=== priority_request_encoder ===
## config.mk

```make
export PLATFORM = sky130hd
export DESIGN_NAME = priority_request_encoder
export DESIGN_NICKNAME = d
export VERILOG_FILES = /design/src/rtl/priority_request_encoder.sv
export SDC_FILE = /design/constraint.sdc
export NUM_CORES = 1
export LEC_CHECK = 0
export CAP_MARGIN = 20
export CELL_PAD_IN_SITES_DETAIL_PLACEMENT = 2
export CELL_PAD_IN_SITES_GLOBAL_PLACEMENT = 2
export CORE_UTILIZATION = 25
export DETAILED_ROUTE_END_ITERATION = 10
export PLACE_DENSITY_LB_ADDON = 0.1
export SYNTH_ARGS = -nofsm -noshare
export SYNTH_HDL_FRONTEND = slang
export SYNTH_SLANG_ARGS = --single-unit
```

## constraint.sdc

```tcl
create_clock -name clk -period 5.68 [get_ports clk]
set_input_delay 1.136 -clock clk [delete_from_list [all_inputs] [get_ports clk]]
set_output_delay 1.136 -clock clk [all_outputs]
set_load 0.01 [all_outputs]
```

## src/rtl/priority_request_encoder.sv

```systemverilog
// Purpose : collects sticky request strobes and grants the lowest-numbered pending one.
// Latency : req sampled at edge t -> pend after t, grant (V=1) after t+1 when E=1.
// Backpressure: a grant holds D/V stable until ack; one idle bubble follows each ack.
//
// Ports:
//   clk   - sole clock, rising edge
//   rst_n - synchronous active-low reset
//   req   - 32 request strobes, ORed into the pending register every cycle
//   E     - grant enable, only consulted when no grant is outstanding
//   ack   - consumer accepts the presented index (ignored while V=0)
//   D     - registered index of the granted request (0 while V=0)
//   V     - registered valid for D
//   pend  - pending-request register
//   cnt   - population count of pend, combinational
module priority_request_encoder (
    input  logic        clk,
    input  logic        rst_n,
    input  logic [31:0] req,
    input  logic        E,
    input  logic        ack,
    output logic [4:0]  D,
    output logic        V,
    output logic [31:0] pend,
    output logic [5:0]  cnt
);

    localparam logic ST_IDLE  = 1'b0;
    localparam logic ST_GRANT = 1'b1;

    logic        r_state;
    logic [31:0] r_pend;
    logic [4:0]  r_d;

    logic [4:0]  w_low_idx;
    logic        w_any;
    logic [31:0] w_clr_mask;
    logic [31:0] w_pend_nxt;
    logic [5:0]  w_cnt;

    // Scan from the top so the lowest set bit is the last one written.
    always_comb begin
        w_low_idx = 5'd0;
        for (int i = 31; i >= 0; i--) begin
            if (r_pend[i]) begin
                w_low_idx = 5'(i);
            end
        end
    end

    assign w_any = |r_pend;

    // The clear is applied before the OR so a same-edge request re-sets the bit.
    assign w_clr_mask = ((r_state == ST_GRANT) && ack) ? (32'd1 << r_d) : 32'd0;
    assign w_pend_nxt = (r_pend & ~w_clr_mask) | req;

    always_comb begin
        w_cnt = 6'd0;
        for (int i = 0; i < 32; i++) begin
            w_cnt = w_cnt + {5'd0, r_pend[i]};
        end
    end

    always_ff @(posedge clk) begin
        if (!rst_n) begin
            r_state <= ST_IDLE;
            r_pend  <= 32'd0;
            r_d     <= 5'd0;
        end else begin
            r_pend <= w_pend_nxt;
            if (r_state == ST_IDLE) begin
                // Grant decision uses the pend value before this edge's requests.
                if (E && w_any) begin
                    r_state <= ST_GRANT;
                    r_d     <= w_low_idx;
                end
            end else begin
                if (ack) begin
                    r_state <= ST_IDLE;
                    r_d     <= 5'd0;
                end
            end
        end
    end

    assign D    = r_d;
    assign V    = (r_state == ST_GRANT);
    assign pend = r_pend;
    assign cnt  = w_cnt;

endmodule

```

Fig. 1: priority_request_encoder, routing congestion map
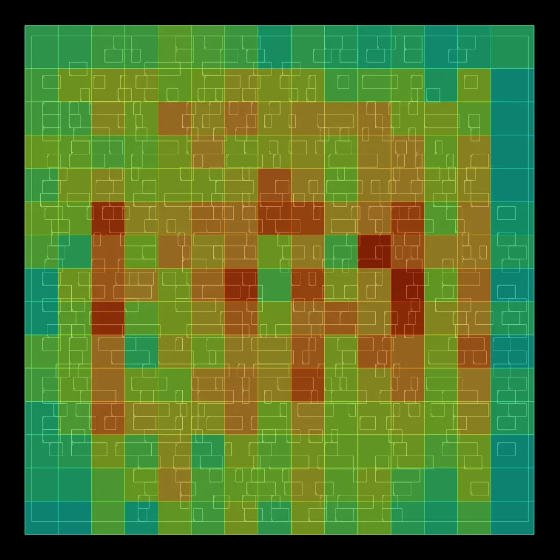
gr usage total: 0.198
met3 Use GR: 0.0322

Fig. 2: priority_request_encoder, drive-strength map
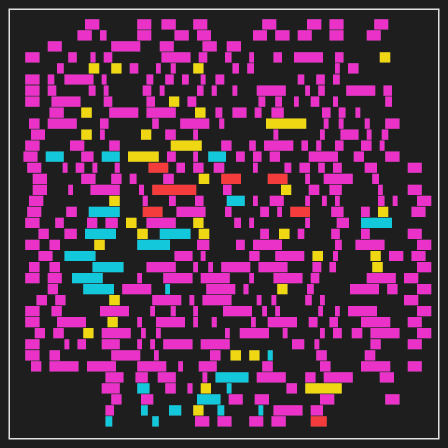
yellow -> drive 3 to 4  # cells 34, share 8.3%
magenta -> drive 1 or less  # cells 344, share 84%
cyan -> drive 2  # cells 25, share 6.1%
red -> drive 6 and up  # cells 7, share 1.7%

==> ci_impl_report.md <==
### Metrics collected by this job

| Metric | Value |
|---|---|
| Status | finished with violations |
| Failing checks | negative setup slack |
| Met1 Use GR | 0.261 |
| Fin worst setup slack | -0.240 ns |
| Hold Path Stages | 2 |
| Asr flop ratio synth | 0 |
| TritonCTS Buffers | 5 |
| Skew final | between 0.008 and 0.009 ns |
| R2R Setup Slk | around 3.3 ns |
| CTS H-tree depth | 2 |
| Worst setup path start | pend[27]$_SDFF_PN0_ |
| DRC Markers | 0 |
| P_clk | roughly 0.00024 W |
| Bufs and invs on worst path | 6 |
| EDFF count, synth | 0 |
| Top power group | combinational logic |
| # rows | 37 |
| Final Hold Viols | 0 |
| Endpoints failing setup | 5 |
| Layout cells sized above 1 | 0.161 |
| Metal3 WL | 329 um |
| GR Layer Usage met2 | 0.346 |
| Cells along the critical path | fa_1, fa_2, inv_2, fa_1, inv_1, fa_1, fa_1, inv_1, fa_1, inv_2, ha_4, buf_4, a21o_1, a21oi_2, nor2b_1, o21a_1, buf_2 |
-- layout by cell type, fill, tap and decap left out, types with 8 or more instances in the layout --
cell / n
fa_1: 22
o21a_1: 27
inv_1: 38
clkdlybuf4s50_1: 73
a21oi_1: 20
nor2_1: 19
nor2b_1: 20
buf_4: 29
nand2_1: 21
dfxtp_2: 8
nand3_1: 10
dfxtp_1: 30
-- worst register-to-register path, delay by kind of cell, from the launching register on --
family | cells | cell delay (ns)
and+or+nand+nor | 3 | 0.84
AOI/OAI and AO/OA | 2 | 0.84
buffers and inverters | 1 | 0.19
DFF | 1 | 0.38
-- repair_timing --
| item | CTS | global route |
|---|---|---|
| buffers inserted | 1 | 0 |
| hold endpoints to repair | 0 | 0 |
| pin swaps | 14 | 8 |
| setup endpoints to repair | 6 | 5 |
| gates cloned | 0 | 0 |
| resized | 30 | 5 |
-- cells by family (layout without fill, tap and decap cells) --
group / after synthesis / after routing / share of synthesized area
adders and majority gates: 32 / 32 / 0.217
DFF: 38 / 38 / 0.284
buffers and inverters: 48 / 158 / 0.0672
AOI/OAI and AO/OA: 81 / 81 / 0.212
and+or+nand+nor: 98 / 98 / 0.211
xor gates and xnor gates: 3 / 3 / 0.00981

=== alarm_ring_sequencer ===
[src/rtl/alarm_pkg.sv]
// Shared state encoding, default timing constants and width helper for the alarm ring sequencer.
package alarm_pkg;

  localparam logic [1:0] ST_IDLE    = 2'b00;
  localparam logic [1:0] ST_RINGING = 2'b01;
  localparam logic [1:0] ST_SNOOZE  = 2'b10;

  localparam int unsigned RING_TIMEOUT_S_DEF = 60;
  localparam int unsigned SNOOZE_S_DEF       = 300;
  localparam int unsigned MAX_SNOOZES_DEF    = 3;
  localparam int unsigned BEEP_HALF_DEF      = 50;

  // Counter width for a modulo-n timer, never narrower than one bit.
  function automatic int unsigned cnt_width(input int unsigned n);
    return (n > 1) ? $clog2(n) : 1;
  endfunction

endpackage

[src/rtl/alarm_ring_sequencer_tick_mod_counter.sv]
// Modulo-N counter advanced by a tick enable; last flags the terminal count N-1.
module tick_mod_counter
  import alarm_pkg::*;
#(
  parameter int unsigned N = 2,
  localparam int unsigned W = cnt_width(N)
) (
  input  logic         clk,
  input  logic         rst_n,
  input  logic         clr,
  input  logic         tick,
  output logic [W-1:0] cnt,
  output logic         last
);

  assign last = (cnt == W'(N - 1));

  always_ff @(posedge clk or negedge rst_n) begin
    if (!rst_n) begin
      cnt <= '0;
    end else if (clr) begin
      cnt <= '0;
    end else if (tick) begin
      cnt <= last ? '0 : cnt + W'(1);
    end
  end

endmodule

[src/rtl/alarm_ring_sequencer.sv]
// Alarm ring sequencer: beep pattern, snooze handling, ring timeout and stop.
// Optional build macro ALARM_AUTO_SNOOZE_EN turns ring timeouts into automatic snoozes.
module alarm_ring_sequencer
  import alarm_pkg::*;
#(
  parameter int unsigned RING_TIMEOUT_S = RING_TIMEOUT_S_DEF,
  parameter int unsigned SNOOZE_S       = SNOOZE_S_DEF,
  parameter int unsigned MAX_SNOOZES    = MAX_SNOOZES_DEF,
  parameter int unsigned BEEP_HALF      = BEEP_HALF_DEF
) (
  input  logic       clk,
  input  logic       rst_n,
  input  logic       tick_1hz,
  input  logic       tick_fast,
  input  logic       armed,
  input  logic       time_match,
  input  logic       btn_snooze,
  input  logic       btn_stop,
  output logic       buzz,
  output logic       led,
  output logic [1:0] state_o,
  output logic [1:0] snooze_cnt,
  output logic       timed_out
);

  localparam int unsigned BEEP_W = cnt_width(BEEP_HALF);
  localparam int unsigned RING_W = cnt_width(RING_TIMEOUT_S);
  localparam int unsigned SNZ_W  = cnt_width(SNOOZE_S);

  logic [1:0] r_state, r_snooze_cnt;
  logic       r_beep_phase, r_led, r_buzz, r_timed_out, r_match_q;

  logic [1:0] w_state_nx, w_snooze_cnt_nx;
  logic       w_phase_nx, w_led_nx, w_timed_out_nx;
  logic       w_enter_ring, w_enter_snz;
  logic       w_match_rise, w_snz_avail;
  logic       w_beep_tick, w_ring_tick, w_snz_tick;
  logic       w_beep_last, w_ring_last, w_snz_last;
  logic       w_beep_wrap, w_timeout, w_snz_expire;

  logic [BEEP_W-1:0] w_beep_cnt;
  logic [RING_W-1:0] w_ring_cnt;
  logic [SNZ_W-1:0]  w_snz_cnt;
  logic              w_unused;

  // Timer counts are observed only through their terminal flags.
  assign w_unused = ^{w_beep_cnt, w_ring_cnt, w_snz_cnt};

  assign w_match_rise = time_match & ~r_match_q;
  assign w_snz_avail  = (r_snooze_cnt < 2'(MAX_SNOOZES));
  assign w_beep_tick  = tick_fast & (r_state == ST_RINGING);
  assign w_ring_tick  = tick_1hz & (r_state == ST_RINGING);
  assign w_snz_tick   = tick_1hz & (r_state == ST_SNOOZE);
  assign w_beep_wrap  = w_beep_tick & w_beep_last;
  assign w_timeout    = w_ring_tick & w_ring_last;
  assign w_snz_expire = w_snz_tick & w_snz_last;

  tick_mod_counter #(.N(BEEP_HALF)) u_beep (
    .clk(clk), .rst_n(rst_n), .clr(w_enter_ring), .tick(w_beep_tick),
    .cnt(w_beep_cnt), .last(w_beep_last)
  );

  tick_mod_counter #(.N(RING_TIMEOUT_S)) u_ring (
    .clk(clk), .rst_n(rst_n), .clr(w_enter_ring), .tick(w_ring_tick),
    .cnt(w_ring_cnt), .last(w_ring_last)
  );

  tick_mod_counter #(.N(SNOOZE_S)) u_snooze (
    .clk(clk), .rst_n(rst_n), .clr(w_enter_snz), .tick(w_snz_tick),
    .cnt(w_snz_cnt), .last(w_snz_last)
  );

  // Next state, snooze bookkeeping and next-cycle output values.
  always_comb begin
    w_state_nx      = r_state;
    w_snooze_cnt_nx = r_snooze_cnt;
    w_phase_nx      = r_beep_phase;
    w_led_nx        = 1'b0;
    w_timed_out_nx  = 1'b0;
    w_enter_ring    = 1'b0;
    w_enter_snz     = 1'b0;
    case (r_state)
      ST_IDLE: begin
        if (armed & w_match_rise) begin
          w_state_nx      = ST_RINGING;
          w_snooze_cnt_nx = '0;
          w_enter_ring    = 1'b1;
        end
      end
      ST_RINGING: begin
        if (w_beep_wrap) w_phase_nx = ~r_beep_phase;
        if (btn_stop | ~armed) begin
          w_state_nx = ST_IDLE;
        end else if (btn_snooze & w_snz_avail) begin
          w_state_nx      = ST_SNOOZE;
          w_snooze_cnt_nx = r_snooze_cnt + 2'd1;
          w_enter_snz     = 1'b1;
        end else if (w_timeout) begin
`ifdef ALARM_AUTO_SNOOZE_EN
          if (w_snz_avail) begin
            w_state_nx      = ST_SNOOZE;
            w_snooze_cnt_nx = r_snooze_cnt + 2'd1;
            w_enter_snz     = 1'b1;
          end else begin
            w_state_nx     = ST_IDLE;
            w_timed_out_nx = 1'b1;
          end
`else
          w_state_nx     = ST_IDLE;
          w_timed_out_nx = 1'b1;
`endif
        end
      end
      ST_SNOOZE: begin
        if (btn_stop | ~armed) begin
          w_state_nx = ST_IDLE;
        end else if (w_snz_expire) begin
          w_state_nx   = ST_RINGING;
          w_enter_ring = 1'b1;
        end
      end
      default: w_state_nx = ST_IDLE;
    endcase
    if (w_enter_ring) w_phase_nx = 1'b1;
    case (w_state_nx)
      ST_RINGING: w_led_nx = w_phase_nx;
      ST_SNOOZE:  w_led_nx = w_enter_snz ? 1'b0 : (r_led ^ tick_1hz);
      default:    w_led_nx = 1'b0;
    endcase
  end

  always_ff @(posedge clk or negedge rst_n) begin
    if (!rst_n) begin
      r_state      <= ST_IDLE;
      r_snooze_cnt <= '0;
      r_beep_phase <= 1'b0;
      r_led        <= 1'b0;
      r_buzz       <= 1'b0;
      r_timed_out  <= 1'b0;
      r_match_q    <= 1'b0;
    end else begin
      r_state      <= w_state_nx;
      r_snooze_cnt <= w_snooze_cnt_nx;
      r_beep_phase <= w_phase_nx;
      r_led        <= w_led_nx;
      r_buzz       <= (w_state_nx == ST_RINGING) & w_phase_nx;
      r_timed_out  <= w_timed_out_nx;
      r_match_q    <= time_match;
    end
  end

  assign buzz       = r_buzz;
  assign led        = r_led;
  assign state_o    = r_state;
  assign snooze_cnt = r_snooze_cnt;
  assign timed_out  = r_timed_out;

endmodule
[config.mk]
export PLATFORM = sky130hd
export DESIGN_NAME = alarm_ring_sequencer
export DESIGN_NICKNAME = d
export VERILOG_FILES = /design/src/rtl/alarm_pkg.sv /design/src/rtl/alarm_ring_sequencer_tick_mod_counter.sv /design/src/rtl/alarm_ring_sequencer.sv
export SDC_FILE = /design/constraint.sdc
export NUM_CORES = 1
export LEC_CHECK = 0
export ABC_AREA = 1
export CORE_UTILIZATION = 40
export CTS_CLUSTER_SIZE = 40
export DETAILED_ROUTE_END_ITERATION = 12
export DONT_BUFFER_PORTS = 1
export GPL_TIMING_DRIVEN = 1
export PLACE_DENSITY_LB_ADDON = 0.1
export SLEW_MARGIN = 10
export SYNTH_ARGS = -nofsm -noshare
export SYNTH_HDL_FRONTEND = slang
export SYNTH_SLANG_ARGS = --single-unit
[constraint.sdc]
create_clock -name clk -period 2 [get_ports clk]
set_clock_uncertainty 0.15 [all_clocks]
set_input_delay 0.3 -clock clk [delete_from_list [all_inputs] [get_ports clk]]
set_output_delay 0.3 -clock clk [all_outputs]
set_load 0.02 [all_outputs]
Fig. 3: alarm_ring_sequencer, register map, names as in the netlist
Other sequential cells in the stronger gray, the rest of the logic in the fainter gray.
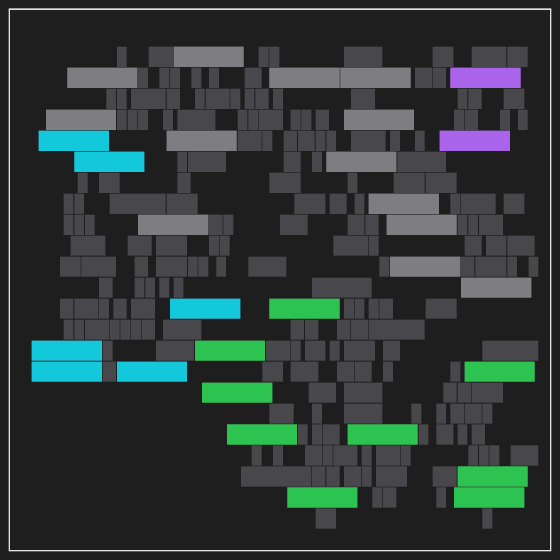
cyan -> u_beep.cnt  # sequential cells 6
green -> u_snooze.cnt  # sequential cells 9
purple -> snooze_cnt  # sequential cells 2

Fig. 4: alarm_ring_sequencer, flops by top-level scope
Other sequential cells in the stronger gray, the rest of the logic in the fainter gray.
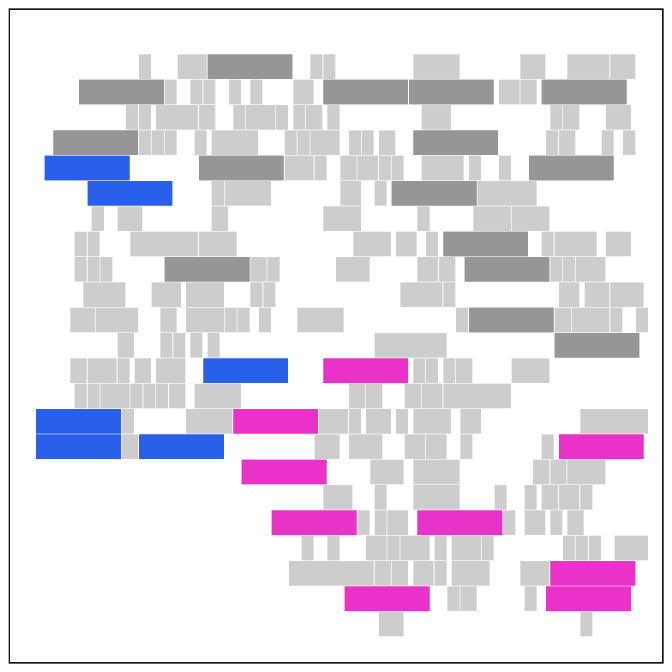
magenta -> u_snooze  # sequential cells 9
blue -> u_beep  # sequential cells 6

==> ci_impl_report.md <==
### Metrics collected by this job

| Metric | Value |
|---|---|
| Critical Path Max Stage Delay | 0.43 ns |
| Final max-slew violation count | 0 |
| CP Class | reg2reg |
| Clk tree area frac | 0.0521 |
| Asr flop ratio synth | 1.00 |
| Top cells, area | dfrtp_1 (41%), nand2_1 (11%), nor2_4 (5.5%) |
| GR Layer Usage met2 | 0.256 |
| Late-Pin Clk Latency | roughly 0.28 ns |
| Clock Path Buffers | 2 |
| Worst r2r src | u_snooze.cnt[1]$_DFFE_PN0P_ |
| Hold Path Stages | 3 |
| Bufs w/o clock | 8 |
| R2R Setup Slk | roughly 0.17 ns |
| Psw | ~0.00044 W |
| Status | finished clean |
| Setup crit end | led$_DFF_PN0_ |
| Initial antenna violation count | 0 |
| Wire length on met2 | 1630 um |
| Top layer in use | met4 |
| Total Nets Final | approximately 240 |
| Clock Root Buffer | clkbuf_8 |
| Logic area | 998 um^2 |
| Grt ovf | 0 |
| Fmax | 546 MHz |
| Most numerous logic cells after layout | nand2_1 (56), dfrtp_1 (30), inv_1 (18), nand3_1 (17), nor2_1 (10) |
| Top class by area | multi-input combinational cells |
| CP Capture Type | flip-flop |
| Comb. pwr | ~0.00025 W |
| Multi-input combinational area share | 0.472 |
| TritonCTS Buffers | 5 |
| Most Crowded Layer GR | met2 |
cell usage after synthesis, types with 2 or more instances:
master and count:
xnor2_1 4, inv_1 18, xor2_1 4, ha_1 7, nand3_1 17, nor3_1 2
nand3b_1 2, nand2_2 5, o21ai_0 5, o21ai_2 3, a21oi_1 2, o21a_1 3
inv_2 8, nand2_1 56, nand4_1 3, nor2_4 9, dfrtp_1 30, nand3_2 3
nand2_4 2, nor2_2 7, o21ai_1 2, nor2_1 10
what timing repair did:
item	in CTS	in global routing
setup buffers	0	1
resized	0	2
endpoints found under the setup margin	0	1
hold buffers	3	0
endpoints found under the hold margin	31	0
logic make-up after synthesis:
group / Yosys count / synth area share
adder cells (fa/ha/maj): 7 / 0.0474
buffers and inverters: 28 / 0.0609
flip-flops: 30 / 0.406
XOR/XNOR: 8 / 0.0379
AND-OR/OR-AND: 18 / 0.0663
AND/OR/NAND/NOR: 122 / 0.382
metrics by stage:
step	instance area, um^2	worst slack (ns)	power (W)
2_1_floorplan	1850	0.205	0.000895
3_3_place_gp	1940	0.184	0.000938
3_5_place_dp	1940	0.0958	0.000951
4_1_cts	2090	0.0909	0.00155
5_1_grt	2110	0.0240	0.00165
6_report	2110	0.169	0.00156

=== pending_request_encoder_flat ===
## config.mk

```make
export PLATFORM = sky130hd
export DESIGN_NAME = pending_request_encoder_flat
export DESIGN_NICKNAME = d
export VERILOG_FILES = /design/src/rtl/pending_request_encoder_pkg.sv /design/src/rtl/pending_request_encoder_if.sv /design/src/rtl/pending_request_encoder_prio_enc.sv /design/src/rtl/pending_request_encoder.sv /design/src/flat_wrapper.sv
export SDC_FILE = /design/constraint.sdc
export NUM_CORES = 1
export LEC_CHECK = 0
export CAP_MARGIN = 0
export CELL_PAD_IN_SITES_DETAIL_PLACEMENT = 1
export CELL_PAD_IN_SITES_GLOBAL_PLACEMENT = 1
export CORE_MARGIN = 3
export CORE_UTILIZATION = 35
export DETAILED_ROUTE_END_ITERATION = 8
export DONT_BUFFER_PORTS = 1
export PLACE_DENSITY_LB_ADDON = 0.1
export SLEW_MARGIN = 30
export SYNTH_ARGS = -nofsm -noshare
export SYNTH_HDL_FRONTEND = slang
export SYNTH_HIERARCHICAL = 1
export SYNTH_SLANG_ARGS = --single-unit
```

## constraint.sdc

```tcl
create_clock -name clk -period 2 [get_ports clk]
set_clock_uncertainty 0.05 [all_clocks]
set_input_delay 0.6 -clock clk [delete_from_list [all_inputs] [get_ports clk]]
set_output_delay 0.6 -clock clk [all_outputs]
set_load 0.03 [all_outputs]
```

## src/rtl/pending_request_encoder_pkg.sv

```systemverilog
// Shared types and helpers for pending_request_encoder: FSM encoding, default
// index width and the one-hot expansion used to clear a served request.
package pending_request_encoder_pkg;

    localparam int unsigned N_DEFAULT = 2;
    // Widest index the one-hot helper supports; N must not exceed this.
    localparam int unsigned N_MAX     = 8;

    typedef enum logic {
        IDLE = 1'b0,
        HOLD = 1'b1
    } state_e;

    function automatic logic [(1 << N_MAX)-1:0] onehot(input logic [N_MAX-1:0] idx);
        logic [(1 << N_MAX)-1:0] mask;
        mask      = '0;
        mask[idx] = 1'b1;
        return mask;
    endfunction

endpackage

```

## src/rtl/pending_request_encoder_if.sv

```systemverilog
// Index output channel of pending_request_encoder: valid/ready handshake
// carrying the N-bit index of the served request.
interface pending_request_encoder_if
    import pending_request_encoder_pkg::*;
#(
    parameter int N = N_DEFAULT
);

    logic [N-1:0] idx_out;
    logic         idx_valid;
    logic         idx_ready;

    modport master (output idx_out, output idx_valid, input idx_ready);
    modport slave  (input idx_out, input idx_valid, output idx_ready);

endinterface

```

## src/rtl/pending_request_encoder_prio_enc.sv

```systemverilog
// prio_enc: combinational search for the first set bit of vec, starting at
// index start and wrapping modulo 2^N.
module prio_enc #(
    parameter int N = 2
) (
    input  logic [(1 << N)-1:0] vec,
    input  logic [N-1:0]        start,
    output logic [N-1:0]        idx,
    output logic                any
);

    logic [N-1:0] probe;

    always_comb begin
        idx   = '0;
        any   = 1'b0;
        probe = '0;
        for (int i = 0; i < (1 << N); i++) begin
            probe = start + N'(i);
            if (!any && vec[probe]) begin
                idx = probe;
                any = 1'b1;
            end
        end
    end

endmodule

```

## src/rtl/pending_request_encoder.sv

```systemverilog
// Collects one-hot request pulses into a pending register and serves them as a
// stream of binary indices. Define PENDING_REQUEST_ENCODER_ROUND_ROBIN_EN for
// rotating priority; otherwise the lowest pending index always wins.
module pending_request_encoder
    import pending_request_encoder_pkg::*;
#(
    parameter int N = N_DEFAULT
) (
    input  logic                       clk,
    input  logic                       rst_n,
    input  logic                       en,
    input  logic [(1 << N)-1:0]        req_in,
    pending_request_encoder_if.master  idx_if,
    output logic [(1 << N)-1:0]        pending,
    output logic                       overflow
);

    localparam int LINES = 1 << N;

    state_e           state, state_next;
    logic [N-1:0]     sel;
    logic [N-1:0]     start;
    logic             any;
    logic             load;
    logic [LINES-1:0] clr_mask;
    logic [LINES-1:0] pending_next;

    prio_enc #(.N(N)) u_prio_enc (
        .vec   (pending),
        .start (start),
        .idx   (sel),
        .any   (any)
    );

`ifdef PENDING_REQUEST_ENCODER_ROUND_ROBIN_EN
    logic [N-1:0] last;

    always_ff @(posedge clk or negedge rst_n) begin
        if (!rst_n)    last <= '1;
        else if (load) last <= sel;
    end

    assign start = last + N'(1);
`else
    assign start = '0;
`endif

    // NOTE: state is updated with non-blocking assignments so every register
    // samples the pre-edge values, independent of process ordering.
    always_ff @(posedge clk or negedge rst_n) begin
        if (!rst_n) state <= IDLE;
        else        state <= state_next;
    end

    // NOTE: every output of a combinational process gets a default first, so
    // no path through the case leaves it unassigned and infers a latch.
    always_comb begin
        state_next = state;
        unique case (state)
            IDLE: if (any) state_next = HOLD;
            HOLD: if (idx_if.idx_ready && !any) state_next = IDLE;
            default: state_next = IDLE;
        endcase
    end

    always_comb begin
        idx_if.idx_valid = (state == HOLD);
        load             = any && ((state == IDLE) || idx_if.idx_ready);
        clr_mask         = load ? LINES'(onehot(N_MAX'(sel))) : '0;
    end

    // A fresh request on the bit being cleared this edge re-pends it.
    assign pending_next = (pending & ~clr_mask) | (en ? req_in : '0);

    always_ff @(posedge clk or negedge rst_n) begin
        if (!rst_n) begin
            pending        <= '0;
            overflow       <= 1'b0;
            idx_if.idx_out <= '0;
        end else begin
            pending  <= pending_next;
            overflow <= en && |(req_in & pending & ~clr_mask);
            if (load) idx_if.idx_out <= sel;
        end
    end

endmodule
```

## src/flat_wrapper.sv

```systemverilog
// flat-port wrapper written by rule: the top's interface ports become plain ports
module pending_request_encoder_flat import pending_request_encoder_pkg::*;
#(
    parameter int N = N_DEFAULT
)
  (clk, rst_n, en, req_in, pending, overflow, idx_if_idx_out, idx_if_idx_valid, idx_if_idx_ready);
  pending_request_encoder_if #(.N(N)) idx_if_i ();
  input  logic clk;
  input  logic rst_n;
  input  logic en;
  input  logic [(1 << N)-1:0] req_in;
  output logic [(1 << N)-1:0] pending;
  output logic overflow;
  output wire logic [$bits(idx_if_i.idx_out)-1:0] idx_if_idx_out;
  output wire logic [$bits(idx_if_i.idx_valid)-1:0] idx_if_idx_valid;
  input wire logic [$bits(idx_if_i.idx_ready)-1:0] idx_if_idx_ready;
  assign idx_if_idx_out = idx_if_i.idx_out;
  assign idx_if_idx_valid = idx_if_i.idx_valid;
  assign idx_if_i.idx_ready = idx_if_idx_ready;
  pending_request_encoder #(.N(N)) u_core (.clk(clk), .rst_n(rst_n), .en(en), .req_in(req_in), .idx_if(idx_if_i), .pending(pending), .overflow(overflow));
endmodule
```

Fig. 5: pending_request_encoder_flat, routing congestion map
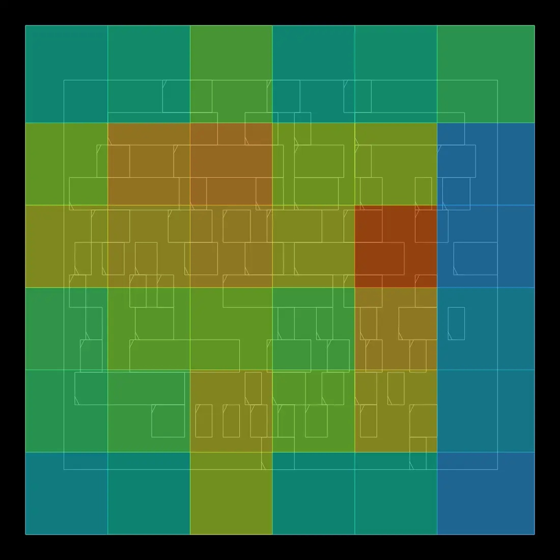
DR WL/cell: 13.5 um
met3 Use GR: 0.0763
Most Crowded Layer GR: met2

Fig. 6: pending_request_encoder_flat, placement by cell class
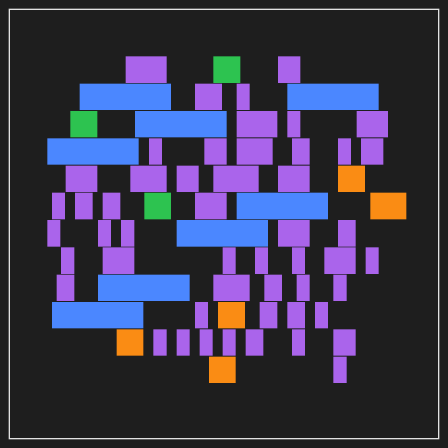
orange -> other buffers and delay cells  # cells 5
green -> cells driving clock nets  # cells 3
blue -> flip-flops  # cells 8
purple -> all other logic  # cells 51

==> ci_impl_report.md <==
### Metrics collected by this job

| Metric | Value |
|---|---|
| Status | finished clean |
| Clock buffers | 3 |
| Worst path top cell family by delay | AND-OR/OR-AND gates |
| Dominant flop cell | dfrtp_1 |
| Cells along the critical path | inv_1, a221o_1, a21oi_2, a41o_1, a22oi_2, o31a_1 |
| Worst setup path start | u_core/pending[1]$_DFF_PN0_ |
| Antenna cells | 0 |
| CP Capture Type | flip-flop |
| Post-route insts no fill | 81 |
| Die width | 42.7 um |
| Multi-input combinational area share | 0.475 |
| Ports | 16 |
| Xor/xnor share | 0 |
| Min Tclk post-route | 1.76 ns |
| Gr usage total | 0.144 |
| Max_cap viols | 0 |
| Leakage | 0.287 nW |
| Post-placement cell count | 77 |
| Worst Hold Launch | en |
| Int Power | 0.000403 W |
| Worst path required time | 2.10 ns |
| # Cells Yosys | 53 |
| VDD IR max | 0.000509 V |
| Synth flops | 8 |
| Die H | 42.7 um |
| Worst Hold Class | in2reg |
| Yosys warnings | 6 |
Fig. 7: pending_request_encoder_flat, cell area per tile
The die is cut into 9 by 9 equal tiles; black is low, pale yellow is high, 0 to 100% covered.
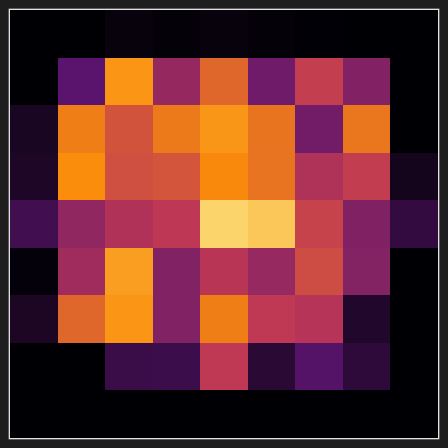
tiles over 75% full = 8.6%
fullest tile = 91%
mean over tiles = 31%

-- layer usage --
metal  routed length [um]  up-vias  track usage  share of wire
li1                     -      211            -              -
met2                  506       12        0.219           0.46
met5                    0        -            0              0
met3                   82        2       0.0763          0.075
met4                    5        0       0.0559         0.0046
met1                  496      199        0.169           0.46
-- layout by cell type (no fill, tap or decap) --
cell type,netlist,layout
nor2_1,2,2
inv_2,1,1
mux2_1,1,1
clkbuf_4,0,3
a22oi_2,1,1
dlygate4sd3_1,0,1
nand2b_2,1,1
nand2b_1,4,4
nand3_1,1,1
inv_1,5,5
a21oi_2,0,1
nor3_2,1,1
conb_1,1,7
nand2_1,8,8
and3_4,1,1
a21o_1,1,1
a22o_1,3,3
a21oi_1,7,6
dfrtp_1,8,8
o21ai_0,2,2
nor2b_1,1,1
a221o_1,1,1
o31a_1,1,1
a41o_1,1,1
buf_4,0,4
o221ai_1,1,1
-- timing repair --
action                    CTS  global route
gates resized               0             0
hold endpoints to repair    8             0
buffers inserted            0             0
hold buffers                1             0

=== ram_fifo_ctrl ===
Fig. 8: ram_fifo_ctrl, register map, names as in the netlist
Other sequential cells in the stronger gray, the rest of the logic in the fainter gray.
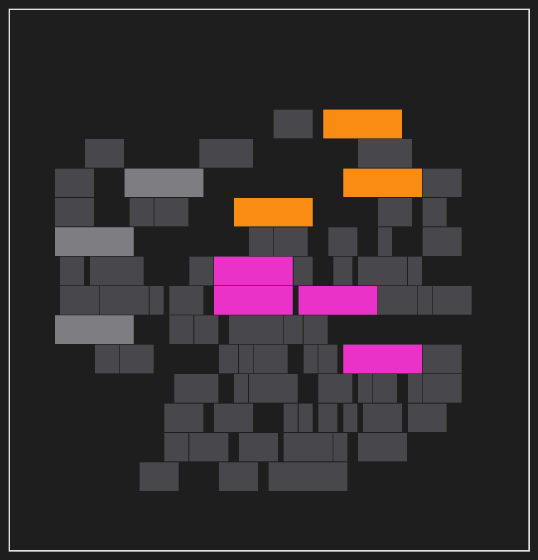
==> src/rtl/ram_fifo_ctrl.sv <==
// ============================================================================
// Module  : ram_fifo_ctrl
// Brief   : Pointer/occupancy controller turning ram_2port (sync write, async
//           read) into a synchronous FIFO. Optional macro FIFO_ERR_FLAGS_EN
//           adds sticky overflow/underflow outputs.
// Revision: 1.0 - initial release
// ============================================================================
`default_nettype none

module ram_fifo_ctrl #(
    parameter int ADDR_WIDTH = 3,
    parameter int DATA_WIDTH = 8
) (
    input  logic                  clk,
    input  logic                  rst_n,
    input  logic                  push,
    input  logic [DATA_WIDTH-1:0] push_data,
    input  logic                  pop,
    output logic                  full,
    output logic                  empty,
    output logic [ADDR_WIDTH:0]   count,
    output logic [ADDR_WIDTH-1:0] mem_w_addr,
    output logic [DATA_WIDTH-1:0] mem_w_data,
    output logic                  mem_we,
`ifdef FIFO_ERR_FLAGS_EN
    output logic                  overflow,
    output logic                  underflow,
`endif
    output logic [ADDR_WIDTH-1:0] mem_r_addr
);

    localparam int                c_DEPTH     = 2 ** ADDR_WIDTH;
    localparam logic [ADDR_WIDTH:0] c_DEPTH_CNT = (ADDR_WIDTH + 1)'(c_DEPTH);

    logic [ADDR_WIDTH-1:0] r_wr_ptr;
    logic [ADDR_WIDTH-1:0] r_rd_ptr;
    logic [ADDR_WIDTH:0]   r_count;
    logic                  w_full;
    logic                  w_empty;
    logic                  w_push_acc;
    logic                  w_pop_acc;

    // Flags come only from the registered count, never from push/pop.
    assign w_full     = (r_count == c_DEPTH_CNT);
    assign w_empty    = (r_count == '0);
    assign w_push_acc = push & ~w_full & rst_n;
    assign w_pop_acc  = pop & ~w_empty & rst_n;

    assign full       = w_full;
    assign empty      = w_empty;
    assign count      = r_count;
    assign mem_we     = w_push_acc;
    assign mem_w_addr = r_wr_ptr;
    assign mem_w_data = push_data;
    assign mem_r_addr = r_rd_ptr;

    // Pointers wrap naturally at ADDR_WIDTH bits.
    always_ff @(posedge clk) begin
        if (!rst_n) begin
            r_wr_ptr <= '0;
            r_rd_ptr <= '0;
            r_count  <= '0;
        end else begin
            if (w_push_acc) begin
                r_wr_ptr <= r_wr_ptr + 1'b1;
            end
            if (w_pop_acc) begin
                r_rd_ptr <= r_rd_ptr + 1'b1;
            end
            case ({w_push_acc, w_pop_acc})
                2'b10:   r_count <= r_count + 1'b1;
                2'b01:   r_count <= r_count - 1'b1;
                default: r_count <= r_count;
            endcase
        end
    end

`ifdef FIFO_ERR_FLAGS_EN
    logic r_overflow;
    logic r_underflow;

    always_ff @(posedge clk) begin
        if (!rst_n) begin
            r_overflow  <= 1'b0;
            r_underflow <= 1'b0;
        end else begin
            if (push & w_full & ~w_pop_acc) begin
                r_overflow <= 1'b1;
            end
            if (pop & w_empty) begin
                r_underflow <= 1'b1;
            end
        end
    end

    assign overflow  = r_overflow;
    assign underflow = r_underflow;
`endif

endmodule

`default_nettype wire

==> config.mk <==
export PLATFORM = sky130hd
export DESIGN_NAME = ram_fifo_ctrl
export DESIGN_NICKNAME = d
export VERILOG_FILES = /design/src/rtl/ram_fifo_ctrl.sv
export SDC_FILE = /design/constraint.sdc
export NUM_CORES = 1
export LEC_CHECK = 0
export CAP_MARGIN = 10
export CORE_AREA = 4 4 44 46
export CTS_BUF_LIST = sky130_fd_sc_hd__clkbuf_8
export DETAILED_ROUTE_END_ITERATION = 8
export DIE_AREA = 0 0 48 50
export PLACE_DENSITY = 0.81
export SLEW_MARGIN = 25
export SYNTH_ARGS = -nofsm -noshare
export SYNTH_HDL_FRONTEND = slang
export SYNTH_SLANG_ARGS = --single-unit
==> constraint.sdc <==
create_clock -name clk -period 7.21 [get_ports clk]
set_input_delay 1.442 -clock clk [delete_from_list [all_inputs] [get_ports clk]]
set_output_delay 1.442 -clock clk [all_outputs]
set_load 0.01 [all_outputs]
==> ci_impl_report.md <==
### Metrics collected by this job

| Metric | Value |
|---|---|
| Worst setup path start | rst_n |
| Final Total Pwr | 0.000166 W |
| CTS H-tree depth | 1 |
| RePlAce Congestion | roughly 0.72 |
| Adder Share, Synth | 0.134 |
| Actual slew at the worst max-slew pin | about 0.37 ns |
| Placed cell areas | 734 um^2 |
| Synth flops | 10 |
| Non-clock buffer share of cell area | 0.206 |
| Leakage | 0.341 nW |
| Endpoints failing setup | 0 |
| Netlist cell types | 22 |
| Critical Path Max Stage Delay | 0.69 ns |
| Top cell excl fill/tap | clkdlybuf4s50_1 |
| Largest net degree at the start of global routing | 14 |
| Top cells, area | dfxtp_1 (32%), ha_1 (10%), buf_4 (9.7%) |
| Syn Nets | 86 |
| Bufs w/o clock | 16 |
| Sequential cell area share | 0.258 |
| Status | finished clean |
| Asr flop ratio synth | 0 |
| Post-CTS setup buffers | 0 |
| Hold_buf cts | 0 |
| Drt first pass iters | 2 |
| Avg Vias per Cell | 4.81 |
| Antenna cells | 0 |
| DRC Markers | 0 |
| EDFF count, synth | 0 |
| Crit path DAT | 2.91 ns |
| Initial antenna violation count | 0 |
| Total Nets Final | 98 |
| Clk slew on worst S/H paths | 0.04 ns |
| RSZ-0062 raised after global routing | false |
| Dpl hpwl | 830 um |
| Logic family by area | simple AND/OR/NAND/NOR gates |
| Fmax | approximately 230 MHz |
| Final Hold Viols | 0 |
| Worst-path fanout max | 13 |
| Fin worst setup slack | 2.86 ns |
| Area leader share | 0.324 |
| Fin crit share | 0.604 |
| Die area | around 2400 um^2 |
| Cells after Synth | slightly below 70 |
| Die width | 48 um |
| Area Overhead vs Synth | 25.5% |
| Aoi share | 0.0688 |
| Xor/xnor share | 0.0850 |
| Logic area | 335 um^2 |
| Average cell area after synthesis | roughly 9.1 um^2 |
| Top power group | sequential cells |
| Tool warning count | 26 |
| Die H | 50 um |
| Clock buffers | 3 |
| Slowest cell on crit path | clkdlybuf4s50_1 |
| Fp util | 0.410 |
| Synth Seq Share | 0.324 |
| Skew final | 0.000914 ns |
| Global-route wire length before repair | 1930 um |
| Mux share | 0.0486 |
| Min Tclk post-route | 4.35 ns |
| And+or+nand+nor area frac | 0.206 |
Notes on Fig. 8 above:
magenta -> count  # sequential cells 4, where middle
orange -> mem_w_addr  # sequential cells 3

-- registers in the layout (all words and copies together) (netlist names) --
name and cells:
mem_w_addr 3, mem_r_addr 3, count 4
-- synthesized netlist by cell type (all sizes together) (2+ instances only) --
cell type / instances
dfxtp: 10
and2: 8
buf: 8
nand2: 6
ha: 5
inv: 5
xnor2: 4
mux2i: 3
nand3: 3
nor2: 2
o21ai: 2
xor2: 2
-- layer usage --
| metal | track usage | share of wire | vias to the layer above |
|---|---|---|---|
| li1 | - | - | 237 |
| met3 | 0.0582 | 0.071 | 2 |
| met1 | 0.151 | 0.48 | 199 |
| met4 | 0.0628 | 0.0088 | 0 |
| met2 | 0.148 | 0.43 | 14 |
| met5 | 0 | 0 | - |
-- worst paths after layout --
path	endpoint	slack [ns]	cells after the start
worst max register to register	count[3]$_SDFFE_PN0P_	4.74	8
worst min-delay path	mem_w_addr[1]$_SDFFE_PN0P_	0.50	2
worst max-delay path	mem_we	2.86	4
worst min register to register	mem_w_addr[1]$_SDFFE_PN0P_	0.50	2
-- critical path, delay by kind of cell --
kind          cells  cell delay, ns
buf+inv           3            1.30
simple gates      1            0.16

=== rr_mux4x1_stream ===
**src/rtl/rr_mux4x1_stream.sv**
```systemverilog
// rr_mux4x1_stream: four valid/ready lanes merged onto one registered stream
// with round-robin arbitration; optional packet lock via MUX4_PKT_LOCK_EN.
//
// Ports:
//   clk, rst_n         clock, async active-low reset
//   in_data[4*DATA_W]  lane i at [i*DATA_W +: DATA_W]
//   in_valid/in_ready  per-lane handshake (in_ready combinational)
//   in_last            per-lane end-of-packet (lock build only)
//   out_data/out_valid registered output beat
//   out_ready          downstream ready
//   out_sel            source lane of out_data
//   out_last           registered in_last of the beat (0 without the macro)
//
// Macro MUX4_PKT_LOCK_EN: hold the grant on one lane until its in_last beat.

module rr_mux4x1_stream #(
  parameter int DATA_W = 8
) (
  input  logic                clk,
  input  logic                rst_n,
  input  logic [4*DATA_W-1:0] in_data,
  input  logic [3:0]          in_valid,
  output logic [3:0]          in_ready,
  input  logic [3:0]          in_last,
  output logic [DATA_W-1:0]   out_data,
  output logic                out_valid,
  input  logic                out_ready,
  output logic [1:0]          out_sel,
  output logic                out_last
);

`ifdef MUX4_PKT_LOCK_EN
  localparam logic PKT_LOCK = 1'b1;
`else
  localparam logic PKT_LOCK = 1'b0;
`endif

  typedef enum logic {
    ARB  = 1'b0,
    LOCK = 1'b1
  } state_t;

  state_t     state;
  state_t     state_nxt;
  logic [1:0] rr_ptr;
  logic [1:0] win;
  logic [1:0] cand;
  logic       win_vld;
  logic       load;
  logic       acc;

  assign load = ~out_valid | out_ready;

  // Scan lowest priority first so the highest-priority
  // valid lane (rr_ptr+1) is the last one written.
  // While locked, rr_ptr already holds the locked lane.
  always_comb begin
    win     = rr_ptr;
    win_vld = 1'b0;
    cand    = rr_ptr;
    for (int k = 4; k >= 1; k--) begin
      cand = rr_ptr + 2'(k);
      if (in_valid[cand]) begin
        win     = cand;
        win_vld = 1'b1;
      end
    end
    if (state == LOCK) begin
      win     = rr_ptr;
      win_vld = in_valid[rr_ptr];
    end
  end

  assign acc      = load & win_vld;
  assign in_ready = acc ? (4'b0001 << win) : 4'b0000;

  always_comb begin
    state_nxt = state;
    unique case (state)
      ARB: begin
        if (acc && PKT_LOCK && !in_last[win])
          state_nxt = LOCK;
      end
      LOCK: begin
        if (acc && in_last[win])
          state_nxt = ARB;
      end
      default: state_nxt = ARB;
    endcase
  end

  always_ff @(posedge clk or negedge rst_n) begin
    if (!rst_n) begin
      state     <= ARB;
      rr_ptr    <= 2'd3;
      out_data  <= '0;
      out_valid <= 1'b0;
      out_sel   <= 2'd0;
      out_last  <= 1'b0;
    end else begin
      state <= state_nxt;
      if (acc) begin
        out_data  <= in_data[int'(win)*DATA_W +: DATA_W];
        out_sel   <= win;
        out_last  <= PKT_LOCK & in_last[win];
        out_valid <= 1'b1;
        rr_ptr    <= win;
      end else if (out_ready) begin
        out_valid <= 1'b0;
      end
    end
  end

endmodule

```
**config.mk**
```make
export PLATFORM = sky130hd
export DESIGN_NAME = rr_mux4x1_stream
export DESIGN_NICKNAME = d
export VERILOG_FILES = /design/src/rtl/rr_mux4x1_stream.sv
export SDC_FILE = /design/constraint.sdc
export NUM_CORES = 1
export LEC_CHECK = 0
export ABC_AREA = 1
export CAP_MARGIN = 20
export CORE_MARGIN = 2
export CORE_UTILIZATION = 40
export CTS_CLUSTER_DIAMETER = 60
export DETAILED_ROUTE_END_ITERATION = 8
export PLACE_DENSITY = 0.8
export SYNTH_ARGS = -nofsm -noshare
export SYNTH_HDL_FRONTEND = slang
export SYNTH_SLANG_ARGS = --single-unit
```
**constraint.sdc**
```tcl
create_clock -name clk -period 2.45 [get_ports clk]
set_input_delay 0.6125 -clock clk [delete_from_list [all_inputs] [get_ports clk]]
set_output_delay 0.6125 -clock clk [all_outputs]
set_load 0.02 [all_outputs]
```
Fig. 9: rr_mux4x1_stream, routing congestion map
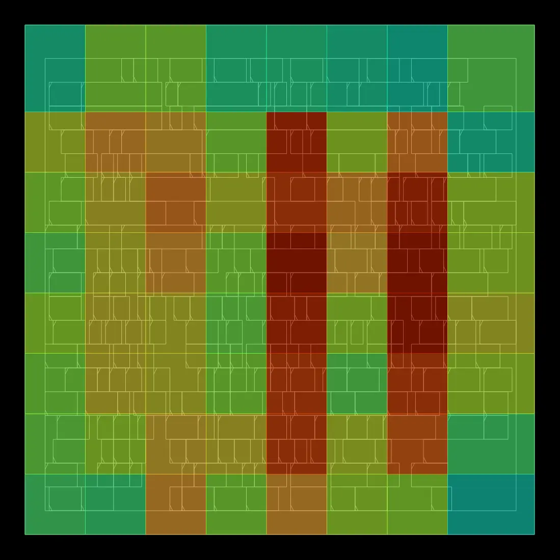
DR WL/cell: 13.8 um
Most Crowded Layer GR: met2
Core Util, Final: 0.771
met3 Use GR: 0.0603
GR Layer Usage met2: 0.469

==> kinds of logic (layout without fill, tap and decap cells) <==
| kind of cell | Yosys count | count (layout) | share of synthesized area |
|---|---|---|---|
| DFF | 14 | 14 | 0.300 |
| other | 1 | 1 | 0.00319 |
| and+or+nand+nor | 121 | 121 | 0.516 |
| xor gates and xnor gates | 1 | 1 | 0.00745 |
| AOI/OAI and AO/OA | 10 | 10 | 0.0713 |
| buffers and inverters | 22 | 108 | 0.102 |
==> layout make-up <==
cell class	instances	area, um^2	area share
sequential	14	353	0.165
clock buffer	4	26.3	0.0123
timing repair buffer	91	846	0.395
inverter	13	51.3	0.0239
tap	31	38.8	0.0181
multi-input combinational	133	828	0.386
==> cells in the mapped netlist (all sizes together) <==
library cell,number
o21ai,5
nand2,60
xnor2,1
a21oi,3
nand3,51
nor3,1
dfstp,2
conb,1
buf,9
o22ai,1
dfrtp,12
inv,13
nor2,9
a31o,1
==> where the power goes <==
part / leakage (nW) / switching (W) / internal, W
sequential: 0.165 / 0.0000733 / 0.000361
combinational: 0.852 / 0.00162 / 0.00133
clock: 0.0150 / 0.0000650 / 0.0000631
total: 1.03 / 0.00176 / 0.00175
==> ci_impl_report.md <==
### Metrics collected by this job

| Metric | Value |
|---|---|
| Status | finished with violations |
| Failing checks | negative setup slack |
| Worst Hold Launch | out_data[4]$_DFFE_PN0P_ |
| Global-route wire length before repair | 6220 um |
| RePlAce Congestion | 0.940 |
| Mapped Area | 1180 um^2 |
| CTS tree | yes |
| Endpoints failing setup | 4 |
| Fin crit share | 1.05 |
| Synth flops | 14 |
| Area Overhead vs Synth | 82.2% |
| Worst Hold Class | reg2reg |
| Slowest cell on crit path | dfstp_2 |
| Actual slew at the worst max-slew pin | 0.583 ns |
| Worst r2r dst | out_data[3]$_DFFE_PN0P_ |
| Startpoint Class | flip-flop |
| Post-synth top area cell | dfrtp_1 |
| Metal3 WL | ~230 um |
| Die area | 3390 um^2 |
| Regs by FF count | out_data (8), out_sel (2), rr_ptr (2) |
| Total Nets Final | 299 |
| Clock Sinks | 14 |
| Fin worst setup slack | -0.129 ns |
| Worst Hold Endpoint | out_data[4]$_DFFE_PN0P_ |
| Cts repair resizes | 51 |
| Worst r2r path cells | 11 |

=== lane_wb_buffer ===
Fig. 10: lane_wb_buffer, register map, names as in the netlist
Other sequential cells in the stronger gray, the rest of the logic in the fainter gray.
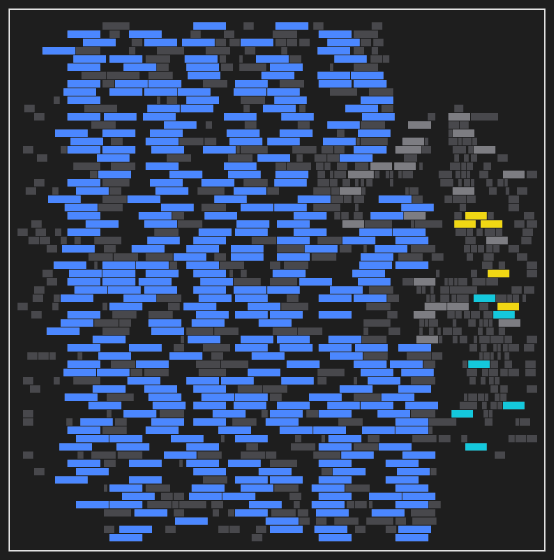
<file path="config.mk">
export PLATFORM = sky130hd
export DESIGN_NAME = lane_wb_buffer
export DESIGN_NICKNAME = d
export VERILOG_FILES = /design/src/rtl/lane_wb_buffer_pkg.sv /design/src/rtl/lane_wb_buffer_fifo.sv /design/src/rtl/lane_wb_buffer.sv
export SDC_FILE = /design/constraint.sdc
export NUM_CORES = 1
export LEC_CHECK = 0
export CORE_AREA = 2 2 174 176
export DETAILED_ROUTE_END_ITERATION = 12
export DIE_AREA = 0 0 176 178
export SYNTH_ARGS = -nofsm -noshare
export SYNTH_HDL_FRONTEND = slang
export SYNTH_HIERARCHICAL = 1
export SYNTH_SLANG_ARGS = --single-unit
export TNS_END_PERCENT = 20
</file>
<file path="constraint.sdc">
create_clock -name clk -period 11 [get_ports clk]
set_input_delay 1.65 -clock clk [delete_from_list [all_inputs] [get_ports clk]]
set_output_delay 1.65 -clock clk [all_outputs]
set_load 0.02 [all_outputs]
</file>
<file path="src/rtl/lane_wb_buffer_pkg.sv">
// Shared types and sizing for the lane write-back path.
package lane_wb_buffer_pkg;

   localparam int VECTOR_REG_WIDTH      = 32;
   localparam int NUM_OF_VECTOR_REG     = 32;
   localparam int ELEMS_PER_REG_DEFAULT = 64;
   localparam int REG_IDX_W             = $clog2(NUM_OF_VECTOR_REG);

   // One queued lane result: destination register plus its data.
   typedef struct packed {
      logic [REG_IDX_W-1:0]        vreg;
      logic [VECTOR_REG_WIDTH-1:0] data;
   } wb_entry_t;

endpackage

</file>
<file path="src/rtl/lane_wb_buffer_fifo.sv">
// Synchronous FIFO with occupancy count; full/empty come from the count so
// wrapped pointers never need an extra lap bit.
// The caller qualifies push/pop: pop only when non-empty, push only when
// not full or popping in the same cycle.
module sync_fifo #(
   parameter  int DEPTH = 8,
   parameter  int WIDTH = 8,
   localparam int PTR_W = $clog2(DEPTH),
   localparam int CNT_W = PTR_W + 1
) (
   input  logic             clk,
   input  logic             reset,
   input  logic             flush,
   input  logic             push,
   input  logic             pop,
   input  logic [WIDTH-1:0] wdata,
   output logic [WIDTH-1:0] rdata,
   output logic [CNT_W-1:0] count,
   output logic             full,
   output logic             empty
);

   logic [WIDTH-1:0] mem [DEPTH];
   logic [PTR_W-1:0] wr_ptr;
   logic [PTR_W-1:0] rd_ptr;

   // Entry storage.
   // NOTE: storage is deliberately not reset; count gates every read, so
   // stale contents are never observed and the array maps onto plain RAM.
   always_ff @(posedge clk) begin
      if (push) mem[wr_ptr] <= wdata;
   end

   // Pointers and occupancy; flush restarts them like reset does.
   // NOTE: all sequential state uses non-blocking assignments so every
   // register samples pre-edge values regardless of statement order.
   always_ff @(posedge clk) begin
      if (reset || flush) begin
         wr_ptr <= '0;
         rd_ptr <= '0;
         count  <= '0;
      end else begin
         if (push) wr_ptr <= wr_ptr + PTR_W'(1);
         if (pop)  rd_ptr <= rd_ptr + PTR_W'(1);
         case ({push, pop})
            2'b10:   count <= count + CNT_W'(1);
            2'b01:   count <= count - CNT_W'(1);
            default: count <= count;
         endcase
      end
   end

   assign rdata = mem[rd_ptr];
   assign full  = (count == CNT_W'(DEPTH));
   assign empty = (count == '0);

endmodule

</file>
<file path="src/rtl/lane_wb_buffer.sv">
// Receive-side write-back buffer: queues lane results, drains them into the
// vector register file with element numbering, and pulses per-register
// completion.
module lane_wb_buffer
   import lane_wb_buffer_pkg::*;
#(
   parameter  int DEPTH         = 8,
   parameter  int SLACK         = 2,
   parameter  int ELEMS_PER_REG = ELEMS_PER_REG_DEFAULT,
   localparam int CNT_W         = $clog2(DEPTH) + 1,
   localparam int ELEM_W        = $clog2(ELEMS_PER_REG)
) (
   input  logic                        clk,
   input  logic                        reset,
   input  logic                        result_vld,
   input  logic [REG_IDX_W-1:0]        vec_reg_in,
   input  logic [VECTOR_REG_WIDTH-1:0] data_in,
   output logic                        wb_full_lane,
   input  logic                        flush,
   output logic                        rf_we,
   output logic [REG_IDX_W-1:0]        rf_reg,
   output logic [ELEM_W-1:0]           rf_elem,
   output logic [VECTOR_REG_WIDTH-1:0] rf_data,
   input  logic                        rf_ready,
   output logic                        reg_done,
   output logic [REG_IDX_W-1:0]        done_reg,
   output logic                        overflow,
   output logic                        seq_err
);

   localparam logic [ELEM_W-1:0] LAST_ELEM = ELEM_W'(ELEMS_PER_REG - 1);

   wb_entry_t            wr_entry;
   wb_entry_t            head;
   logic [CNT_W-1:0]     count;
   logic                 full;
   logic                 empty;
   logic                 push;
   logic                 pop;
   logic                 accept;
   logic [ELEM_W-1:0]    elem_cnt;
   logic [REG_IDX_W-1:0] cur_reg;
   logic                 seq_break;
   logic [ELEM_W-1:0]    elem_eff;
   logic [ELEM_W-1:0]    elem_next;

   assign wr_entry = '{vreg: vec_reg_in, data: data_in};
   assign pop      = rf_we && rf_ready;
   assign push     = result_vld && !flush && (!full || pop);
   assign accept   = pop && !flush;

   sync_fifo #(
      .DEPTH (DEPTH),
      .WIDTH ($bits(wb_entry_t))
   ) u_fifo (
      .clk   (clk),
      .reset (reset),
      .flush (flush),
      .push  (push),
      .pop   (pop),
      .wdata (wr_entry),
      .rdata (head),
      .count (count),
      .full  (full),
      .empty (empty)
   );

   // Element index for the head entry; a register change mid-way restarts at 0.
   // NOTE: every output gets a default first so no path can infer a latch.
   always_comb begin
      seq_break = 1'b0;
      elem_eff  = elem_cnt;
      elem_next = '0;
      if ((head.vreg != cur_reg) && (elem_cnt != '0)) begin
         seq_break = 1'b1;
         elem_eff  = '0;
      end
      if (elem_eff != LAST_ELEM) elem_next = elem_eff + ELEM_W'(1);
   end

   // Drain outputs are zero while empty so unwritten storage never leaks out.
   assign rf_we        = !empty;
   assign rf_reg       = empty ? '0 : head.vreg;
   assign rf_data      = empty ? '0 : head.data;
   assign rf_elem      = empty ? '0 : elem_eff;
   assign wb_full_lane = (count >= CNT_W'(DEPTH - SLACK));

   // Element counter, completion pulse and sticky error flags.
   always_ff @(posedge clk) begin
      if (reset) begin
         elem_cnt <= '0;
         cur_reg  <= '0;
         reg_done <= 1'b0;
         done_reg <= '0;
         overflow <= 1'b0;
         seq_err  <= 1'b0;
      end else begin
         reg_done <= 1'b0;
         if (flush) begin
            elem_cnt <= '0;
         end else if (accept) begin
            elem_cnt <= elem_next;
            cur_reg  <= head.vreg;
            if (seq_break) seq_err <= 1'b1;
            if (elem_eff == LAST_ELEM) begin
               reg_done <= 1'b1;
               done_reg <= head.vreg;
            end
         end
         if (result_vld && !flush && full && !pop) overflow <= 1'b1;
      end
   end

endmodule

</file>
==> ci_impl_report.md <==
### Metrics collected by this job

| Metric | Value |
|---|---|
| Status | finished clean |
| Top layer in use | met4 |
| Switching share of power | 0.199 |
| Well tap count | 390 |
| CTS tree | yes |
| P_clk | about 0.0011 W |
| Worst path required time | 9.35 ns |
| GR Layer Usage met2 | 0.286 |
| Wire length on met2 | 12500 um |
| Clk slew on worst S/H paths | 0.06 ns |
| Startpoint Class | flip-flop |
| Worst Hold Class | reg2reg |
| Endpoints failing setup | 0 |
| Metal3 WL | 1200 um |
| Final Cell Area | 15500 um^2 |
| Late-Pin Clk Latency | 0.52 ns |
| Vias in the first global route | between 6000 and 7000 |
| Avg Vias per Cell | between 5 and 6 |
| Final Total Pwr | around 0.0026 W |
| Drt total wl | 25600 um |
| Inverters | 6 |
| Max reg flops | 296 |
| EDFF count, synth | approximately 300 |
| Psw | 0.000514 W |
| Most numerous logic cells after layout | edfxtp_1 (296), clkdlybuf4s50_1 (94), mux4_2 (74), nor2b_1 (38), mux2_2 (37) |
| Worst Hold Launch | seq_err$_SDFFE_PP0P_ |
| Pre-CTS setup slack | a little over 5 ns |
| Clk tree area frac | 0.0700 |
| RSZ-0062 raised after global routing | false |
| Synth flops | 328 |
| Post-placement cell count | 1132 |
| Synth Seq Share | 0.729 |
| Worst r2r path cells | 12 |
| Asr flop ratio synth | 0 |
| Logic family by area | multiplexers |
| Leakage | 4.76 nW |
| Die area | 31300 um^2 |
| Netlist cell types | 50 |
| Gr usage total | 0.169 |
| Top class by area | sequential cells |
| Worst Hold Endpoint | seq_err$_SDFFE_PP0P_ |
| CP Capture Type | output pin |
| # Cells Yosys | ~670 |
| Int Power | just over 0.002 W |
| Final setup TNS | 0 ns |
| Grt ovf | 0 |
| Starting DRT DRC Count | 410 |
| Final max-slew violation count | 0 |
| Clock Root Buffer | clkbuf_16 |
| Fin worst setup slack | about 4.7 ns |
| Combinational Power Share | 0.040 |
| Die width | 176 um |
| Global-route wire length before repair | 39800 um |
Notes on Fig. 10 above:
cyan -> elem_cnt  # sequential cells 6
blue -> u_fifo/mem  # sequential cells 296
yellow -> done_reg  # sequential cells 5, where right middle
not colored = 21
sequential power: 0.00137 W
Core Util, Final: 0.529
sequential cell area share: 0.614
register area: 9540 um^2

==> Yosys cell counts (4+ instances only) <==
cell type / number / share of area
buf_2: 10 / 0.0038
mux2i_1: 8 / 0.0061
xnor2_1: 6 / 0.0040
mux2_2: 37 / 0.032
nor2_1: 21 / 0.0060
a21oi_1: 11 / 0.0042
inv_1: 6 / 0.0017
buf_6: 9 / 0.0078
edfxtp_1: 296 / 0.68
mux4_2: 74 / 0.13
dfxtp_1: 32 / 0.049
nand2_1: 22 / 0.0063
xor2_1: 5 / 0.0033
nand2b_1: 14 / 0.0067
nand3_1: 7 / 0.0027
nor3_1: 5 / 0.0019
nor3b_1: 5 / 0.0029
ha_1: 6 / 0.0057
nor2b_1: 38 / 0.018
buf_1: 4 / 0.0011
clkbuf_1: 11 / 0.0032
==> critical path, stage by stage (launching register included) <==
cell and delay [ns]:
dfxtp_4 0.80, buf_4 0.77, mux4_2 0.59, mux2_2 0.31, xnor2_1 0.20, and3_4 0.24
nand2_1 0.22, nor3b_1 0.29, clkdlybuf4s50_1 0.64

=== cpu_core_p ===
Fig. 11: cpu_core_p, routing congestion map
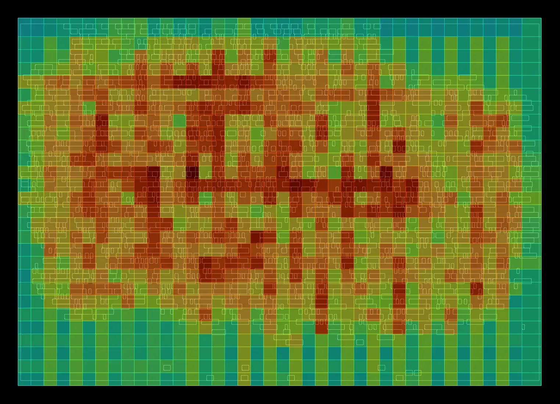
Fig. 12: cpu_core_p, placement by cell class
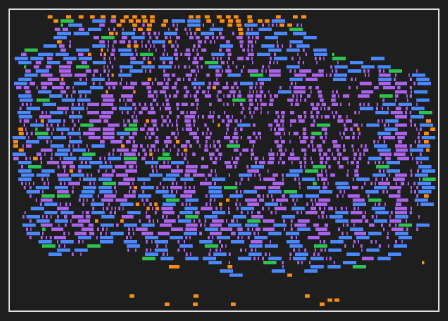
Fig. 13: cpu_core_p, cell area per tile
The die is cut into 28 by 20 equal tiles; black is low, pale yellow is high, 0 to 100% covered.
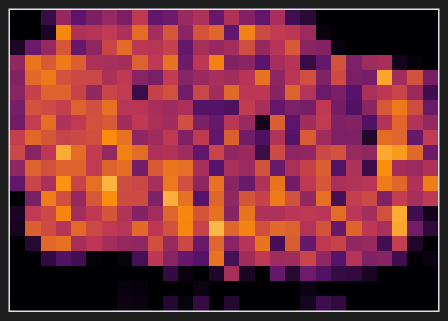
File: config.mk
export PLATFORM = sky130hd
export DESIGN_NAME = cpu_core_p
export DESIGN_NICKNAME = d
export VERILOG_FILES = /design/src/rtl/cpu_core_p.sv
export SDC_FILE = /design/constraint.sdc
export NUM_CORES = 1
export LEC_CHECK = 0
export ABC_AREA = 0
export ABC_CLOCK_PERIOD_IN_PS = 12220
export CELL_PAD_IN_SITES_DETAIL_PLACEMENT = 1
export CELL_PAD_IN_SITES_GLOBAL_PLACEMENT = 1
export CORE_ASPECT_RATIO = 0.7
export CORE_UTILIZATION = 35
export CTS_CLUSTER_SIZE = 8
export DETAILED_ROUTE_END_ITERATION = 7
export PLACE_DENSITY = 0.68
export RECOVER_POWER = 100
export REMOVE_ABC_BUFFERS = 1
export SYNTH_ARGS = -nofsm -noshare
export SYNTH_HDL_FRONTEND = slang
export SYNTH_SLANG_ARGS = --single-unit
File: constraint.sdc
create_clock -name clk_main -period 12.22 [get_ports clk_main]
set_input_delay 2.444 -clock clk_main [delete_from_list [all_inputs] [get_ports clk_main]]
set_output_delay 2.444 -clock clk_main [all_outputs]
set_load 0.05 [all_outputs]
File: src/rtl/cpu_core_p.sv
// Multi-cycle 16-bit-instruction core with req/ack ROM and RAM ports; FETCH/EXEC/MEM/HALT FSM.
// Optional multiplier on opcode E is enabled by defining CPU_MUL_EN (otherwise E is a NOP).
module cpu_core_p #(
  parameter int DATA_W   = 16,
  parameter int ADDR_W   = 6,
  parameter int REG_N    = 16,
  parameter int RESET_PC = 0
) (
  input  logic              clk_main,
  input  logic              reset,
  output logic [ADDR_W-1:0] rom_addr,
  output logic              rom_req,
  input  logic              rom_ack,
  input  logic [15:0]       rom_data,
  output logic [ADDR_W-1:0] ram_addr,
  output logic [DATA_W-1:0] ram_wdata,
  input  logic [DATA_W-1:0] ram_rdata,
  output logic              ram_we,
  output logic              ram_req,
  input  logic              ram_ack,
  output logic              halted,
  output logic [ADDR_W-1:0] pc_out
);

  localparam int RI_W = $clog2(REG_N);
  localparam logic [ADDR_W-1:0] PC0 = ADDR_W'(RESET_PC);

  typedef enum logic [1:0] {S_FETCH, S_EXEC, S_MEM, S_HALT} state_t;

  state_t            state, state_nxt;
  logic              run;
  logic [15:0]       ir;
  logic              z;
  logic [ADDR_W-1:0] pc;
  logic [DATA_W-1:0] regs [REG_N];

  logic [3:0]        op;
  logic [RI_W-1:0]   dr, sa, sb;
  logic [DATA_W-1:0] src_a, src_b, alu_res;
  logic              alu_wr, z_wr;
  logic [ADDR_W-1:0] pc_inc, off_ext;

  assign op      = ir[15:12];
  assign dr      = ir[8 +: RI_W];
  assign sa      = ir[4 +: RI_W];
  assign sb      = ir[0 +: RI_W];
  assign src_a   = regs[sa];
  assign src_b   = regs[sb];
  assign pc_inc  = pc + ADDR_W'(1);
  assign off_ext = ADDR_W'($signed(ir[11:4]));

  always_comb begin
    alu_res = '0;
    alu_wr  = 1'b0;
    z_wr    = 1'b0;
    case (op)
      4'h1: begin alu_res = src_a + src_b;  alu_wr = 1'b1; z_wr = 1'b1; end
      4'h2: begin alu_res = src_a - src_b;  alu_wr = 1'b1; z_wr = 1'b1; end
      4'h3: begin alu_res = src_a & src_b;  alu_wr = 1'b1; z_wr = 1'b1; end
      4'h4: begin alu_res = src_a | src_b;  alu_wr = 1'b1; z_wr = 1'b1; end
      4'h5: begin alu_res = src_a ^ src_b;  alu_wr = 1'b1; z_wr = 1'b1; end
      4'h6: begin alu_res = ~src_a;         alu_wr = 1'b1; z_wr = 1'b1; end
      4'h7: begin alu_res = src_a << 1;     alu_wr = 1'b1; z_wr = 1'b1; end
      4'h8: begin alu_res = src_a >> 1;     alu_wr = 1'b1; z_wr = 1'b1; end
      4'h9: begin alu_res = DATA_W'($signed(ir[7:0])); alu_wr = 1'b1; end
`ifdef CPU_MUL_EN
      4'hE: begin alu_res = src_a * src_b;  alu_wr = 1'b1; z_wr = 1'b1; end
`endif
      default: ;
    endcase
  end

  always_comb begin
    state_nxt = state;
    case (state)
      S_FETCH: if (run && rom_ack) state_nxt = S_EXEC;
      S_EXEC: begin
        if (op == 4'hA || op == 4'hB) state_nxt = S_MEM;
        else if (op == 4'hF)          state_nxt = S_HALT;
        else                          state_nxt = S_FETCH;
      end
      S_MEM:   if (ram_ack) state_nxt = S_FETCH;
      default: state_nxt = S_HALT;
    endcase
  end

  // run holds off the first fetch until one clock after reset release
  always_ff @(posedge clk_main or negedge reset) begin
    if (!reset) begin
      state     <= S_FETCH;
      run       <= 1'b0;
      ir        <= '0;
      z         <= 1'b0;
      pc        <= PC0;
      ram_addr  <= '0;
      ram_wdata <= '0;
    end else begin
      run   <= 1'b1;
      state <= state_nxt;
      if (state == S_FETCH && run && rom_ack) ir <= rom_data;
      if (state == S_EXEC) begin
        if (z_wr) z <= (alu_res == '0);
        case (op)
          4'hA, 4'hB: begin
            ram_addr  <= ADDR_W'(src_a);
            ram_wdata <= src_b;
          end
          4'hC:    pc <= z ? pc_inc + off_ext : pc_inc;
          4'hD:    pc <= ADDR_W'(src_a);
          4'hF:    ;
          default: pc <= pc_inc;
        endcase
      end
      if (state == S_MEM && ram_ack) pc <= pc_inc;
    end
  end

  always_ff @(posedge clk_main or negedge reset) begin
    if (!reset) begin
      for (int i = 0; i < REG_N; i++) regs[i] <= '0;
    end else if (state == S_EXEC && alu_wr) begin
      regs[dr] <= alu_res;
    end else if (state == S_MEM && ram_ack && op == 4'hA) begin
      regs[dr] <= ram_rdata;
    end
  end

  assign rom_req = run && (state == S_FETCH);
  assign rom_addr = pc;
  assign pc_out   = pc;
  assign ram_req  = (state == S_MEM);
  assign ram_we   = (state == S_MEM) && (op == 4'hB);
  assign halted   = (state == S_HALT);

endmodule

==> ci_impl_report.md <==
### Metrics collected by this job

| Metric | Value |
|---|---|
| Status | finished with violations |
| Failing checks | max-capacitance violations, max-slew violations |
| Max_cap viols | 20 |
| Clock Sinks | between 300 and 400 |
| # Cells Yosys | 1827 |
| Skew final | roughly 0.025 ns |
| Worst Hold Class | reg2reg |
| Fmax | between 100 and 150 MHz |
| Final max-slew violation count | 750 |
| Flop pwr share | 0.464 |
| Pre-CTS setup slack | 5.42 ns |
| Most numerous logic cells after layout | nand2_1 (347), dfrtp_1 (299), o21ai_0 (298), mux4_2 (147), ha_1 (54) |
| Total Nets Final | 1920 |
| Worst path depth | 16 |
| Worst Hold Endpoint | ram_wdata[14]$_DFFE_PN0P_ |
| Drt first pass iters | 6 |
| Netlist cell types | between 80 and 90 |
## Picture notes: Fig. 11
DR WL/cell: 28.1 um
Core Util, Final: 0.402
Most Crowded Layer GR: met2
GR Layer Usage met2: 0.393
met3 Use GR: 0.0685

## Picture notes: Fig. 12
orange -> other buffers and delay cells  # cells 106
purple -> all other logic  # cells 1372
blue -> flip-flops  # cells 304
green -> clock drivers and dummy loads  # cells 53
Final Cell Area: 21200 um^2
Core Box Area: 52700 um^2
# rows: 70

## Picture notes: Fig. 13
mean over tiles = 37%
nearly empty tiles = 17%
emptiest ninth of the die = bottom left
densest ninth of the die = left middle
fp util: 0.358

[final cells by class]
type | count | area, um^2
fillers | 5838 | 31500
multi-input cells | 1318 | 10300
flip-flops and latches | 304 | 7620
clock buffers | 49 | 1130
repair buffers | 106 | 951
well taps | 720 | 901
inverters | 54 | 203
clock inverters | 4 | 52.6
diodes | 3 | 7.51
[state kept, by name, indices dropped and copies added (netlist names)]
register,count
ir,16
run,1
z,1
state,2
regs,256
ram_wdata,16
pc_out,6
ram_addr,6
[power by group through the flow]
| stage | logic [W] | registers [W] | clock network (W) |
|---|---|---|---|
| floorplan | 0.00000812 | 0.00103 | 0 |
| global placement | 0.0000493 | 0.00103 | 0 |
| detailed placement | 0.0000503 | 0.00103 | 0 |
| CTS | 0.0000505 | 0.00101 | 0.00114 |
| global route | 0.0000538 | 0.00101 | 0.00118 |
| finish | 0.0000478 | 0.00101 | 0.00112 |
[routing by layer]
metal	global-route usage	vias up	wire length (um)
met4	0.0710	4	2000
met5	0	-	27
met1	0.384	8164	32300
met3	0.0685	139	6560
li1	-	6699	-
met2	0.393	645	31100

=== ternary_frame_fetcher_flat ===
$ cat src/rtl/ternary_frame_fetcher_pkg.sv
// Shared PT-5 trit encoding, frame-fetch FSM states and the buffered pair layout.
// Combinational definitions only; no latency or flow control of its own.
package tfmbs_pkg;

  localparam logic [1:0] TRIT_ZERO = 2'b00;
  localparam logic [1:0] TRIT_POS  = 2'b01;
  localparam logic [1:0] TRIT_NEG  = 2'b10;

  localparam logic [7:0] PT5_MAX   = 8'd242;
  localparam int         PT5_TRITS = 5;
  localparam int         TRIT_BITS = 2 * PT5_TRITS;

  typedef enum logic [1:0] {
    S_IDLE,
    S_RUN,
    S_DRAIN,
    S_DONE
  } state_t;

  typedef struct packed {
    logic [TRIT_BITS-1:0] w;
    logic [TRIT_BITS-1:0] x;
    logic                 last;
  } pair_t;

endpackage

$ cat src/rtl/ternary_frame_fetcher_if.sv
// Unpacked trit-pair stream with valid/ready handshake.
// Data must hold while valid is high and ready is low.
interface ternary_frame_fetcher_if;
  import tfmbs_pkg::*;

  logic                 out_valid;
  logic                 out_ready;
  logic [TRIT_BITS-1:0] out_w;
  logic [TRIT_BITS-1:0] out_x;
  logic                 out_last;

  modport master (output out_valid, output out_w, output out_x, output out_last, input out_ready);
  modport slave  (input out_valid, input out_w, input out_x, input out_last, output out_ready);

endinterface

$ cat src/rtl/ternary_frame_fetcher_pt5_unpack.sv
// PT-5 byte to 5 trits (base-3 digits, LSD first); zero latency, no flow control.
// Bytes above 242 are not PT-5 codes: they yield all-zero trits and raise invalid.
module pt5_unpack
  import tfmbs_pkg::*;
(
  input  logic [7:0]           byte_in,
  output logic [TRIT_BITS-1:0] trits,
  output logic                 invalid
);

  logic [7:0] rem;
  logic [7:0] digit;

  always_comb begin
    trits   = '0;
    rem     = byte_in;
    digit   = '0;
    invalid = (byte_in > PT5_MAX);
    for (int i = 0; i < PT5_TRITS; i++) begin
      digit = rem % 8'd3;
      case (digit)
        8'd1:    trits[2*i +: 2] = TRIT_POS;
        8'd2:    trits[2*i +: 2] = TRIT_NEG;
        default: trits[2*i +: 2] = TRIT_ZERO;
      endcase
      rem = rem / 8'd3;
    end
    if (invalid) trits = '0;
  end

endmodule

$ cat src/rtl/ternary_frame_fetcher.sv
// Fetches len byte pairs from two SRAM banks, unpacks to trits; start to first out_valid is 3 cycles.
// Credit of 2 (in-flight reads + buffered pairs) stops reads under backpressure without losing data.
module ternary_frame_fetcher
  import tfmbs_pkg::*;
#(
  parameter int ADDR_WIDTH = 12,
  parameter int DATA_WIDTH = 8
) (
  input  logic                    clk,
  input  logic                    rst_n,
  input  logic                    start,
  input  logic [ADDR_WIDTH-1:0]   base_a,
  input  logic [ADDR_WIDTH-1:0]   base_b,
  input  logic [ADDR_WIDTH:0]     len,
  output logic [ADDR_WIDTH-1:0]   addr_a,
  output logic [ADDR_WIDTH-1:0]   addr_b,
  output logic                    we_a,
  output logic                    we_b,
  input  logic [DATA_WIDTH-1:0]   dout_a,
  input  logic [DATA_WIDTH-1:0]   dout_b,
  ternary_frame_fetcher_if.master stream,
  output logic                    busy,
  output logic                    done,
  output logic                    err
);

  state_t               state;
  logic [ADDR_WIDTH:0]  len_q;
  logic [ADDR_WIDTH:0]  cnt;
  logic                 rd_vld;
  logic                 rd_last;
  pair_t                fifo_mem [2];
  logic                 wr_ptr;
  logic                 rd_ptr;
  logic [1:0]           fifo_cnt;
  logic [TRIT_BITS-1:0] trits_a;
  logic [TRIT_BITS-1:0] trits_b;
  logic                 bad_a;
  logic                 bad_b;
  logic                 pop;
  logic                 issue;
  logic                 last_issue;
  pair_t                head;

  pt5_unpack u_unpack_a (.byte_in(dout_a), .trits(trits_a), .invalid(bad_a));
  pt5_unpack u_unpack_b (.byte_in(dout_b), .trits(trits_b), .invalid(bad_b));

  assign we_a = 1'b0;
  assign we_b = 1'b0;

  assign head             = fifo_mem[rd_ptr];
  assign stream.out_valid = (fifo_cnt != 2'd0);
  assign stream.out_w     = head.w;
  assign stream.out_x     = head.x;
  assign stream.out_last  = head.last;

  assign pop        = stream.out_valid && stream.out_ready;
  // Counting this cycle's pop as returned credit keeps a one-pair-per-cycle stream.
  assign issue      = (state == S_RUN) &&
                      ((3'(rd_vld) + 3'(fifo_cnt) - 3'(pop)) < 3'd2);
  assign last_issue = (cnt == len_q - (ADDR_WIDTH+1)'(1));

  always_ff @(posedge clk or negedge rst_n) begin
    if (!rst_n) begin
      state       <= S_IDLE;
      len_q       <= '0;
      cnt         <= '0;
      addr_a      <= '0;
      addr_b      <= '0;
      rd_vld      <= 1'b0;
      rd_last     <= 1'b0;
      fifo_mem[0] <= '0;
      fifo_mem[1] <= '0;
      wr_ptr      <= 1'b0;
      rd_ptr      <= 1'b0;
      fifo_cnt    <= '0;
      busy        <= 1'b0;
      done        <= 1'b0;
      err         <= 1'b0;
    end else begin
      rd_vld  <= issue;
      rd_last <= issue && last_issue;
      done    <= 1'b0;

      if (issue) begin
        addr_a <= addr_a + ADDR_WIDTH'(1);
        addr_b <= addr_b + ADDR_WIDTH'(1);
        cnt    <= cnt + (ADDR_WIDTH+1)'(1);
      end

      // SRAM data returns one cycle after issue and is decoded on the way in.
      if (rd_vld) begin
        fifo_mem[wr_ptr] <= '{w: trits_a, x: trits_b, last: rd_last};
        wr_ptr           <= ~wr_ptr;
        if (bad_a || bad_b) err <= 1'b1;
      end
      if (pop) rd_ptr <= ~rd_ptr;
      fifo_cnt <= fifo_cnt + 2'(rd_vld) - 2'(pop);

      case (state)
        S_IDLE: begin
          if (start) begin
            addr_a <= base_a;
            addr_b <= base_b;
            len_q  <= len;
            cnt    <= '0;
            err    <= 1'b0;
            if (len == '0) begin
              state <= S_DONE;
              done  <= 1'b1;
            end else begin
              state <= S_RUN;
              busy  <= 1'b1;
            end
          end
        end
        S_RUN: begin
          if (issue && last_issue) state <= S_DRAIN;
        end
        S_DRAIN: begin
          if (pop && head.last) begin
            state <= S_DONE;
            busy  <= 1'b0;
            done  <= 1'b1;
          end
        end
        default: state <= S_IDLE;
      endcase
    end
  end

endmodule

$ cat src/flat_wrapper.sv
// flat-port wrapper written by rule: the top's interface ports become plain ports
module ternary_frame_fetcher_flat import tfmbs_pkg::*;
#(
  parameter int ADDR_WIDTH = 12,
  parameter int DATA_WIDTH = 8
)
  (clk, rst_n, start, base_a, base_b, len, addr_a, addr_b, we_a, we_b, dout_a, dout_b, busy, done, err, stream_out_valid, stream_out_w, stream_out_x, stream_out_last, stream_out_ready);
  ternary_frame_fetcher_if stream_i ();
  input  logic clk;
  input  logic rst_n;
  input  logic start;
  input  logic [ADDR_WIDTH-1:0] base_a;
  input  logic [ADDR_WIDTH-1:0] base_b;
  input  logic [ADDR_WIDTH:0] len;
  output logic [ADDR_WIDTH-1:0] addr_a;
  output logic [ADDR_WIDTH-1:0] addr_b;
  output logic we_a;
  output logic we_b;
  input  logic [DATA_WIDTH-1:0] dout_a;
  input  logic [DATA_WIDTH-1:0] dout_b;
  output logic busy;
  output logic done;
  output logic err;
  output wire logic [$bits(stream_i.out_valid)-1:0] stream_out_valid;
  output wire logic [$bits(stream_i.out_w)-1:0] stream_out_w;
  output wire logic [$bits(stream_i.out_x)-1:0] stream_out_x;
  output wire logic [$bits(stream_i.out_last)-1:0] stream_out_last;
  input wire logic [$bits(stream_i.out_ready)-1:0] stream_out_ready;
  assign stream_out_valid = stream_i.out_valid;
  assign stream_out_w = stream_i.out_w;
  assign stream_out_x = stream_i.out_x;
  assign stream_out_last = stream_i.out_last;
  assign stream_i.out_ready = stream_out_ready;
  ternary_frame_fetcher #(.ADDR_WIDTH(ADDR_WIDTH), .DATA_WIDTH(DATA_WIDTH)) u_core (.clk(clk), .rst_n(rst_n), .start(start), .base_a(base_a), .base_b(base_b), .len(len), .addr_a(addr_a), .addr_b(addr_b), .we_a(we_a), .we_b(we_b), .dout_a(dout_a), .dout_b(dout_b), .stream(stream_i), .busy(busy), .done(done), .err(err));
endmodule
$ cat config.mk
export PLATFORM = sky130hd
export DESIGN_NAME = ternary_frame_fetcher_flat
export DESIGN_NICKNAME = d
export VERILOG_FILES = /design/src/rtl/ternary_frame_fetcher_pkg.sv /design/src/rtl/ternary_frame_fetcher_if.sv /design/src/rtl/ternary_frame_fetcher_pt5_unpack.sv /design/src/rtl/ternary_frame_fetcher.sv /design/src/flat_wrapper.sv
export SDC_FILE = /design/constraint.sdc
export NUM_CORES = 1
export LEC_CHECK = 0
export ABC_CLOCK_PERIOD_IN_PS = 4300
export CORE_UTILIZATION = 25
export DETAILED_ROUTE_END_ITERATION = 10
export PLACE_DENSITY = 0.49
export SLEW_MARGIN = 25
export SYNTH_ARGS = -nofsm -noshare
export SYNTH_HDL_FRONTEND = slang
export SYNTH_SLANG_ARGS = --single-unit
$ cat constraint.sdc
create_clock -name clk -period 4.3 [get_ports clk]
set_clock_uncertainty 0.15 [all_clocks]
set_input_delay 0.86 -clock clk [delete_from_list [all_inputs] [get_ports clk]]
set_output_delay 0.86 -clock clk [all_outputs]
set_load 0.005 [all_outputs]
Fig. 14: ternary_frame_fetcher_flat, placement by cell class
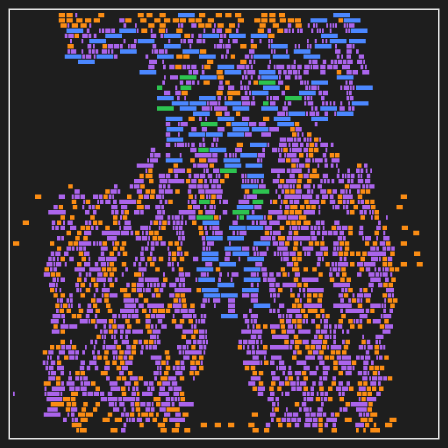
purple -> all other logic  # cells 1458
blue -> flip-flops  # cells 103
orange -> other buffers and delay cells  # cells 624
green -> clock drivers and dummy loads  # cells 16

==> ci_impl_report.md <==
### Metrics collected by this job

| Metric | Value |
|---|---|
| Clk tree area frac | 0.0162 |
| Pre-CTS setup slack | -6.24 ns |
| Final Hold Viols | 0 |
| Area leader share | 0.208 |
| Final max-slew violation count | 0 |
| Failing checks | negative setup slack |
| Status | finished with violations |
| Late-Pin Clk Latency | 0.36 ns |
| Top cells, area | dfrtp_1 (21%), nand2_1 (6.5%), ha_1 (5.5%) |
| Global-route wire length before repair | 67900 um |
| Endpoints failing setup | 32 |
| RePlAce Congestion | 0.857 |
| Fin worst setup slack | -5.05 ns |
| DRC Markers | 0 |
| Largest net degree at the start of global routing | 54 |
| Worst Hold Endpoint | u_core.fifo_mem[12]$_DFFE_PN0P_ |
| Dpl hpwl | 31500 um |
| Max_cap viols | 0 |
| Final Cell Area | around 19000 um^2 |
| Core Box Area | around 50000 um^2 |
| Met1 Routed Length | 19500 um |
| Clk slew on worst S/H paths | 0.07 ns |
where the power goes:
group | total, W | internal, W | switching (W)
Clock | 0.000833 | 0.000415 | 0.000418
Sequential | 0.00145 | 0.00123 | 0.000214
Combinational | 0.00826 | 0.00428 | 0.00398
Total | 0.0105 | 0.00593 | 0.00461
worst max-delay path by stage:
stage	from	endpoint	slack, ns	cells after the start
3_5_place_dp	dout_b[7]	u_core.fifo_mem[30]$_DFFE_PN0P_	-6.24	48
3_3_place_gp	dout_b[7]	u_core.fifo_mem[9]$_DFFE_PN0P_	-5.99	48
4_1_cts	dout_b[7]	u_core.fifo_mem[9]$_DFFE_PN0P_	-5.08	51
6_report	dout_b[7]	u_core.fifo_mem[9]$_DFFE_PN0P_	-5.05	47
5_1_grt	dout_b[7]	u_core.fifo_mem[9]$_DFFE_PN0P_	-5.55	51
2_1_floorplan	dout_b[6]	u_core.fifo_mem[30]$_DFFE_PN0P_	-6.15	56
critical path: cells and delay by family:
kind | cells | cell delay (ns)
AOI/OAI and AO/OA | 15 | 2.92
xor gates and xnor gates | 3 | 0.42
adders and majority gates | 6 | 1.09
buffers and inverters | 8 | 0.86
muxes | 1 | 0.18
and+or+nand+nor | 14 | 3.12

=== credit_input_port ===
Fig. 15: credit_input_port, drive-strength map
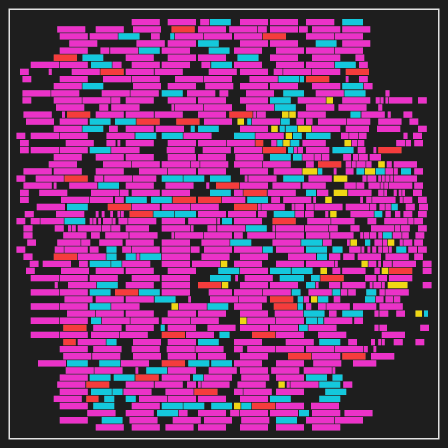
Fig. 16: credit_input_port, register map, names as in the netlist
Other sequential cells in the stronger gray, the rest of the logic in the fainter gray.
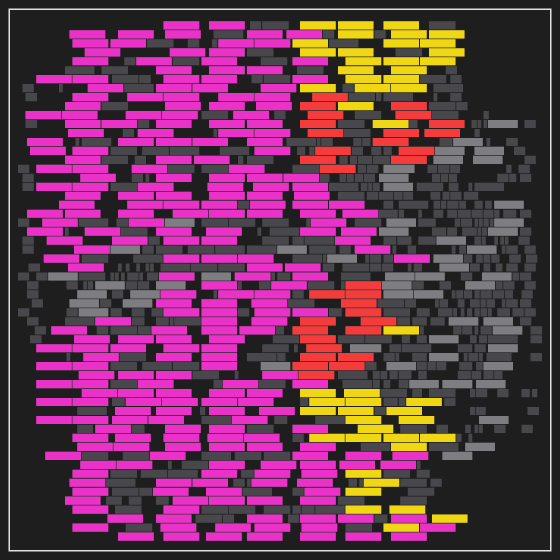
Fig. 17: credit_input_port, cell area per tile
The die is cut into 16 by 16 equal tiles; black is low, pale yellow is high, 0 to 100% covered.
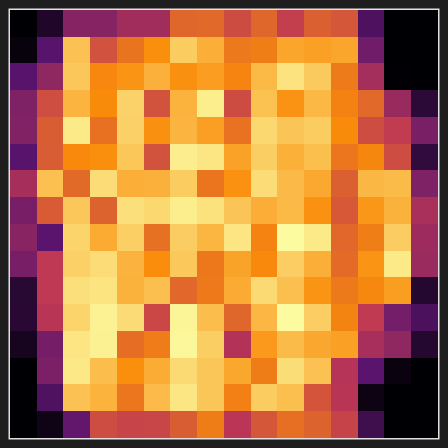
<file path="src/rtl/credit_input_port.sv">
// Credit-based router input port: per-VC flit FIFOs with XY route precompute,
// a per-VC IDLE/VA/ACTIVE packet FSM, registered crossbar output and credit return.
module credit_input_port #(
  parameter  int VC_NUM      = 2,
  parameter  int BUFFER_SIZE = 8,
  parameter  int PAYLOAD_W   = 16,
  parameter  int COORD_W     = 2,
  parameter  int X_CURRENT   = 1,
  parameter  int Y_CURRENT   = 1,
  localparam int VC_W        = (VC_NUM > 1) ? $clog2(VC_NUM) : 1
) (
  input  logic                     clk,
  input  logic                     rst,
  input  logic                     flit_valid_i,
  input  logic [VC_W-1:0]          flit_vc_i,
  input  logic [1:0]               flit_type_i,
  input  logic [COORD_W-1:0]       flit_xdest_i,
  input  logic [COORD_W-1:0]       flit_ydest_i,
  input  logic [PAYLOAD_W-1:0]     flit_payload_i,
  input  logic [VC_NUM-1:0]        va_grant_i,
  input  logic [VC_NUM*VC_W-1:0]   va_vc_i,
  input  logic                     sa_valid_i,
  input  logic [VC_W-1:0]          sa_vc_i,
  output logic [VC_NUM-1:0]        vc_request_o,
  output logic [VC_NUM-1:0]        sa_request_o,
  output logic [VC_NUM*3-1:0]      out_port_o,
  output logic                     flit_valid_o,
  output logic [1:0]               flit_type_o,
  output logic [VC_W-1:0]          flit_vc_o,
  output logic [PAYLOAD_W-1:0]     flit_payload_o,
  output logic                     credit_valid_o,
  output logic [VC_W-1:0]          credit_vc_o,
  output logic                     error_o
);

  localparam int PTR_W = $clog2(BUFFER_SIZE);
  localparam int CNT_W = PTR_W + 1;
  localparam logic [COORD_W-1:0] X_POS = COORD_W'(X_CURRENT);
  localparam logic [COORD_W-1:0] Y_POS = COORD_W'(Y_CURRENT);

  localparam logic [1:0] FLIT_HEAD     = 2'd0;
  localparam logic [1:0] FLIT_TAIL     = 2'd2;
  localparam logic [1:0] FLIT_HEADTAIL = 2'd3;

  localparam logic [2:0] PORT_LOCAL = 3'd0;
  localparam logic [2:0] PORT_NORTH = 3'd1;
  localparam logic [2:0] PORT_SOUTH = 3'd2;
  localparam logic [2:0] PORT_WEST  = 3'd3;
  localparam logic [2:0] PORT_EAST  = 3'd4;

  typedef enum logic [1:0] {IDLE, VA, ACTIVE} vc_state_e;

  function automatic logic is_head(input logic [1:0] t);
    return (t == FLIT_HEAD) || (t == FLIT_HEADTAIL);
  endfunction

  function automatic logic is_end(input logic [1:0] t);
    return (t == FLIT_TAIL) || (t == FLIT_HEADTAIL);
  endfunction

  // X is resolved before Y, which keeps XY routing deadlock-free in a mesh.
  function automatic logic [2:0] xy_route(input logic [COORD_W-1:0] xd,
                                          input logic [COORD_W-1:0] yd);
    if (xd > X_POS)      return PORT_EAST;
    else if (xd < X_POS) return PORT_WEST;
    else if (yd < Y_POS) return PORT_NORTH;
    else if (yd > Y_POS) return PORT_SOUTH;
    else                 return PORT_LOCAL;
  endfunction

  logic [VC_NUM-1:0]    pop_sa;
  logic [VC_NUM-1:0]    err_ev;
  logic [1:0]           front_type    [VC_NUM];
  logic [PAYLOAD_W-1:0] front_payload [VC_NUM];
  logic [VC_W-1:0]      down_vc       [VC_NUM];
  logic [2:0]           wr_route;

  assign wr_route = is_head(flit_type_i) ? xy_route(flit_xdest_i, flit_ydest_i) : PORT_LOCAL;

  for (genvar v = 0; v < VC_NUM; v++) begin : g_vc
    logic [1:0]           type_mem    [BUFFER_SIZE];
    logic [PAYLOAD_W-1:0] payload_mem [BUFFER_SIZE];
    logic [2:0]           route_mem   [BUFFER_SIZE];
    logic [PTR_W-1:0]     wr_ptr, rd_ptr;
    logic [CNT_W-1:0]     count;
    vc_state_e            state_q, state_d;
    logic [2:0]           port_q;
    logic [VC_W-1:0]      dvc_q;
    logic                 wr_req, wr_en, empty, full, pop_drop, pop;

    assign wr_req   = flit_valid_i && (flit_vc_i == VC_W'(v));
    assign empty    = (count == '0);
    assign full     = (count == CNT_W'(BUFFER_SIZE));
    assign pop_sa[v] = (state_q == ACTIVE) && !empty && sa_valid_i && (sa_vc_i == VC_W'(v));
    assign pop_drop = (state_q == IDLE) && !empty && !is_head(type_mem[rd_ptr]);
    assign pop      = pop_sa[v] || pop_drop;
    assign wr_en    = wr_req && (!full || pop);
    assign err_ev[v] = pop_drop || (wr_req && full && !pop);

    assign front_type[v]    = type_mem[rd_ptr];
    assign front_payload[v] = payload_mem[rd_ptr];
    assign down_vc[v]       = dvc_q;

    assign vc_request_o[v]       = (state_q == VA);
    assign sa_request_o[v]       = (state_q == ACTIVE) && !empty;
    assign out_port_o[v*3 +: 3]  = port_q;

    // NOTE: every variable gets a default before the case so no latch is inferred.
    always_comb begin
      state_d = state_q;
      unique case (state_q)
        IDLE:    if (!empty && is_head(type_mem[rd_ptr])) state_d = VA;
        VA:      if (va_grant_i[v]) state_d = ACTIVE;
        ACTIVE:  if (pop_sa[v] && is_end(type_mem[rd_ptr])) state_d = IDLE;
        default: state_d = IDLE;
      endcase
    end

    // NOTE: state uses non-blocking assignments so all registers update off the same edge values.
    always_ff @(posedge clk or negedge rst) begin
      if (!rst) begin
        state_q <= IDLE;
        wr_ptr  <= '0;
        rd_ptr  <= '0;
        count   <= '0;
        port_q  <= '0;
        dvc_q   <= '0;
      end else begin
        state_q <= state_d;
        if (wr_en) wr_ptr <= wr_ptr + 1'b1;
        if (pop)   rd_ptr <= rd_ptr + 1'b1;
        unique case ({wr_en, pop})
          2'b10:   count <= count + 1'b1;
          2'b01:   count <= count - 1'b1;
          default: count <= count;
        endcase
        if (state_q == IDLE && state_d == VA) port_q <= route_mem[rd_ptr];
        if (state_q == VA && va_grant_i[v])   dvc_q  <= va_vc_i[v*VC_W +: VC_W];
      end
    end

    // NOTE: storage is left unreset; an empty count already marks every entry invalid.
    always_ff @(posedge clk) begin
      if (wr_en) begin
        type_mem[wr_ptr]    <= flit_type_i;
        payload_mem[wr_ptr] <= flit_payload_i;
        route_mem[wr_ptr]   <= wr_route;
      end
    end
  end

  logic                 pop_any;
  logic [1:0]           sel_type;
  logic [PAYLOAD_W-1:0] sel_payload;
  logic [VC_W-1:0]      sel_dvc;

  assign pop_any = |pop_sa;

  // At most one VC can match sa_vc_i, so the OR-style mux never collides.
  always_comb begin
    sel_type    = '0;
    sel_payload = '0;
    sel_dvc     = '0;
    for (int v = 0; v < VC_NUM; v++) begin
      if (pop_sa[v]) begin
        sel_type    = front_type[v];
        sel_payload = front_payload[v];
        sel_dvc     = down_vc[v];
      end
    end
  end

  always_ff @(posedge clk or negedge rst) begin
    if (!rst) begin
      flit_valid_o   <= 1'b0;
      flit_type_o    <= '0;
      flit_vc_o      <= '0;
      flit_payload_o <= '0;
      credit_valid_o <= 1'b0;
      credit_vc_o    <= '0;
      error_o        <= 1'b0;
    end else begin
      flit_valid_o   <= pop_any;
      credit_valid_o <= pop_any;
      if (pop_any) begin
        flit_type_o    <= sel_type;
        flit_vc_o      <= sel_dvc;
        flit_payload_o <= sel_payload;
        credit_vc_o    <= sa_vc_i;
      end
      error_o <= error_o || (|err_ev);
    end
  end

endmodule

</file>
<file path="config.mk">
export PLATFORM = sky130hd
export DESIGN_NAME = credit_input_port
export DESIGN_NICKNAME = d
export VERILOG_FILES = /design/src/rtl/credit_input_port.sv
export SDC_FILE = /design/constraint.sdc
export NUM_CORES = 1
export LEC_CHECK = 0
export CORE_MARGIN = 2
export CORE_UTILIZATION = 60
export DETAILED_ROUTE_END_ITERATION = 6
export GPL_TIMING_DRIVEN = 1
export PLACE_DENSITY = 0.79
export SYNTH_ARGS = -nofsm -noshare
export SYNTH_HDL_FRONTEND = slang
export SYNTH_SLANG_ARGS = --single-unit
</file>
<file path="constraint.sdc">
create_clock -name clk -period 6.4 [get_ports clk]
set_input_delay 1.92 -clock clk [delete_from_list [all_inputs] [get_ports clk]]
set_output_delay 1.92 -clock clk [all_outputs]
set_load 0.005 [all_outputs]
</file>
==> ci_impl_report.md <==
### Metrics collected by this job

| Metric | Value |
|---|---|
| Final Total Pwr | 0.00777 W |
| Starting DRT DRC Count | slightly below 800 |
| Max_cap viols | 0 |
| Top class by area | sequential cells |
| Global-route wire length before repair | slightly below 50000 um |
| Mapped Area | 15300 um^2 |
| Grt ovf | 0 |
| CTS H-tree depth | 2 |
| Tool warning count | 28 |
| Dpl hpwl | 19200 um |
| Drt first pass iters | 6 |
| Top power group | sequential cells |
| Worst path required time | between 6 and 7 ns |
| Layout cells sized above 1 | 0.248 |
| CP Capture Type | flip-flop |
| Area leader share | 0.659 |
| Gr usage total | 0.251 |
| FILL cells | 1501 |
| Vias in the first global route | 7951 |
| Asr flop ratio synth | 0.138 |
| Comb. pwr | 0.00232 W |
| Clock power share | 0.263 |
| Status | finished clean |
| CTS tree | yes |
| RePlAce Congestion | between 0.8 and 0.9 |
| Ports | 65 |
## Picture notes: Fig. 15
magenta -> drive 1 or less  # cells 646, share 75%
cyan -> drive 2  # cells 141, share 16%
yellow -> drive 3 to 4  # cells 30, share 3.5%
red -> drive 6 and up  # cells 42, share 4.9%
Final Cell Area: 17500 um^2
bufs w/o clock: 85
Area Overhead vs Synth: 14.4%

## Picture notes: Fig. 16
red -> g_vc.type_mem  # sequential cells 32
yellow -> g_vc.route_mem  # sequential cells 48
magenta -> g_vc.payload_mem  # sequential cells 256
not colored = 54
Core Util, Final: 0.698
sequential cell area share: 0.653
sequential power: 0.00341 W
register area: 11400 um^2

## Picture notes: Fig. 17
fullest tile = 99%
mean over tiles = 64%
tiles over 75% full = 47%
nearly empty tiles = 6.2%
emptiest ninth of the die = bottom right

## critical path, cell delays in order, from the launching register on
cell      delay (ns)
dfrtp_1         0.75
buf_4           0.50
mux4_2          0.36
mux2i_1         0.21
ha_1            0.29
or2_2           0.30
a211oi_1        0.27
buf_4           0.25
o211ai_1        0.25
nor2_2          1.12
## metrics by stage
step	std cells	area (um^2)	hold slack (ns)
CTS	1189	17500	0.495
global route	1189	17500	0.524
finish	1189	17500	0.491
floorplan	745	15300	0.471
detailed placement	1121	16400	0.481
global placement	1121	16400	0.473
## cells by family (layout without fill, tap and decap cells)
kind of cell	Yosys count	in the layout	synth area share
buffers and inverters	44	158	0.0143
DFF	390	390	0.747
and+or+nand+nor	101	101	0.0349
AOI/OAI and AO/OA	43	43	0.0230
adders and majority gates	10	10	0.00817
xor gates and xnor gates	17	17	0.00972
muxes	140	140	0.163
## sequential cells by signal (all words and copies together) (netlist names), 6 cells and up
name / flops
g_vc.count: 8
g_vc.rd_ptr: 6
g_vc.wr_ptr: 6
g_vc.route_mem: 48
g_vc.port_q: 6
flit_payload_o: 16
g_vc.payload_mem: 256
g_vc.type_mem: 32

=== fetch_stage ===
--- config.mk ---
export PLATFORM = sky130hd
export DESIGN_NAME = fetch_stage
export DESIGN_NICKNAME = d
export VERILOG_FILES = /design/src/rtl/riscv_pkg.sv /design/src/rtl/if_id_reg.sv /design/src/rtl/fetch_stage.sv
export SDC_FILE = /design/constraint.sdc
export NUM_CORES = 1
export LEC_CHECK = 0
export ABC_AREA = 0
export CORE_UTILIZATION = 40
export DETAILED_ROUTE_END_ITERATION = 8
export GPL_TIMING_DRIVEN = 1
export PLACE_DENSITY = 0.74
export RECOVER_POWER = 100
export SLEW_MARGIN = 10
export SYNTH_ARGS = -nofsm -noshare
export SYNTH_HDL_FRONTEND = slang
export SYNTH_SLANG_ARGS = --single-unit
--- constraint.sdc ---
create_clock -name clk_i -period 12.49 [get_ports clk_i]
set_input_delay 1.249 -clock clk_i [delete_from_list [all_inputs] [get_ports clk_i]]
set_output_delay 1.249 -clock clk_i [all_outputs]
set_load 0.005 [all_outputs]
--- src/rtl/riscv_pkg.sv ---
// Shared definitions for the 5-stage RISC-V core front end.
package riscv_pkg;

    localparam logic [31:0] NOP_INSTR        = 32'h0000_0013;
    localparam logic [31:0] DEFAULT_RESET_PC = 32'h0000_0000;

    localparam int RS1_MSB = 19;
    localparam int RS1_LSB = 15;
    localparam int RS2_MSB = 24;
    localparam int RS2_LSB = 20;

    typedef enum logic [1:0] {
        REQ  = 2'd0,
        WAIT = 2'd1,
        HOLD = 2'd2
    } fetch_state_t;

endpackage

--- src/rtl/if_id_reg.sv ---
// IF/ID pipeline register with stall/flush control and rs1/rs2 extraction.
module if_id_reg
    import riscv_pkg::*;
(
    input  logic        clk,
    input  logic        rst,
    input  logic        flush,
    input  logic        stall,
    input  logic        load,
    input  logic [31:0] load_pc,
    input  logic [31:0] load_instr,
    output logic [31:0] pc,
    output logic [31:0] instr,
    output logic        valid,
    output logic [4:0]  rs1,
    output logic [4:0]  rs2
);

    // flush beats load beats stall; otherwise a bubble is inserted
    always_ff @(posedge clk or posedge rst) begin
        if (rst) begin
            pc    <= '0;
            instr <= NOP_INSTR;
            valid <= 1'b0;
        end else if (flush) begin
            instr <= NOP_INSTR;
            valid <= 1'b0;
        end else if (load) begin
            pc    <= load_pc;
            instr <= load_instr;
            valid <= 1'b1;
        end else if (!stall) begin
            instr <= NOP_INSTR;
            valid <= 1'b0;
        end
    end

    assign rs1 = valid ? instr[RS1_MSB:RS1_LSB] : 5'd0;
    assign rs2 = valid ? instr[RS2_MSB:RS2_LSB] : 5'd0;

endmodule

--- src/rtl/fetch_stage.sv ---
// IF stage: PC, single-outstanding imem requests, hold buffer, IF/ID register.
// Optional FETCH_PERF_CNT_EN adds stall and fetch counters.
module fetch_stage
    import riscv_pkg::*;
#(
    parameter logic [31:0] RESET_PC = DEFAULT_RESET_PC,
    parameter int          XLEN     = 32
) (
    input  logic        clk_i,
    input  logic        rst_i,
    input  logic        Hazard_i,
    input  logic        Flush_i,
    input  logic [31:0] BranchTarget_i,
    output logic        imem_req_o,
    output logic [31:0] imem_addr_o,
    input  logic        imem_gnt_i,
    input  logic        imem_rvalid_i,
    input  logic [31:0] imem_rdata_i,
    output logic [31:0] IF_IDpc_o,
    output logic [31:0] IF_IDinstr_o,
    output logic        IF_IDvalid_o,
    output logic [4:0]  IF_IDrs1_o,
`ifdef FETCH_PERF_CNT_EN
    output logic [4:0]  IF_IDrs2_o,
    output logic [31:0] StallCnt_o,
    output logic [31:0] FetchCnt_o
`else
    output logic [4:0]  IF_IDrs2_o
`endif
);

    fetch_state_t    state, state_nxt;
    logic [XLEN-1:0] pc, pc_nxt;
    logic [XLEN-1:0] pc_issued, pc_issued_nxt;
    logic [XLEN-1:0] hold_pc, hold_pc_nxt;
    logic [31:0]     hold_instr, hold_instr_nxt;
    logic            kill, kill_nxt;
    logic            ifid_load;
    logic [31:0]     ifid_load_pc, ifid_load_instr;
    logic            free;
    logic [31:0]     target;
    logic            unused_tgt_lsb;

    assign free           = !Hazard_i || !IF_IDvalid_o;
    assign target         = {BranchTarget_i[31:2], 2'b00};
    assign unused_tgt_lsb = ^BranchTarget_i[1:0];
    assign imem_req_o     = (state == REQ) && !rst_i;
    assign imem_addr_o    = {pc[31:2], 2'b00};

    always_comb begin
        state_nxt       = state;
        pc_nxt          = pc;
        pc_issued_nxt   = pc_issued;
        hold_pc_nxt     = hold_pc;
        hold_instr_nxt  = hold_instr;
        kill_nxt        = kill;
        ifid_load       = 1'b0;
        ifid_load_pc    = hold_pc;
        ifid_load_instr = hold_instr;
        unique case (state)
            REQ: begin
                if (imem_gnt_i) begin
                    pc_issued_nxt = pc;
                    pc_nxt        = pc + 32'd4;
                    state_nxt     = WAIT;
                    // a grant coinciding with a redirect fetched the wrong path
                    kill_nxt      = Flush_i;
                end
            end
            WAIT: begin
                if (imem_rvalid_i) begin
                    state_nxt = REQ;
                    kill_nxt  = 1'b0;
                    if (!kill && !Flush_i) begin
                        if (free) begin
                            ifid_load       = 1'b1;
                            ifid_load_pc    = pc_issued;
                            ifid_load_instr = imem_rdata_i;
                        end else begin
                            state_nxt      = HOLD;
                            hold_pc_nxt    = pc_issued;
                            hold_instr_nxt = imem_rdata_i;
                        end
                    end
                end else if (Flush_i) begin
                    kill_nxt = 1'b1;
                end
            end
            HOLD: begin
                if (Flush_i) begin
                    state_nxt = REQ;
                end else if (!Hazard_i) begin
                    ifid_load = 1'b1;
                    state_nxt = REQ;
                end
            end
            default: state_nxt = REQ;
        endcase
        if (Flush_i) begin
            pc_nxt = target;
        end
    end

    always_ff @(posedge clk_i or posedge rst_i) begin
        if (rst_i) begin
            state      <= REQ;
            pc         <= RESET_PC;
            pc_issued  <= '0;
            hold_pc    <= '0;
            hold_instr <= NOP_INSTR;
            kill       <= 1'b0;
        end else begin
            state      <= state_nxt;
            pc         <= pc_nxt;
            pc_issued  <= pc_issued_nxt;
            hold_pc    <= hold_pc_nxt;
            hold_instr <= hold_instr_nxt;
            kill       <= kill_nxt;
        end
    end

    if_id_reg u_if_id_reg (
        .clk        (clk_i),
        .rst        (rst_i),
        .flush      (Flush_i),
        .stall      (Hazard_i),
        .load       (ifid_load),
        .load_pc    (ifid_load_pc),
        .load_instr (ifid_load_instr),
        .pc         (IF_IDpc_o),
        .instr      (IF_IDinstr_o),
        .valid      (IF_IDvalid_o),
        .rs1        (IF_IDrs1_o),
        .rs2        (IF_IDrs2_o)
    );

`ifdef FETCH_PERF_CNT_EN
    always_ff @(posedge clk_i or posedge rst_i) begin
        if (rst_i) begin
            StallCnt_o <= '0;
            FetchCnt_o <= '0;
        end else begin
            if (Hazard_i && IF_IDvalid_o) begin
                StallCnt_o <= StallCnt_o + 32'd1;
            end
            if (ifid_load) begin
                FetchCnt_o <= FetchCnt_o + 32'd1;
            end
        end
    end
`endif

endmodule

Fig. 18: fetch_stage, register map, names as in the netlist
Other sequential cells in the stronger gray, the rest of the logic in the fainter gray.
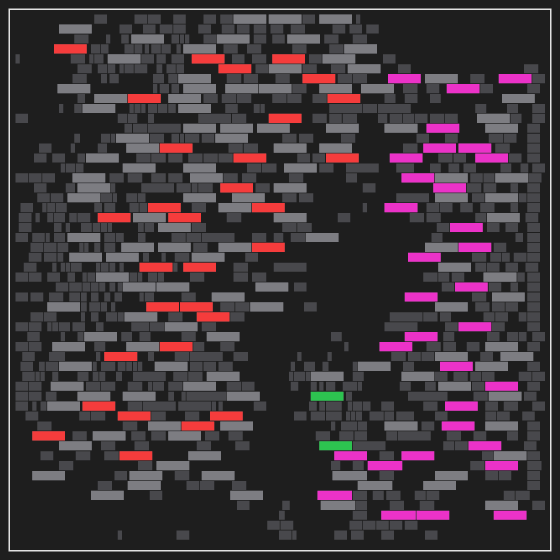
magenta -> hold_instr  # sequential cells 32, where a vertical strip on the right
red -> pc_issued  # sequential cells 30
green -> state  # sequential cells 2
Core Util, Final: 0.523
register area: 4710 um^2

Fig. 19: fetch_stage, cell area per tile
The die is cut into 15 by 15 equal tiles; black is low, pale yellow is high, 0 to 100% covered.
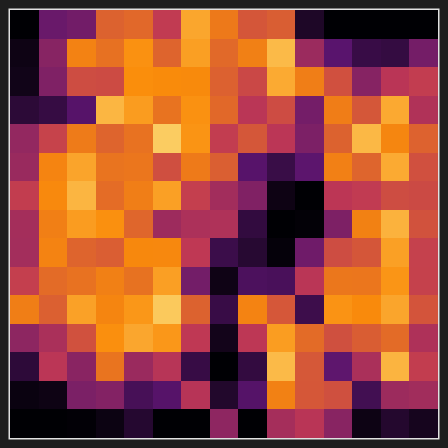
fullest tile = 89%
nearly empty tiles = 7.1%
tiles over 75% full = 15%
mean over tiles = 49%
Core Box Area: 21000 um^2
fp util: 0.407

==> ci_impl_report.md <==
### Metrics collected by this job

| Metric | Value |
|---|---|
| Status | finished with violations |
| Failing checks | max-capacitance violations, max-slew violations |
| Adder Share, Synth | 0.00587 |
| Antenna Nets Post-Route | 0 |
| Top class by area | sequential cells |
| Xor/xnor share | 0.00924 |
| Post-synth top area cell | dfrtp_1 |
| Max_cap viols | 7 |
| Psw | 0.000500 W |
| Die area | 21900 um^2 |
| VDD IR max | 0.0000919 V |
| Seq_cells | 188 |
| Largest net degree at the start of global routing | 122 |
| Fin crit share | 0.595 |
| # Cells Yosys | 653 |
| RePlAce Congestion | 0.843 |
| Ports | 178 |
| Die H | between 100 and 150 um |
| Clock Sinks | about 190 |
| Final max-slew violation count | 312 |
| Clock Root Buffer | clkbuf_16 |
| Global-route wire length before repair | 31800 um |
| Final Hold Viols | 0 |
| Met1 Routed Length | 9390 um |
| P_clk | between 0.0005 and 0.0006 W |
| # rows | 53 |
| Top cell excl fill/tap | dfrtp_1 |
| Leakage | around 4.9 nW |
| Drt total wl | 19600 um |
| Cts repair resizes | 0 |
| Pre-CTS setup slack | 8.14 ns |
| Late-Pin Clk Latency | 0.43 ns |
| Mapped Area | 8530 um^2 |
| Antenna cells | 0 |
| Worst path top cell family by delay | buffers and inverters |
| CP Class | in2reg |
| Synth Seq Share | 0.552 |
| Cells along the critical path | dlygate4sd3_1, clkbuf_1, a2111oi_0, clkbuf_1, o21ai_0, buf_4, mux2_2 |
| FILL cells | 1836 |
| Top layer in use | met4 |
| Comb. pwr | 0.000436 W |
| Worst Hold Endpoint | u_if_id_reg.instr[27]$_DFFE_PP0P_ |
| RSZ-0062 raised after global routing | false |
| Most numerous logic cells after layout | dfrtp_1 (182), mux2_2 (154), dlygate4sd3_1 (107), clkdlybuf4s50_1 (64), nand2_1 (35) |
| Netlist cell types | approximately 49 |
| Grt ovf | 0 |
| Avg Vias per Cell | 5.38 |
| Dpl hpwl | around 13000 um |
| Vias in the first global route | 5961 |
| EDFF count, synth | 0 |
| Hold Path Stages | 1 |
| Mux share | 0.240 |
| Combinational Power Share | 0.238 |
| Non-clock buffer share of cell area | 0.161 |
| Logic area | 3540 um^2 |
| Wire length on met2 | 8950 um |
| Critical Path Max Stage Delay | between 2 and 3 ns |
| Bufs w/o clock | 180 |
| Logic family by area | multiplexers |
| Crit path DAT | about 7.7 ns |
| Worst r2r dst | u_if_id_reg.pc[5]$_DFFE_PP0P_ |
[cells by family after synthesis]
group                      Yosys count
buffers and inverters               50
DFF                                188
muxes                              185
adders and majority gates            4
other                                1
xor gates and xnor gates             9
AOI/OAI and AO/OA                   89
and+or+nand+nor                    127
[layer usage]
layer / vias to the layer above / track usage
li1: 2723 / -
met2: 205 / 0.285
met3: 13 / 0.0398
met1: 2964 / 0.263
met5: - / 0
met4: 0 / 0.0567
[how the worst max path moves through the flow]
stage,start,to,slack (ns),cells past startpoint
floorplan,rst_i,hold_instr[10]$_DFFE_PP0P_,6.14,1
global placement,Flush_i,u_if_id_reg.pc[30]$_DFFE_PP0P_,8.14,7
detailed placement,Flush_i,u_if_id_reg.pc[30]$_DFFE_PP0P_,8.14,7
CTS,Flush_i,u_if_id_reg.pc[2]$_DFFE_PP0P_,8.60,7
global route,Flush_i,u_if_id_reg.pc[11]$_DFFE_PP0P_,4.40,7
finish,Flush_i,u_if_id_reg.pc[2]$_DFFE_PP0P_,5.06,7
[stage by stage]
stage / instances / util
floorplan: 656 / -
global placement: 1068 / 0.499
detailed placement: 1068 / 0.499
CTS: 1098 / 0.527
global route: 1098 / 0.523
finish: 1098 / 0.523

=== async_load_sequencer_flat ===
==> config.mk <==
export PLATFORM = sky130hd
export DESIGN_NAME = async_load_sequencer_flat
export DESIGN_NICKNAME = d
export VERILOG_FILES = /design/src/rtl/async_load_sequencer_if.sv /design/src/rtl/async_load_sequencer.sv /design/src/flat_wrapper.sv
export SDC_FILE = /design/constraint.sdc
export NUM_CORES = 1
export LEC_CHECK = 0
export CAP_MARGIN = 10
export CORE_MARGIN = 2
export CORE_UTILIZATION = 44
export CTS_BUF_LIST = sky130_fd_sc_hd__clkbuf_4
export DETAILED_ROUTE_END_ITERATION = 8
export PLACE_DENSITY = 0.88
export SKIP_CTS_REPAIR_TIMING = 1
export SYNTH_ARGS = -nofsm -noshare
export SYNTH_HDL_FRONTEND = slang
export SYNTH_SLANG_ARGS = --single-unit
==> constraint.sdc <==
create_clock -name clk -period 2 [get_ports clk]
set_input_delay 0.6 -clock clk [delete_from_list [all_inputs] [get_ports clk]]
set_output_delay 0.6 -clock clk [all_outputs]
set_load 0.02 [all_outputs]
==> src/rtl/async_load_sequencer_if.sv <==
// -----------------------------------------------------------------------------
// async_load_sequencer_if
// Request handshake and async-load bank signals of async_load_sequencer.
//   master : request source / bank owner (drives req_valid, req_data, q_in)
//   slave  : the sequencer (drives req_ready, ld, ld_val, ff_en, busy, done, err)
// Signals:
//   req_valid/req_ready/req_data : load request handshake (WIDTH-bit value)
//   ld      : shared async-load strobe, drives arst of every bank cell
//   ld_val  : per-bit load value, drives rval of bank cell i from bit i
//   ff_en   : low while a load sequence is running (bank d-path must hold)
//   busy    : sequence in progress
//   done    : one-cycle pulse at sequence completion
//   q_in    : bank q readback
//   err     : sticky readback mismatch flag
// -----------------------------------------------------------------------------
interface async_load_sequencer_if #(
  parameter int WIDTH = 8
);
  logic             req_valid;
  logic             req_ready;
  logic [WIDTH-1:0] req_data;
  logic             ld;
  logic [WIDTH-1:0] ld_val;
  logic             ff_en;
  logic             busy;
  logic             done;
  logic [WIDTH-1:0] q_in;
  logic             err;

  modport master (
    output req_valid, req_data, q_in,
    input  req_ready, ld, ld_val, ff_en, busy, done, err
  );

  modport slave (
    input  req_valid, req_data, q_in,
    output req_ready, ld, ld_val, ff_en, busy, done, err
  );
endinterface

==> src/rtl/async_load_sequencer.sv <==
// -----------------------------------------------------------------------------
// async_load_sequencer
// Upstream control for a bank of async-load flip-flops. A request accepted on
// the valid/ready handshake is turned into a SETUP / PULSE / HOLD sequence on
// the shared strobe ld, with ld_val held stable across all strobe edges so no
// cell ever sees rval move while its arst is active.
//
// Ports:
//   clk    : clock, rising edge
//   arst_n : asynchronous active-low reset
//   bus    : async_load_sequencer_if.slave (handshake + bank signals)
//
// Parameters:
//   WIDTH     : bank width
//   SETUP_CYC : cycles ld_val is stable before ld rises   (>= 1)
//   PULSE_CYC : cycles ld stays high                      (>= 1)
//   HOLD_CYC  : cycles ld_val is stable after ld falls    (>= 1)
//
// Optional feature (macro ASYNC_LOAD_VERIFY_EN): on the last HOLD cycle the
// bank readback q_in is compared with ld_val; a mismatch sets the sticky err
// flag until reset. Without the macro err is tied 0 and q_in is ignored.
// -----------------------------------------------------------------------------
module async_load_sequencer #(
  parameter int WIDTH     = 8,
  parameter int SETUP_CYC = 2,
  parameter int PULSE_CYC = 3,
  parameter int HOLD_CYC  = 2
) (
  input  logic                   clk,
  input  logic                   arst_n,
  async_load_sequencer_if.slave  bus
);

  if (SETUP_CYC < 1 || PULSE_CYC < 1 || HOLD_CYC < 1) begin : g_bad_params
    $error("async_load_sequencer: SETUP_CYC, PULSE_CYC and HOLD_CYC must all be >= 1");
  end

  localparam int MAX_CYC =
    (SETUP_CYC > PULSE_CYC) ? ((SETUP_CYC > HOLD_CYC) ? SETUP_CYC : HOLD_CYC)
                            : ((PULSE_CYC > HOLD_CYC) ? PULSE_CYC : HOLD_CYC);
  localparam int CNT_W = (MAX_CYC < 1) ? 1 : $clog2(MAX_CYC + 1);

  // Counter reload values: each phase lasts (load + 1) cycles.
  localparam logic [CNT_W-1:0] SETUP_LOAD = CNT_W'(SETUP_CYC - 1);
  localparam logic [CNT_W-1:0] PULSE_LOAD = CNT_W'(PULSE_CYC - 1);
  localparam logic [CNT_W-1:0] HOLD_LOAD  = CNT_W'(HOLD_CYC - 1);

  typedef enum logic [1:0] {
    S_IDLE  = 2'd0,
    S_SETUP = 2'd1,
    S_PULSE = 2'd2,
    S_HOLD  = 2'd3
  } state_e;

  state_e           r_state, w_state;
  logic [CNT_W-1:0] r_cnt,   w_cnt;
  logic             r_ld,    w_ld;
  logic [WIDTH-1:0] r_ld_val, w_ld_val;
  logic             r_done,  w_done;
  logic             r_busy,  w_busy;
  logic             r_ff_en, w_ff_en;
  logic             w_cnt_zero;

`ifdef ASYNC_LOAD_VERIFY_EN
  logic             r_err,   w_err;
`endif

  assign w_cnt_zero = (r_cnt == '0);

  // Next-state and next-output logic.
  always_comb begin
    // NOTE: every variable gets a default first so no path leaves it
    // unassigned, which would otherwise infer a latch.
    w_state  = r_state;
    w_cnt    = r_cnt;
    w_ld     = r_ld;
    w_ld_val = r_ld_val;
    w_done   = 1'b0;
`ifdef ASYNC_LOAD_VERIFY_EN
    w_err    = r_err;
`endif

    unique case (r_state)
      S_IDLE: begin
        // ld_val only ever changes here, on the accept edge.
        if (bus.req_valid) begin
          w_ld_val = bus.req_data;
          w_cnt    = SETUP_LOAD;
          w_state  = S_SETUP;
        end
      end
      S_SETUP: begin
        if (w_cnt_zero) begin
          w_ld    = 1'b1;
          w_cnt   = PULSE_LOAD;
          w_state = S_PULSE;
        end else begin
          w_cnt = r_cnt - CNT_W'(1);
        end
      end
      S_PULSE: begin
        if (w_cnt_zero) begin
          w_ld    = 1'b0;
          w_cnt   = HOLD_LOAD;
          w_state = S_HOLD;
        end else begin
          w_cnt = r_cnt - CNT_W'(1);
        end
      end
      S_HOLD: begin
        if (w_cnt_zero) begin
          w_done  = 1'b1;
          w_state = S_IDLE;
`ifdef ASYNC_LOAD_VERIFY_EN
          // Bank has had the full hold window to settle; check readback.
          if (bus.q_in != r_ld_val) w_err = 1'b1;
`endif
        end else begin
          w_cnt = r_cnt - CNT_W'(1);
        end
      end
      default: begin
        w_ld    = 1'b0;
        w_state = S_IDLE;
      end
    endcase

    // busy/ff_en are registered alongside state so they line up with it.
    w_busy  = (w_state != S_IDLE);
    w_ff_en = !w_busy;
  end

  // State and registered outputs.
  always_ff @(posedge clk or negedge arst_n) begin
    if (!arst_n) begin
      r_state  <= S_IDLE;
      r_cnt    <= '0;
      r_ld     <= 1'b0;
      r_ld_val <= '0;
      r_done   <= 1'b0;
      r_busy   <= 1'b0;
      r_ff_en  <= 1'b1;
    end else begin
      // NOTE: non-blocking assignments so every register samples the
      // pre-edge values computed above, independent of statement order.
      r_state  <= w_state;
      r_cnt    <= w_cnt;
      r_ld     <= w_ld;
      r_ld_val <= w_ld_val;
      r_done   <= w_done;
      r_busy   <= w_busy;
      r_ff_en  <= w_ff_en;
    end
  end

`ifdef ASYNC_LOAD_VERIFY_EN
  always_ff @(posedge clk or negedge arst_n) begin
    if (!arst_n) r_err <= 1'b0;
    else         r_err <= w_err;
  end
  assign bus.err = r_err;
`else
  logic w_unused_q_in;
  assign w_unused_q_in = ^bus.q_in;
  assign bus.err       = 1'b0;
`endif

  // Ready is the only combinational output; gated by arst_n so it is low
  // for the whole time reset is held.
  assign bus.req_ready = (r_state == S_IDLE) && arst_n;
  assign bus.ld        = r_ld;
  assign bus.ld_val    = r_ld_val;
  assign bus.done      = r_done;
  assign bus.busy      = r_busy;
  assign bus.ff_en     = r_ff_en;

endmodule

==> src/flat_wrapper.sv <==
// flat-port wrapper written by rule: the top's interface ports become plain ports
module async_load_sequencer_flat 
#(
  parameter int WIDTH     = 8,
  parameter int SETUP_CYC = 2,
  parameter int PULSE_CYC = 3,
  parameter int HOLD_CYC  = 2
)
  (clk, arst_n, bus_req_valid, bus_req_data, bus_q_in, bus_req_ready, bus_ld, bus_ld_val, bus_ff_en, bus_busy, bus_done, bus_err);
  async_load_sequencer_if #(.WIDTH(WIDTH)) bus_i ();
  input  logic clk;
  input  logic arst_n;
  input wire logic [$bits(bus_i.req_valid)-1:0] bus_req_valid;
  input wire logic [$bits(bus_i.req_data)-1:0] bus_req_data;
  input wire logic [$bits(bus_i.q_in)-1:0] bus_q_in;
  output wire logic [$bits(bus_i.req_ready)-1:0] bus_req_ready;
  output wire logic [$bits(bus_i.ld)-1:0] bus_ld;
  output wire logic [$bits(bus_i.ld_val)-1:0] bus_ld_val;
  output wire logic [$bits(bus_i.ff_en)-1:0] bus_ff_en;
  output wire logic [$bits(bus_i.busy)-1:0] bus_busy;
  output wire logic [$bits(bus_i.done)-1:0] bus_done;
  output wire logic [$bits(bus_i.err)-1:0] bus_err;
  assign bus_i.req_valid = bus_req_valid;
  assign bus_i.req_data = bus_req_data;
  assign bus_i.q_in = bus_q_in;
  assign bus_req_ready = bus_i.req_ready;
  assign bus_ld = bus_i.ld;
  assign bus_ld_val = bus_i.ld_val;
  assign bus_ff_en = bus_i.ff_en;
  assign bus_busy = bus_i.busy;
  assign bus_done = bus_i.done;
  assign bus_err = bus_i.err;
  async_load_sequencer #(.WIDTH(WIDTH), .SETUP_CYC(SETUP_CYC), .PULSE_CYC(PULSE_CYC), .HOLD_CYC(HOLD_CYC)) u_core (.clk(clk), .arst_n(arst_n), .bus(bus_i));
endmodule
Fig. 20: async_load_sequencer_flat, routing congestion map
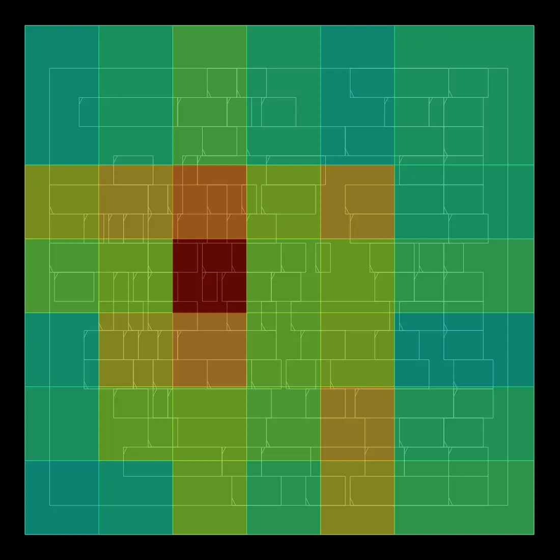
DR WL/cell: 13.1 um
met1 Use GR: 0.187
GR Layer Usage met2: 0.289

Fig. 21: async_load_sequencer_flat, placement by cell class
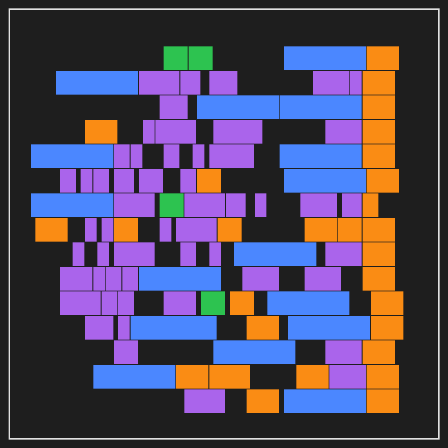
purple -> all other logic  # cells 53
green -> clock drivers and dummy loads  # cells 4
blue -> flip-flops  # cells 16
orange -> other buffers and delay cells  # cells 28

==> area by class of cell <==
type | count | share of cell area
tap | 25 | 0.0275
sequential | 16 | 0.354
timing repair buffer | 28 | 0.233
multi-input combinational | 47 | 0.339
clock buffer | 4 | 0.0264
inverter | 6 | 0.0198
==> Yosys cell counts, drive strengths merged (2+ instances only) <==
cell    count
nor3        2
buf         3
a21oi       6
inv         6
nand2       4
and2        2
mux2        9
nor2        3
nand2b      3
ha          8
o21ai       2
dfrtp      15
==> final timing paths <==
path                                                     to  depth (start not counted)                        startpoint
min in group asynchronous  u_core.bus.ld_val[7]$_DFFE_PN0P_                          2                            arst_n
max reg2reg                     u_core.r_cnt[1]$_DFFE_PN0P_                          5       u_core.r_cnt[0]$_DFFE_PN0P_
max                                           bus_req_ready                          3                            arst_n
min                        u_core.bus.ld_val[5]$_DFFE_PN0P_                          1  u_core.bus.ld_val[5]$_DFFE_PN0P_
max in group asynchronous        u_core.bus.ff_en$_DFF_PN1_                          2                            arst_n
min reg2reg                u_core.bus.ld_val[5]$_DFFE_PN0P_                          1  u_core.bus.ld_val[5]$_DFFE_PN0P_
==> ci_impl_report.md <==
### Metrics collected by this job

| Metric | Value |
|---|---|
| Status | finished clean |
| Post-placement cell count | between 100 and 150 |
| Fin crit share | 0.981 |
| Top cell excl fill/tap | clkdlybuf4s50_1 |
| Area leader share | 0.450 |
| Area Overhead vs Synth | 36.3% |
| Die area | 2260 um^2 |
| Max_cap viols | 0 |
| Drt total wl | ~1600 um |
| Max reg flops | 8 |
| Psw | 0.000716 W |
| Register area | about 400 um^2 |
| Antenna Nets Post-Route | 0 |
| Met3 Use GR | 0.0528 |
| Endpoints failing setup | 0 |
| Logic family by area | multiplexers |
| Largest net degree at the start of global routing | 17 |
| Vias in the first global route | 588 |
| Post-synth top area cell | dfrtp_1 |
| Flop pwr share | 0.296 |
| Clock Sinks | 16 |

=== ts ===
Fig. 22: ts, register map, names as in the netlist
Other sequential cells in the stronger gray, the rest of the logic in the fainter gray.
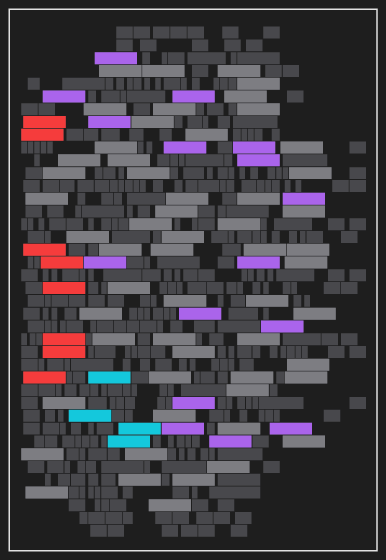
Fig. 23: ts, drive-strength map
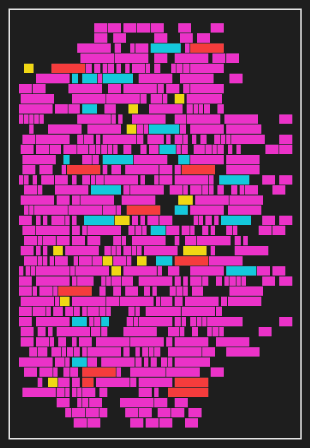
### config.mk
export PLATFORM = sky130hd
export DESIGN_NAME = ts
export DESIGN_NICKNAME = d
export VERILOG_FILES = /design/src/rtl/ts.sv
export SDC_FILE = /design/constraint.sdc
export NUM_CORES = 1
export LEC_CHECK = 0
export ABC_AREA = 0
export ABC_CLOCK_PERIOD_IN_PS = 3600
export CORE_ASPECT_RATIO = 1.5
export CORE_MARGIN = 2
export CORE_UTILIZATION = 49
export DETAILED_ROUTE_END_ITERATION = 8
export PLACE_DENSITY = 0.88
export SETUP_SLACK_MARGIN = 0.02
export SLEW_MARGIN = 0
export SYNTH_ARGS = -nofsm -noshare
export SYNTH_HDL_FRONTEND = slang
export SYNTH_SLANG_ARGS = --single-unit
### constraint.sdc
create_clock -name clk -period 3.6 [get_ports clk]
set_clock_uncertainty 0.15 [all_clocks]
set_input_delay 0.72 -clock clk [delete_from_list [all_inputs] [get_ports clk]]
set_output_delay 0.72 -clock clk [all_outputs]
set_load 0.03 [all_outputs]
### src/rtl/ts.sv
// Transmit scheduler: strict-priority pick of one eligible queue per round,
// single-cycle mb read, metadata forward, then wait for tx completion.
//
// Ports:
//   clk, rst_n               clock, async active-low reset
//   in_ts_fifo_empty[3:0]    per-queue empty flags from mb
//   in_ts_gate_state[3:0]    per-queue gate open from GC
//   in_ts_md[7:0]            metadata from mb
//   in_ts_md_wr              metadata valid from mb
//   out_ts_q0..q3_rden       read enables to mb (one-hot, single cycle)
//   out_ts_md[7:0]           metadata to transmitter
//   out_ts_md_wr             metadata valid pulse to transmitter
//   out_ts_qid[1:0]          queue index of forwarded metadata
//   in_ts_tx_done            transmitter finished pulse
//   out_ts_busy              high outside IDLE
//   out_ts_timeout_err       sticky metadata timeout flag
//   out_ts_q0..q3_deq_cnt    per-queue forwarded packet counters
module ts #(
    parameter int MD_TIMEOUT = 4,
    parameter     PLATFORM   = "xilinx"
) (
    input  logic        clk,
    input  logic        rst_n,
    input  logic [3:0]  in_ts_fifo_empty,
    input  logic [3:0]  in_ts_gate_state,
    input  logic [7:0]  in_ts_md,
    input  logic        in_ts_md_wr,
    output logic        out_ts_q0_rden,
    output logic        out_ts_q1_rden,
    output logic        out_ts_q2_rden,
    output logic        out_ts_q3_rden,
    output logic [7:0]  out_ts_md,
    output logic        out_ts_md_wr,
    output logic [1:0]  out_ts_qid,
    input  logic        in_ts_tx_done,
    output logic        out_ts_busy,
    output logic        out_ts_timeout_err,
    output logic [15:0] out_ts_q0_deq_cnt,
    output logic [15:0] out_ts_q1_deq_cnt,
    output logic [15:0] out_ts_q2_deq_cnt,
    output logic [15:0] out_ts_q3_deq_cnt
);

    typedef enum logic [1:0] {
        IDLE      = 2'd0,
        WAIT_MD   = 2'd1,
        WAIT_DONE = 2'd2
    } state_e;

    localparam logic [3:0] TMO_LIM = 4'(MD_TIMEOUT);

    // Platform string only selects vendor flavour; behaviour is identical.
    if (PLATFORM == "xilinx") begin : g_xilinx
    end else begin : g_generic
    end

    state_e      state_q;
    logic [1:0]  sel_q;
    logic [3:0]  tmo_q;
    logic [7:0]  md_q;
    logic        md_wr_q;
    logic [1:0]  qid_q;
    logic        terr_q;
    logic [15:0] cnt_q [4];

    logic [3:0]  elig;
    logic [1:0]  grant;
    logic        issue;
    logic [3:0]  rden;

    assign elig = in_ts_gate_state & ~in_ts_fifo_empty;

    // Lowest eligible index wins.
    always_comb begin
        grant = 2'd0;
        if (elig[0]) begin
            grant = 2'd0;
        end else if (elig[1]) begin
            grant = 2'd1;
        end else if (elig[2]) begin
            grant = 2'd2;
        end else if (elig[3]) begin
            grant = 2'd3;
        end
    end

    // Read enable exists only in the IDLE cycle that grants; rst_n gating
    // keeps all outputs low while reset is asserted.
    assign issue = rst_n & (state_q == IDLE) & (|elig);
    assign rden  = issue ? (4'b0001 << grant) : 4'b0000;

    always_ff @(posedge clk or negedge rst_n) begin
        if (!rst_n) begin
            state_q <= IDLE;
            sel_q   <= 2'd0;
            tmo_q   <= 4'd0;
            md_q    <= 8'd0;
            md_wr_q <= 1'b0;
            qid_q   <= 2'd0;
            terr_q  <= 1'b0;
            for (int i = 0; i < 4; i++) begin
                cnt_q[i] <= 16'd0;
            end
        end else begin
            md_wr_q <= 1'b0;
            case (state_q)
                IDLE: begin
                    if (|elig) begin
                        sel_q   <= grant;
                        tmo_q   <= 4'd0;
                        state_q <= WAIT_MD;
                    end
                end
                WAIT_MD: begin
                    if (in_ts_md_wr) begin
                        md_q         <= in_ts_md;
                        qid_q        <= sel_q;
                        md_wr_q      <= 1'b1;
                        cnt_q[sel_q] <= cnt_q[sel_q] + 16'd1;
                        state_q      <= WAIT_DONE;
                    end else if (tmo_q + 4'd1 == TMO_LIM) begin
                        // mb never answered: abandon the round
                        terr_q  <= 1'b1;
                        state_q <= IDLE;
                    end else begin
                        tmo_q <= tmo_q + 4'd1;
                    end
                end
                WAIT_DONE: begin
                    if (in_ts_tx_done) begin
                        state_q <= IDLE;
                    end
                end
                default: begin
                    state_q <= IDLE;
                end
            endcase
        end
    end

    assign out_ts_q0_rden     = rden[0];
    assign out_ts_q1_rden     = rden[1];
    assign out_ts_q2_rden     = rden[2];
    assign out_ts_q3_rden     = rden[3];
    assign out_ts_md          = md_q;
    assign out_ts_md_wr       = md_wr_q;
    assign out_ts_qid         = qid_q;
    assign out_ts_busy        = (state_q != IDLE);
    assign out_ts_timeout_err = terr_q;
    assign out_ts_q0_deq_cnt  = cnt_q[0];
    assign out_ts_q1_deq_cnt  = cnt_q[1];
    assign out_ts_q2_deq_cnt  = cnt_q[2];
    assign out_ts_q3_deq_cnt  = cnt_q[3];

endmodule

==> ci_impl_report.md <==
### Metrics collected by this job

| Metric | Value |
|---|---|
| Status | finished clean |
| Slew headroom | 0.375 |
| Cts repair resizes | 0 |
| Antenna cells | 0 |
| Cells along the critical path | clkdlybuf4s50_1, nand2b_1, nand4_1, nor2_1, clkdlybuf4s50_1 |
| Synth flops | around 84 |
| Final max-slew violation count | 0 |
| Switching share of power | 0.391 |
| Gr usage total | 0.243 |
| Most Crowded Layer GR | met2 |
| Top layer in use | met4 |
| CP Class | in2out |
| Largest net degree at the start of global routing | about 70 |
| Die area | 8970 um^2 |
| Most frequent cell after synthesis | nand2_1 |
| Starting DRT DRC Count | 304 |
| Post-synth top area cell | dfrtp_1 |
| Clock Sinks | 84 |
| Clock power share | 0.247 |
| Setup crit end | out_ts_q3_rden |
| CTS H-tree depth | 3 |
| Chip Area, Yosys | roughly 4000 um^2 |
| Die width | 78.0 um |
Notes on Fig. 22 above:
purple -> out_ts_q3_deq_cnt  # sequential cells 16
red -> out_ts_md  # sequential cells 8, where left middle
cyan -> tmo_q  # sequential cells 4

Notes on Fig. 23 above:
magenta -> drive 1 or less  # cells 446, share 91%
yellow -> drive 3 to 4  # cells 13, share 2.6%
cyan -> drive 2  # cells 21, share 4.3%
red -> drive 6 and up  # cells 11, share 2.2%
Final Cell Area: 5380 um^2
bufs w/o clock: 107
fin worst setup slack: 0.367 ns
Area Overhead vs Synth: 33.6%

cells in the final DEF, fill, tap and decap left out, types with 2 or more instances in the layout:
master             n
xor2_1             3
nand4_1            4
dfrtp_1           84
mux4_1             6
a21oi_1            3
clkinvlp_4         2
nand2b_1           6
nor4_1             2
nor3_1             5
clkdlybuf4s50_1   99
nor2_1            15
a31oi_1            3
mux4_2             9
nor3b_1            3
mux2_2             5
o21ai_0           57
nor2b_1            2
clkinv_2           2
inv_1              6
buf_4              8
nand3b_1           4
nand3_1            7
clkbuf_16          9
ha_1               2
mux2i_1            5
xnor2_1           13
nand2_1          105
logic make-up (layout without fill, tap and decap cells):
kind of cell / count (synthesis) / in the layout / share of synthesized area
flip-flops: 84 / 84 / 0.523
adder cells (fa/ha/maj): 2 / 2 / 0.00622
AND-OR/OR-AND: 70 / 70 / 0.0942
AND/OR/NAND/NOR: 165 / 165 / 0.190
multiplexers: 25 / 25 / 0.116
XOR/XNOR: 16 / 16 / 0.0348
buffers and inverters: 24 / 129 / 0.0361
worst reg2reg max path, cell delays in order, from the launching register on:
cell and delay [ns]:
dfrtp_1 0.53, buf_4 0.42, mux4_1 0.42, nand4_1 0.34, nor4_2 0.66, xnor2_1 0.25, o21ai_0 0.14

=== wave_classifier_flat ===
Fig. 24: wave_classifier_flat, routing congestion map
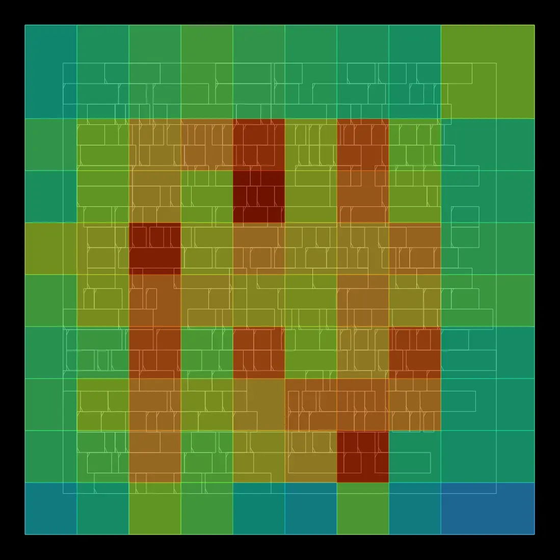
Fig. 25: wave_classifier_flat, cell area per tile
The die is cut into 7 by 7 equal tiles; black is low, pale yellow is high, 0 to 100% covered.
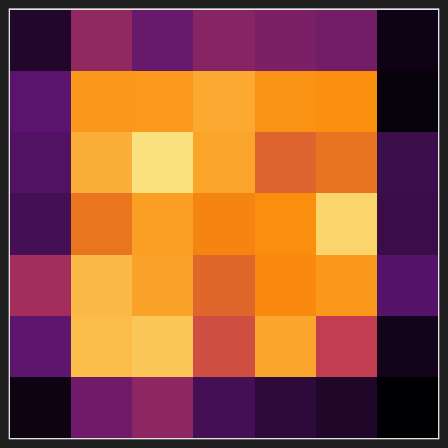
File: src/rtl/wave_classifier_if.sv
// Sample stream into the classifier plus its classification results.
// WAVE_CLS_MINMAX_EN adds the per-period wave_min/wave_max results.
interface wave_classifier_if #(
  parameter int unsigned W     = 5,
  parameter int unsigned CNT_W = 8
);
  logic [W-1:0]     wave_in;
  logic             wave_vld;
  logic [1:0]       wave_type;
  logic             locked;
  logic [CNT_W-1:0] period;
  logic             period_vld;
  logic             mismatch;
`ifdef WAVE_CLS_MINMAX_EN
  logic [W-1:0]     wave_min;
  logic [W-1:0]     wave_max;

  modport master (
    output wave_in, wave_vld,
    input  wave_type, locked, period, period_vld, mismatch, wave_min, wave_max
  );
  modport slave (
    input  wave_in, wave_vld,
    output wave_type, locked, period, period_vld, mismatch, wave_min, wave_max
  );
`else
  modport master (
    output wave_in, wave_vld,
    input  wave_type, locked, period, period_vld, mismatch
  );
  modport slave (
    input  wave_in, wave_vld,
    output wave_type, locked, period, period_vld, mismatch
  );
`endif
endinterface

File: src/rtl/wave_classifier.sv
// Identifies square/sawtooth/triangle from the step pattern, measures its period and flags deviations.
// Optional WAVE_CLS_MINMAX_EN: per-period sample extrema on wave_min/wave_max.
module wave_classifier #(
  parameter int unsigned W     = 5,
  parameter int unsigned CNT_W = 8
) (
  input logic              clk,
  input logic              rst,
  wave_classifier_if.slave bus
);
  localparam logic [W-1:0]     MAX     = {W{1'b1}};
  localparam logic [CNT_W-1:0] CNT_MAX = {CNT_W{1'b1}};

  typedef enum logic [1:0] {S_EMPTY, S_HUNT, S_ANCH1, S_LOCK} state_e;
  typedef enum logic [2:0] {ST_HOLD, ST_UP1, ST_DN1, ST_JUP, ST_JDN, ST_OTHER} step_e;

  state_e           state_q, state_d;
  logic [W-1:0]     prev_q, prev_d;
  logic [2:0]       mask_q, mask_d;
  logic             dir_up_q, dir_up_d;
  logic [CNT_W-1:0] cnt_q, cnt_d;
  logic             locked_q, locked_d;
  logic [1:0]       type_q, type_d;
  logic [CNT_W-1:0] period_q, period_d;
  logic             period_vld_q, period_vld_d;
  logic             mismatch_q, mismatch_d;
`ifdef WAVE_CLS_MINMAX_EN
  logic [W-1:0]     rmin_q, rmin_d, rmax_q, rmax_d;
  logic [W-1:0]     wmin_q, wmin_d, wmax_q, wmax_d;
`endif

  logic [W-1:0]     cur;
  logic [W:0]       cur_x, prev_x;
  step_e            step;
  logic [2:0]       allow, mask_new;
  logic             anchor, restart;
  logic [1:0]       type_enc;
  logic [CNT_W-1:0] cnt_inc;

  assign cur = bus.wave_in;

  // Step class and the candidate set it permits; {tri, saw, sq}
  always_comb begin
    cur_x  = {1'b0, cur};
    prev_x = {1'b0, prev_q};
    step   = ST_OTHER;
    if (cur == prev_q)                     step = ST_HOLD;
    else if (prev_q == '0 && cur == MAX)   step = ST_JUP;
    else if (prev_q == MAX && cur == '0)   step = ST_JDN;
    else if (cur_x == prev_x + (W+1)'(1))  step = ST_UP1;
    else if (prev_x == cur_x + (W+1)'(1))  step = ST_DN1;

    allow = 3'b000;
    unique case (step)
      ST_HOLD: allow = (cur == '0 || cur == MAX) ? 3'b001 : 3'b000;
      ST_JUP:  allow = 3'b001;
      ST_JDN:  allow = 3'b011;
      ST_UP1:  allow = (dir_up_q || prev_q == '0) ? 3'b110 : 3'b010;
      ST_DN1:  allow = (!dir_up_q || prev_q == MAX) ? 3'b100 : 3'b000;
      default: allow = 3'b000;
    endcase
  end

  // Next state: mask narrowing, anchors, period measurement, lock/mismatch
  always_comb begin
    state_d      = state_q;
    prev_d       = prev_q;
    mask_d       = mask_q;
    dir_up_d     = dir_up_q;
    cnt_d        = cnt_q;
    locked_d     = locked_q;
    type_d       = type_q;
    period_d     = period_q;
    period_vld_d = 1'b0;
    mismatch_d   = 1'b0;
    restart      = 1'b0;
`ifdef WAVE_CLS_MINMAX_EN
    rmin_d = rmin_q;
    rmax_d = rmax_q;
    wmin_d = wmin_q;
    wmax_d = wmax_q;
`endif

    mask_new = mask_q & allow;
    anchor   = $onehot(mask_new) &&
               ((mask_new[0] && step == ST_JUP) ||
                (mask_new[1] && step == ST_JDN) ||
                (mask_new[2] && step == ST_UP1 && prev_q == '0));
    type_enc = mask_new[2] ? 2'd2 : (mask_new[1] ? 2'd1 : 2'd0);
    cnt_inc  = (cnt_q == CNT_MAX) ? cnt_q : cnt_q + CNT_W'(1);

    if (bus.wave_vld) begin
      prev_d = cur;
      if (state_q == S_EMPTY) begin
        state_d = S_HUNT;
      end else begin
        if (step == ST_UP1)      dir_up_d = 1'b1;
        else if (step == ST_DN1) dir_up_d = 1'b0;

        if (mask_new == '0) begin
          // Failing step is dropped; the current sample seeds the fresh search
          restart = 1'b1;
          state_d = S_HUNT;
          mask_d  = 3'b111;
          cnt_d   = '0;
          if (state_q == S_LOCK) begin
            mismatch_d = 1'b1;
            locked_d   = 1'b0;
            type_d     = 2'd3;
          end
        end else begin
          mask_d = mask_new;
          cnt_d  = anchor ? CNT_W'(1) : cnt_inc;
          if (anchor) begin
            if (state_q == S_HUNT) begin
              state_d = S_ANCH1;
            end else begin
              state_d      = S_LOCK;
              locked_d     = 1'b1;
              type_d       = type_enc;
              period_d     = cnt_q;
              period_vld_d = 1'b1;
            end
          end
        end
      end
`ifdef WAVE_CLS_MINMAX_EN
      if (state_q == S_EMPTY || restart || anchor) begin
        rmin_d = cur;
        rmax_d = cur;
      end else begin
        rmin_d = (cur < rmin_q) ? cur : rmin_q;
        rmax_d = (cur > rmax_q) ? cur : rmax_q;
      end
      if (period_vld_d) begin
        wmin_d = rmin_q;
        wmax_d = rmax_q;
      end
`endif
    end
  end

  always_ff @(posedge clk) begin
    if (rst) begin
      state_q      <= S_EMPTY;
      prev_q       <= '0;
      mask_q       <= 3'b111;
      dir_up_q     <= 1'b1;
      cnt_q        <= '0;
      locked_q     <= 1'b0;
      type_q       <= 2'd3;
      period_q     <= '0;
      period_vld_q <= 1'b0;
      mismatch_q   <= 1'b0;
`ifdef WAVE_CLS_MINMAX_EN
      rmin_q <= '0;
      rmax_q <= '0;
      wmin_q <= '0;
      wmax_q <= '0;
`endif
    end else begin
      state_q      <= state_d;
      prev_q       <= prev_d;
      mask_q       <= mask_d;
      dir_up_q     <= dir_up_d;
      cnt_q        <= cnt_d;
      locked_q     <= locked_d;
      type_q       <= type_d;
      period_q     <= period_d;
      period_vld_q <= period_vld_d;
      mismatch_q   <= mismatch_d;
`ifdef WAVE_CLS_MINMAX_EN
      rmin_q <= rmin_d;
      rmax_q <= rmax_d;
      wmin_q <= wmin_d;
      wmax_q <= wmax_d;
`endif
    end
  end

  assign bus.wave_type  = type_q;
  assign bus.locked     = locked_q;
  assign bus.period     = period_q;
  assign bus.period_vld = period_vld_q;
  assign bus.mismatch   = mismatch_q;
`ifdef WAVE_CLS_MINMAX_EN
  assign bus.wave_min   = wmin_q;
  assign bus.wave_max   = wmax_q;
`endif
endmodule

File: src/flat_wrapper.sv
// flat-port wrapper written by rule: the top's interface ports become plain ports
module wave_classifier_flat 
#(
  parameter int unsigned W     = 5,
  parameter int unsigned CNT_W = 8
)
  (clk, rst, bus_wave_in, bus_wave_vld, bus_wave_type, bus_locked, bus_period, bus_period_vld, bus_mismatch);
  wave_classifier_if #(.W(W), .CNT_W(CNT_W)) bus_i ();
  input logic clk;
  input logic rst;
  input wire logic [$bits(bus_i.wave_in)-1:0] bus_wave_in;
  input wire logic [$bits(bus_i.wave_vld)-1:0] bus_wave_vld;
  output wire logic [$bits(bus_i.wave_type)-1:0] bus_wave_type;
  output wire logic [$bits(bus_i.locked)-1:0] bus_locked;
  output wire logic [$bits(bus_i.period)-1:0] bus_period;
  output wire logic [$bits(bus_i.period_vld)-1:0] bus_period_vld;
  output wire logic [$bits(bus_i.mismatch)-1:0] bus_mismatch;
  assign bus_i.wave_in = bus_wave_in;
  assign bus_i.wave_vld = bus_wave_vld;
  assign bus_wave_type = bus_i.wave_type;
  assign bus_locked = bus_i.locked;
  assign bus_period = bus_i.period;
  assign bus_period_vld = bus_i.period_vld;
  assign bus_mismatch = bus_i.mismatch;
  wave_classifier #(.W(W), .CNT_W(CNT_W)) u_core (.clk(clk), .rst(rst), .bus(bus_i));
endmodule
File: config.mk
export PLATFORM = sky130hd
export DESIGN_NAME = wave_classifier_flat
export DESIGN_NICKNAME = d
export VERILOG_FILES = /design/src/rtl/wave_classifier_if.sv /design/src/rtl/wave_classifier.sv /design/src/flat_wrapper.sv
export SDC_FILE = /design/constraint.sdc
export NUM_CORES = 1
export LEC_CHECK = 0
export CAP_MARGIN = 20
export CORE_MARGIN = 5
export CORE_UTILIZATION = 61
export DETAILED_ROUTE_END_ITERATION = 8
export PLACE_DENSITY_LB_ADDON = 0.08
export SYNTH_ARGS = -nofsm -noshare
export SYNTH_HDL_FRONTEND = slang
export SYNTH_SLANG_ARGS = --single-unit
File: constraint.sdc
create_clock -name clk -period 6.35 [get_ports clk]
set_input_delay 0.635 -clock clk [delete_from_list [all_inputs] [get_ports clk]]
set_output_delay 0.635 -clock clk [all_outputs]
set_load 0.05 [all_outputs]
==> ci_impl_report.md <==
### Metrics collected by this job

| Metric | Value |
|---|---|
| Vias in the first global route | 1694 |
| Status | finished clean |
| Dpl hpwl | 3410 um |
| Yosys warnings | 0 |
| Fin worst setup slack | 1.52 ns |
| Area leader share | 0.316 |
| Worst path required time | 6.62 ns |
| Post-route insts no fill | 288 |
| Top cells, area | dfxtp_1 (32%), nand2_1 (5.7%), ha_1 (4.3%) |
| Layout cells sized above 1 | 0.112 |
| Clk slew on worst S/H paths | about 0.11 ns |
| Skew final | 0.00738 ns |
| Fmax | 207 MHz |
| Drt first pass iters | 4 |
| Die width | between 60 and 70 um |
| Met1 Use GR | 0.300 |
| Port buffer count | 20 |
| Avg Vias per Cell | between 6 and 7 |
| Post-placement cell count | 280 |
| Worst r2r dst | u_core.bus.wave_type[0]$_SDFFE_PP1P_ |
| Final Cell Area | 2300 um^2 |
| Startpoint Class | input port |
| Initial antenna violation count | 0 |
| Area Overhead vs Synth | 13.3% |
| Endpoints failing setup | 0 |
| Drt total wl | 4580 um |
| Crit path DAT | 5.10 ns |
| Worst Hold Slack | 0.461 ns |
| Antenna Nets Post-Route | 0 |
| PwrDens | about 190 nW/um^2 |
| Grt ovf | 0 |
| Core Box Area | approximately 3300 um^2 |
| TritonCTS Buffers | 5 |
| Slowest cell on crit path | clkdlybuf4s50_1 |
| Clock Sinks | 32 |
| Pre-CTS setup slack | between 1 and 1.5 ns |
## Picture notes: Fig. 24
Core Util, Final: 0.699
DR WL/cell: 15.9 um

## Picture notes: Fig. 25
nearly empty tiles = 4.1%
densest ninth of the die = middle
fullest tile = 94%
tiles over 75% full = 35%
mean over tiles = 49%
emptiest ninth of the die = bottom right

cell type report:
class                           count  area (um^2)
Multi-Input combinational cell    169         1270
Fill cell                         282          988
Sequential cell                    32          641
Timing Repair Buffer               20          200
Tap cell                           46         57.6
Inverter                           13         48.8
Clock inverter                      3         42.5
Clock buffer                        5         37.5
report_power, final:
| group | internal, W | switching (W) |
|---|---|---|
| logic | 0.0000279 | 0.0000408 |
| clock network | 0.0000820 | 0.0000777 |
| registers | 0.000205 | 0.00000628 |
| total | 0.000315 | 0.000125 |
sequential cells by signal, indices dropped and copies added (netlist names):
| signal | count |
|---|---|
| u_core.bus.wave_type | 2 |
| u_core.mask_q | 3 |
| u_core.bus.mismatch | 1 |
| u_core.bus.period | 8 |
| u_core.bus.locked | 1 |
| u_core.state_q | 2 |
| u_core.prev_q | 5 |
| u_core.bus.period_vld | 1 |
| u_core.dir_up_q | 1 |
| u_core.cnt_q | 8 |
logic make-up after synthesis:
logic type,share of synthesized area
flip-flops,0.316
buffers and inverters,0.0574
adder cells (fa/ha/maj),0.0531
XOR/XNOR,0.0642
multiplexers,0.0296
AND-OR/OR-AND,0.247
AND/OR/NAND/NOR,0.232

=== div_sched ===
Fig. 26: div_sched, drive-strength map
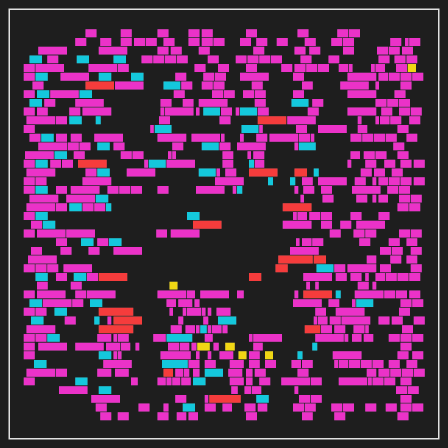
`src/rtl/div_sched_pkg.sv`:
```
// ============================================================================
// Module  : div_sched_pkg
// Brief   : Shared types and helpers for the divider scheduler.
//           This package holds the FSM state encoding, the default datapath
//           width, and the round-robin pick function.
// Revision: 1.0 - initial release
// ============================================================================
`default_nettype none

package div_sched_pkg;

   // Width of the shared divider core's operands and results
   localparam int DIV_DATA_W = 16;

   // Largest requester count the pick function handles
   localparam int RR_MAX_REQ = 8;

   // Scheduler FSM encoding; explicit two-bit width
   typedef enum logic [1:0] {
      IDLE  = 2'd0,
      ISSUE = 2'd1,
      WAIT  = 2'd2,
      RESP  = 2'd3
   } state_t;

   // Return the first set bit of valid at or after ptr, wrapping modulo nreq.
   // If no bit is set the result is ptr; the caller qualifies it with |valid.
   function automatic logic [2:0] rr_pick(input logic [7:0]  valid,
                                          input logic [2:0]  ptr,
                                          input int unsigned nreq);
      logic [2:0]  pick;
      logic        found;
      int unsigned idx;
      pick  = ptr;
      found = 1'b0;
      for (int unsigned i = 0; i < 8; i++) begin
         // ptr < nreq and i < nreq, so one subtraction is enough to wrap
         idx = 32'(ptr) + i;
         if (idx >= nreq) begin
            idx = idx - nreq;
         end
         if ((i < nreq) && !found && valid[3'(idx)]) begin
            pick  = 3'(idx);
            found = 1'b1;
         end
      end
      return pick;
   endfunction

endpackage

`default_nettype wire

```
`src/rtl/div_sched_rr_arbiter.sv`:
```
// ============================================================================
// Module  : rr_arbiter
// Brief   : Round-robin arbiter with a combinational grant.
//           The arbiter drives a one-hot ready only while enable is high.
//           The search pointer moves one past the winner on each handshake.
// Revision: 1.0 - initial release
// ============================================================================
`default_nettype none

module rr_arbiter
   import div_sched_pkg::*;
#(
   parameter int NREQ = 4,
   parameter int ID_W = $clog2(NREQ)
) (
   input  logic            clk,
   input  logic            reset,
   input  logic            enable,
   input  logic [NREQ-1:0] req_valid,
   output logic [NREQ-1:0] req_ready,
   output logic [ID_W-1:0] grant_id,
   output logic            handshake
);

   logic [ID_W-1:0] r_ptr;
   logic [2:0]      w_pick;
   logic            w_any;

   assign w_any     = |req_valid;
   assign w_pick    = rr_pick(8'(req_valid), 3'(r_ptr), 32'(NREQ));
   assign grant_id  = ID_W'(w_pick);

   // The picked index is always a valid requester whenever any bit is set,
   // so the handshake needs only enable and a non-empty request vector
   assign handshake = enable & w_any;
   assign req_ready = handshake ? (NREQ'(1) << w_pick) : '0;

   // Advance the pointer past the winner so that it has lowest priority next
   always_ff @(posedge clk or posedge reset) begin
      if (reset) begin
         r_ptr <= '0;
      end else if (handshake) begin
         r_ptr <= (grant_id == ID_W'(NREQ - 1)) ? '0 : grant_id + ID_W'(1);
      end
   end

endmodule

`default_nettype wire

```
`src/rtl/div_sched.sv`:
```
// ============================================================================
// Module  : div_sched
// Brief   : Shares a single signed sequential divider among NREQ requesters.
//           Requests are granted round-robin and the operands are latched.
//           The core is started with a one-cycle pulse. The scheduler waits
//           for the core's done pulse, then holds an ID-tagged response
//           until the consumer accepts it.
//           Optional build macro: DIV_ZERO_CHECK_EN. When it is defined, a
//           zero divisor is answered locally with rsp_dz=1 and the core is
//           never started.
// Revision: 1.0 - initial release
// ============================================================================
`default_nettype none

module div_sched
   import div_sched_pkg::*;
#(
   parameter  int NREQ   = 4,
   parameter  int DATA_W = DIV_DATA_W,
   localparam int ID_W   = $clog2(NREQ)
) (
   input  logic                     clk,
   input  logic                     reset,
   input  logic [NREQ-1:0]          req_valid,
   output logic [NREQ-1:0]          req_ready,
   input  logic [NREQ*DATA_W-1:0]   req_dividend,
   input  logic [NREQ*DATA_W-1:0]   req_divisor,
   output logic                     rsp_valid,
   input  logic                     rsp_ready,
   output logic [ID_W-1:0]          rsp_id,
   output logic [DATA_W-1:0]        rsp_quotient,
   output logic [DATA_W-1:0]        rsp_remainder,
   output logic                     rsp_dz,
   output logic                     div_start,
   output logic [DATA_W-1:0]        div_dividend,
   output logic [DATA_W-1:0]        div_divisor,
   input  logic                     div_done,
   input  logic [DATA_W-1:0]        div_quotient,
   input  logic [DATA_W-1:0]        div_remainder,
   output logic                     busy
);

   state_t              r_state;
   state_t              w_state_next;

   logic                w_idle;
   logic                w_hs;
   logic [ID_W-1:0]     w_grant_id;
   logic [DATA_W-1:0]   w_sel_dividend;
   logic [DATA_W-1:0]   w_sel_divisor;
   logic                w_dz_hit;

   logic [ID_W-1:0]     r_id;
   logic [DATA_W-1:0]   r_dividend;
   logic [DATA_W-1:0]   r_divisor;
   logic [DATA_W-1:0]   r_quotient;
   logic [DATA_W-1:0]   r_remainder;
   logic                r_dz;

   assign w_idle = (r_state == IDLE);

   // Grants are offered only in IDLE, so at most one request is ever in flight
   rr_arbiter #(
      .NREQ      (NREQ),
      .ID_W      (ID_W)
   ) u_arb (
      .clk       (clk),
      .reset     (reset),
      .enable    (w_idle),
      .req_valid (req_valid),
      .req_ready (req_ready),
      .grant_id  (w_grant_id),
      .handshake (w_hs)
   );

   // Operands of the requester that wins the current grant
   assign w_sel_dividend = req_dividend[w_grant_id*DATA_W +: DATA_W];
   assign w_sel_divisor  = req_divisor [w_grant_id*DATA_W +: DATA_W];

`ifdef DIV_ZERO_CHECK_EN
   // A zero divisor is answered locally, so the core never sees it
   assign w_dz_hit = (w_sel_divisor == '0);
`else
   // Zero divisors go to the core like any other operand
   assign w_dz_hit = 1'b0;
`endif

   // State register
   always_ff @(posedge clk or posedge reset) begin
      if (reset) begin
         r_state <= IDLE;
      end else begin
         r_state <= w_state_next;
      end
   end

   // Next-state logic and the state-decoded control outputs
   always_comb begin
      w_state_next = r_state;
      div_start    = 1'b0;
      rsp_valid    = 1'b0;
      busy         = 1'b1;
      case (r_state)
         IDLE: begin
            busy = 1'b0;
            if (w_hs) begin
               w_state_next = w_dz_hit ? RESP : ISSUE;
            end
         end
         ISSUE: begin
            div_start    = 1'b1;
            w_state_next = WAIT;
         end
         WAIT: begin
            if (div_done) begin
               w_state_next = RESP;
            end
         end
         RESP: begin
            rsp_valid = 1'b1;
            // Leaving straight to IDLE leaves one bubble before the next grant
            if (rsp_ready) begin
               w_state_next = IDLE;
            end
         end
         default: begin
            w_state_next = IDLE;
         end
      endcase
   end

   // Capture operands on a grant and results on core completion.
   // Results are held steady while the response is stalled.
   always_ff @(posedge clk or posedge reset) begin
      if (reset) begin
         r_id        <= '0;
         r_dividend  <= '0;
         r_divisor   <= '0;
         r_quotient  <= '0;
         r_remainder <= '0;
         r_dz        <= 1'b0;
      end else begin
         if (w_idle && w_hs) begin
            r_id       <= w_grant_id;
            r_dividend <= w_sel_dividend;
            r_divisor  <= w_sel_divisor;
            r_dz       <= w_dz_hit;
            if (w_dz_hit) begin
               // The local answer for a zero divisor is -1 with the dividend as remainder
               r_quotient  <= '1;
               r_remainder <= w_sel_dividend;
            end
         end
         // A done pulse outside WAIT belongs to no request and is dropped
         if ((r_state == WAIT) && div_done) begin
            r_quotient  <= div_quotient;
            r_remainder <= div_remainder;
         end
      end
   end

   assign div_dividend  = r_dividend;
   assign div_divisor   = r_divisor;
   assign rsp_id        = r_id;
   assign rsp_quotient  = r_quotient;
   assign rsp_remainder = r_remainder;
   assign rsp_dz        = r_dz;

endmodule

`default_nettype wire

```
`config.mk`:
```
export PLATFORM = sky130hd
export DESIGN_NAME = div_sched
export DESIGN_NICKNAME = d
export VERILOG_FILES = /design/src/rtl/div_sched_pkg.sv /design/src/rtl/div_sched_rr_arbiter.sv /design/src/rtl/div_sched.sv
export SDC_FILE = /design/constraint.sdc
export NUM_CORES = 1
export LEC_CHECK = 0
export CAP_MARGIN = 20
export CORE_MARGIN = 4
export CORE_UTILIZATION = 25
export DETAILED_ROUTE_END_ITERATION = 10
export GPL_TIMING_DRIVEN = 0
export PLACE_DENSITY_LB_ADDON = 0.08
export SLEW_MARGIN = 40
export SYNTH_ARGS = -nofsm -noshare
export SYNTH_HDL_FRONTEND = slang
export SYNTH_HIERARCHICAL = 1
export SYNTH_SLANG_ARGS = --single-unit
```
`constraint.sdc`:
```
create_clock -name clk -period 5.75 [get_ports clk]
set_input_delay 1.725 -clock clk [delete_from_list [all_inputs] [get_ports clk]]
set_output_delay 1.725 -clock clk [all_outputs]
set_load 0.02 [all_outputs]
```
==> ci_impl_report.md <==
### Metrics collected by this job

| Metric | Value |
|---|---|
| Startpoint Class | input port |
| Bufs w/o clock | ~270 |
| Cts repair resizes | 12 |
| Adder Share, Synth | 0.0348 |
| TritonCTS Buffers | 9 |
| Area leader share | 0.443 |
| CP Capture Type | output pin |
| Syn Nets | between 500 and 600 |
| Worst path required time | 4.03 ns |
| Grt ovf | 0 |
| Slew headroom | 0.625 |
| Worst r2r dst | div_divisor[2]$_DFFE_PP0P_ |
| Dpl hpwl | 11100 um |
| Multi-input combinational area share | 0.292 |
| Top class by area | non-clock buffers |
| Worst path top cell family by delay | buffers and inverters |
| Fp util | 0.257 |
| Worst setup path start | req_valid[2] |
| Clock Root Buffer | clkbuf_16 |
| Core Box Area | about 15000 um^2 |
| Final setup TNS | 0 ns |
| Non-clock buffer share of cell area | 0.367 |
| Skew final | 0.00774 ns |
| Chip Area, Yosys | approximately 4000 um^2 |
| Average cell area after synthesis | 12.2 um^2 |
| FILL cells | 1432 |
| Die area | 17900 um^2 |
| Bufs and invs on worst path | 3 |
| Largest net degree at the start of global routing | 44 |
| Cells along the critical path | dlygate4sd2_1, mux4_1, a21oi_1, nor2_1, xnor2_1, buf_4, ha_1, and2_1, clkdlybuf4s15_2 |
| Inverters | 9 |
| Status | finished clean |
| R2R Setup Slk | about 2.2 ns |
| Mapped Area | 3950 um^2 |
| Tool warning count | 34 |
| Fin crit share | 0.963 |
| CTS H-tree depth | 3 |
| Core Util, Final | 0.456 |
| Switching share of power | 0.402 |
| Cells after Synth | ~320 |
| Gr usage total | 0.154 |
| Avg Vias per Cell | 4.55 |
| Aoi share | 0.118 |
Notes on Fig. 26 above:
yellow -> drive 3 to 4  # cells 6, share 1.0%
magenta -> drive 1 or less  # cells 491, share 85%
red -> drive 6 and up  # cells 19, share 3.3%
cyan -> drive 2  # cells 65, share 11%

-- synthesized netlist by cell type (all sizes together) (4+ instances only) --
cell type  instances
buf               19
mux2i             67
mux2              36
clkbuf             4
inv                9
o221ai            32
nand2             38
dfrtp             70
ha                11
and2               5
o21ai              4
-- tightest hold or removal path: cells and delay by family, from the launching register on --
| kind | cells | cell delay (ns) |
|---|---|---|
| DFF | 1 | 0.35 |
| and+or+nand+nor | 2 | 0.10 |
-- sequential cells by signal, summed over array words and instances (netlist names) --
register,flops
rsp_remainder,16
u_arb/r_ptr,2
rsp_id,2
div_dividend,16
rsp_quotient,16
div_divisor,16
r_state,2
-- per-layer routing --
| layer | vias up | global-route usage |
|---|---|---|
| met5 | - | 0 |
| met4 | 0 | 0.0486 |
| met3 | 15 | 0.0680 |
| met2 | 172 | 0.254 |
| met1 | 1704 | 0.181 |
| li1 | 1710 | - |
-- power by group through the flow --
stage	Combinational [W]	Sequential (W)	Clock, W
3_3_place_gp	0.00258	0.000881	0
6_report	0.00257	0.000888	0.000642
4_1_cts	0.00262	0.000890	0.000664
5_1_grt	0.00279	0.000919	0.000684
3_5_place_dp	0.00260	0.000893	0
2_1_floorplan	0.00132	0.00117	0

=== pin_verifier ===
`config.mk`:
```
export PLATFORM = sky130hd
export DESIGN_NAME = pin_verifier
export DESIGN_NICKNAME = d
export VERILOG_FILES = /design/src/rtl/pin_verifier.sv
export SDC_FILE = /design/constraint.sdc
export NUM_CORES = 1
export LEC_CHECK = 0
export CAP_MARGIN = 25
export CELL_PAD_IN_SITES_DETAIL_PLACEMENT = 0
export CELL_PAD_IN_SITES_GLOBAL_PLACEMENT = 1
export CORE_MARGIN = 1.5
export CORE_UTILIZATION = 38
export DETAILED_ROUTE_END_ITERATION = 16
export PLACE_DENSITY_LB_ADDON = 0.1
export REMOVE_ABC_BUFFERS = 1
export SETUP_SLACK_MARGIN = 0.3
export SKIP_LAST_GASP = 1
export SLEW_MARGIN = 15
export SYNTH_ARGS = -nofsm -noshare
export SYNTH_HDL_FRONTEND = slang
export SYNTH_SLANG_ARGS = --single-unit
```
`constraint.sdc`:
```
create_clock -name clk -period 2 [get_ports clk]
set_input_delay 0.3 -clock clk [delete_from_list [all_inputs] [get_ports clk]]
set_output_delay 0.3 -clock clk [all_outputs]
set_load 0.005 [all_outputs]
```
`src/rtl/pin_verifier.sv`:
```
`default_nettype none
// +----------------------------------------------------------------------------+
// | Module : pin_verifier                                                      |
// | Desc   : Single-digit PIN check FSM with per-card lockout and key timeout. |
// | Rev    : 1.0                                                               |
// +----------------------------------------------------------------------------+
module pin_verifier #(
  parameter int MAX_TRIES = 3,
  parameter int TIMEOUT   = 5
) (
  input  logic       clk,
  input  logic       rst,
  input  logic       card_in,
  input  logic [7:0] cardno,
  input  logic       key_valid,
  input  logic [3:0] key_digit,
  input  logic       key_enter,
  input  logic [3:0] correct_pin,
  input  logic       session_done,
  input  logic       admin_clear,
  output logic       pin_ok,
  output logic [3:0] pin_out,
  output logic [7:0] card_out,
  output logic       pin_bad,
  output logic       locked,
  output logic [1:0] tries_left,
  output logic       timeout_err
);

  localparam int TRY_W = $clog2(MAX_TRIES + 1);
  localparam int TMR_W = $clog2(TIMEOUT + 1);

  localparam logic [TRY_W-1:0] TRY_MAX    = TRY_W'(MAX_TRIES);
  localparam logic [TRY_W-1:0] TRY_ONE    = TRY_W'(1);
  localparam logic [TMR_W-1:0] TMR_LAST   = TMR_W'(TIMEOUT - 1);
  localparam logic [TMR_W-1:0] TMR_ONE    = TMR_W'(1);
  localparam logic [1:0]       TRIES_INIT = (MAX_TRIES > 3) ? 2'd3 : 2'(MAX_TRIES);

  localparam logic [2:0] S_IDLE     = 3'd0;
  localparam logic [2:0] S_WAIT_KEY = 3'd1;
  localparam logic [2:0] S_CHECK    = 3'd2;
  localparam logic [2:0] S_GRANT    = 3'd3;
  localparam logic [2:0] S_FAIL     = 3'd4;
  localparam logic [2:0] S_LOCKED   = 3'd5;

  logic [2:0]       state_q, state_d;
  logic [7:0]       lock_q, lock_d;
  logic [7:0]       card_q, card_d;
  logic [3:0]       digit_q, digit_d;
  logic             digit_vld_q, digit_vld_d;
  logic [TRY_W-1:0] tries_q, tries_d;
  logic [TMR_W-1:0] timer_q, timer_d;

  logic             pin_ok_q, pin_ok_d;
  logic [3:0]       pin_out_q, pin_out_d;
  logic [7:0]       card_out_q, card_out_d;
  logic             pin_bad_q, pin_bad_d;
  logic             locked_q, locked_d;
  logic [1:0]       tries_left_q, tries_left_d;
  logic             timeout_err_q, timeout_err_d;

  logic             key_ok;
  logic             set_lock;
  logic             wrong_hit;
  logic             timeout_hit;

  function automatic logic [1:0] left_of(input logic [TRY_W-1:0] t);
    int rem;
    rem = MAX_TRIES - int'(t);
    if (rem <= 0)
      return 2'd0;
    else if (rem > 3)
      return 2'd3;
    else
      return 2'(rem);
  endfunction

  always_comb begin
    state_d     = state_q;
    lock_d      = lock_q;
    card_d      = card_q;
    digit_d     = digit_q;
    digit_vld_d = digit_vld_q;
    tries_d     = tries_q;
    timer_d     = timer_q;
    set_lock    = 1'b0;
    wrong_hit   = 1'b0;
    timeout_hit = 1'b0;
    key_ok      = key_valid && (key_digit <= 4'd9);

    case (state_q)
      S_IDLE: begin
        if (card_in && (cardno != 8'd0)) begin
          card_d      = cardno;
          digit_d     = 4'd0;
          digit_vld_d = 1'b0;
          tries_d     = '0;
          timer_d     = '0;
          state_d     = lock_q[cardno[2:0]] ? S_LOCKED : S_WAIT_KEY;
        end
      end
      S_WAIT_KEY: begin
        if (key_ok) begin
          digit_d     = key_digit;
          digit_vld_d = 1'b1;
        end
        // Out-of-range digits are treated as idle cycles for the timer.
        if (key_enter) begin
          timer_d = '0;
          state_d = S_CHECK;
        end else if (key_ok) begin
          timer_d = '0;
        end else if (timer_q >= TMR_LAST) begin
          timeout_hit = 1'b1;
          state_d     = S_IDLE;
        end else begin
          timer_d = timer_q + TMR_ONE;
        end
      end
      S_CHECK: begin
        if (digit_vld_q && (digit_q == correct_pin)) begin
          state_d = S_GRANT;
        end else begin
          wrong_hit = 1'b1;
          tries_d   = tries_q + TRY_ONE;
          if ((tries_q + TRY_ONE) == TRY_MAX) begin
            set_lock = 1'b1;
            state_d  = S_LOCKED;
          end else begin
            state_d = S_FAIL;
          end
        end
      end
      S_FAIL: begin
        digit_d     = 4'd0;
        digit_vld_d = 1'b0;
        timer_d     = '0;
        state_d     = S_WAIT_KEY;
      end
      S_GRANT: begin
        if (session_done)
          state_d = S_IDLE;
      end
      S_LOCKED: begin
        state_d = S_LOCKED;
      end
      default: begin
        state_d = S_IDLE;
      end
    endcase

    // Card removal wins over every other transition out of a live session.
    if ((state_q != S_IDLE) && !card_in) begin
      state_d     = S_IDLE;
      tries_d     = tries_q;
      set_lock    = 1'b0;
      wrong_hit   = 1'b0;
      timeout_hit = 1'b0;
    end

    if (set_lock)
      lock_d[card_q[2:0]] = 1'b1;
    if (admin_clear)
      lock_d = '0;

    // Grant outputs need a full cycle in GRANT, so they rise one edge after the state.
    pin_ok_d      = (state_q == S_GRANT) && (state_d == S_GRANT);
    pin_out_d     = pin_ok_d ? digit_q : 4'd0;
    card_out_d    = pin_ok_d ? card_q : 8'd0;
    pin_bad_d     = wrong_hit;
    locked_d      = (state_d == S_LOCKED);
    timeout_err_d = timeout_hit;
    tries_left_d  = left_of(tries_d);
  end

  always_ff @(posedge clk) begin
    if (rst) begin
      state_q       <= S_IDLE;
      lock_q        <= '0;
      card_q        <= '0;
      digit_q       <= '0;
      digit_vld_q   <= 1'b0;
      tries_q       <= '0;
      timer_q       <= '0;
      pin_ok_q      <= 1'b0;
      pin_out_q     <= '0;
      card_out_q    <= '0;
      pin_bad_q     <= 1'b0;
      locked_q      <= 1'b0;
      tries_left_q  <= TRIES_INIT;
      timeout_err_q <= 1'b0;
    end else begin
      state_q       <= state_d;
      lock_q        <= lock_d;
      card_q        <= card_d;
      digit_q       <= digit_d;
      digit_vld_q   <= digit_vld_d;
      tries_q       <= tries_d;
      timer_q       <= timer_d;
      pin_ok_q      <= pin_ok_d;
      pin_out_q     <= pin_out_d;
      card_out_q    <= card_out_d;
      pin_bad_q     <= pin_bad_d;
      locked_q      <= locked_d;
      tries_left_q  <= tries_left_d;
      timeout_err_q <= timeout_err_d;
    end
  end

  assign pin_ok      = pin_ok_q;
  assign pin_out     = pin_out_q;
  assign card_out    = card_out_q;
  assign pin_bad     = pin_bad_q;
  assign locked      = locked_q;
  assign tries_left  = tries_left_q;
  assign timeout_err = timeout_err_q;

endmodule
`default_nettype wire

```
Fig. 27: pin_verifier, routing congestion map
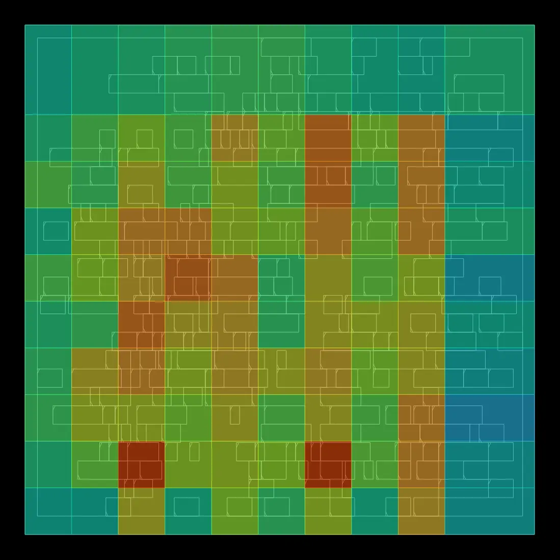
Most Crowded Layer GR: met2
met1 Use GR: 0.234
gr usage total: 0.164
met3 Use GR: 0.0370

Fig. 28: pin_verifier, drive-strength map
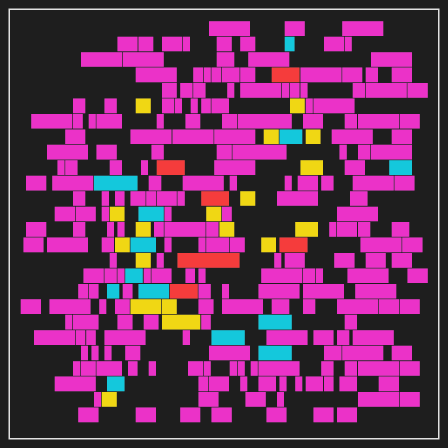
yellow -> drive 3 to 4  # cells 18, share 6.9%
red -> drive 6 and up  # cells 6, share 2.3%
magenta -> drive 1 or less  # cells 223, share 86%
cyan -> drive 2  # cells 13, share 5.0%
Area Overhead vs Synth: 34.7%
fin worst setup slack: 0.324 ns
Final Cell Area: 2680 um^2
bufs w/o clock: 54

==> ci_impl_report.md <==
### Metrics collected by this job

| Metric | Value |
|---|---|
| # rows | 26 |
| RSZ-0062 raised after global routing | false |
| EDFF count, synth | 0 |
| Top cells, area | dfxtp_1 (47%), mux2i_1 (4.5%), and2_1 (4.4%) |
| Psw | 0.000434 W |
| Vias in the first global route | roughly 1400 |
| Status | finished clean |
| Register area | 942 um^2 |
| Core Box Area | between 5000 and 6000 um^2 |
| Port buffer count | approximately 40 |
| Clock Sinks | 47 |
| Clk slew on worst S/H paths | 0.08 ns |
| Cells along the critical path | clkdlybuf4s15_2, or4_4, o21a_1, o21a_4, buf_4, a21oi_2, a211oi_1 |
| Clock power share | 0.353 |
| Worst r2r src | state_q[2]$_SDFF_PP0_ |
| Comb. pwr | 0.000234 W |
| Die width | ~75 um |
| Hold_buf cts | 0 |
| Xor/xnor share | 0.0176 |
| Netlist cell types | 41 |
| Top cell excl fill/tap | dfxtp_1 |
| Fmax | 597 MHz |
| Fin crit share | 0.838 |
| Avg Vias per Cell | 4.91 |
| PwrDens | between 700 and 800 nW/um^2 |
| Flop pwr share | 0.523 |
| Clk tree area frac | 0.0383 |
| Final Total Pwr | roughly 0.0019 W |
| Worst Hold Launch | cardno[6] |
| Logic area | 998 um^2 |
| Die area | 5680 um^2 |
| Multi-input combinational area share | 0.373 |
| Slowest cell on crit path | or4_4 |
| Total Nets Final | ~290 |
| Synth flops | 47 |
| Well tap count | 70 |
| Critical Path Max Stage Delay | 0.55 ns |
| Cells after Synth | around 210 |
| Final Hold Viols | 0 |
| Min Tclk post-route | 1.68 ns |
| Clock Root Buffer | clkbuf_8 |
| Slew headroom | 0.650 |
| Yosys warnings | 0 |
| Worst Hold Endpoint | card_q[6]$_SDFFE_PP0P_ |
| R2R Setup Slk | 0.46 ns |
| Drt first pass iters | 4 |
| Mux share | 0.0774 |
| Worst Hold Slack | 0.362 ns |
| CTS tree | yes |
| Worst path top cell family by delay | AND-OR/OR-AND gates |
| Area leader share | 0.473 |
| Tool warning count | 27 |
| Fp util | 0.392 |
| Sequential power | about 0.00098 W |
| Clock Path Buffers | 2 |
-- metrics by stage --
stage | utilization | area [um^2] | TNS [ns]
2_1_floorplan | - | 1940 | 0
3_3_place_gp | 0.497 | 2520 | -3.67
3_5_place_dp | 0.497 | 2520 | -3.85
4_1_cts | 0.522 | 2650 | 0
5_1_grt | 0.528 | 2680 | 0
6_report | 0.528 | 2680 | 0
-- flip-flops by register name (all words and copies together) (netlist names) --
signal / cells
digit_q: 4
card_out: 8
card_q: 8
timeout_err: 1
locked: 1
timer_q: 3
pin_ok: 1
tries_q: 2
digit_vld_q: 1
lock_q: 8
tries_left: 2
state_q: 3
pin_bad: 1
pin_out: 4
-- synthesized netlist by cell type (2+ instances only) --
cell and number:
mux4_1 2, nor3_1 10, dfxtp_1 47, o21ai_0 3, a21oi_1 5, nor2b_1 2
nand2_1 15, ha_1 3, mux2i_1 9, nor4_1 5, and2_1 14, a211oi_1 3
nand2b_1 4, or4_4 2, inv_1 13, a31oi_1 2, clkbuf_1 4, nand3_1 2
o32ai_1 4, nor2_1 21, o21a_1 10, xnor2_1 4, nor4b_1 4, o211ai_1 2

=== apb_rr_master ===
Fig. 29: apb_rr_master, routing congestion map
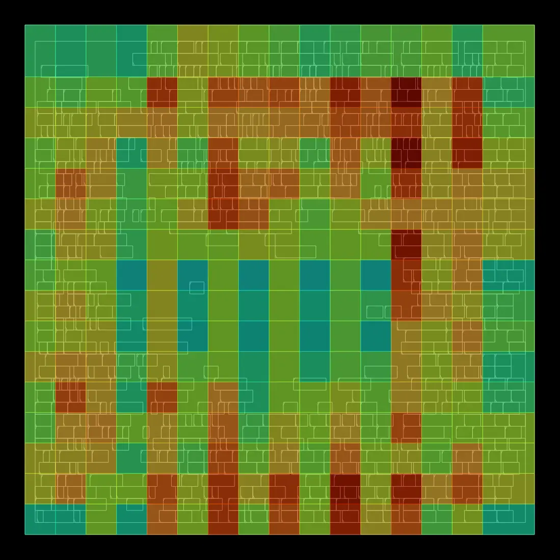
**src/rtl/apb_rr_pkg.sv**
```systemverilog
// Shared types and helpers for the round-robin APB master.
// Pure declarations: no logic, no latency.
// No flow control lives here.
package apb_rr_pkg;

  // Transfer sequencer states: arbitrate, APB setup phase, APB access phase.
  typedef enum logic [1:0] {
    IDLE   = 2'd0,
    SETUP  = 2'd1,
    ACCESS = 2'd2
  } state_e;

  // Requester index width. A single requester still gets a 1-bit index so
  // that idx_t (logic [idx_w(N_REQ)-1:0]) is never zero-width.
  function automatic int idx_w(input int n_req);
    return (n_req > 1) ? $clog2(n_req) : 1;
  endfunction

endpackage

```
**src/rtl/apb_rr_pick.sv**
```systemverilog
// Round-robin picker: first set request at or above ptr, wrapping mod N_REQ.
// Latency: purely combinational.
// Backpressure: none; the caller decides when the pick is consumed.
module apb_rr_pick
  import apb_rr_pkg::*;
#(
  parameter int N_REQ = 2,
  localparam int IW = idx_w(N_REQ)
) (
  input  logic [N_REQ-1:0] req_i,
  input  logic [IW-1:0]    ptr_i,
  output logic             vld_o,
  output logic [IW-1:0]    idx_o,
  output logic [N_REQ-1:0] onehot_o
);

  typedef logic [IW-1:0] idx_t;

  idx_t cand;

  // Scan from the farthest offset down so the closest request to ptr wins last.
  always_comb begin
    vld_o = 1'b0;
    idx_o = '0;
    cand  = '0;
    for (int i = N_REQ - 1; i >= 0; i--) begin
      cand = IW'((int'(ptr_i) + i) % N_REQ);
      if (req_i[cand]) begin
        vld_o = 1'b1;
        idx_o = cand;
      end
    end
  end

  // One-hot view of the chosen index.
  always_comb begin
    onehot_o = '0;
    if (vld_o) onehot_o[idx_o] = 1'b1;
  end

endmodule

```
**src/rtl/apb_rr_master.sv**
```systemverilog
// Shares one APB slave among N_REQ request/response clients, round-robin.
// Latency: grant T, SETUP T+1, ACCESS T+2, response one cycle after pready_i.
// Backpressure: one transfer in flight; requests are only accepted in IDLE.
module apb_rr_master
  import apb_rr_pkg::*;
#(
  parameter int N_REQ      = 2,
  parameter int ADDR_WIDTH = 32,
  parameter int DATA_WIDTH = 32,
  localparam int SW = DATA_WIDTH / 8,
  localparam int IW = idx_w(N_REQ)
) (
  input  logic                       pclk_i,
  input  logic                       preset_i,
  input  logic [N_REQ-1:0]           req_valid_i,
  output logic [N_REQ-1:0]           req_ready_o,
  input  logic [N_REQ*ADDR_WIDTH-1:0] req_addr_i,
  input  logic [N_REQ-1:0]           req_write_i,
  input  logic [N_REQ*DATA_WIDTH-1:0] req_wdata_i,
  input  logic [N_REQ*SW-1:0]        req_strb_i,
  output logic [N_REQ-1:0]           rsp_valid_o,
  output logic [DATA_WIDTH-1:0]      rsp_rdata_o,
  output logic                       rsp_err_o,
  output logic [ADDR_WIDTH-1:0]      paddr_o,
  output logic [2:0]                 pprot_o,
  output logic                       psel_o,
  output logic                       penable_o,
  output logic                       pwrite_o,
  output logic [DATA_WIDTH-1:0]      pwdata_o,
  output logic [SW-1:0]              pstrb_o,
  input  logic                       pready_i,
  input  logic [DATA_WIDTH-1:0]      prdata_i,
  input  logic                       pslverr_i
);

  typedef logic [IW-1:0] idx_t;

  state_e                  state_q, state_d;
  idx_t                    ptr_q, ptr_d;
  idx_t                    gidx_q;
  logic [ADDR_WIDTH-1:0]   paddr_q;
  logic                    pwrite_q;
  logic [DATA_WIDTH-1:0]   pwdata_q;
  logic [SW-1:0]           pstrb_q;
  logic [N_REQ-1:0]        rsp_vld_q, rsp_vld_d;
  logic [DATA_WIDTH-1:0]   rdata_q;
  logic                    err_q;

  logic                    pick_vld;
  idx_t                    pick_idx;
  logic [N_REQ-1:0]        pick_oh;
  logic                    accept;
  logic                    done;
  logic [ADDR_WIDTH-1:0]   win_addr;
  logic                    win_write;
  logic [DATA_WIDTH-1:0]   win_wdata;
  logic [SW-1:0]           win_strb;

  apb_rr_pick #(.N_REQ(N_REQ)) u_pick (
    .req_i    (req_valid_i),
    .ptr_i    (ptr_q),
    .vld_o    (pick_vld),
    .idx_o    (pick_idx),
    .onehot_o (pick_oh)
  );

  assign accept = (state_q == IDLE) && pick_vld;
  assign done   = (state_q == ACCESS) && pready_i;

  // Slice the winning requester's transfer out of the packed request buses.
  always_comb begin
    win_addr  = req_addr_i[int'(pick_idx)*ADDR_WIDTH +: ADDR_WIDTH];
    win_write = req_write_i[pick_idx];
    win_wdata = req_wdata_i[int'(pick_idx)*DATA_WIDTH +: DATA_WIDTH];
    win_strb  = req_strb_i[int'(pick_idx)*SW +: SW];
  end

  // FSM state register.
  always_ff @(posedge pclk_i) begin
    if (preset_i) state_q <= IDLE;
    else          state_q <= state_d;
  end

  // FSM next state: SETUP always lasts one cycle, ACCESS waits for pready_i.
  always_comb begin
    state_d = state_q;
    case (state_q)
      IDLE:    if (pick_vld) state_d = SETUP;
      SETUP:   state_d = ACCESS;
      ACCESS:  if (pready_i) state_d = IDLE;
      default: state_d = IDLE;
    endcase
  end

  // FSM outputs: grant only in IDLE; psel/penable decode the registered state.
  always_comb begin
    req_ready_o = '0;
    psel_o      = 1'b0;
    penable_o   = 1'b0;
    case (state_q)
      IDLE:   req_ready_o = pick_oh;
      SETUP:  psel_o = 1'b1;
      ACCESS: begin
        psel_o    = 1'b1;
        penable_o = 1'b1;
      end
      default: ;
    endcase
  end

  // Pointer advance past the winner and the response pulse for the owner.
  always_comb begin
    ptr_d = ptr_q;
    if (accept) ptr_d = (int'(pick_idx) == N_REQ - 1) ? '0 : pick_idx + IW'(1);
    rsp_vld_d = '0;
    if (done) rsp_vld_d[gidx_q] = 1'b1;
  end

  // Transfer latch on accept, response capture on completion.
  always_ff @(posedge pclk_i) begin
    if (preset_i) begin
      ptr_q     <= '0;
      gidx_q    <= '0;
      paddr_q   <= '0;
      pwrite_q  <= 1'b0;
      pwdata_q  <= '0;
      pstrb_q   <= '0;
      rsp_vld_q <= '0;
      rdata_q   <= '0;
      err_q     <= 1'b0;
    end else begin
      ptr_q     <= ptr_d;
      rsp_vld_q <= rsp_vld_d;
      if (accept) begin
        gidx_q   <= pick_idx;
        paddr_q  <= win_addr;
        pwrite_q <= win_write;
        pwdata_q <= win_wdata;
        pstrb_q  <= win_write ? win_strb : '0;
      end
      if (done) begin
        if (!pwrite_q) rdata_q <= prdata_i;
        err_q <= pslverr_i;
      end
    end
  end

  assign paddr_o     = paddr_q;
  assign pprot_o     = 3'b000;
  assign pwrite_o    = pwrite_q;
  assign pwdata_o    = pwdata_q;
  assign pstrb_o     = pstrb_q;
  assign rsp_valid_o = rsp_vld_q;
  assign rsp_rdata_o = rdata_q;
  assign rsp_err_o   = err_q;

  a_ready_onehot: assert property (@(posedge pclk_i) disable iff (preset_i) $onehot0(req_ready_o));
  a_rsp_onehot:   assert property (@(posedge pclk_i) disable iff (preset_i) $onehot0(rsp_valid_o));
  a_access_hold:  assert property (@(posedge pclk_i) disable iff (preset_i)
                    (state_q == ACCESS && !pready_i) |=>
                    ($stable(paddr_o) && $stable(pwrite_o) && $stable(pwdata_o) &&
                     $stable(pstrb_o) && psel_o && penable_o));
  a_n_req:        assert property (@(posedge pclk_i) N_REQ >= 1);

endmodule
```
**config.mk**
```make
export PLATFORM = sky130hd
export DESIGN_NAME = apb_rr_master
export DESIGN_NICKNAME = d
export VERILOG_FILES = /design/src/rtl/apb_rr_pkg.sv /design/src/rtl/apb_rr_pick.sv /design/src/rtl/apb_rr_master.sv
export SDC_FILE = /design/constraint.sdc
export NUM_CORES = 1
export LEC_CHECK = 0
export CAP_MARGIN = 0
export CORE_MARGIN = 2
export CORE_UTILIZATION = 35
export DETAILED_ROUTE_END_ITERATION = 10
export HOLD_SLACK_MARGIN = 0.1
export PLACE_DENSITY = 0.86
export SLEW_MARGIN = 25
export SYNTH_ARGS = -nofsm -noshare
export SYNTH_HDL_FRONTEND = slang
export SYNTH_SLANG_ARGS = --single-unit
```
**constraint.sdc**
```tcl
create_clock -name pclk_i -period 2.3 [get_ports pclk_i]
set_input_delay 0.46 -clock pclk_i [delete_from_list [all_inputs] [get_ports pclk_i]]
set_output_delay 0.46 -clock pclk_i [all_outputs]
set_load 0.005 [all_outputs]
```
==> ci_impl_report.md <==
### Metrics collected by this job

| Metric | Value |
|---|---|
| Gr usage total | 0.224 |
| Multi-input combinational area share | 0.253 |
| Xor/xnor share | 0 |
| Critical Path Max Stage Delay | 0.51 ns |
| CP Class | reg2out |
| Clock buffers | 11 |
| Seq_cells | 108 |
| Sequential cell area share | 0.281 |
| Fmax | ~450 MHz |
| Drt total wl | 15400 um |
| Total Nets Final | 939 |
| Post-placement cell count | 916 |
| Status | finished clean |
| Cells after Synth | 494 |
| Leakage | 3.14 nW |
| FILL cells | 962 |
| Worst Hold Launch | preset_i |
| Fp util | 0.359 |
| Most common cell on crit path | inv_1 |
| Register area | 2160 um^2 |
| Die area | ~13000 um^2 |
| Worst r2r dst | pwdata_o[11]$_SDFFE_PP0P_ |
| Synth Seq Share | 0.499 |
| PwrDens | 692 nW/um^2 |
| Non-clock buffer share of cell area | 0.391 |
| Aoi share | 0.242 |
| Mapped Area | between 4000 and 5000 um^2 |
| Area Overhead vs Synth | 77.5% |
| Fin crit share | 0.976 |
| Cts repair resizes | 1 |
Notes on Fig. 29 above:
Most Crowded Layer GR: met2
Core Util, Final: 0.637
DR WL/cell: 16.5 um
met1 Use GR: 0.244
GR Layer Usage met2: 0.393

critical path, delay by kind of cell, from the launching register on:
kind,cells,cell delay (ns)
buffers and inverters,4,0.82
flip-flops,1,0.33
AND/OR/NAND/NOR,1,0.09
adder cells (fa/ha/maj),1,0.18
where the power goes:
| part | switching, W | internal [W] | leakage [nW] |
|---|---|---|---|
| clock network | 0.000712 | 0.00110 | 0.166 |
| registers | 0.000105 | 0.00206 | 0.886 |
| logic | 0.000521 | 0.000821 | 2.08 |
| total | 0.00134 | 0.00398 | 3.14 |
worst max-delay path by stage:
stage,start,end
2_1_floorplan,state_q[0]$_SDFFE_PP0P_,paddr_o[13]$_SDFFE_PP0P_
3_3_place_gp,req_valid_i[0],req_ready_o[0]
3_5_place_dp,req_valid_i[1],pwdata_o[11]$_SDFFE_PP0P_
4_1_cts,req_valid_i[1],req_ready_o[1]
5_1_grt,state_q[1]$_SDFFE_PP0P_,req_ready_o[1]
6_report,state_q[0]$_SDFFE_PP0P_,req_ready_o[1]
per-layer routing:
| metal | wire length (um) | vias to the layer above |
|---|---|---|
| met2 | 7570 | 226 |
| met1 | 5940 | 2200 |
| met4 | 525 | 0 |
| li1 | - | 2264 |
| met5 | 0 | - |
| met3 | 1340 | 39 |

=== exe_mem_pipe ===
<file path="config.mk">
export PLATFORM = sky130hd
export DESIGN_NAME = exe_mem_pipe
export DESIGN_NICKNAME = d
export VERILOG_FILES = /design/src/rtl/exe_mem_pipe.sv
export SDC_FILE = /design/constraint.sdc
export NUM_CORES = 1
export LEC_CHECK = 0
export CORE_MARGIN = 4
export CORE_UTILIZATION = 23
export DETAILED_ROUTE_END_ITERATION = 10
export GPL_TIMING_DRIVEN = 0
export SLEW_MARGIN = 15
export SYNTH_ARGS = -nofsm -noshare
export SYNTH_HDL_FRONTEND = slang
export SYNTH_SLANG_ARGS = --single-unit
</file>
<file path="constraint.sdc">
create_clock -name clk -period 1.8 [get_ports clk]
set_input_delay 0.36 -clock clk [delete_from_list [all_inputs] [get_ports clk]]
set_output_delay 0.36 -clock clk [all_outputs]
set_load 0.005 [all_outputs]
</file>
<file path="src/rtl/exe_mem_pipe.sv">
// exe_mem_pipe: EXE->MEM pipeline register with a skid-buffered
// valid/ready handshake, synchronous flush, bubble gating of control bits,
// forwarding / load-use hazard outputs and a saturating stall counter.
//
// Ports:
//   clk, rst            rising-edge clock, synchronous active-high reset
//   flush               drop both held entries and the current input
//   in_valid/in_ready   EXE-side handshake (in_ready comes from a flop)
//   *_in                control bits and payload from EXE
//   out_valid/out_ready MEM-side handshake
//   *_out               control bits (gated by out_valid) and payload
//   hz_raddr1/2         source registers of the instruction now in EXE
//   fwd_en, fwd_data    forwarding of the ALU result held in this stage
//   load_use            load in this stage feeds the instruction in EXE
//   stall_cnt           saturating count of cycles with out_valid & ~out_ready
module exe_mem_pipe #(
    parameter int DSIZE = 32,
    parameter int ASIZE = 5,
    parameter int CNT_W = 16
) (
    input  logic             clk,
    input  logic             rst,
    input  logic             flush,
    input  logic             in_valid,
    output logic             in_ready,
    input  logic             wen_in,
    input  logic             mem_write_in,
    input  logic             mem_read_in,
    input  logic             mem_to_reg_in,
    input  logic [DSIZE-1:0] rdata2_in,
    input  logic [DSIZE-1:0] result_in,
    input  logic [ASIZE-1:0] waddr_in,
    output logic             out_valid,
    input  logic             out_ready,
    output logic             wen_out,
    output logic             mem_write_out,
    output logic             mem_read_out,
    output logic             mem_to_reg_out,
    output logic [DSIZE-1:0] rdata2_out,
    output logic [DSIZE-1:0] result_out,
    output logic [ASIZE-1:0] waddr_out,
    input  logic [ASIZE-1:0] hz_raddr1,
    input  logic [ASIZE-1:0] hz_raddr2,
    output logic             fwd_en,
    output logic [DSIZE-1:0] fwd_data,
    output logic             load_use,
    output logic [CNT_W-1:0] stall_cnt
);

    // Packed payload: {wen, mem_write, mem_read, mem_to_reg, rdata2, result, waddr}
    localparam int PW = 4 + 2 * DSIZE + ASIZE;

    logic [PW-1:0]    in_pl;
    logic [PW-1:0]    main_q, main_d;
    logic [PW-1:0]    skid_q, skid_d;
    logic             m_v_q, m_v_d;
    logic             s_v_q, s_v_d;
    logic [CNT_W-1:0] stall_q, stall_d;
    logic             acc;
    logic             xfer;

    assign in_pl = {wen_in, mem_write_in, mem_read_in, mem_to_reg_in,
                    rdata2_in, result_in, waddr_in};

    // in_ready depends only on the skid flop, so a MEM stall never reaches EXE
    // combinationally.
    assign in_ready = ~s_v_q;
    assign acc      = in_valid & ~s_v_q & ~flush;
    assign xfer     = m_v_q & out_ready;

    always_comb begin
        main_d = main_q;
        skid_d = skid_q;
        m_v_d  = m_v_q;
        s_v_d  = s_v_q;
        if (flush) begin
            m_v_d = 1'b0;
            s_v_d = 1'b0;
        end else if (!m_v_q || (xfer && !s_v_q)) begin
            main_d = in_pl;
            m_v_d  = acc;
        end else if (xfer && s_v_q) begin
            // in_ready was low this cycle, so nothing new is accepted here.
            main_d = skid_q;
            m_v_d  = 1'b1;
            s_v_d  = 1'b0;
        end else if (acc) begin
            skid_d = in_pl;
            s_v_d  = 1'b1;
        end
    end

    always_comb begin
        stall_d = stall_q;
        if (m_v_q && !out_ready && (stall_q != {CNT_W{1'b1}})) begin
            stall_d = stall_q + {{(CNT_W-1){1'b0}}, 1'b1};
        end
    end

    always_ff @(posedge clk) begin
        if (rst) begin
            main_q  <= '0;
            skid_q  <= '0;
            m_v_q   <= 1'b0;
            s_v_q   <= 1'b0;
            stall_q <= '0;
        end else begin
            main_q  <= main_d;
            skid_q  <= skid_d;
            m_v_q   <= m_v_d;
            s_v_q   <= s_v_d;
            stall_q <= stall_d;
        end
    end

    assign out_valid      = m_v_q;
    assign waddr_out      = main_q[ASIZE-1:0];
    assign result_out     = main_q[ASIZE +: DSIZE];
    assign rdata2_out     = main_q[ASIZE+DSIZE +: DSIZE];
    // Bubbles must never write memory or the register file.
    assign mem_to_reg_out = main_q[PW-4] & m_v_q;
    assign mem_read_out   = main_q[PW-3] & m_v_q;
    assign mem_write_out  = main_q[PW-2] & m_v_q;
    assign wen_out        = main_q[PW-1] & m_v_q;
    assign stall_cnt      = stall_q;

    // Register 0 is hard-wired zero: never forward it, never stall on it.
    assign fwd_data = result_out;
    assign fwd_en   = wen_out & ~mem_read_out & (waddr_out != '0);
    assign load_use = mem_read_out & wen_out & (waddr_out != '0) &
                      ((waddr_out == hz_raddr1) | (waddr_out == hz_raddr2));

endmodule
</file>
Fig. 30: exe_mem_pipe, drive-strength map
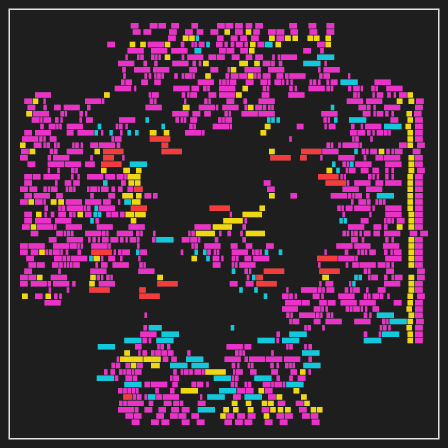
yellow -> drive 3 to 4  # cells 141, share 12%
red -> drive 6 and up  # cells 25, share 2.2%
cyan -> drive 2  # cells 79, share 7.0%
magenta -> drive 1 or less  # cells 885, share 78%

==> ci_impl_report.md <==
### Metrics collected by this job

| Metric | Value |
|---|---|
| Status | finished with violations |
| Failing checks | negative setup slack |
| Top power group | sequential cells |
| Chip Area, Yosys | around 7000 um^2 |
| Max_cap viols | 0 |
| CP Class | reg2out |
| Skew final | ~0.021 ns |
| Startpoint Class | flip-flop |
| CP Capture Type | output pin |
| Initial antenna violation count | 2 |
| Fp util | 0.234 |
| Average cell area after synthesis | 8.22 um^2 |
| Adder Share, Synth | 0.00174 |
| Endpoints failing setup | 2 |
| Layout cells sized above 1 | 0.217 |
| Commonest cells post-synth | nand2_1 (228), dfxtp_1 (164), a21oi_1 (158) |
| Die area | 34200 um^2 |
| Top layer in use | met5 |
| Mapped Area | between 7000 and 8000 um^2 |
| Synth flops | between 150 and 200 |
| Switching share of power | 0.255 |
| Yosys warnings | 0 |
| Asr flop ratio synth | 0 |
| Worst Hold Slack | 0.265 ns |
| Area Overhead vs Synth | 48.0% |
| # rows | between 60 and 70 |
| Late-Pin Clk Latency | between 0.4 and 0.5 ns |
| Worst r2r path cells | 4 |
| Fin worst setup slack | -0.225 ns |
| Antenna cells | 0 |
| FILL cells | 3230 |
| Worst path required time | 1.44 ns |
| Worst Hold Launch | out_ready |
| TritonCTS Buffers | 17 |
| Fmax | 494 MHz |
| Mux share | 0.00139 |
| Vias in the first global route | 6560 |
| DR vias | 6894 |
| Worst-path fanout max | 4 |
| Metal3 WL | 1940 um |
| Largest net degree at the start of global routing | 17 |
| Grt ovf | 0 |
| Clock Root Buffer | clkbuf_16 |
[layout make-up]
cell class	count	area [um^2]	share of cell area
inverters	4	15.0	0.00141
plain buffers	162	1050	0.0987
repair buffers	226	2220	0.208
flip-flops and latches	164	3340	0.314
clock inverters	13	101	0.00951
multi-input cells	542	2980	0.280
clock buffers	19	443	0.0416
well taps	396	495	0.0465
[per-stage QoR]
stage	util	worst slack [ns]	cell area, um^2
after floorplan	-	0.0240	7200
final	0.346	-0.225	10700
after global routing	0.346	-0.273	10700
after global placement	0.319	-1.02	9810
after detailed placement	0.319	-1.05	9810
after CTS	0.344	-0.269	10600
[worst max-delay path, cell delays in order (launching register included)]
cell	delay [ns]
dfxtp_4	0.37
or4_4	0.55
o21ai_2	0.15
a211oi_1	0.05
buf_2	0.13
[cell families (layout without fill, tap and decap cells)]
logic type	count (synthesis)	count (layout)
AND/OR/NAND/NOR	277	277
AND-OR/OR-AND	251	251
buffers and inverters	170	424
flip-flops	164	164
XOR/XNOR	12	12
adder cells (fa/ha/maj)	1	1
multiplexers	1	1
[what timing repair did]
item	in CTS	in global routing
buffers inserted	14	1
setup endpoints to repair	183	130
gates resized	84	58
pin swaps	7	2

=== frame_deserializer ===
`src/rtl/frame_deserializer.sv`:
```
// rtl/frame_deserializer.sv - LANES-wide serial-to-parallel frame assembler with valid/ready output register
module frame_deserializer #(
  parameter int DATA_WIDTH = 8,
  parameter int LANES = 1,
  localparam int BEATS = DATA_WIDTH / LANES,
  localparam int LEN_W = $clog2(BEATS) + 1
) (
  input  logic                  clk,
  input  logic                  rst_n,
  input  logic [LANES-1:0]      serial_in,
  input  logic                  enable,
  input  logic                  start,
  input  logic [LEN_W-1:0]      frame_len,
  input  logic                  msb_first,
  output logic [DATA_WIDTH-1:0] out_data,
  output logic                  out_valid,
  input  logic                  out_ready,
  output logic                  busy,
  output logic                  overrun,
  output logic                  abort
);

  typedef enum logic {IDLE, RECV} state_t;

  state_t                state, state_nx;
  logic [LEN_W-1:0]      cnt, cnt_nx, len_q, len_nx, len_in, len_use, base_cnt;
  logic                  msb_q, msb_nx, msb_use;
  logic [DATA_WIDTH-1:0] sreg, sreg_nx, base, word;
  logic                  old_done, new_open, take, done, abort_nx;
  logic [DATA_WIDTH-1:0] data_q;
  logic                  valid_q, overrun_q, abort_q;

  // Zero or oversize lengths collapse to a full-width frame.
  always_comb begin
    len_in = frame_len;
    if (frame_len == '0 || frame_len > LEN_W'(BEATS))
      len_in = LEN_W'(BEATS);
  end

  always_comb begin
    state_nx = state;
    cnt_nx   = cnt;
    len_nx   = len_q;
    msb_nx   = msb_q;
    sreg_nx  = sreg;

    // A beat that finishes the open frame belongs to it; a start in that
    // same cycle only opens the next frame (empty, no abort).
    old_done = (state == RECV) && enable && (cnt + LEN_W'(1) == len_q);
    new_open = start && !old_done;
    abort_nx = new_open && (state == RECV);

    len_use  = new_open ? len_in : len_q;
    msb_use  = new_open ? msb_first : msb_q;
    base     = new_open ? '0 : sreg;
    base_cnt = new_open ? '0 : cnt;
    take     = enable && (new_open || state == RECV);

    if (msb_use)
      word = (base << LANES) | DATA_WIDTH'(serial_in);
    else
      word = base | (DATA_WIDTH'(serial_in) << (int'(base_cnt) * LANES));

    done = take && (base_cnt + LEN_W'(1) == len_use);

    if (done) begin
      sreg_nx = '0;
      cnt_nx  = '0;
      if (start && old_done) begin
        state_nx = RECV;
        len_nx   = len_in;
        msb_nx   = msb_first;
      end else begin
        state_nx = IDLE;
      end
    end else if (take) begin
      state_nx = RECV;
      cnt_nx   = base_cnt + LEN_W'(1);
      sreg_nx  = word;
      len_nx   = len_use;
      msb_nx   = msb_use;
    end else if (new_open) begin
      state_nx = RECV;
      cnt_nx   = '0;
      sreg_nx  = '0;
      len_nx   = len_in;
      msb_nx   = msb_first;
    end
  end

  always_ff @(posedge clk) begin
    if (!rst_n) begin
      state     <= IDLE;
      cnt       <= '0;
      len_q     <= '0;
      msb_q     <= 1'b0;
      sreg      <= '0;
      data_q    <= '0;
      valid_q   <= 1'b0;
      overrun_q <= 1'b0;
      abort_q   <= 1'b0;
    end else begin
      state     <= state_nx;
      cnt       <= cnt_nx;
      len_q     <= len_nx;
      msb_q     <= msb_nx;
      sreg      <= sreg_nx;
      abort_q   <= abort_nx;
      overrun_q <= 1'b0;
      // A held, unaccepted word wins over a newly completed one.
      if (done) begin
        if (!valid_q || out_ready) begin
          data_q  <= word;
          valid_q <= 1'b1;
        end else begin
          overrun_q <= 1'b1;
        end
      end else if (valid_q && out_ready) begin
        valid_q <= 1'b0;
        data_q  <= '0;
      end
    end
  end

  assign out_data  = valid_q ? data_q : '0;
  assign out_valid = valid_q;
  assign busy      = (state == RECV);
  assign overrun   = overrun_q;
  assign abort     = abort_q;

endmodule
```
`config.mk`:
```
export PLATFORM = sky130hd
export DESIGN_NAME = frame_deserializer
export DESIGN_NICKNAME = d
export VERILOG_FILES = /design/src/rtl/frame_deserializer.sv
export SDC_FILE = /design/constraint.sdc
export NUM_CORES = 1
export LEC_CHECK = 0
export ABC_CLOCK_PERIOD_IN_PS = 3500
export CORE_UTILIZATION = 29
export CTS_BUF_LIST = sky130_fd_sc_hd__clkbuf_16
export DETAILED_ROUTE_END_ITERATION = 10
export GPL_ROUTABILITY_DRIVEN = 0
export GPL_TIMING_DRIVEN = 0
export PLACE_DENSITY = 0.52
export SLEW_MARGIN = 10
export SYNTH_ARGS = -nofsm -noshare
export SYNTH_HDL_FRONTEND = slang
export SYNTH_SLANG_ARGS = --single-unit
```
`constraint.sdc`:
```
create_clock -name clk -period 3.5 [get_ports clk]
set_input_delay 0.7 -clock clk [delete_from_list [all_inputs] [get_ports clk]]
set_output_delay 0.7 -clock clk [all_outputs]
set_load 0.005 [all_outputs]
```
==> ci_impl_report.md <==
### Metrics collected by this job

| Metric | Value |
|---|---|
| Status | finished clean |
| Xor/xnor share | 0.0471 |
| Clock Sinks | 29 |
| Avg Vias per Cell | 5.21 |
| Synth Seq Share | 0.312 |
| Startpoint Class | flip-flop |
| Die width | 82.1 um |
| Vias in the first global route | roughly 1600 |
| Syn Nets | 245 |
| Crit path DAT | roughly 3.6 ns |
| Top cells, area | dfxtp_1 (31%), nor2_1 (5.5%), nand2_1 (5.2%) |
| Slowest cell on crit path | a2111oi_4 |
| Worst path depth | 13 |
| Final Hold Viols | 0 |
| FILL cells | 606 |
| Hold_buf cts | 0 |
| Worst-path fanout max | 4 |
| Leakage | 0.929 nW |
| Most numerous logic cells after layout | dfxtp_1 (29), nor2_1 (26), nand2_1 (25), clkdlybuf4s50_1 (20), inv_1 (15) |
| Min Tclk post-route | 3.40 ns |
| Netlist cell types | around 50 |
| Actual slew at the worst max-slew pin | 0.671 ns |
| Area leader share | 0.312 |
| Aoi share | 0.279 |
| Mapped Area | 1860 um^2 |
| PwrDens | 368 nW/um^2 |
| Starting DRT DRC Count | 91 |
| Antenna cells | 0 |
| CTS H-tree depth | 2 |
| Max_cap viols | 0 |
| And+or+nand+nor area frac | 0.279 |
-- stage by stage --
step	util	cell area, um^2
2_1_floorplan	-	1870
3_3_place_gp	0.358	2170
3_5_place_dp	0.358	2170
4_1_cts	0.385	2330
5_1_grt	0.397	2400
6_report	0.397	2400
-- power by group through the flow --
stage	Sequential, W	Combinational (W)	Clock, W
6_report	0.000349	0.000133	0.000404
5_1_grt	0.000350	0.000147	0.000434
4_1_cts	0.000348	0.000125	0.000416
3_5_place_dp	0.000355	0.000121	0
3_3_place_gp	0.000355	0.000122	0
2_1_floorplan	0.000352	0.0000817	0
-- cell type report --
class / count / area, um^2 / share of cell area
clock buffers: 5 / 125 / 0.0520
inverters: 14 / 52.6 / 0.0219
repair buffers: 25 / 235 / 0.0978
well taps: 75 / 93.8 / 0.0390
multi-input cells: 174 / 1220 / 0.509
flip-flops and latches: 29 / 581 / 0.241
clock inverters: 3 / 13.8 / 0.00572
plain buffers: 15 / 78.8 / 0.0328
-- cell families after synthesis --
logic type,after synthesis
simple gates,96
compound gates,65
buf+inv,29
flops,29
xor+xnor,10
fa+ha+maj,2
mux,1
Fig. 31: frame_deserializer, routing congestion map
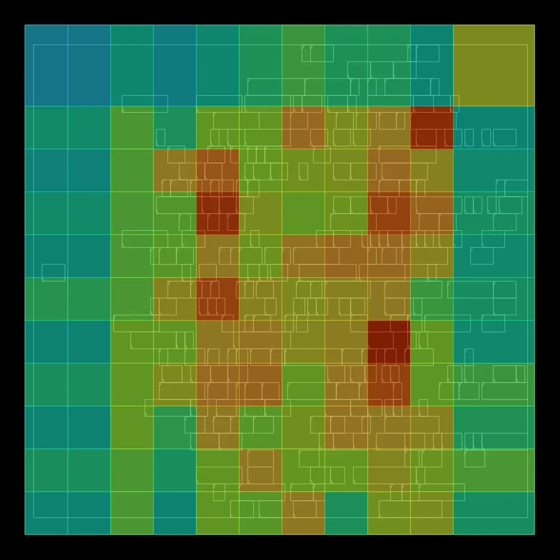
GR Layer Usage met2: 0.236
met3 Use GR: 0.0367

Fig. 32: frame_deserializer, drive-strength map
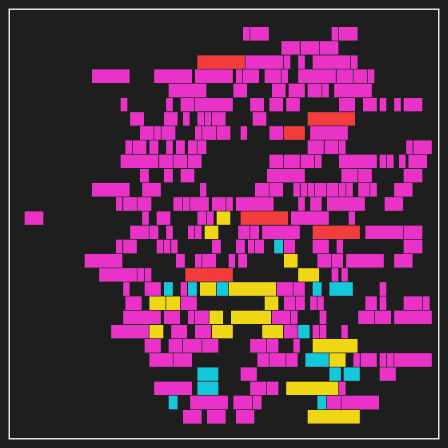
red -> drive 6 and up  # cells 6, share 2.3%
yellow -> drive 3 to 4  # cells 18, share 6.8%
magenta -> drive 1 or less  # cells 227, share 86%
cyan -> drive 2  # cells 14, share 5.3%


=== tlb_op_ctrl ===
Fig. 33: tlb_op_ctrl, cell area per tile
The die is cut into 18 by 19 equal tiles; black is low, pale yellow is high, 0 to 100% covered.
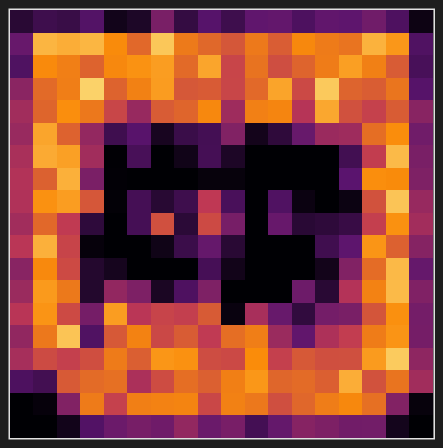
## src/rtl/tlb_op_ctrl.sv

```systemverilog
// TLB maintenance sequencer: runs TLBP/TLBR/TLBWI/TLBWR against the tlb block,
// owns CP0.Random and reports probe/read results back to CP0.
package tlb_op_pkg;

  typedef struct packed {
    logic [18:0] vpn2;
    logic [7:0]  asid;
    logic [11:0] pagemask;
    logic        g;
    logic [19:0] pfn0;
    logic [2:0]  c0;
    logic        d0;
    logic        v0;
    logic [19:0] pfn1;
    logic [2:0]  c1;
    logic        d1;
    logic        v1;
  } tlb_entry_t;

endpackage

module tlb_op_ctrl
  import tlb_op_pkg::*;
#(
  parameter int unsigned TLB_NUM = 16,
  parameter int unsigned IDX_W   = $clog2(TLB_NUM)
) (
  input  logic             clk,
  input  logic             reset,
  input  logic             op_valid,
  input  logic [1:0]       op_type,
  output logic             op_ready,
  input  logic [IDX_W-1:0] cp0_index,
  input  logic [IDX_W-1:0] cp0_wired,
  input  logic             cp0_wired_we,
  input  tlb_entry_t       cp0_entry,
  input  logic [31:0]      cp0_entry_hi,
  output logic [IDX_W-1:0] random_out,
  output logic [31:0]      tlbp_key,
  input  logic             tlbp_found,
  input  logic [IDX_W-1:0] tlbp_index,
  output logic [IDX_W-1:0] r_index,
  input  tlb_entry_t       r_entry,
  output logic             we,
  output logic [IDX_W-1:0] w_index,
  output tlb_entry_t       w_entry,
  output logic             done,
  output logic             index_we,
  output logic             index_p,
  output logic [IDX_W-1:0] index_val,
  output logic             entry_we,
  output tlb_entry_t       rd_entry,
  output logic             tlb_flush
);

  localparam logic [IDX_W-1:0] LAST_IDX = IDX_W'(TLB_NUM - 1);

  typedef enum logic [1:0] {
    S_IDLE,
    S_EXEC,
    S_DONE
  } state_t;

  typedef enum logic [1:0] {
    OP_TLBP  = 2'd0,
    OP_TLBR  = 2'd1,
    OP_TLBWI = 2'd2,
    OP_TLBWR = 2'd3
  } op_t;

  state_t state;
  op_t    op_q;

  // Reload on Wired write or on reaching the wired floor; a floor at or above
  // the last index therefore pins Random at TLB_NUM-1.
  always_ff @(posedge clk) begin
    if (reset || cp0_wired_we || (random_out <= cp0_wired)) begin
      random_out <= LAST_IDX;
    end else begin
      random_out <= random_out - 1'b1;
    end
  end

  // Request fields are captured straight into the tlb-facing registers at
  // accept, so later input changes cannot reach the tlb mid-op.
  always_ff @(posedge clk) begin
    if (reset) begin
      state     <= S_IDLE;
      op_q      <= OP_TLBP;
      op_ready  <= 1'b1;
      we        <= 1'b0;
      done      <= 1'b0;
      index_we  <= 1'b0;
      entry_we  <= 1'b0;
      tlb_flush <= 1'b0;
      index_p   <= 1'b0;
      index_val <= '0;
      rd_entry  <= '0;
      r_index   <= '0;
      w_index   <= '0;
      w_entry   <= '0;
      tlbp_key  <= '0;
    end else begin
      we        <= 1'b0;
      done      <= 1'b0;
      index_we  <= 1'b0;
      entry_we  <= 1'b0;
      tlb_flush <= 1'b0;
      unique case (state)
        S_IDLE: begin
          if (op_valid && op_ready) begin
            op_q     <= op_t'(op_type);
            state    <= S_EXEC;
            op_ready <= 1'b0;
            unique case (op_t'(op_type))
              OP_TLBP: tlbp_key <= cp0_entry_hi;
              OP_TLBR: r_index  <= cp0_index;
              OP_TLBWI: begin
                w_index <= cp0_index;
                w_entry <= cp0_entry;
                we      <= 1'b1;
              end
              OP_TLBWR: begin
                w_index <= random_out;
                w_entry <= cp0_entry;
                we      <= 1'b1;
              end
            endcase
          end
        end
        S_EXEC: begin
          state <= S_DONE;
          done  <= 1'b1;
          unique case (op_q)
            OP_TLBP: begin
              index_we  <= 1'b1;
              index_p   <= ~tlbp_found;
              index_val <= tlbp_found ? tlbp_index : '0;
            end
            OP_TLBR: begin
              entry_we <= 1'b1;
              rd_entry <= r_entry;
            end
            OP_TLBWI, OP_TLBWR: tlb_flush <= 1'b1;
          endcase
        end
        S_DONE: begin
          state    <= S_IDLE;
          op_ready <= 1'b1;
        end
        default: begin
          state    <= S_IDLE;
          op_ready <= 1'b1;
        end
      endcase
    end
  end

endmodule
```

## config.mk

```make
export PLATFORM = sky130hd
export DESIGN_NAME = tlb_op_ctrl
export DESIGN_NICKNAME = d
export VERILOG_FILES = /design/src/rtl/tlb_op_ctrl.sv
export SDC_FILE = /design/constraint.sdc
export NUM_CORES = 1
export LEC_CHECK = 0
export CORE_AREA = 4 4 180 182
export DETAILED_ROUTE_END_ITERATION = 8
export DIE_AREA = 0 0 184 186
export GPL_ROUTABILITY_DRIVEN = 0
export PLACE_DENSITY = 0.73
export SLEW_MARGIN = 20
export SYNTH_ARGS = -nofsm -noshare
export SYNTH_HDL_FRONTEND = slang
export SYNTH_SLANG_ARGS = --single-unit
export TNS_END_PERCENT = 5
```

## constraint.sdc

```tcl
create_clock -name clk -period 1.6 [get_ports clk]
set_input_delay 0.32 -clock clk [delete_from_list [all_inputs] [get_ports clk]]
set_output_delay 0.32 -clock clk [all_outputs]
set_load 0.03 [all_outputs]
```

==> ci_impl_report.md <==
### Metrics collected by this job

| Metric | Value |
|---|---|
| PwrDens | 996 nW/um^2 |
| RSZ-0062 raised after global routing | true |
| Layout cells sized above 1 | 0.195 |
| CP Capture Type | output pin |
| Fp util | 0.297 |
| Post-placement cell count | 1863 |
| Xor/xnor share | 0.00193 |
| # Cells Yosys | 1062 |
| Placed cell areas | 14300 um^2 |
| CP Class | reg2out |
| Grt ovf | 0 |
| R2R Setup Slk | ~0.12 ns |
| Fmax | 643 MHz |
| Top layer in use | met5 |
| Ports | 466 |
| Yosys warnings | 0 |
| Status | finished clean |
| Commonest cells post-synth | dfxtp_1 (239), a21oi_1 (190), nand2_1 (189) |
| Final Total Pwr | 0.0150 W |
| Wire length on met2 | 16400 um |
| Asr flop ratio synth | 0 |
| Initial antenna violation count | 2 |
| Post-CTS setup buffers | 0 |
| Synth flops | ~240 |
| Critical Path Max Stage Delay | 0.38 ns |
| Final Hold Viols | 0 |
| Avg Vias per Cell | around 4.7 |
| Tool warning count | 27 |
| # rows | 64 |
| Most Crowded Layer GR | met2 |
| Min Tclk post-route | around 1.6 ns |
| Metal3 WL | 2620 um |
| Hold Path Stages | 2 |
| Worst Hold Class | in2reg |
| Worst r2r dst | tlbp_key[10]$_SDFFE_PP0P_ |
| Bufs and invs on worst path | 1 |
| CTS H-tree depth | 1 |
| FILL cells | ~2800 |
| Logic area | approximately 3800 um^2 |
| TritonCTS Buffers | 28 |
| Synth Seq Share | 0.527 |
| Leakage | approximately 5.4 nW |
| Worst-path fanout max | 2 |
| Slew headroom | 0.597 |
| Startpoint Class | flip-flop |
| Vias in the first global route | 8841 |
| Dominant flop cell | dfxtp_1 |
| Aoi share | 0.165 |
| Worst Hold Launch | reset |
| Average cell area after synthesis | 8.55 um^2 |
| EDFF count, synth | 0 |
| Most frequent cell after synthesis | dfxtp_1 |
| Clk slew on worst S/H paths | 0.06 ns |
| Cts repair resizes | 584 |
| Top cells, area | dfxtp_1 (53%), a21oi_1 (10%), nand2_1 (7.8%) |
| Worst r2r src | state[0]$_SDFFE_PP0N_ |
| Setup crit end | w_entry[38] |
| DR vias | 9099 |
| Worst path depth | 1 |
| Largest net degree at the start of global routing | 88 |
| Max_cap viols | 0 |
| Worst setup path start | w_entry[38]$_SDFFE_PP0P_ |
| CTS tree | yes |
| Post-synth top area cell | dfxtp_1 |
| Clock Path Buffers | 3 |
| Met3 Use GR | 0.0504 |
| Drt total wl | 33300 um |
| GR Layer Usage met2 | 0.299 |
| Final setup TNS | 0 ns |
| Late-Pin Clk Latency | 0.54 ns |
## Picture notes: Fig. 33
emptiest ninth of the die = middle
fullest tile = 90%
nearly empty tiles = 12%
mean over tiles = 43%
tiles over 75% full = 13%

## stage by stage
step / hold WS, ns / util
2_1_floorplan: 0.416 / -
3_5_place_dp: 0.445 / 0.466
6_report: 0.233 / 0.492
3_3_place_gp: 0.441 / 0.466
4_1_cts: 0.183 / 0.501
5_1_grt: 0.223 / 0.492
## where the power goes
group	switching (W)	leakage, nW	internal [W]
clock	0.00251	0.477	0.00407
sequential	0.000111	1.94	0.00615
combinational	0.00111	3.00	0.00102
## flip-flops by register name (all words and copies together) (netlist names), 4 cells and up
signal      flops
r_index         4
w_entry        90
index_val       4
w_index         4
tlbp_key       32
random_out      4
rd_entry       90
## logic make-up after synthesis
group / Yosys count
and+or+nand+nor: 384
AOI/OAI and AO/OA: 292
xor gates and xnor gates: 2
buffers and inverters: 104
muxes: 36
DFF: 239
adders and majority gates: 5
## layout make-up
class | count | area share
timing repair buffer | 507 | 0.329
sequential | 239 | 0.318
multi-input combinational | 719 | 0.255
clock buffer | 44 | 0.0586
tap | 396 | 0.0329
clock inverter | 5 | 0.00541
inverter | 6 | 0.00150
antenna | 1 | 0.000166

=== rob_commit_flat ===
Fig. 34: rob_commit_flat, placement by cell class
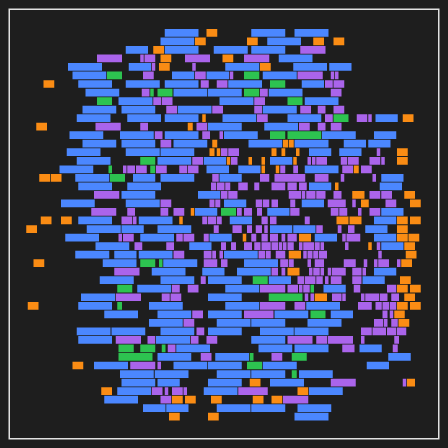
Fig. 35: rob_commit_flat, register map, names as in the netlist
Other sequential cells in the stronger gray, the rest of the logic in the fainter gray.
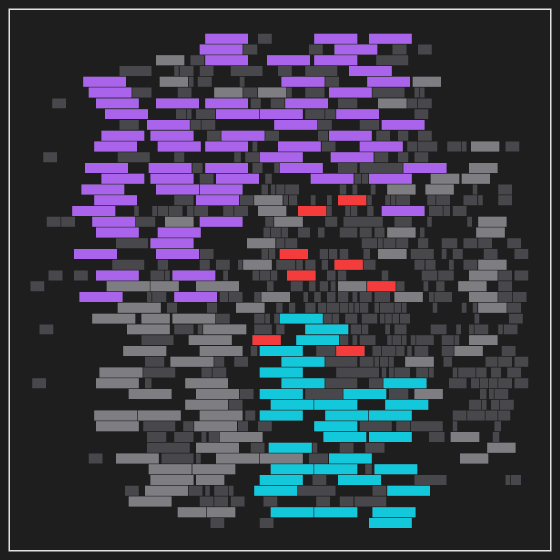
`src/rtl/rob_commit_if.sv`:
```
`default_nettype none
// ============================================================================
//  Module      : rob_commit_if
//  Description : Bundle of the allocation, common-data-bus and retirement
//                signals between the issue stage / execution units and the
//                reorder buffer.
//                master : issue stage + CDB side (drives alloc_* and cdb_*)
//                slave  : reorder buffer (drives alloc handshake replies,
//                         commit_*, rf_we, mem_we, flush, count)
//  Revision    : 1.0 - initial release
// ============================================================================
interface rob_commit_if #(
    parameter int IDX_W  = 3,
    parameter int DATA_W = 8
);
    // Allocation from issue
    logic              alloc_valid;
    logic [3:0]        alloc_func;
    logic [3:0]        alloc_rd;
    logic              alloc_ready;
    logic [IDX_W-1:0]  alloc_idx;
    // Common data bus
    logic              cdb_valid;
    logic [IDX_W-1:0]  cdb_idx;
    logic [DATA_W-1:0] cdb_data;
    logic              cdb_taken;
    // Retirement
    logic              commit_valid;
    logic [IDX_W-1:0]  commit_idx;
    logic [3:0]        commit_func;
    logic [3:0]        commit_rd;
    logic [DATA_W-1:0] commit_data;
    logic              rf_we;
    logic              mem_we;
    logic              flush;
    logic [IDX_W:0]    count;

    modport master (
        output alloc_valid, alloc_func, alloc_rd,
        output cdb_valid, cdb_idx, cdb_data, cdb_taken,
        input  alloc_ready, alloc_idx,
        input  commit_valid, commit_idx, commit_func, commit_rd, commit_data,
        input  rf_we, mem_we, flush, count
    );

    modport slave (
        input  alloc_valid, alloc_func, alloc_rd,
        input  cdb_valid, cdb_idx, cdb_data, cdb_taken,
        output alloc_ready, alloc_idx,
        output commit_valid, commit_idx, commit_func, commit_rd, commit_data,
        output rf_we, mem_we, flush, count
    );
endinterface
`default_nettype wire

```
`src/rtl/rob_commit.sv`:
```
`default_nettype none
// ============================================================================
//  Module      : rob_commit
//  Description : Reorder buffer with strict in-order retirement. Entries are
//                allocated at the tail in program order, filled out of order
//                from the common data bus, and retired one per cycle from the
//                head, producing registered regbank / memory write strobes.
//  Revision    : 1.0 - initial release
//
//  Ports
//    clk1   in  clock, all state updates on the rising edge
//    rst_n  in  synchronous active-low reset
//    rob    rob_commit_if.slave : alloc_*, cdb_*, commit_*, rf_we, mem_we,
//                                 flush, count
//
//  Configuration macro
//    ROB_BRANCH_FLUSH_EN : when defined, retiring a taken branch empties the
//                          buffer and pulses flush for one cycle. When
//                          undefined, branches retire as no-ops and flush is 0.
// ============================================================================
module rob_commit #(
    parameter int DEPTH  = 8,
    parameter int IDX_W  = 3,
    parameter int DATA_W = 8
) (
    input  wire logic       clk1,
    input  wire logic       rst_n,
    rob_commit_if.slave     rob
);

    localparam logic [IDX_W:0] c_DEPTH   = (IDX_W+1)'(DEPTH);
    localparam logic [3:0]     c_F_LOAD  = 4'b0100;
    localparam logic [3:0]     c_F_STORE = 4'b0101;
    localparam logic [3:0]     c_F_BEQ   = 4'b0110;
    localparam logic [3:0]     c_F_BNEQ  = 4'b0111;

    // Per-entry state
    logic              r_busy  [DEPTH];
    logic              r_ready [DEPTH];
    logic [3:0]        r_func  [DEPTH];
    logic [3:0]        r_rd    [DEPTH];
    logic [DATA_W-1:0] r_data  [DEPTH];
    logic              r_taken [DEPTH];

    logic [IDX_W-1:0]  r_head;
    logic [IDX_W-1:0]  r_tail;
    logic [IDX_W:0]    r_count;

    // Registered retirement outputs
    logic              r_commit_valid;
    logic [IDX_W-1:0]  r_commit_idx;
    logic [3:0]        r_commit_func;
    logic [3:0]        r_commit_rd;
    logic [DATA_W-1:0] r_commit_data;
    logic              r_rf_we;
    logic              r_mem_we;

    logic              w_flush;
    logic              w_alloc_ready;
    logic              w_alloc;
    logic              w_retire;
    logic              w_cdb_hit;
    logic              w_head_branch;

    // No bypass: a full buffer refuses allocation even when the head retires
    // in the same cycle.
    assign w_alloc_ready = (r_count < c_DEPTH) && !w_flush;
    assign w_alloc       = rob.alloc_valid && w_alloc_ready;
    // An empty buffer has no busy head, so this never fires when empty.
    assign w_retire      = r_busy[r_head] && r_ready[r_head];
    // Only busy entries accept results; this also drops a result aimed at the
    // index being allocated this cycle, since that entry is not yet busy.
    assign w_cdb_hit     = rob.cdb_valid && r_busy[rob.cdb_idx];
    assign w_head_branch = (r_func[r_head] == c_F_BEQ) || (r_func[r_head] == c_F_BNEQ);

`ifdef ROB_BRANCH_FLUSH_EN
    logic r_flush;
    logic w_flush_take;

    assign w_flush_take = w_retire && w_head_branch && r_taken[r_head];
    assign w_flush      = r_flush;
`else
    // Branch outcome is captured but has no architectural effect here.
    logic w_unused_branch;

    assign w_unused_branch = w_head_branch ^ r_taken[r_head];
    assign w_flush         = 1'b0;
`endif

    always_ff @(posedge clk1) begin
        if (!rst_n) begin
            for (int i = 0; i < DEPTH; i++) begin
                r_busy[i]  <= 1'b0;
                r_ready[i] <= 1'b0;
            end
            r_head         <= '0;
            r_tail         <= '0;
            r_count        <= '0;
            r_commit_valid <= 1'b0;
            r_commit_idx   <= '0;
            r_commit_func  <= '0;
            r_commit_rd    <= '0;
            r_commit_data  <= '0;
            r_rf_we        <= 1'b0;
            r_mem_we       <= 1'b0;
`ifdef ROB_BRANCH_FLUSH_EN
            r_flush        <= 1'b0;
`endif
        end else begin
            if (w_cdb_hit) begin
                r_ready[rob.cdb_idx] <= 1'b1;
                r_data[rob.cdb_idx]  <= rob.cdb_data;
                r_taken[rob.cdb_idx] <= rob.cdb_taken;
            end

            // Commit fields come from the pre-edge head contents; a CDB write
            // landing on the retiring head is overridden by the clear below.
            if (w_retire) begin
                r_busy[r_head]  <= 1'b0;
                r_ready[r_head] <= 1'b0;
                r_head          <= r_head + 1'b1;
                r_commit_valid  <= 1'b1;
                r_commit_idx    <= r_head;
                r_commit_func   <= r_func[r_head];
                r_commit_rd     <= r_rd[r_head];
                r_commit_data   <= r_data[r_head];
                r_rf_we         <= (r_func[r_head] <= c_F_LOAD);
                r_mem_we        <= (r_func[r_head] == c_F_STORE);
            end else begin
                r_commit_valid  <= 1'b0;
                r_rf_we         <= 1'b0;
                r_mem_we        <= 1'b0;
            end

            if (w_alloc) begin
                r_func[r_tail]  <= rob.alloc_func;
                r_rd[r_tail]    <= rob.alloc_rd;
                r_busy[r_tail]  <= 1'b1;
                r_ready[r_tail] <= 1'b0;
                r_tail          <= r_tail + 1'b1;
            end

            case ({w_alloc, w_retire})
                2'b10:   r_count <= r_count + 1'b1;
                2'b01:   r_count <= r_count - 1'b1;
                default: r_count <= r_count;
            endcase

`ifdef ROB_BRANCH_FLUSH_EN
            r_flush <= w_flush_take;
            // Taken branch: squash every younger entry, including one being
            // allocated on this same edge (last assignment wins).
            if (w_flush_take) begin
                for (int i = 0; i < DEPTH; i++) begin
                    r_busy[i]  <= 1'b0;
                    r_ready[i] <= 1'b0;
                end
                r_head  <= '0;
                r_tail  <= '0;
                r_count <= '0;
            end
`endif
        end
    end

    assign rob.alloc_ready  = w_alloc_ready;
    assign rob.alloc_idx    = r_tail;
    assign rob.count        = r_count;
    assign rob.commit_valid = r_commit_valid;
    assign rob.commit_idx   = r_commit_idx;
    assign rob.commit_func  = r_commit_func;
    assign rob.commit_rd    = r_commit_rd;
    assign rob.commit_data  = r_commit_data;
    assign rob.rf_we        = r_rf_we;
    assign rob.mem_we       = r_mem_we;
    assign rob.flush        = w_flush;

endmodule
`default_nettype wire

```
`src/flat_wrapper.sv`:
```
// flat-port wrapper written by rule: the top's interface ports become plain ports
module rob_commit_flat 
#(
    parameter int DEPTH  = 8,
    parameter int IDX_W  = 3,
    parameter int DATA_W = 8
)
  (clk1, rst_n, rob_alloc_valid, rob_alloc_func, rob_alloc_rd, rob_cdb_valid, rob_cdb_idx, rob_cdb_data, rob_cdb_taken, rob_alloc_ready, rob_alloc_idx, rob_commit_valid, rob_commit_idx, rob_commit_func, rob_commit_rd, rob_commit_data, rob_rf_we, rob_mem_we, rob_flush, rob_count);
  rob_commit_if #(.IDX_W(IDX_W), .DATA_W(DATA_W)) rob_i ();
  input  wire logic clk1;
  input  wire logic rst_n;
  input wire logic [$bits(rob_i.alloc_valid)-1:0] rob_alloc_valid;
  input wire logic [$bits(rob_i.alloc_func)-1:0] rob_alloc_func;
  input wire logic [$bits(rob_i.alloc_rd)-1:0] rob_alloc_rd;
  input wire logic [$bits(rob_i.cdb_valid)-1:0] rob_cdb_valid;
  input wire logic [$bits(rob_i.cdb_idx)-1:0] rob_cdb_idx;
  input wire logic [$bits(rob_i.cdb_data)-1:0] rob_cdb_data;
  input wire logic [$bits(rob_i.cdb_taken)-1:0] rob_cdb_taken;
  output wire logic [$bits(rob_i.alloc_ready)-1:0] rob_alloc_ready;
  output wire logic [$bits(rob_i.alloc_idx)-1:0] rob_alloc_idx;
  output wire logic [$bits(rob_i.commit_valid)-1:0] rob_commit_valid;
  output wire logic [$bits(rob_i.commit_idx)-1:0] rob_commit_idx;
  output wire logic [$bits(rob_i.commit_func)-1:0] rob_commit_func;
  output wire logic [$bits(rob_i.commit_rd)-1:0] rob_commit_rd;
  output wire logic [$bits(rob_i.commit_data)-1:0] rob_commit_data;
  output wire logic [$bits(rob_i.rf_we)-1:0] rob_rf_we;
  output wire logic [$bits(rob_i.mem_we)-1:0] rob_mem_we;
  output wire logic [$bits(rob_i.flush)-1:0] rob_flush;
  output wire logic [$bits(rob_i.count)-1:0] rob_count;
  assign rob_i.alloc_valid = rob_alloc_valid;
  assign rob_i.alloc_func = rob_alloc_func;
  assign rob_i.alloc_rd = rob_alloc_rd;
  assign rob_i.cdb_valid = rob_cdb_valid;
  assign rob_i.cdb_idx = rob_cdb_idx;
  assign rob_i.cdb_data = rob_cdb_data;
  assign rob_i.cdb_taken = rob_cdb_taken;
  assign rob_alloc_ready = rob_i.alloc_ready;
  assign rob_alloc_idx = rob_i.alloc_idx;
  assign rob_commit_valid = rob_i.commit_valid;
  assign rob_commit_idx = rob_i.commit_idx;
  assign rob_commit_func = rob_i.commit_func;
  assign rob_commit_rd = rob_i.commit_rd;
  assign rob_commit_data = rob_i.commit_data;
  assign rob_rf_we = rob_i.rf_we;
  assign rob_mem_we = rob_i.mem_we;
  assign rob_flush = rob_i.flush;
  assign rob_count = rob_i.count;
  rob_commit #(.DEPTH(DEPTH), .IDX_W(IDX_W), .DATA_W(DATA_W)) u_core (.clk1(clk1), .rst_n(rst_n), .rob(rob_i));
endmodule
```
`config.mk`:
```
export PLATFORM = sky130hd
export DESIGN_NAME = rob_commit_flat
export DESIGN_NICKNAME = d
export VERILOG_FILES = /design/src/rtl/rob_commit_if.sv /design/src/rtl/rob_commit.sv /design/src/flat_wrapper.sv
export SDC_FILE = /design/constraint.sdc
export NUM_CORES = 1
export LEC_CHECK = 0
export CORE_MARGIN = 5
export CORE_UTILIZATION = 45
export CTS_BUF_LIST = sky130_fd_sc_hd__clkbuf_8
export CTS_CLUSTER_DIAMETER = 200
export DETAILED_ROUTE_END_ITERATION = 12
export GPL_TIMING_DRIVEN = 0
export PLACE_DENSITY = 0.69
export SYNTH_ARGS = -nofsm -noshare
export SYNTH_HDL_FRONTEND = slang
export SYNTH_SLANG_ARGS = --single-unit
```
`constraint.sdc`:
```
create_clock -name clk1 -period 5.9 [get_ports clk1]
set_input_delay 0.59 -clock clk1 [delete_from_list [all_inputs] [get_ports clk1]]
set_output_delay 0.59 -clock clk1 [all_outputs]
set_load 0.01 [all_outputs]
```
==> ci_impl_report.md <==
### Metrics collected by this job

| Metric | Value |
|---|---|
| Antenna cells | 0 |
| Logic family by area | multiplexers |
| Gr usage total | 0.179 |
| Well tap count | about 220 |
| Starting DRT DRC Count | roughly 430 |
| Most common cell on crit path | a21oi_1 |
| CP Capture Type | flip-flop |
| Startpoint Class | flip-flop |
| Fp util | 0.456 |
| Bufs w/o clock | 82 |
| # Cells Yosys | 468 |
| Dpl hpwl | about 11000 um |
| Met1 Use GR | 0.238 |
| DR WL/cell | 20.6 um |
| Most frequent cell after synthesis | edfxtp_1 |
| Area leader share | 0.534 |
| Max_cap viols | 0 |
| Fmax | 329 MHz |
| Xor/xnor share | 0.00608 |
| Slowest cell on crit path | a21oi_1 |
| Met1 Routed Length | 6800 um |
| Wire length on met2 | ~7600 um |
| Worst-path fanout max | 11 |
| Status | finished clean |
| Total Nets Final | 569 |
| Slew headroom | 0.176 |
| Clock Path Buffers | 2 |
| Commonest cells post-synth | edfxtp_1 (128), dfxtp_1 (51), mux2i_1 (50) |
| Largest net degree at the start of global routing | 17 |
| Multi-input gates | 253 |
| Avg Vias per Cell | 5.59 |
| Average cell area after synthesis | 15.4 um^2 |
| R2R Setup Slk | 2.86 ns |
| Mux share | 0.135 |
| Initial antenna violation count | 0 |
| Clk slew on worst S/H paths | 0.08 ns |
| DRC Markers | 0 |
| Grt ovf | 0 |
| Antenna Nets Post-Route | 0 |
| Die width | around 140 um |
| Worst Hold Launch | u_core.rob.commit_data[5]$_SDFFE_PN0N_ |
| Drt total wl | 15800 um |
| Asr flop ratio synth | 0 |
| Cells along the critical path | buf_6, nand3_1, a21oi_1, nor3_4, inv_2, buf_4, ha_1, xor2_1, ha_1, a21oi_1, xnor2_1, or3_1, a21oi_1 |
| GR Layer Usage met2 | 0.287 |
| Regs by FF count | u_core.r_data (64), u_core.r_func (32), u_core.r_rd (32) |
| Final setup TNS | 0 ns |
| TritonCTS Buffers | 17 |
| DR vias | 4298 |
| Bufs and invs on worst path | 3 |
| Layout cells sized above 1 | 0.134 |
| Crit path DAT | roughly 3.4 ns |
| Synth Seq Share | 0.676 |
| Final max-slew violation count | 0 |
| Clock Sinks | between 150 and 200 |
Notes on Fig. 34 above:
orange -> other buffers and delay cells  # cells 82
green -> clock drivers and dummy loads  # cells 32
purple -> all other logic  # cells 260
blue -> flip-flops  # cells 179
Final Cell Area: 8420 um^2
# rows: 46
Core Box Area: 15800 um^2

Notes on Fig. 35 above:
purple -> u_core.r_data  # sequential cells 64
cyan -> u_core.r_func  # sequential cells 32, where bottom middle
red -> u_core.r_ready  # sequential cells 8, where middle
sequential cell area share: 0.578
Core Util, Final: 0.534
register area: 4860 um^2
sequential power: 0.00137 W

placed cells by master (no fill, tap or decap), drive strengths merged, types with 3 or more instances in the layout:
cell             n
edfxtp         128
dfxtp           51
clkdlybuf4s50   51
mux2i           50
nand2           32
clkbuf          32
a21oi           20
mux4            20
buf             19
nor2            16
a22oi           13
o211ai          13
inv             12
and3             8
nand2b           5
nor2b            5
ha               5
nor3             5
nand4b           4
nand3            4
o31ai            4
a311oi           4
clkinv           4
xor2             3
nand3b           3
or2              3
o21ai            3
nor3b            3
a31oi            3
a211oi           3
o211a            3
bufinv           3
a41oi            3
stage by stage:
stage,instances,util,worst slack [ns],total power (W)
2_1_floorplan,468,-,3.39,0.00143
3_3_place_gp,735,0.506,2.62,0.00148
3_5_place_dp,737,0.508,2.77,0.00148
4_1_cts,769,0.534,2.88,0.00231
5_1_grt,769,0.534,2.67,0.00237
6_report,769,0.534,2.86,0.00230
tightest hold or removal path, stage by stage, from the launching register on:
cell and delay [ns]:
dfxtp_1 0.31, nand2_1 0.05, mux2i_1 0.06
power by group:
part	switching, W	leakage, nW	internal, W
combinational	0.0000499	1.10	0.0000378
sequential	0.00000897	1.57	0.00136
clock	0.000401	0.230	0.000442

=== gf4_mul_dom ===
Fig. 36: gf4_mul_dom, placement by cell class
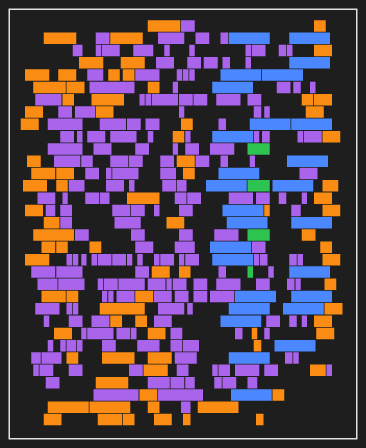
Fig. 37: gf4_mul_dom, routing congestion map
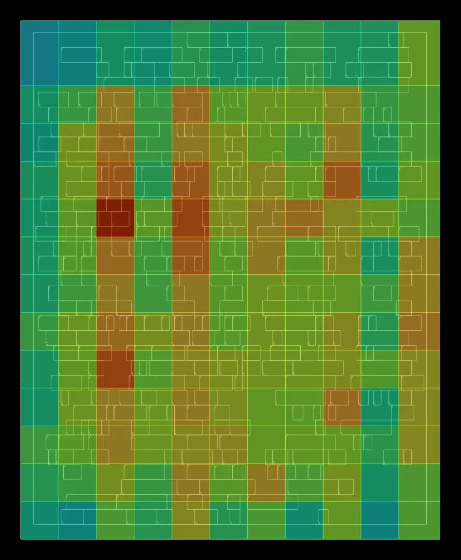
File: config.mk
export PLATFORM = sky130hd
export DESIGN_NAME = gf4_mul_dom
export DESIGN_NICKNAME = d
export VERILOG_FILES = /design/src/rtl/gf4_mul_dom.sv
export SDC_FILE = /design/constraint.sdc
export NUM_CORES = 1
export LEC_CHECK = 0
export CAP_MARGIN = 20
export CELL_PAD_IN_SITES_DETAIL_PLACEMENT = 0
export CELL_PAD_IN_SITES_GLOBAL_PLACEMENT = 2
export CORE_ASPECT_RATIO = 1.25
export CORE_MARGIN = 2
export CORE_UTILIZATION = 32
export DETAILED_ROUTE_END_ITERATION = 8
export GPL_TIMING_DRIVEN = 0
export MAX_ROUTING_LAYER = met4
export PLACE_DENSITY_LB_ADDON = 0.1
export SLEW_MARGIN = 30
export SYNTH_ARGS = -nofsm -noshare
export SYNTH_HDL_FRONTEND = slang
export SYNTH_SLANG_ARGS = --single-unit
File: constraint.sdc
create_clock -name clk -period 0.9 [get_ports clk]
set_input_delay 0.09 -clock clk [delete_from_list [all_inputs] [get_ports clk]]
set_output_delay 0.09 -clock clk [all_outputs]
set_load 0.02 [all_outputs]
File: src/rtl/gf4_mul_dom.sv
// Two-share domain-oriented-masking GF(2^4) multiplier (poly x^4+x+1) with a 2-stage pipeline.
// Optional macro DOM_INPUT_REG_EN adds an input register stage, making the latency 3 cycles.
module gf4_mul_dom (
  input  logic       clk,
  input  logic       rst,
  input  logic       EnxSI,
  input  logic       ValidInxSI,
  input  logic [3:0] AxDI [2],
  input  logic [3:0] BxDI [2],
  input  logic [3:0] ZxDI,
  output logic [3:0] QxDO [2],
  output logic       ValidOutxSO,
  output logic       RandUsedxSO
);

  // Shift-and-add multiply; the reduction folds x^4 back in as x+1 (4'h3).
  function automatic logic [3:0] gf_mul(input logic [3:0] a, input logic [3:0] b);
    logic [3:0] acc;
    logic [3:0] sh;
    acc = 4'h0;
    sh  = a;
    for (int i = 0; i < 4; i++) begin
      if (b[i]) acc = acc ^ sh;
      sh = {sh[2:0], 1'b0} ^ (sh[3] ? 4'h3 : 4'h0);
    end
    return acc;
  endfunction

  logic [3:0] w_a0, w_a1, w_b0, w_b1, w_z;
  logic       w_vin;

`ifdef DOM_INPUT_REG_EN
  logic [3:0] r_a0, r_a1, r_b0, r_b1, r_z;
  logic       r_vin;

  always_ff @(posedge clk or posedge rst) begin
    if (rst) begin
      r_a0  <= 4'h0;
      r_a1  <= 4'h0;
      r_b0  <= 4'h0;
      r_b1  <= 4'h0;
      r_z   <= 4'h0;
      r_vin <= 1'b0;
    end else if (EnxSI) begin
      r_a0  <= AxDI[0];
      r_a1  <= AxDI[1];
      r_b0  <= BxDI[0];
      r_b1  <= BxDI[1];
      r_z   <= ZxDI;
      r_vin <= ValidInxSI;
    end
  end

  assign w_a0  = r_a0;
  assign w_a1  = r_a1;
  assign w_b0  = r_b0;
  assign w_b1  = r_b1;
  assign w_z   = r_z;
  assign w_vin = r_vin;
`else
  assign w_a0  = AxDI[0];
  assign w_a1  = AxDI[1];
  assign w_b0  = BxDI[0];
  assign w_b1  = BxDI[1];
  assign w_z   = ZxDI;
  assign w_vin = ValidInxSI;
`endif

  // Stage 1: each term stays in its own register so no share domains meet before the flops.
  logic [3:0] w_p00, w_p11, w_c01, w_c10;

  always_comb begin
    w_p00 = gf_mul(w_a0, w_b0);
    w_p11 = gf_mul(w_a1, w_b1);
    w_c01 = gf_mul(w_a0, w_b1) ^ w_z;
    w_c10 = gf_mul(w_a1, w_b0) ^ w_z;
  end

  logic [3:0] r_p00, r_p11, r_c01, r_c10;
  logic       r_v1;

  always_ff @(posedge clk or posedge rst) begin
    if (rst) begin
      r_p00 <= 4'h0;
      r_p11 <= 4'h0;
      r_c01 <= 4'h0;
      r_c10 <= 4'h0;
      r_v1  <= 1'b0;
    end else if (EnxSI) begin
      r_p00 <= w_p00;
      r_p11 <= w_p11;
      r_c01 <= w_c01;
      r_c10 <= w_c10;
      r_v1  <= w_vin;
    end
  end

  // Stage 2: cross-domain integration happens only on registered terms.
  logic [3:0] r_q0, r_q1;
  logic       r_v2;

  always_ff @(posedge clk or posedge rst) begin
    if (rst) begin
      r_q0 <= 4'h0;
      r_q1 <= 4'h0;
      r_v2 <= 1'b0;
    end else if (EnxSI) begin
      r_q0 <= r_p00 ^ r_c01;
      r_q1 <= r_p11 ^ r_c10;
      r_v2 <= r_v1;
    end
  end

  // Pulse flag: updated every clock so it is high for exactly one cycle after Z is consumed.
  logic r_rand_used;

  always_ff @(posedge clk or posedge rst) begin
    if (rst) begin
      r_rand_used <= 1'b0;
    end else begin
      r_rand_used <= EnxSI & w_vin;
    end
  end

  assign QxDO[0]     = r_q0;
  assign QxDO[1]     = r_q1;
  assign ValidOutxSO = r_v2;
  assign RandUsedxSO = r_rand_used;

endmodule

==> ci_impl_report.md <==
### Metrics collected by this job

| Metric | Value |
|---|---|
| Status | finished with violations |
| Failing checks | negative setup slack |
| Die width | 76.5 um |
| RePlAce Congestion | 0.815 |
| # Cells Yosys | between 200 and 250 |
| Post-route insts no fill | 401 |
| Starting DRT DRC Count | 42 |
| Post-placement cell count | 364 |
| Switching share of power | 0.328 |
| Cells along the critical path | buf_12, buf_8, buf_12, nor3_2, nor4_4, xnor2_1, mux2_4 |
| CTS tree | yes |
| Yosys warnings | 0 |
| Chip Area, Yosys | 2100 um^2 |
| Antenna Nets Post-Route | 0 |
| Actual slew at the worst max-slew pin | 0.554 ns |
| Global-route wire length before repair | just over 9000 um |
| Core Util, Final | 0.543 |
| Worst r2r src | r_q0[0]$_DFFE_PP0P_ |
| Slew headroom | 0.630 |
| Mux share | 0.0738 |
| Average cell area after synthesis | 8.48 um^2 |
| # rows | 33 |
| Dominant flop cell | dfrtp_1 |
| Layout cells sized above 1 | 0.439 |
| Most numerous logic cells after layout | xnor2_1 (41), nand2_1 (36), dfrtp_1 (27), buf_6 (26), buf_4 (22) |
| Leakage | 1.52 nW |
| Largest net degree at the start of global routing | 28 |
| Worst setup path start | AxDI[7] |
| Fin crit share | 1.14 |
| Synth Seq Share | 0.321 |
| Top cells, area | dfrtp_1 (32%), xnor2_1 (21%), nand2_1 (8.7%) |
| Grt ovf | 0 |
| Ports | 34 |
| Worst r2r path cells | 3 |
| Commonest cells post-synth | xnor2_1 (51), nand2_1 (49), dfrtp_1 (27) |
| Asr flop ratio synth | 1.00 |
| Late-Pin Clk Latency | 0.26 ns |
| CTS H-tree depth | 1 |
| Fmax | 979 MHz |
| Most frequent cell after synthesis | xnor2_1 |
| Xor/xnor share | 0.253 |
| Endpoints failing setup | 11 |
| Area leader share | 0.321 |
| Cells after Synth | 248 |
| Fin worst setup slack | -0.122 ns |
| Post-synth top area cell | dfrtp_1 |
| Top cell excl fill/tap | xnor2_1 |
| Pre-CTS setup slack | -1.22 ns |
| R2R Setup Slk | 0.09 ns |
| Placed cell areas | about 2900 um^2 |
| PwrDens | about 1400 nW/um^2 |
| Worst-path fanout max | 8 |
| Port buffer count | 29 |
| Setup crit end | r_c01[1]$_DFFE_PP0P_ |
| CP Capture Type | flip-flop |
## Picture notes: Fig. 36
blue -> flip-flops  # cells 27
purple -> all other logic  # cells 201
green -> clock drivers and dummy loads  # cells 4
orange -> other buffers and delay cells  # cells 82

## Picture notes: Fig. 37
gr usage total: 0.165
GR Layer Usage met2: 0.295
met3 Use GR: 0.0163

-- power by group through the flow --
stage	clock network, W	logic [W]	registers, W
floorplan	0	0.00121	0.00190
CTS	0.000683	0.00228	0.00173
global placement	0	0.00198	0.00174
global route	0.000738	0.00265	0.00181
detailed placement	0	0.00199	0.00175
finish	0.000668	0.00246	0.00176
-- state kept, by name (all words and copies together) (netlist names) --
name	cells
RandUsedxSO	1
ValidOutxSO	1
r_c01	4
r_c10	4
r_p00	4
r_p11	4
r_q0	4
r_q1	4
r_v1	1
-- area by class of cell --
cell class	count	area [um^2]
inverter	4	15.0
sequential	27	676
timing repair buffer	62	677
buffer	20	298
multi-input combinational	197	1680
clock buffer	4	45.0
tap	87	109
fill	627	2950
-- timing repair --
| action | CTS | global route |
|---|---|---|
| gates resized | 164 | 39 |
| endpoints found under the setup margin | 26 | 26 |
| endpoints found under the hold margin | 0 | 0 |
| setup buffers | 28 | 4 |
| pin swaps | 51 | 33 |
| cloned | 1 | 0 |
-- metal layers --
metal	global-route usage	vias to the layer above	wire, um
met1	0.202	882	2400
met3	0.0163	2	114
li1	-	950	-
met5	-	-	0
met4	0.0409	0	42
met2	0.295	26	2950

=== gate_access_sched ===
<file path="src/rtl/gate_access_sched.sv">
// rtl/gate_access_sched.sv - round-robin gate scheduler for two lanes with open window and clearance gap
// Optional served counters enabled by defining GATE_SCHED_STATS_EN.
module gate_access_sched #(
  parameter int OPEN_CYCLES  = 8,
  parameter int CLEAR_CYCLES = 2,
  parameter int CNT_W        = 4
) (
  input  logic       clk,
  input  logic       rst,
  input  logic [1:0] req,
  input  logic       pass,
  output logic [1:0] grant,
  output logic       gate_open,
  output logic       busy,
  output logic       timeout,
  output logic [7:0] served0,
  output logic [7:0] served1
);

  typedef enum logic [1:0] {
    ST_IDLE  = 2'b00,
    ST_GRANT = 2'b01,
    ST_CLEAR = 2'b10,
    ST_BAD   = 2'b11
  } state_e;

  localparam logic [CNT_W-1:0] OPEN_LOAD  = CNT_W'(OPEN_CYCLES - 1);
  localparam logic [CNT_W-1:0] CLEAR_LOAD = CNT_W'(CLEAR_CYCLES - 1);
  localparam logic [CNT_W-1:0] CNT_ONE    = CNT_W'(1);

  state_e           state_q, state_d;
  logic [CNT_W-1:0] cnt_q, cnt_d;
  logic             last_q, last_d;
  logic [1:0]       grant_q, grant_d;
  logic             gate_open_q, gate_open_d;
  logic             busy_q, busy_d;
  logic             timeout_q, timeout_d;
  logic             lane_sel;

  always_comb begin
    state_d     = state_q;
    cnt_d       = cnt_q;
    last_d      = last_q;
    grant_d     = grant_q;
    gate_open_d = gate_open_q;
    busy_d      = busy_q;
    timeout_d   = 1'b0;
    lane_sel    = 1'b0;

    case (state_q)
      ST_IDLE: begin
        grant_d     = 2'b00;
        gate_open_d = 1'b0;
        busy_d      = 1'b0;
        if (req != 2'b00) begin
          // On a tie the lane not served last wins; a single request wins outright.
          lane_sel    = (req == 2'b11) ? ~last_q : req[1];
          grant_d     = lane_sel ? 2'b10 : 2'b01;
          gate_open_d = 1'b1;
          busy_d      = 1'b1;
          cnt_d       = OPEN_LOAD;
          state_d     = ST_GRANT;
        end
      end

      ST_GRANT: begin
        if (pass || (cnt_q == '0)) begin
          timeout_d   = ~pass;
          last_d      = grant_q[1];
          grant_d     = 2'b00;
          gate_open_d = 1'b0;
          cnt_d       = CLEAR_LOAD;
          state_d     = ST_CLEAR;
        end else begin
          cnt_d = cnt_q - CNT_ONE;
        end
      end

      ST_CLEAR: begin
        grant_d     = 2'b00;
        gate_open_d = 1'b0;
        if (cnt_q == '0) begin
          busy_d  = 1'b0;
          state_d = ST_IDLE;
        end else begin
          cnt_d = cnt_q - CNT_ONE;
        end
      end

      default: begin
        grant_d     = 2'b00;
        gate_open_d = 1'b0;
        busy_d      = 1'b0;
        cnt_d       = '0;
        state_d     = ST_IDLE;
      end
    endcase
  end

  always_ff @(posedge clk) begin
    if (rst) begin
      state_q     <= ST_IDLE;
      cnt_q       <= '0;
      last_q      <= 1'b1;
      grant_q     <= 2'b00;
      gate_open_q <= 1'b0;
      busy_q      <= 1'b0;
      timeout_q   <= 1'b0;
    end else begin
      state_q     <= state_d;
      cnt_q       <= cnt_d;
      last_q      <= last_d;
      grant_q     <= grant_d;
      gate_open_q <= gate_open_d;
      busy_q      <= busy_d;
      timeout_q   <= timeout_d;
    end
  end

  assign grant     = grant_q;
  assign gate_open = gate_open_q;
  assign busy      = busy_q;
  assign timeout   = timeout_q;

`ifdef GATE_SCHED_STATS_EN
  logic [7:0] served0_q, served0_d;
  logic [7:0] served1_q, served1_d;
  logic       served_end;

  // Only pass-terminated windows count; counters hold at 255.
  always_comb begin
    served_end = (state_q == ST_GRANT) && pass;
    served0_d  = served0_q;
    served1_d  = served1_q;
    if (served_end && grant_q[0] && (served0_q != 8'hFF)) served0_d = served0_q + 8'd1;
    if (served_end && grant_q[1] && (served1_q != 8'hFF)) served1_d = served1_q + 8'd1;
  end

  always_ff @(posedge clk) begin
    if (rst) begin
      served0_q <= 8'd0;
      served1_q <= 8'd0;
    end else begin
      served0_q <= served0_d;
      served1_q <= served1_d;
    end
  end

  assign served0 = served0_q;
  assign served1 = served1_q;
`else
  assign served0 = 8'd0;
  assign served1 = 8'd0;
`endif

endmodule

</file>
<file path="config.mk">
export PLATFORM = sky130hd
export DESIGN_NAME = gate_access_sched
export DESIGN_NICKNAME = d
export VERILOG_FILES = /design/src/rtl/gate_access_sched.sv
export SDC_FILE = /design/constraint.sdc
export NUM_CORES = 1
export LEC_CHECK = 0
export ABC_AREA = 1
export CORE_MARGIN = 5
export CORE_UTILIZATION = 47
export CTS_CLUSTER_SIZE = 10
export DETAILED_ROUTE_END_ITERATION = 6
export PLACE_DENSITY = 0.83
export SETUP_SLACK_MARGIN = 0.02
export SYNTH_ARGS = -nofsm -noshare
export SYNTH_HDL_FRONTEND = slang
export SYNTH_SLANG_ARGS = --single-unit
</file>
<file path="constraint.sdc">
create_clock -name clk -period 2.42 [get_ports clk]
set_clock_uncertainty 0.2 [all_clocks]
set_input_delay 0.484 -clock clk [delete_from_list [all_inputs] [get_ports clk]]
set_output_delay 0.484 -clock clk [all_outputs]
set_load 0.02 [all_outputs]
</file>
Fig. 38: gate_access_sched, routing congestion map
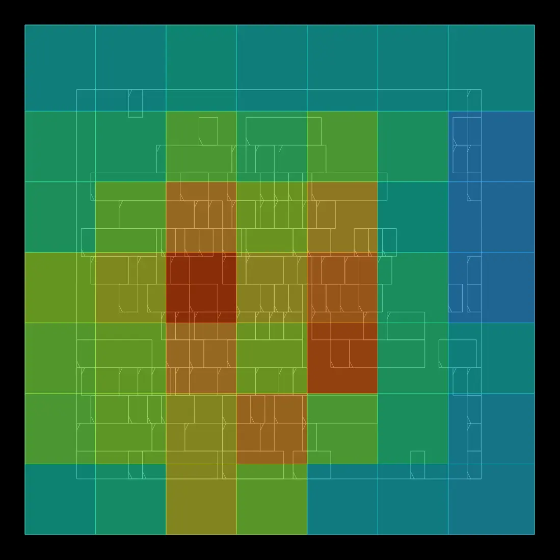
GR Layer Usage met2: 0.212
gr usage total: 0.122
Most Crowded Layer GR: met2
DR WL/cell: 10.6 um
Core Util, Final: 0.538

Fig. 39: gate_access_sched, drive-strength map
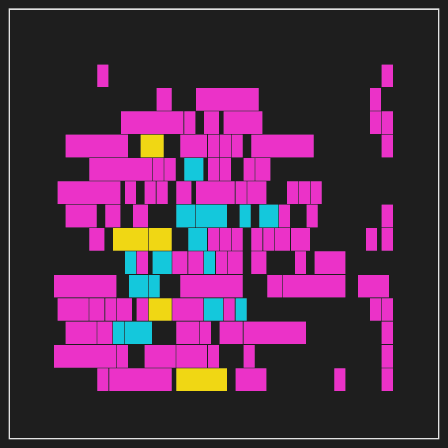
yellow -> drive 3 to 4  # cells 5, share 4.4%
magenta -> drive 1 or less  # cells 93, share 82%
cyan -> drive 2  # cells 15, share 13%
Area Overhead vs Synth: 8.72%
fin worst setup slack: 0.505 ns

==> ci_impl_report.md <==
### Metrics collected by this job

| Metric | Value |
|---|---|
| Fin crit share | 0.791 |
| Status | finished clean |
| Global-route wire length before repair | 2430 um |
| # rows | 14 |
| Psw | 0.000214 W |
| Synth Seq Share | 0.322 |
| Chip Area, Yosys | 746 um^2 |
| Clock Root Buffer | clkbuf_4 |
| Initial antenna violation count | 0 |
| Final max-slew violation count | 0 |
| Post-route insts no fill | 129 |
| Largest net degree at the start of global routing | 13 |
| Min Tclk post-route | 1.92 ns |
| Die area | 2480 um^2 |
| Switching share of power | 0.380 |
| Worst r2r dst | cnt_q[0]$_SDFFE_PP0P_ |
| Top power group | sequential cells |
| Total Nets Final | ~120 |
| Leakage | 0.391 nW |
| CP Capture Type | output pin |
| CP Class | reg2out |
| Cells along the critical path | clkdlybuf4s50_1 |
| Mux share | 0 |
| Layout cells sized above 1 | 0.177 |
| Avg Vias per Cell | 4.71 |
| Clk slew on worst S/H paths | 0.07 ns |
| Worst setup path start | grant[1]$_SDFFE_PP0P_ |
| Worst r2r src | cnt_q[0]$_SDFFE_PP0P_ |
| Top cell excl fill/tap | nand2_1 |
| # Cells Yosys | 103 |
| Ports | 26 |
| Tool warning count | 27 |
Fig. 40: gate_access_sched, register map, names as in the netlist
Other sequential cells in the stronger gray, the rest of the logic in the fainter gray.
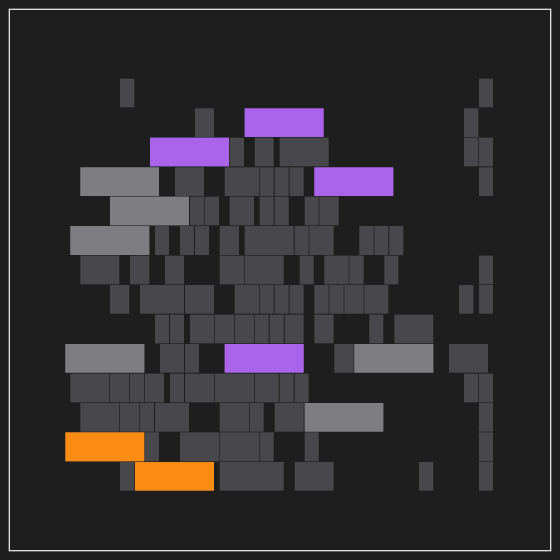
purple -> cnt_q  # sequential cells 4
orange -> grant  # sequential cells 2
not colored = 6

[logic make-up after synthesis]
| kind of cell | after synthesis |
|---|---|
| AOI/OAI and AO/OA | 14 |
| xor gates and xnor gates | 1 |
| adders and majority gates | 2 |
| buffers and inverters | 29 |
| DFF | 12 |
| other | 1 |
| and+or+nand+nor | 44 |
[flip-flops by register name, summed over array words and instances, names as in the netlist]
signal and cells:
last_q 1, cnt_q 4, busy 1, grant 2, state_q 2, timeout 1
gate_open 1
[Yosys cell counts, drive strengths merged]
master,number,share of area
a21oi,9,0.060
dfxtp,12,0.32
nand2,23,0.13
nor3,1,0.0067
nand3,5,0.040
xor2,1,0.012
nand4,2,0.017
o21ai,4,0.047
ha,2,0.034
conb,1,0.0050
clkbuf,1,0.0050
buf,16,0.16
inv,12,0.060
nor2,12,0.081
a21boi,1,0.010
nand3b,1,0.010
[cell type report]
type,instances,area [um^2]
fill,152,696
multi-input combinational,77,393
sequential,12,240
timing repair buffer,9,90.1
inverter,12,45.0
clock buffer,3,22.5
tap,16,20.0
[metal layers]
metal / GRT usage / share of wire
met5: 0 / 0
met4: 0.0524 / 0.025
met3: 0.0181 / 0.082
met2: 0.212 / 0.45
met1: 0.146 / 0.44

=== led_pattern_driver ===
Fig. 41: led_pattern_driver, drive-strength map
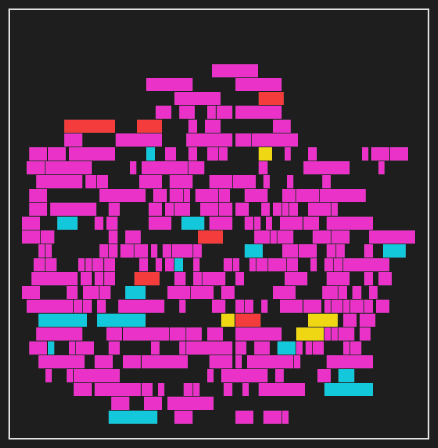
Fig. 42: led_pattern_driver, cell area per tile
The die is cut into 8 by 8 equal tiles; black is low, pale yellow is high, 0 to 100% covered.
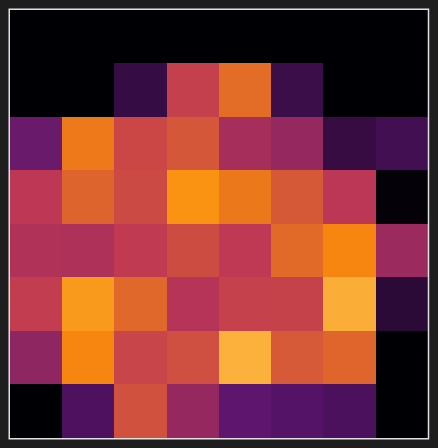
## src/rtl/led_pkg.sv

```systemverilog
// Shared definitions for the LED pattern driver: mode encoding and defaults.
package led_pkg;

  typedef enum logic [2:0] {
    MODE_OFF     = 3'd0,
    MODE_SOLID   = 3'd1,
    MODE_BLINK   = 3'd2,
    MODE_CHASE   = 3'd3,
    MODE_BREATHE = 3'd4
  } mode_t;

  localparam int DEFAULT_BREATHE_STEP = 16;

  // Unused encodings 5-7 collapse to OFF so the stored mode is always legal.
  function automatic mode_t decode_mode(input logic [2:0] raw);
    if (raw > 3'd4) return MODE_OFF;
    return mode_t'(raw);
  endfunction

endpackage

```

## src/rtl/led_pwm_gen.sv

```systemverilog
// Free-running PWM counter and duty compare shared by all LEDs.
// Define LED_GAMMA_EN to apply a registered square-law gamma to the duty.
module led_pwm_gen #(
  parameter int PWM_BITS = 8
) (
  input  logic                clk,
  input  logic                rst,
  input  logic [PWM_BITS-1:0] duty,
  output logic                on
);

  logic [PWM_BITS-1:0] pwm_cnt;

  always_ff @(posedge clk or posedge rst) begin
    if (rst) pwm_cnt <= '0;
    else     pwm_cnt <= pwm_cnt + PWM_BITS'(1);
  end

`ifdef LED_GAMMA_EN
  logic [PWM_BITS-1:0] duty_g;
  logic                force_on;

  // Force-on is decided on the linear duty, delayed to stay aligned with duty_g.
  always_ff @(posedge clk or posedge rst) begin
    if (rst) begin
      duty_g   <= '0;
      force_on <= 1'b0;
    end else begin
      duty_g   <= PWM_BITS'(({{PWM_BITS{1'b0}}, duty} * {{PWM_BITS{1'b0}}, duty}) >> PWM_BITS);
      force_on <= &duty;
    end
  end

  assign on = force_on | (pwm_cnt < duty_g);
`else
  assign on = (&duty) | (pwm_cnt < duty);
`endif

endmodule

```

## src/rtl/led_pattern_driver.sv

```systemverilog
// LED bank driver: off/solid/blink/chase/breathe patterns stepped by the divider's blink wave.
// Optional LED_GAMMA_EN (in led_pwm_gen) adds gamma-corrected PWM and one cycle of latency.
module led_pattern_driver
  import led_pkg::*;
#(
  parameter int NUM_LEDS     = 4,
  parameter int PWM_BITS     = 8,
  parameter int BREATHE_STEP = DEFAULT_BREATHE_STEP
) (
  input  logic                clk,
  input  logic                rst,
  input  logic                blink_in,
  input  logic [2:0]          mode,
  input  logic [PWM_BITS-1:0] brightness,
  input  logic                mode_load,
  output logic [NUM_LEDS-1:0] led,
  output logic                step_pulse
);

  localparam logic [PWM_BITS:0] STEP_W = (PWM_BITS+1)'(BREATHE_STEP);

  logic                blink_q;
  logic                step;
  mode_t               mode_q;
  logic [PWM_BITS-1:0] bright_q;
  logic                phase;
  logic [NUM_LEDS-1:0] chase;
  logic [PWM_BITS-1:0] level;
  logic                dir_up;
  logic [PWM_BITS-1:0] duty;
  logic                on;
  logic [NUM_LEDS-1:0] led_next;
  logic [PWM_BITS:0]   level_up;
  logic [PWM_BITS:0]   level_dn;
  logic                up_sat;
  logic                dn_sat;

  assign step     = blink_in & ~blink_q;
  assign level_up = {1'b0, level} + STEP_W;
  assign level_dn = {1'b0, level} - STEP_W;
  assign up_sat   = level_up >= {1'b0, bright_q};
  assign dn_sat   = {1'b0, level} <= STEP_W;

  // A load restarts every pattern and takes priority over a coincident step.
  always_ff @(posedge clk or posedge rst) begin
    if (rst) begin
      blink_q    <= 1'b1;
      step_pulse <= 1'b0;
      mode_q     <= MODE_OFF;
      bright_q   <= '0;
      phase      <= 1'b1;
      chase      <= NUM_LEDS'(1);
      level      <= '0;
      dir_up     <= 1'b1;
      led        <= '0;
    end else begin
      blink_q    <= blink_in;
      step_pulse <= step;
      led        <= led_next;
      if (mode_load) begin
        mode_q   <= decode_mode(mode);
        bright_q <= brightness;
        phase    <= 1'b1;
        chase    <= NUM_LEDS'(1);
        level    <= '0;
        dir_up   <= 1'b1;
      end else if (step) begin
        phase <= ~phase;
        chase <= {chase[NUM_LEDS-2:0], chase[NUM_LEDS-1]};
        if (dir_up) begin
          if (up_sat) begin
            level  <= bright_q;
            dir_up <= 1'b0;
          end else begin
            level <= level_up[PWM_BITS-1:0];
          end
        end else begin
          if (dn_sat) begin
            level  <= '0;
            dir_up <= 1'b1;
          end else begin
            level <= level_dn[PWM_BITS-1:0];
          end
        end
      end
    end
  end

  always_comb begin
    duty     = (mode_q == MODE_BREATHE) ? level : bright_q;
    led_next = '0;
    case (mode_q)
      MODE_SOLID:   led_next = {NUM_LEDS{on}};
      MODE_BLINK:   led_next = {NUM_LEDS{phase & on}};
      MODE_CHASE:   led_next = chase & {NUM_LEDS{on}};
      MODE_BREATHE: led_next = {NUM_LEDS{on}};
      default:      led_next = '0;
    endcase
  end

  led_pwm_gen #(
    .PWM_BITS(PWM_BITS)
  ) u_pwm (
    .clk (clk),
    .rst (rst),
    .duty(duty),
    .on  (on)
  );

endmodule

```

## config.mk

```make
export PLATFORM = sky130hd
export DESIGN_NAME = led_pattern_driver
export DESIGN_NICKNAME = d
export VERILOG_FILES = /design/src/rtl/led_pkg.sv /design/src/rtl/led_pwm_gen.sv /design/src/rtl/led_pattern_driver.sv
export SDC_FILE = /design/constraint.sdc
export NUM_CORES = 1
export LEC_CHECK = 0
export CAP_MARGIN = 20
export CORE_AREA = 2 2 80 82
export CTS_CLUSTER_SIZE = 24
export DETAILED_ROUTE_END_ITERATION = 6
export DIE_AREA = 0 0 82 84
export GPL_TIMING_DRIVEN = 0
export PLACE_DENSITY = 0.67
export REMOVE_ABC_BUFFERS = 1
export SYNTH_ARGS = -nofsm -noshare
export SYNTH_HDL_FRONTEND = slang
export SYNTH_SLANG_ARGS = --single-unit
```

## constraint.sdc

```tcl
create_clock -name clk -period 3 [get_ports clk]
set_clock_uncertainty 0.1 [all_clocks]
set_input_delay 0.3 -clock clk [delete_from_list [all_inputs] [get_ports clk]]
set_output_delay 0.3 -clock clk [all_outputs]
set_load 0.02 [all_outputs]
```

==> ci_impl_report.md <==
### Metrics collected by this job

| Metric | Value |
|---|---|
| Status | finished clean |
| RSZ-0062 raised after global routing | false |
| Psw | approximately 0.00054 W |
| Post-CTS setup buffers | 0 |
| Core Box Area | slightly above 6000 um^2 |
| Wire length on met2 | 2190 um |
| Global-route wire length before repair | 8420 um |
| Top class by area | multi-input combinational cells |
| Final Total Pwr | 0.00152 W |
| CP Capture Type | flip-flop |
| Commonest cells post-synth | dfrtp_1 (35), o21ai_0 (21), ha_1 (19) |
| Asr flop ratio synth | 1.00 |
| Seq_cells | 39 |
| Most Crowded Layer GR | met2 |
| Slew headroom | 0.382 |
| Combinational Power Share | 0.326 |
| CTS tree | yes |
| Synth Seq Share | 0.424 |
| Antenna Nets Post-Route | 0 |
| Well tap count | 77 |
| PwrDens | 569 nW/um^2 |
| CP Class | reg2reg |
| Min Tclk post-route | about 2.7 ns |
| Tool warning count | 27 |
| Non-clock buffer share of cell area | 0.0833 |
| Worst path required time | 3.08 ns |
| Max_cap viols | 0 |
| Startpoint Class | flip-flop |
Notes on Fig. 41 above:
magenta -> drive 1 or less  # cells 230, share 91%
cyan -> drive 2  # cells 14, share 5.5%
red -> drive 6 and up  # cells 6, share 2.4%
yellow -> drive 3 to 4  # cells 4, share 1.6%
bufs w/o clock: 21
Area Overhead vs Synth: 15.6%
Final Cell Area: 2670 um^2
fin worst setup slack: 0.304 ns

Notes on Fig. 42 above:
emptiest ninth of the die = top right
densest ninth of the die = middle
tiles over 75% full = 6.2%
mean over tiles = 37%
nearly empty tiles = 25%

[flip-flops by register name, summed over array words and instances, names as in the netlist]
name / flops
bright_q: 8
phase: 1
blink_q: 1
level: 8
step_pulse: 1
u_pwm.pwm_cnt: 8
chase: 4
dir_up: 1
led: 4
mode_q: 3
[critical path, stage by stage (launching register included)]
cell	delay [ns]
dfrtp_1	0.49
inv_1	0.16
ha_1	0.25
or4_1	0.53
a21oi_1	0.18
o311a_1	0.46
mux2i_1	0.32
o211ai_2	0.09
[per-stage QoR]
step | setup WS [ns] | util | cells | TNS (ns) | hold WS [ns]
after floorplan | 0.274 | - | 225 | 0 | 0.204
after global placement | -0.108 | 0.419 | 321 | -0.377 | 0.367
after detailed placement | 0.333 | 0.419 | 322 | 0 | 0.372
after CTS | 0.309 | 0.434 | 330 | 0 | 0.316
after global routing | 0.0102 | 0.438 | 331 | 0 | 0.310
final | 0.304 | 0.438 | 331 | 0 | 0.323


==> layout pictures side by side <==
Register map, names as in the netlist.
Other sequential cells in the stronger gray, the rest of the logic in the fainter gray.
picture 1
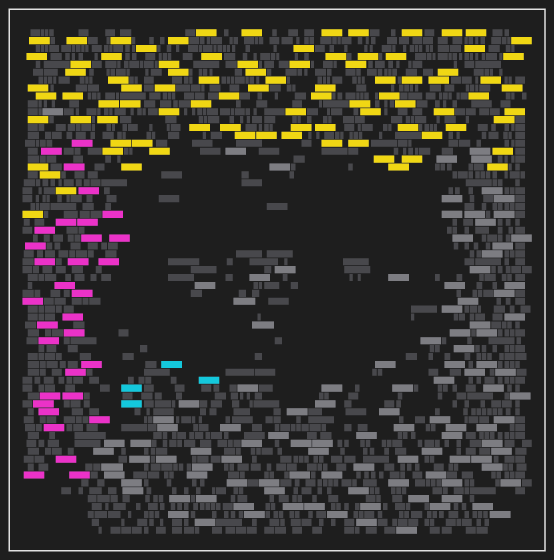
picture 2
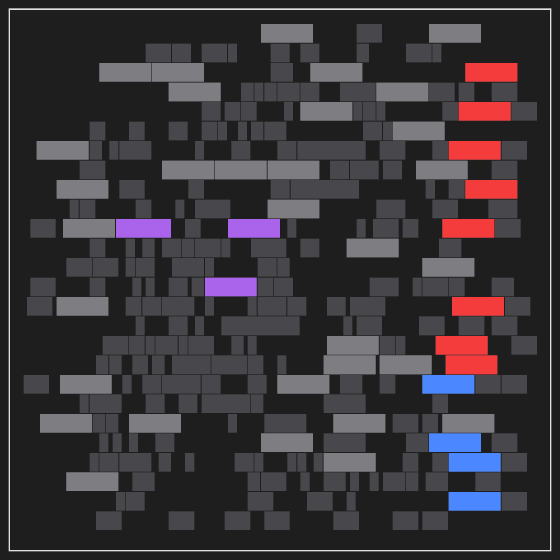
picture 3
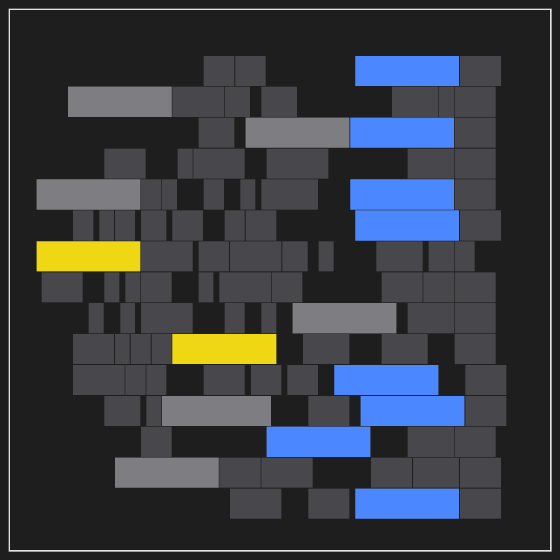
picture 4
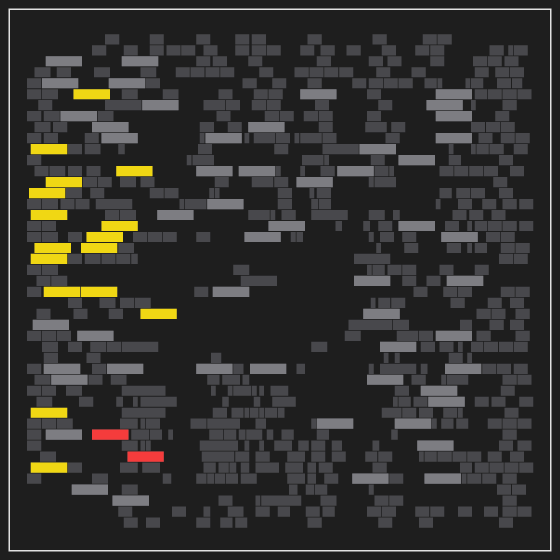
picture 5
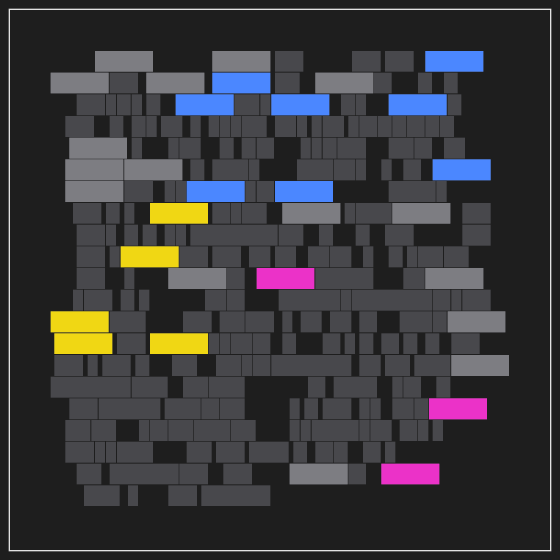
picture 6
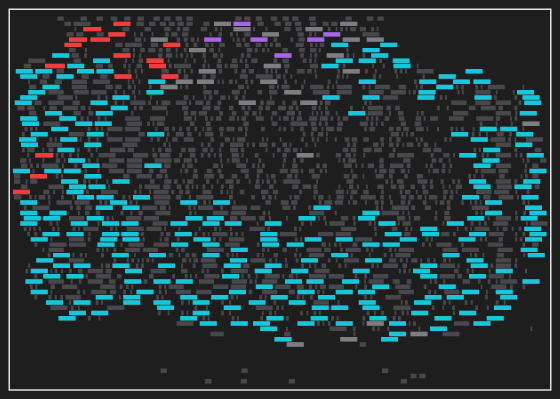
| picture | from |
|---|---|
| picture 4 | div_sched |
| picture 6 | cpu_core_p |
| picture 1 | tlb_op_ctrl |
| picture 5 | wave_classifier_flat |
| picture 2 | pin_verifier |
| picture 3 | async_load_sequencer_flat |
- most sequential cells: picture 6
- fewest sequential cells: picture 3

Key to picture 1:
cyan -> r_index  # sequential cells 4
magenta -> tlbp_key  # sequential cells 32
yellow -> rd_entry  # sequential cells 90, where a horizontal strip, top


==> gallery <==
Placement by cell class.
panel A
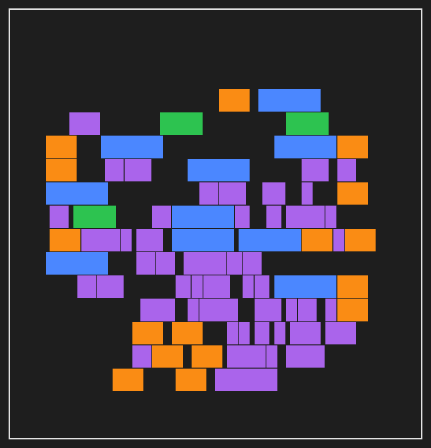
panel B
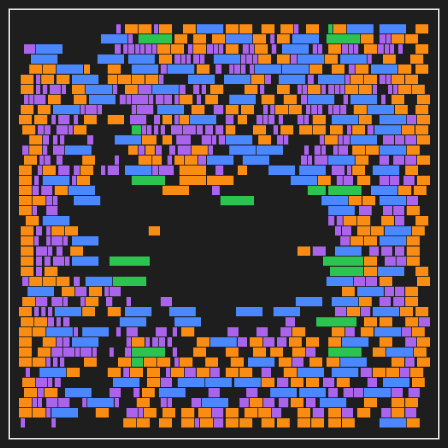
panel C
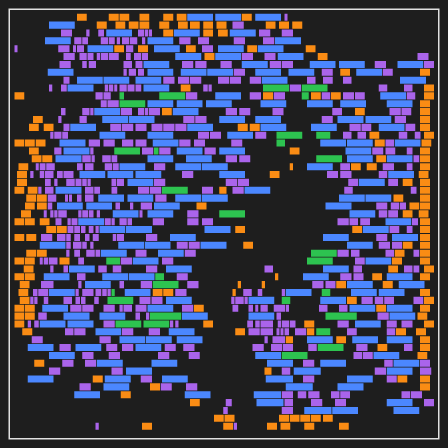
panel D
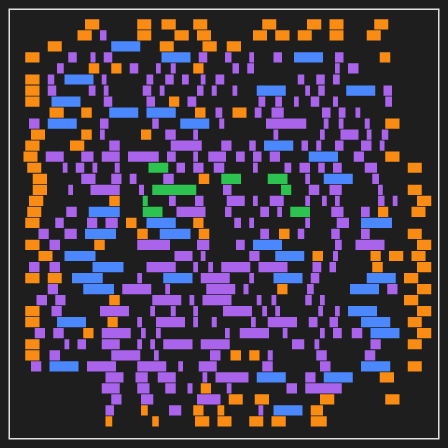
panel E
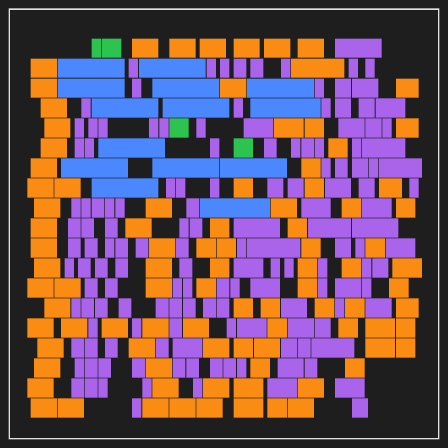
panel F
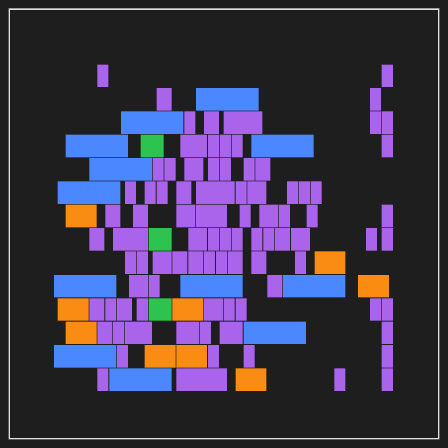
ram_fifo_ctrl: panel A
rr_mux4x1_stream: panel E
apb_rr_master: panel B
gate_access_sched: panel F
fetch_stage: panel C
priority_request_encoder: panel D
Of these, lowest utilization: panel D
Of these, fewest cells: panel A

Key to panel F:
purple -> all other logic  # cells 89
blue -> flip-flops  # cells 12
orange -> other buffers and delay cells  # cells 9
green -> cells driving clock nets  # cells 3

Power and IR drop assume default switching activity.
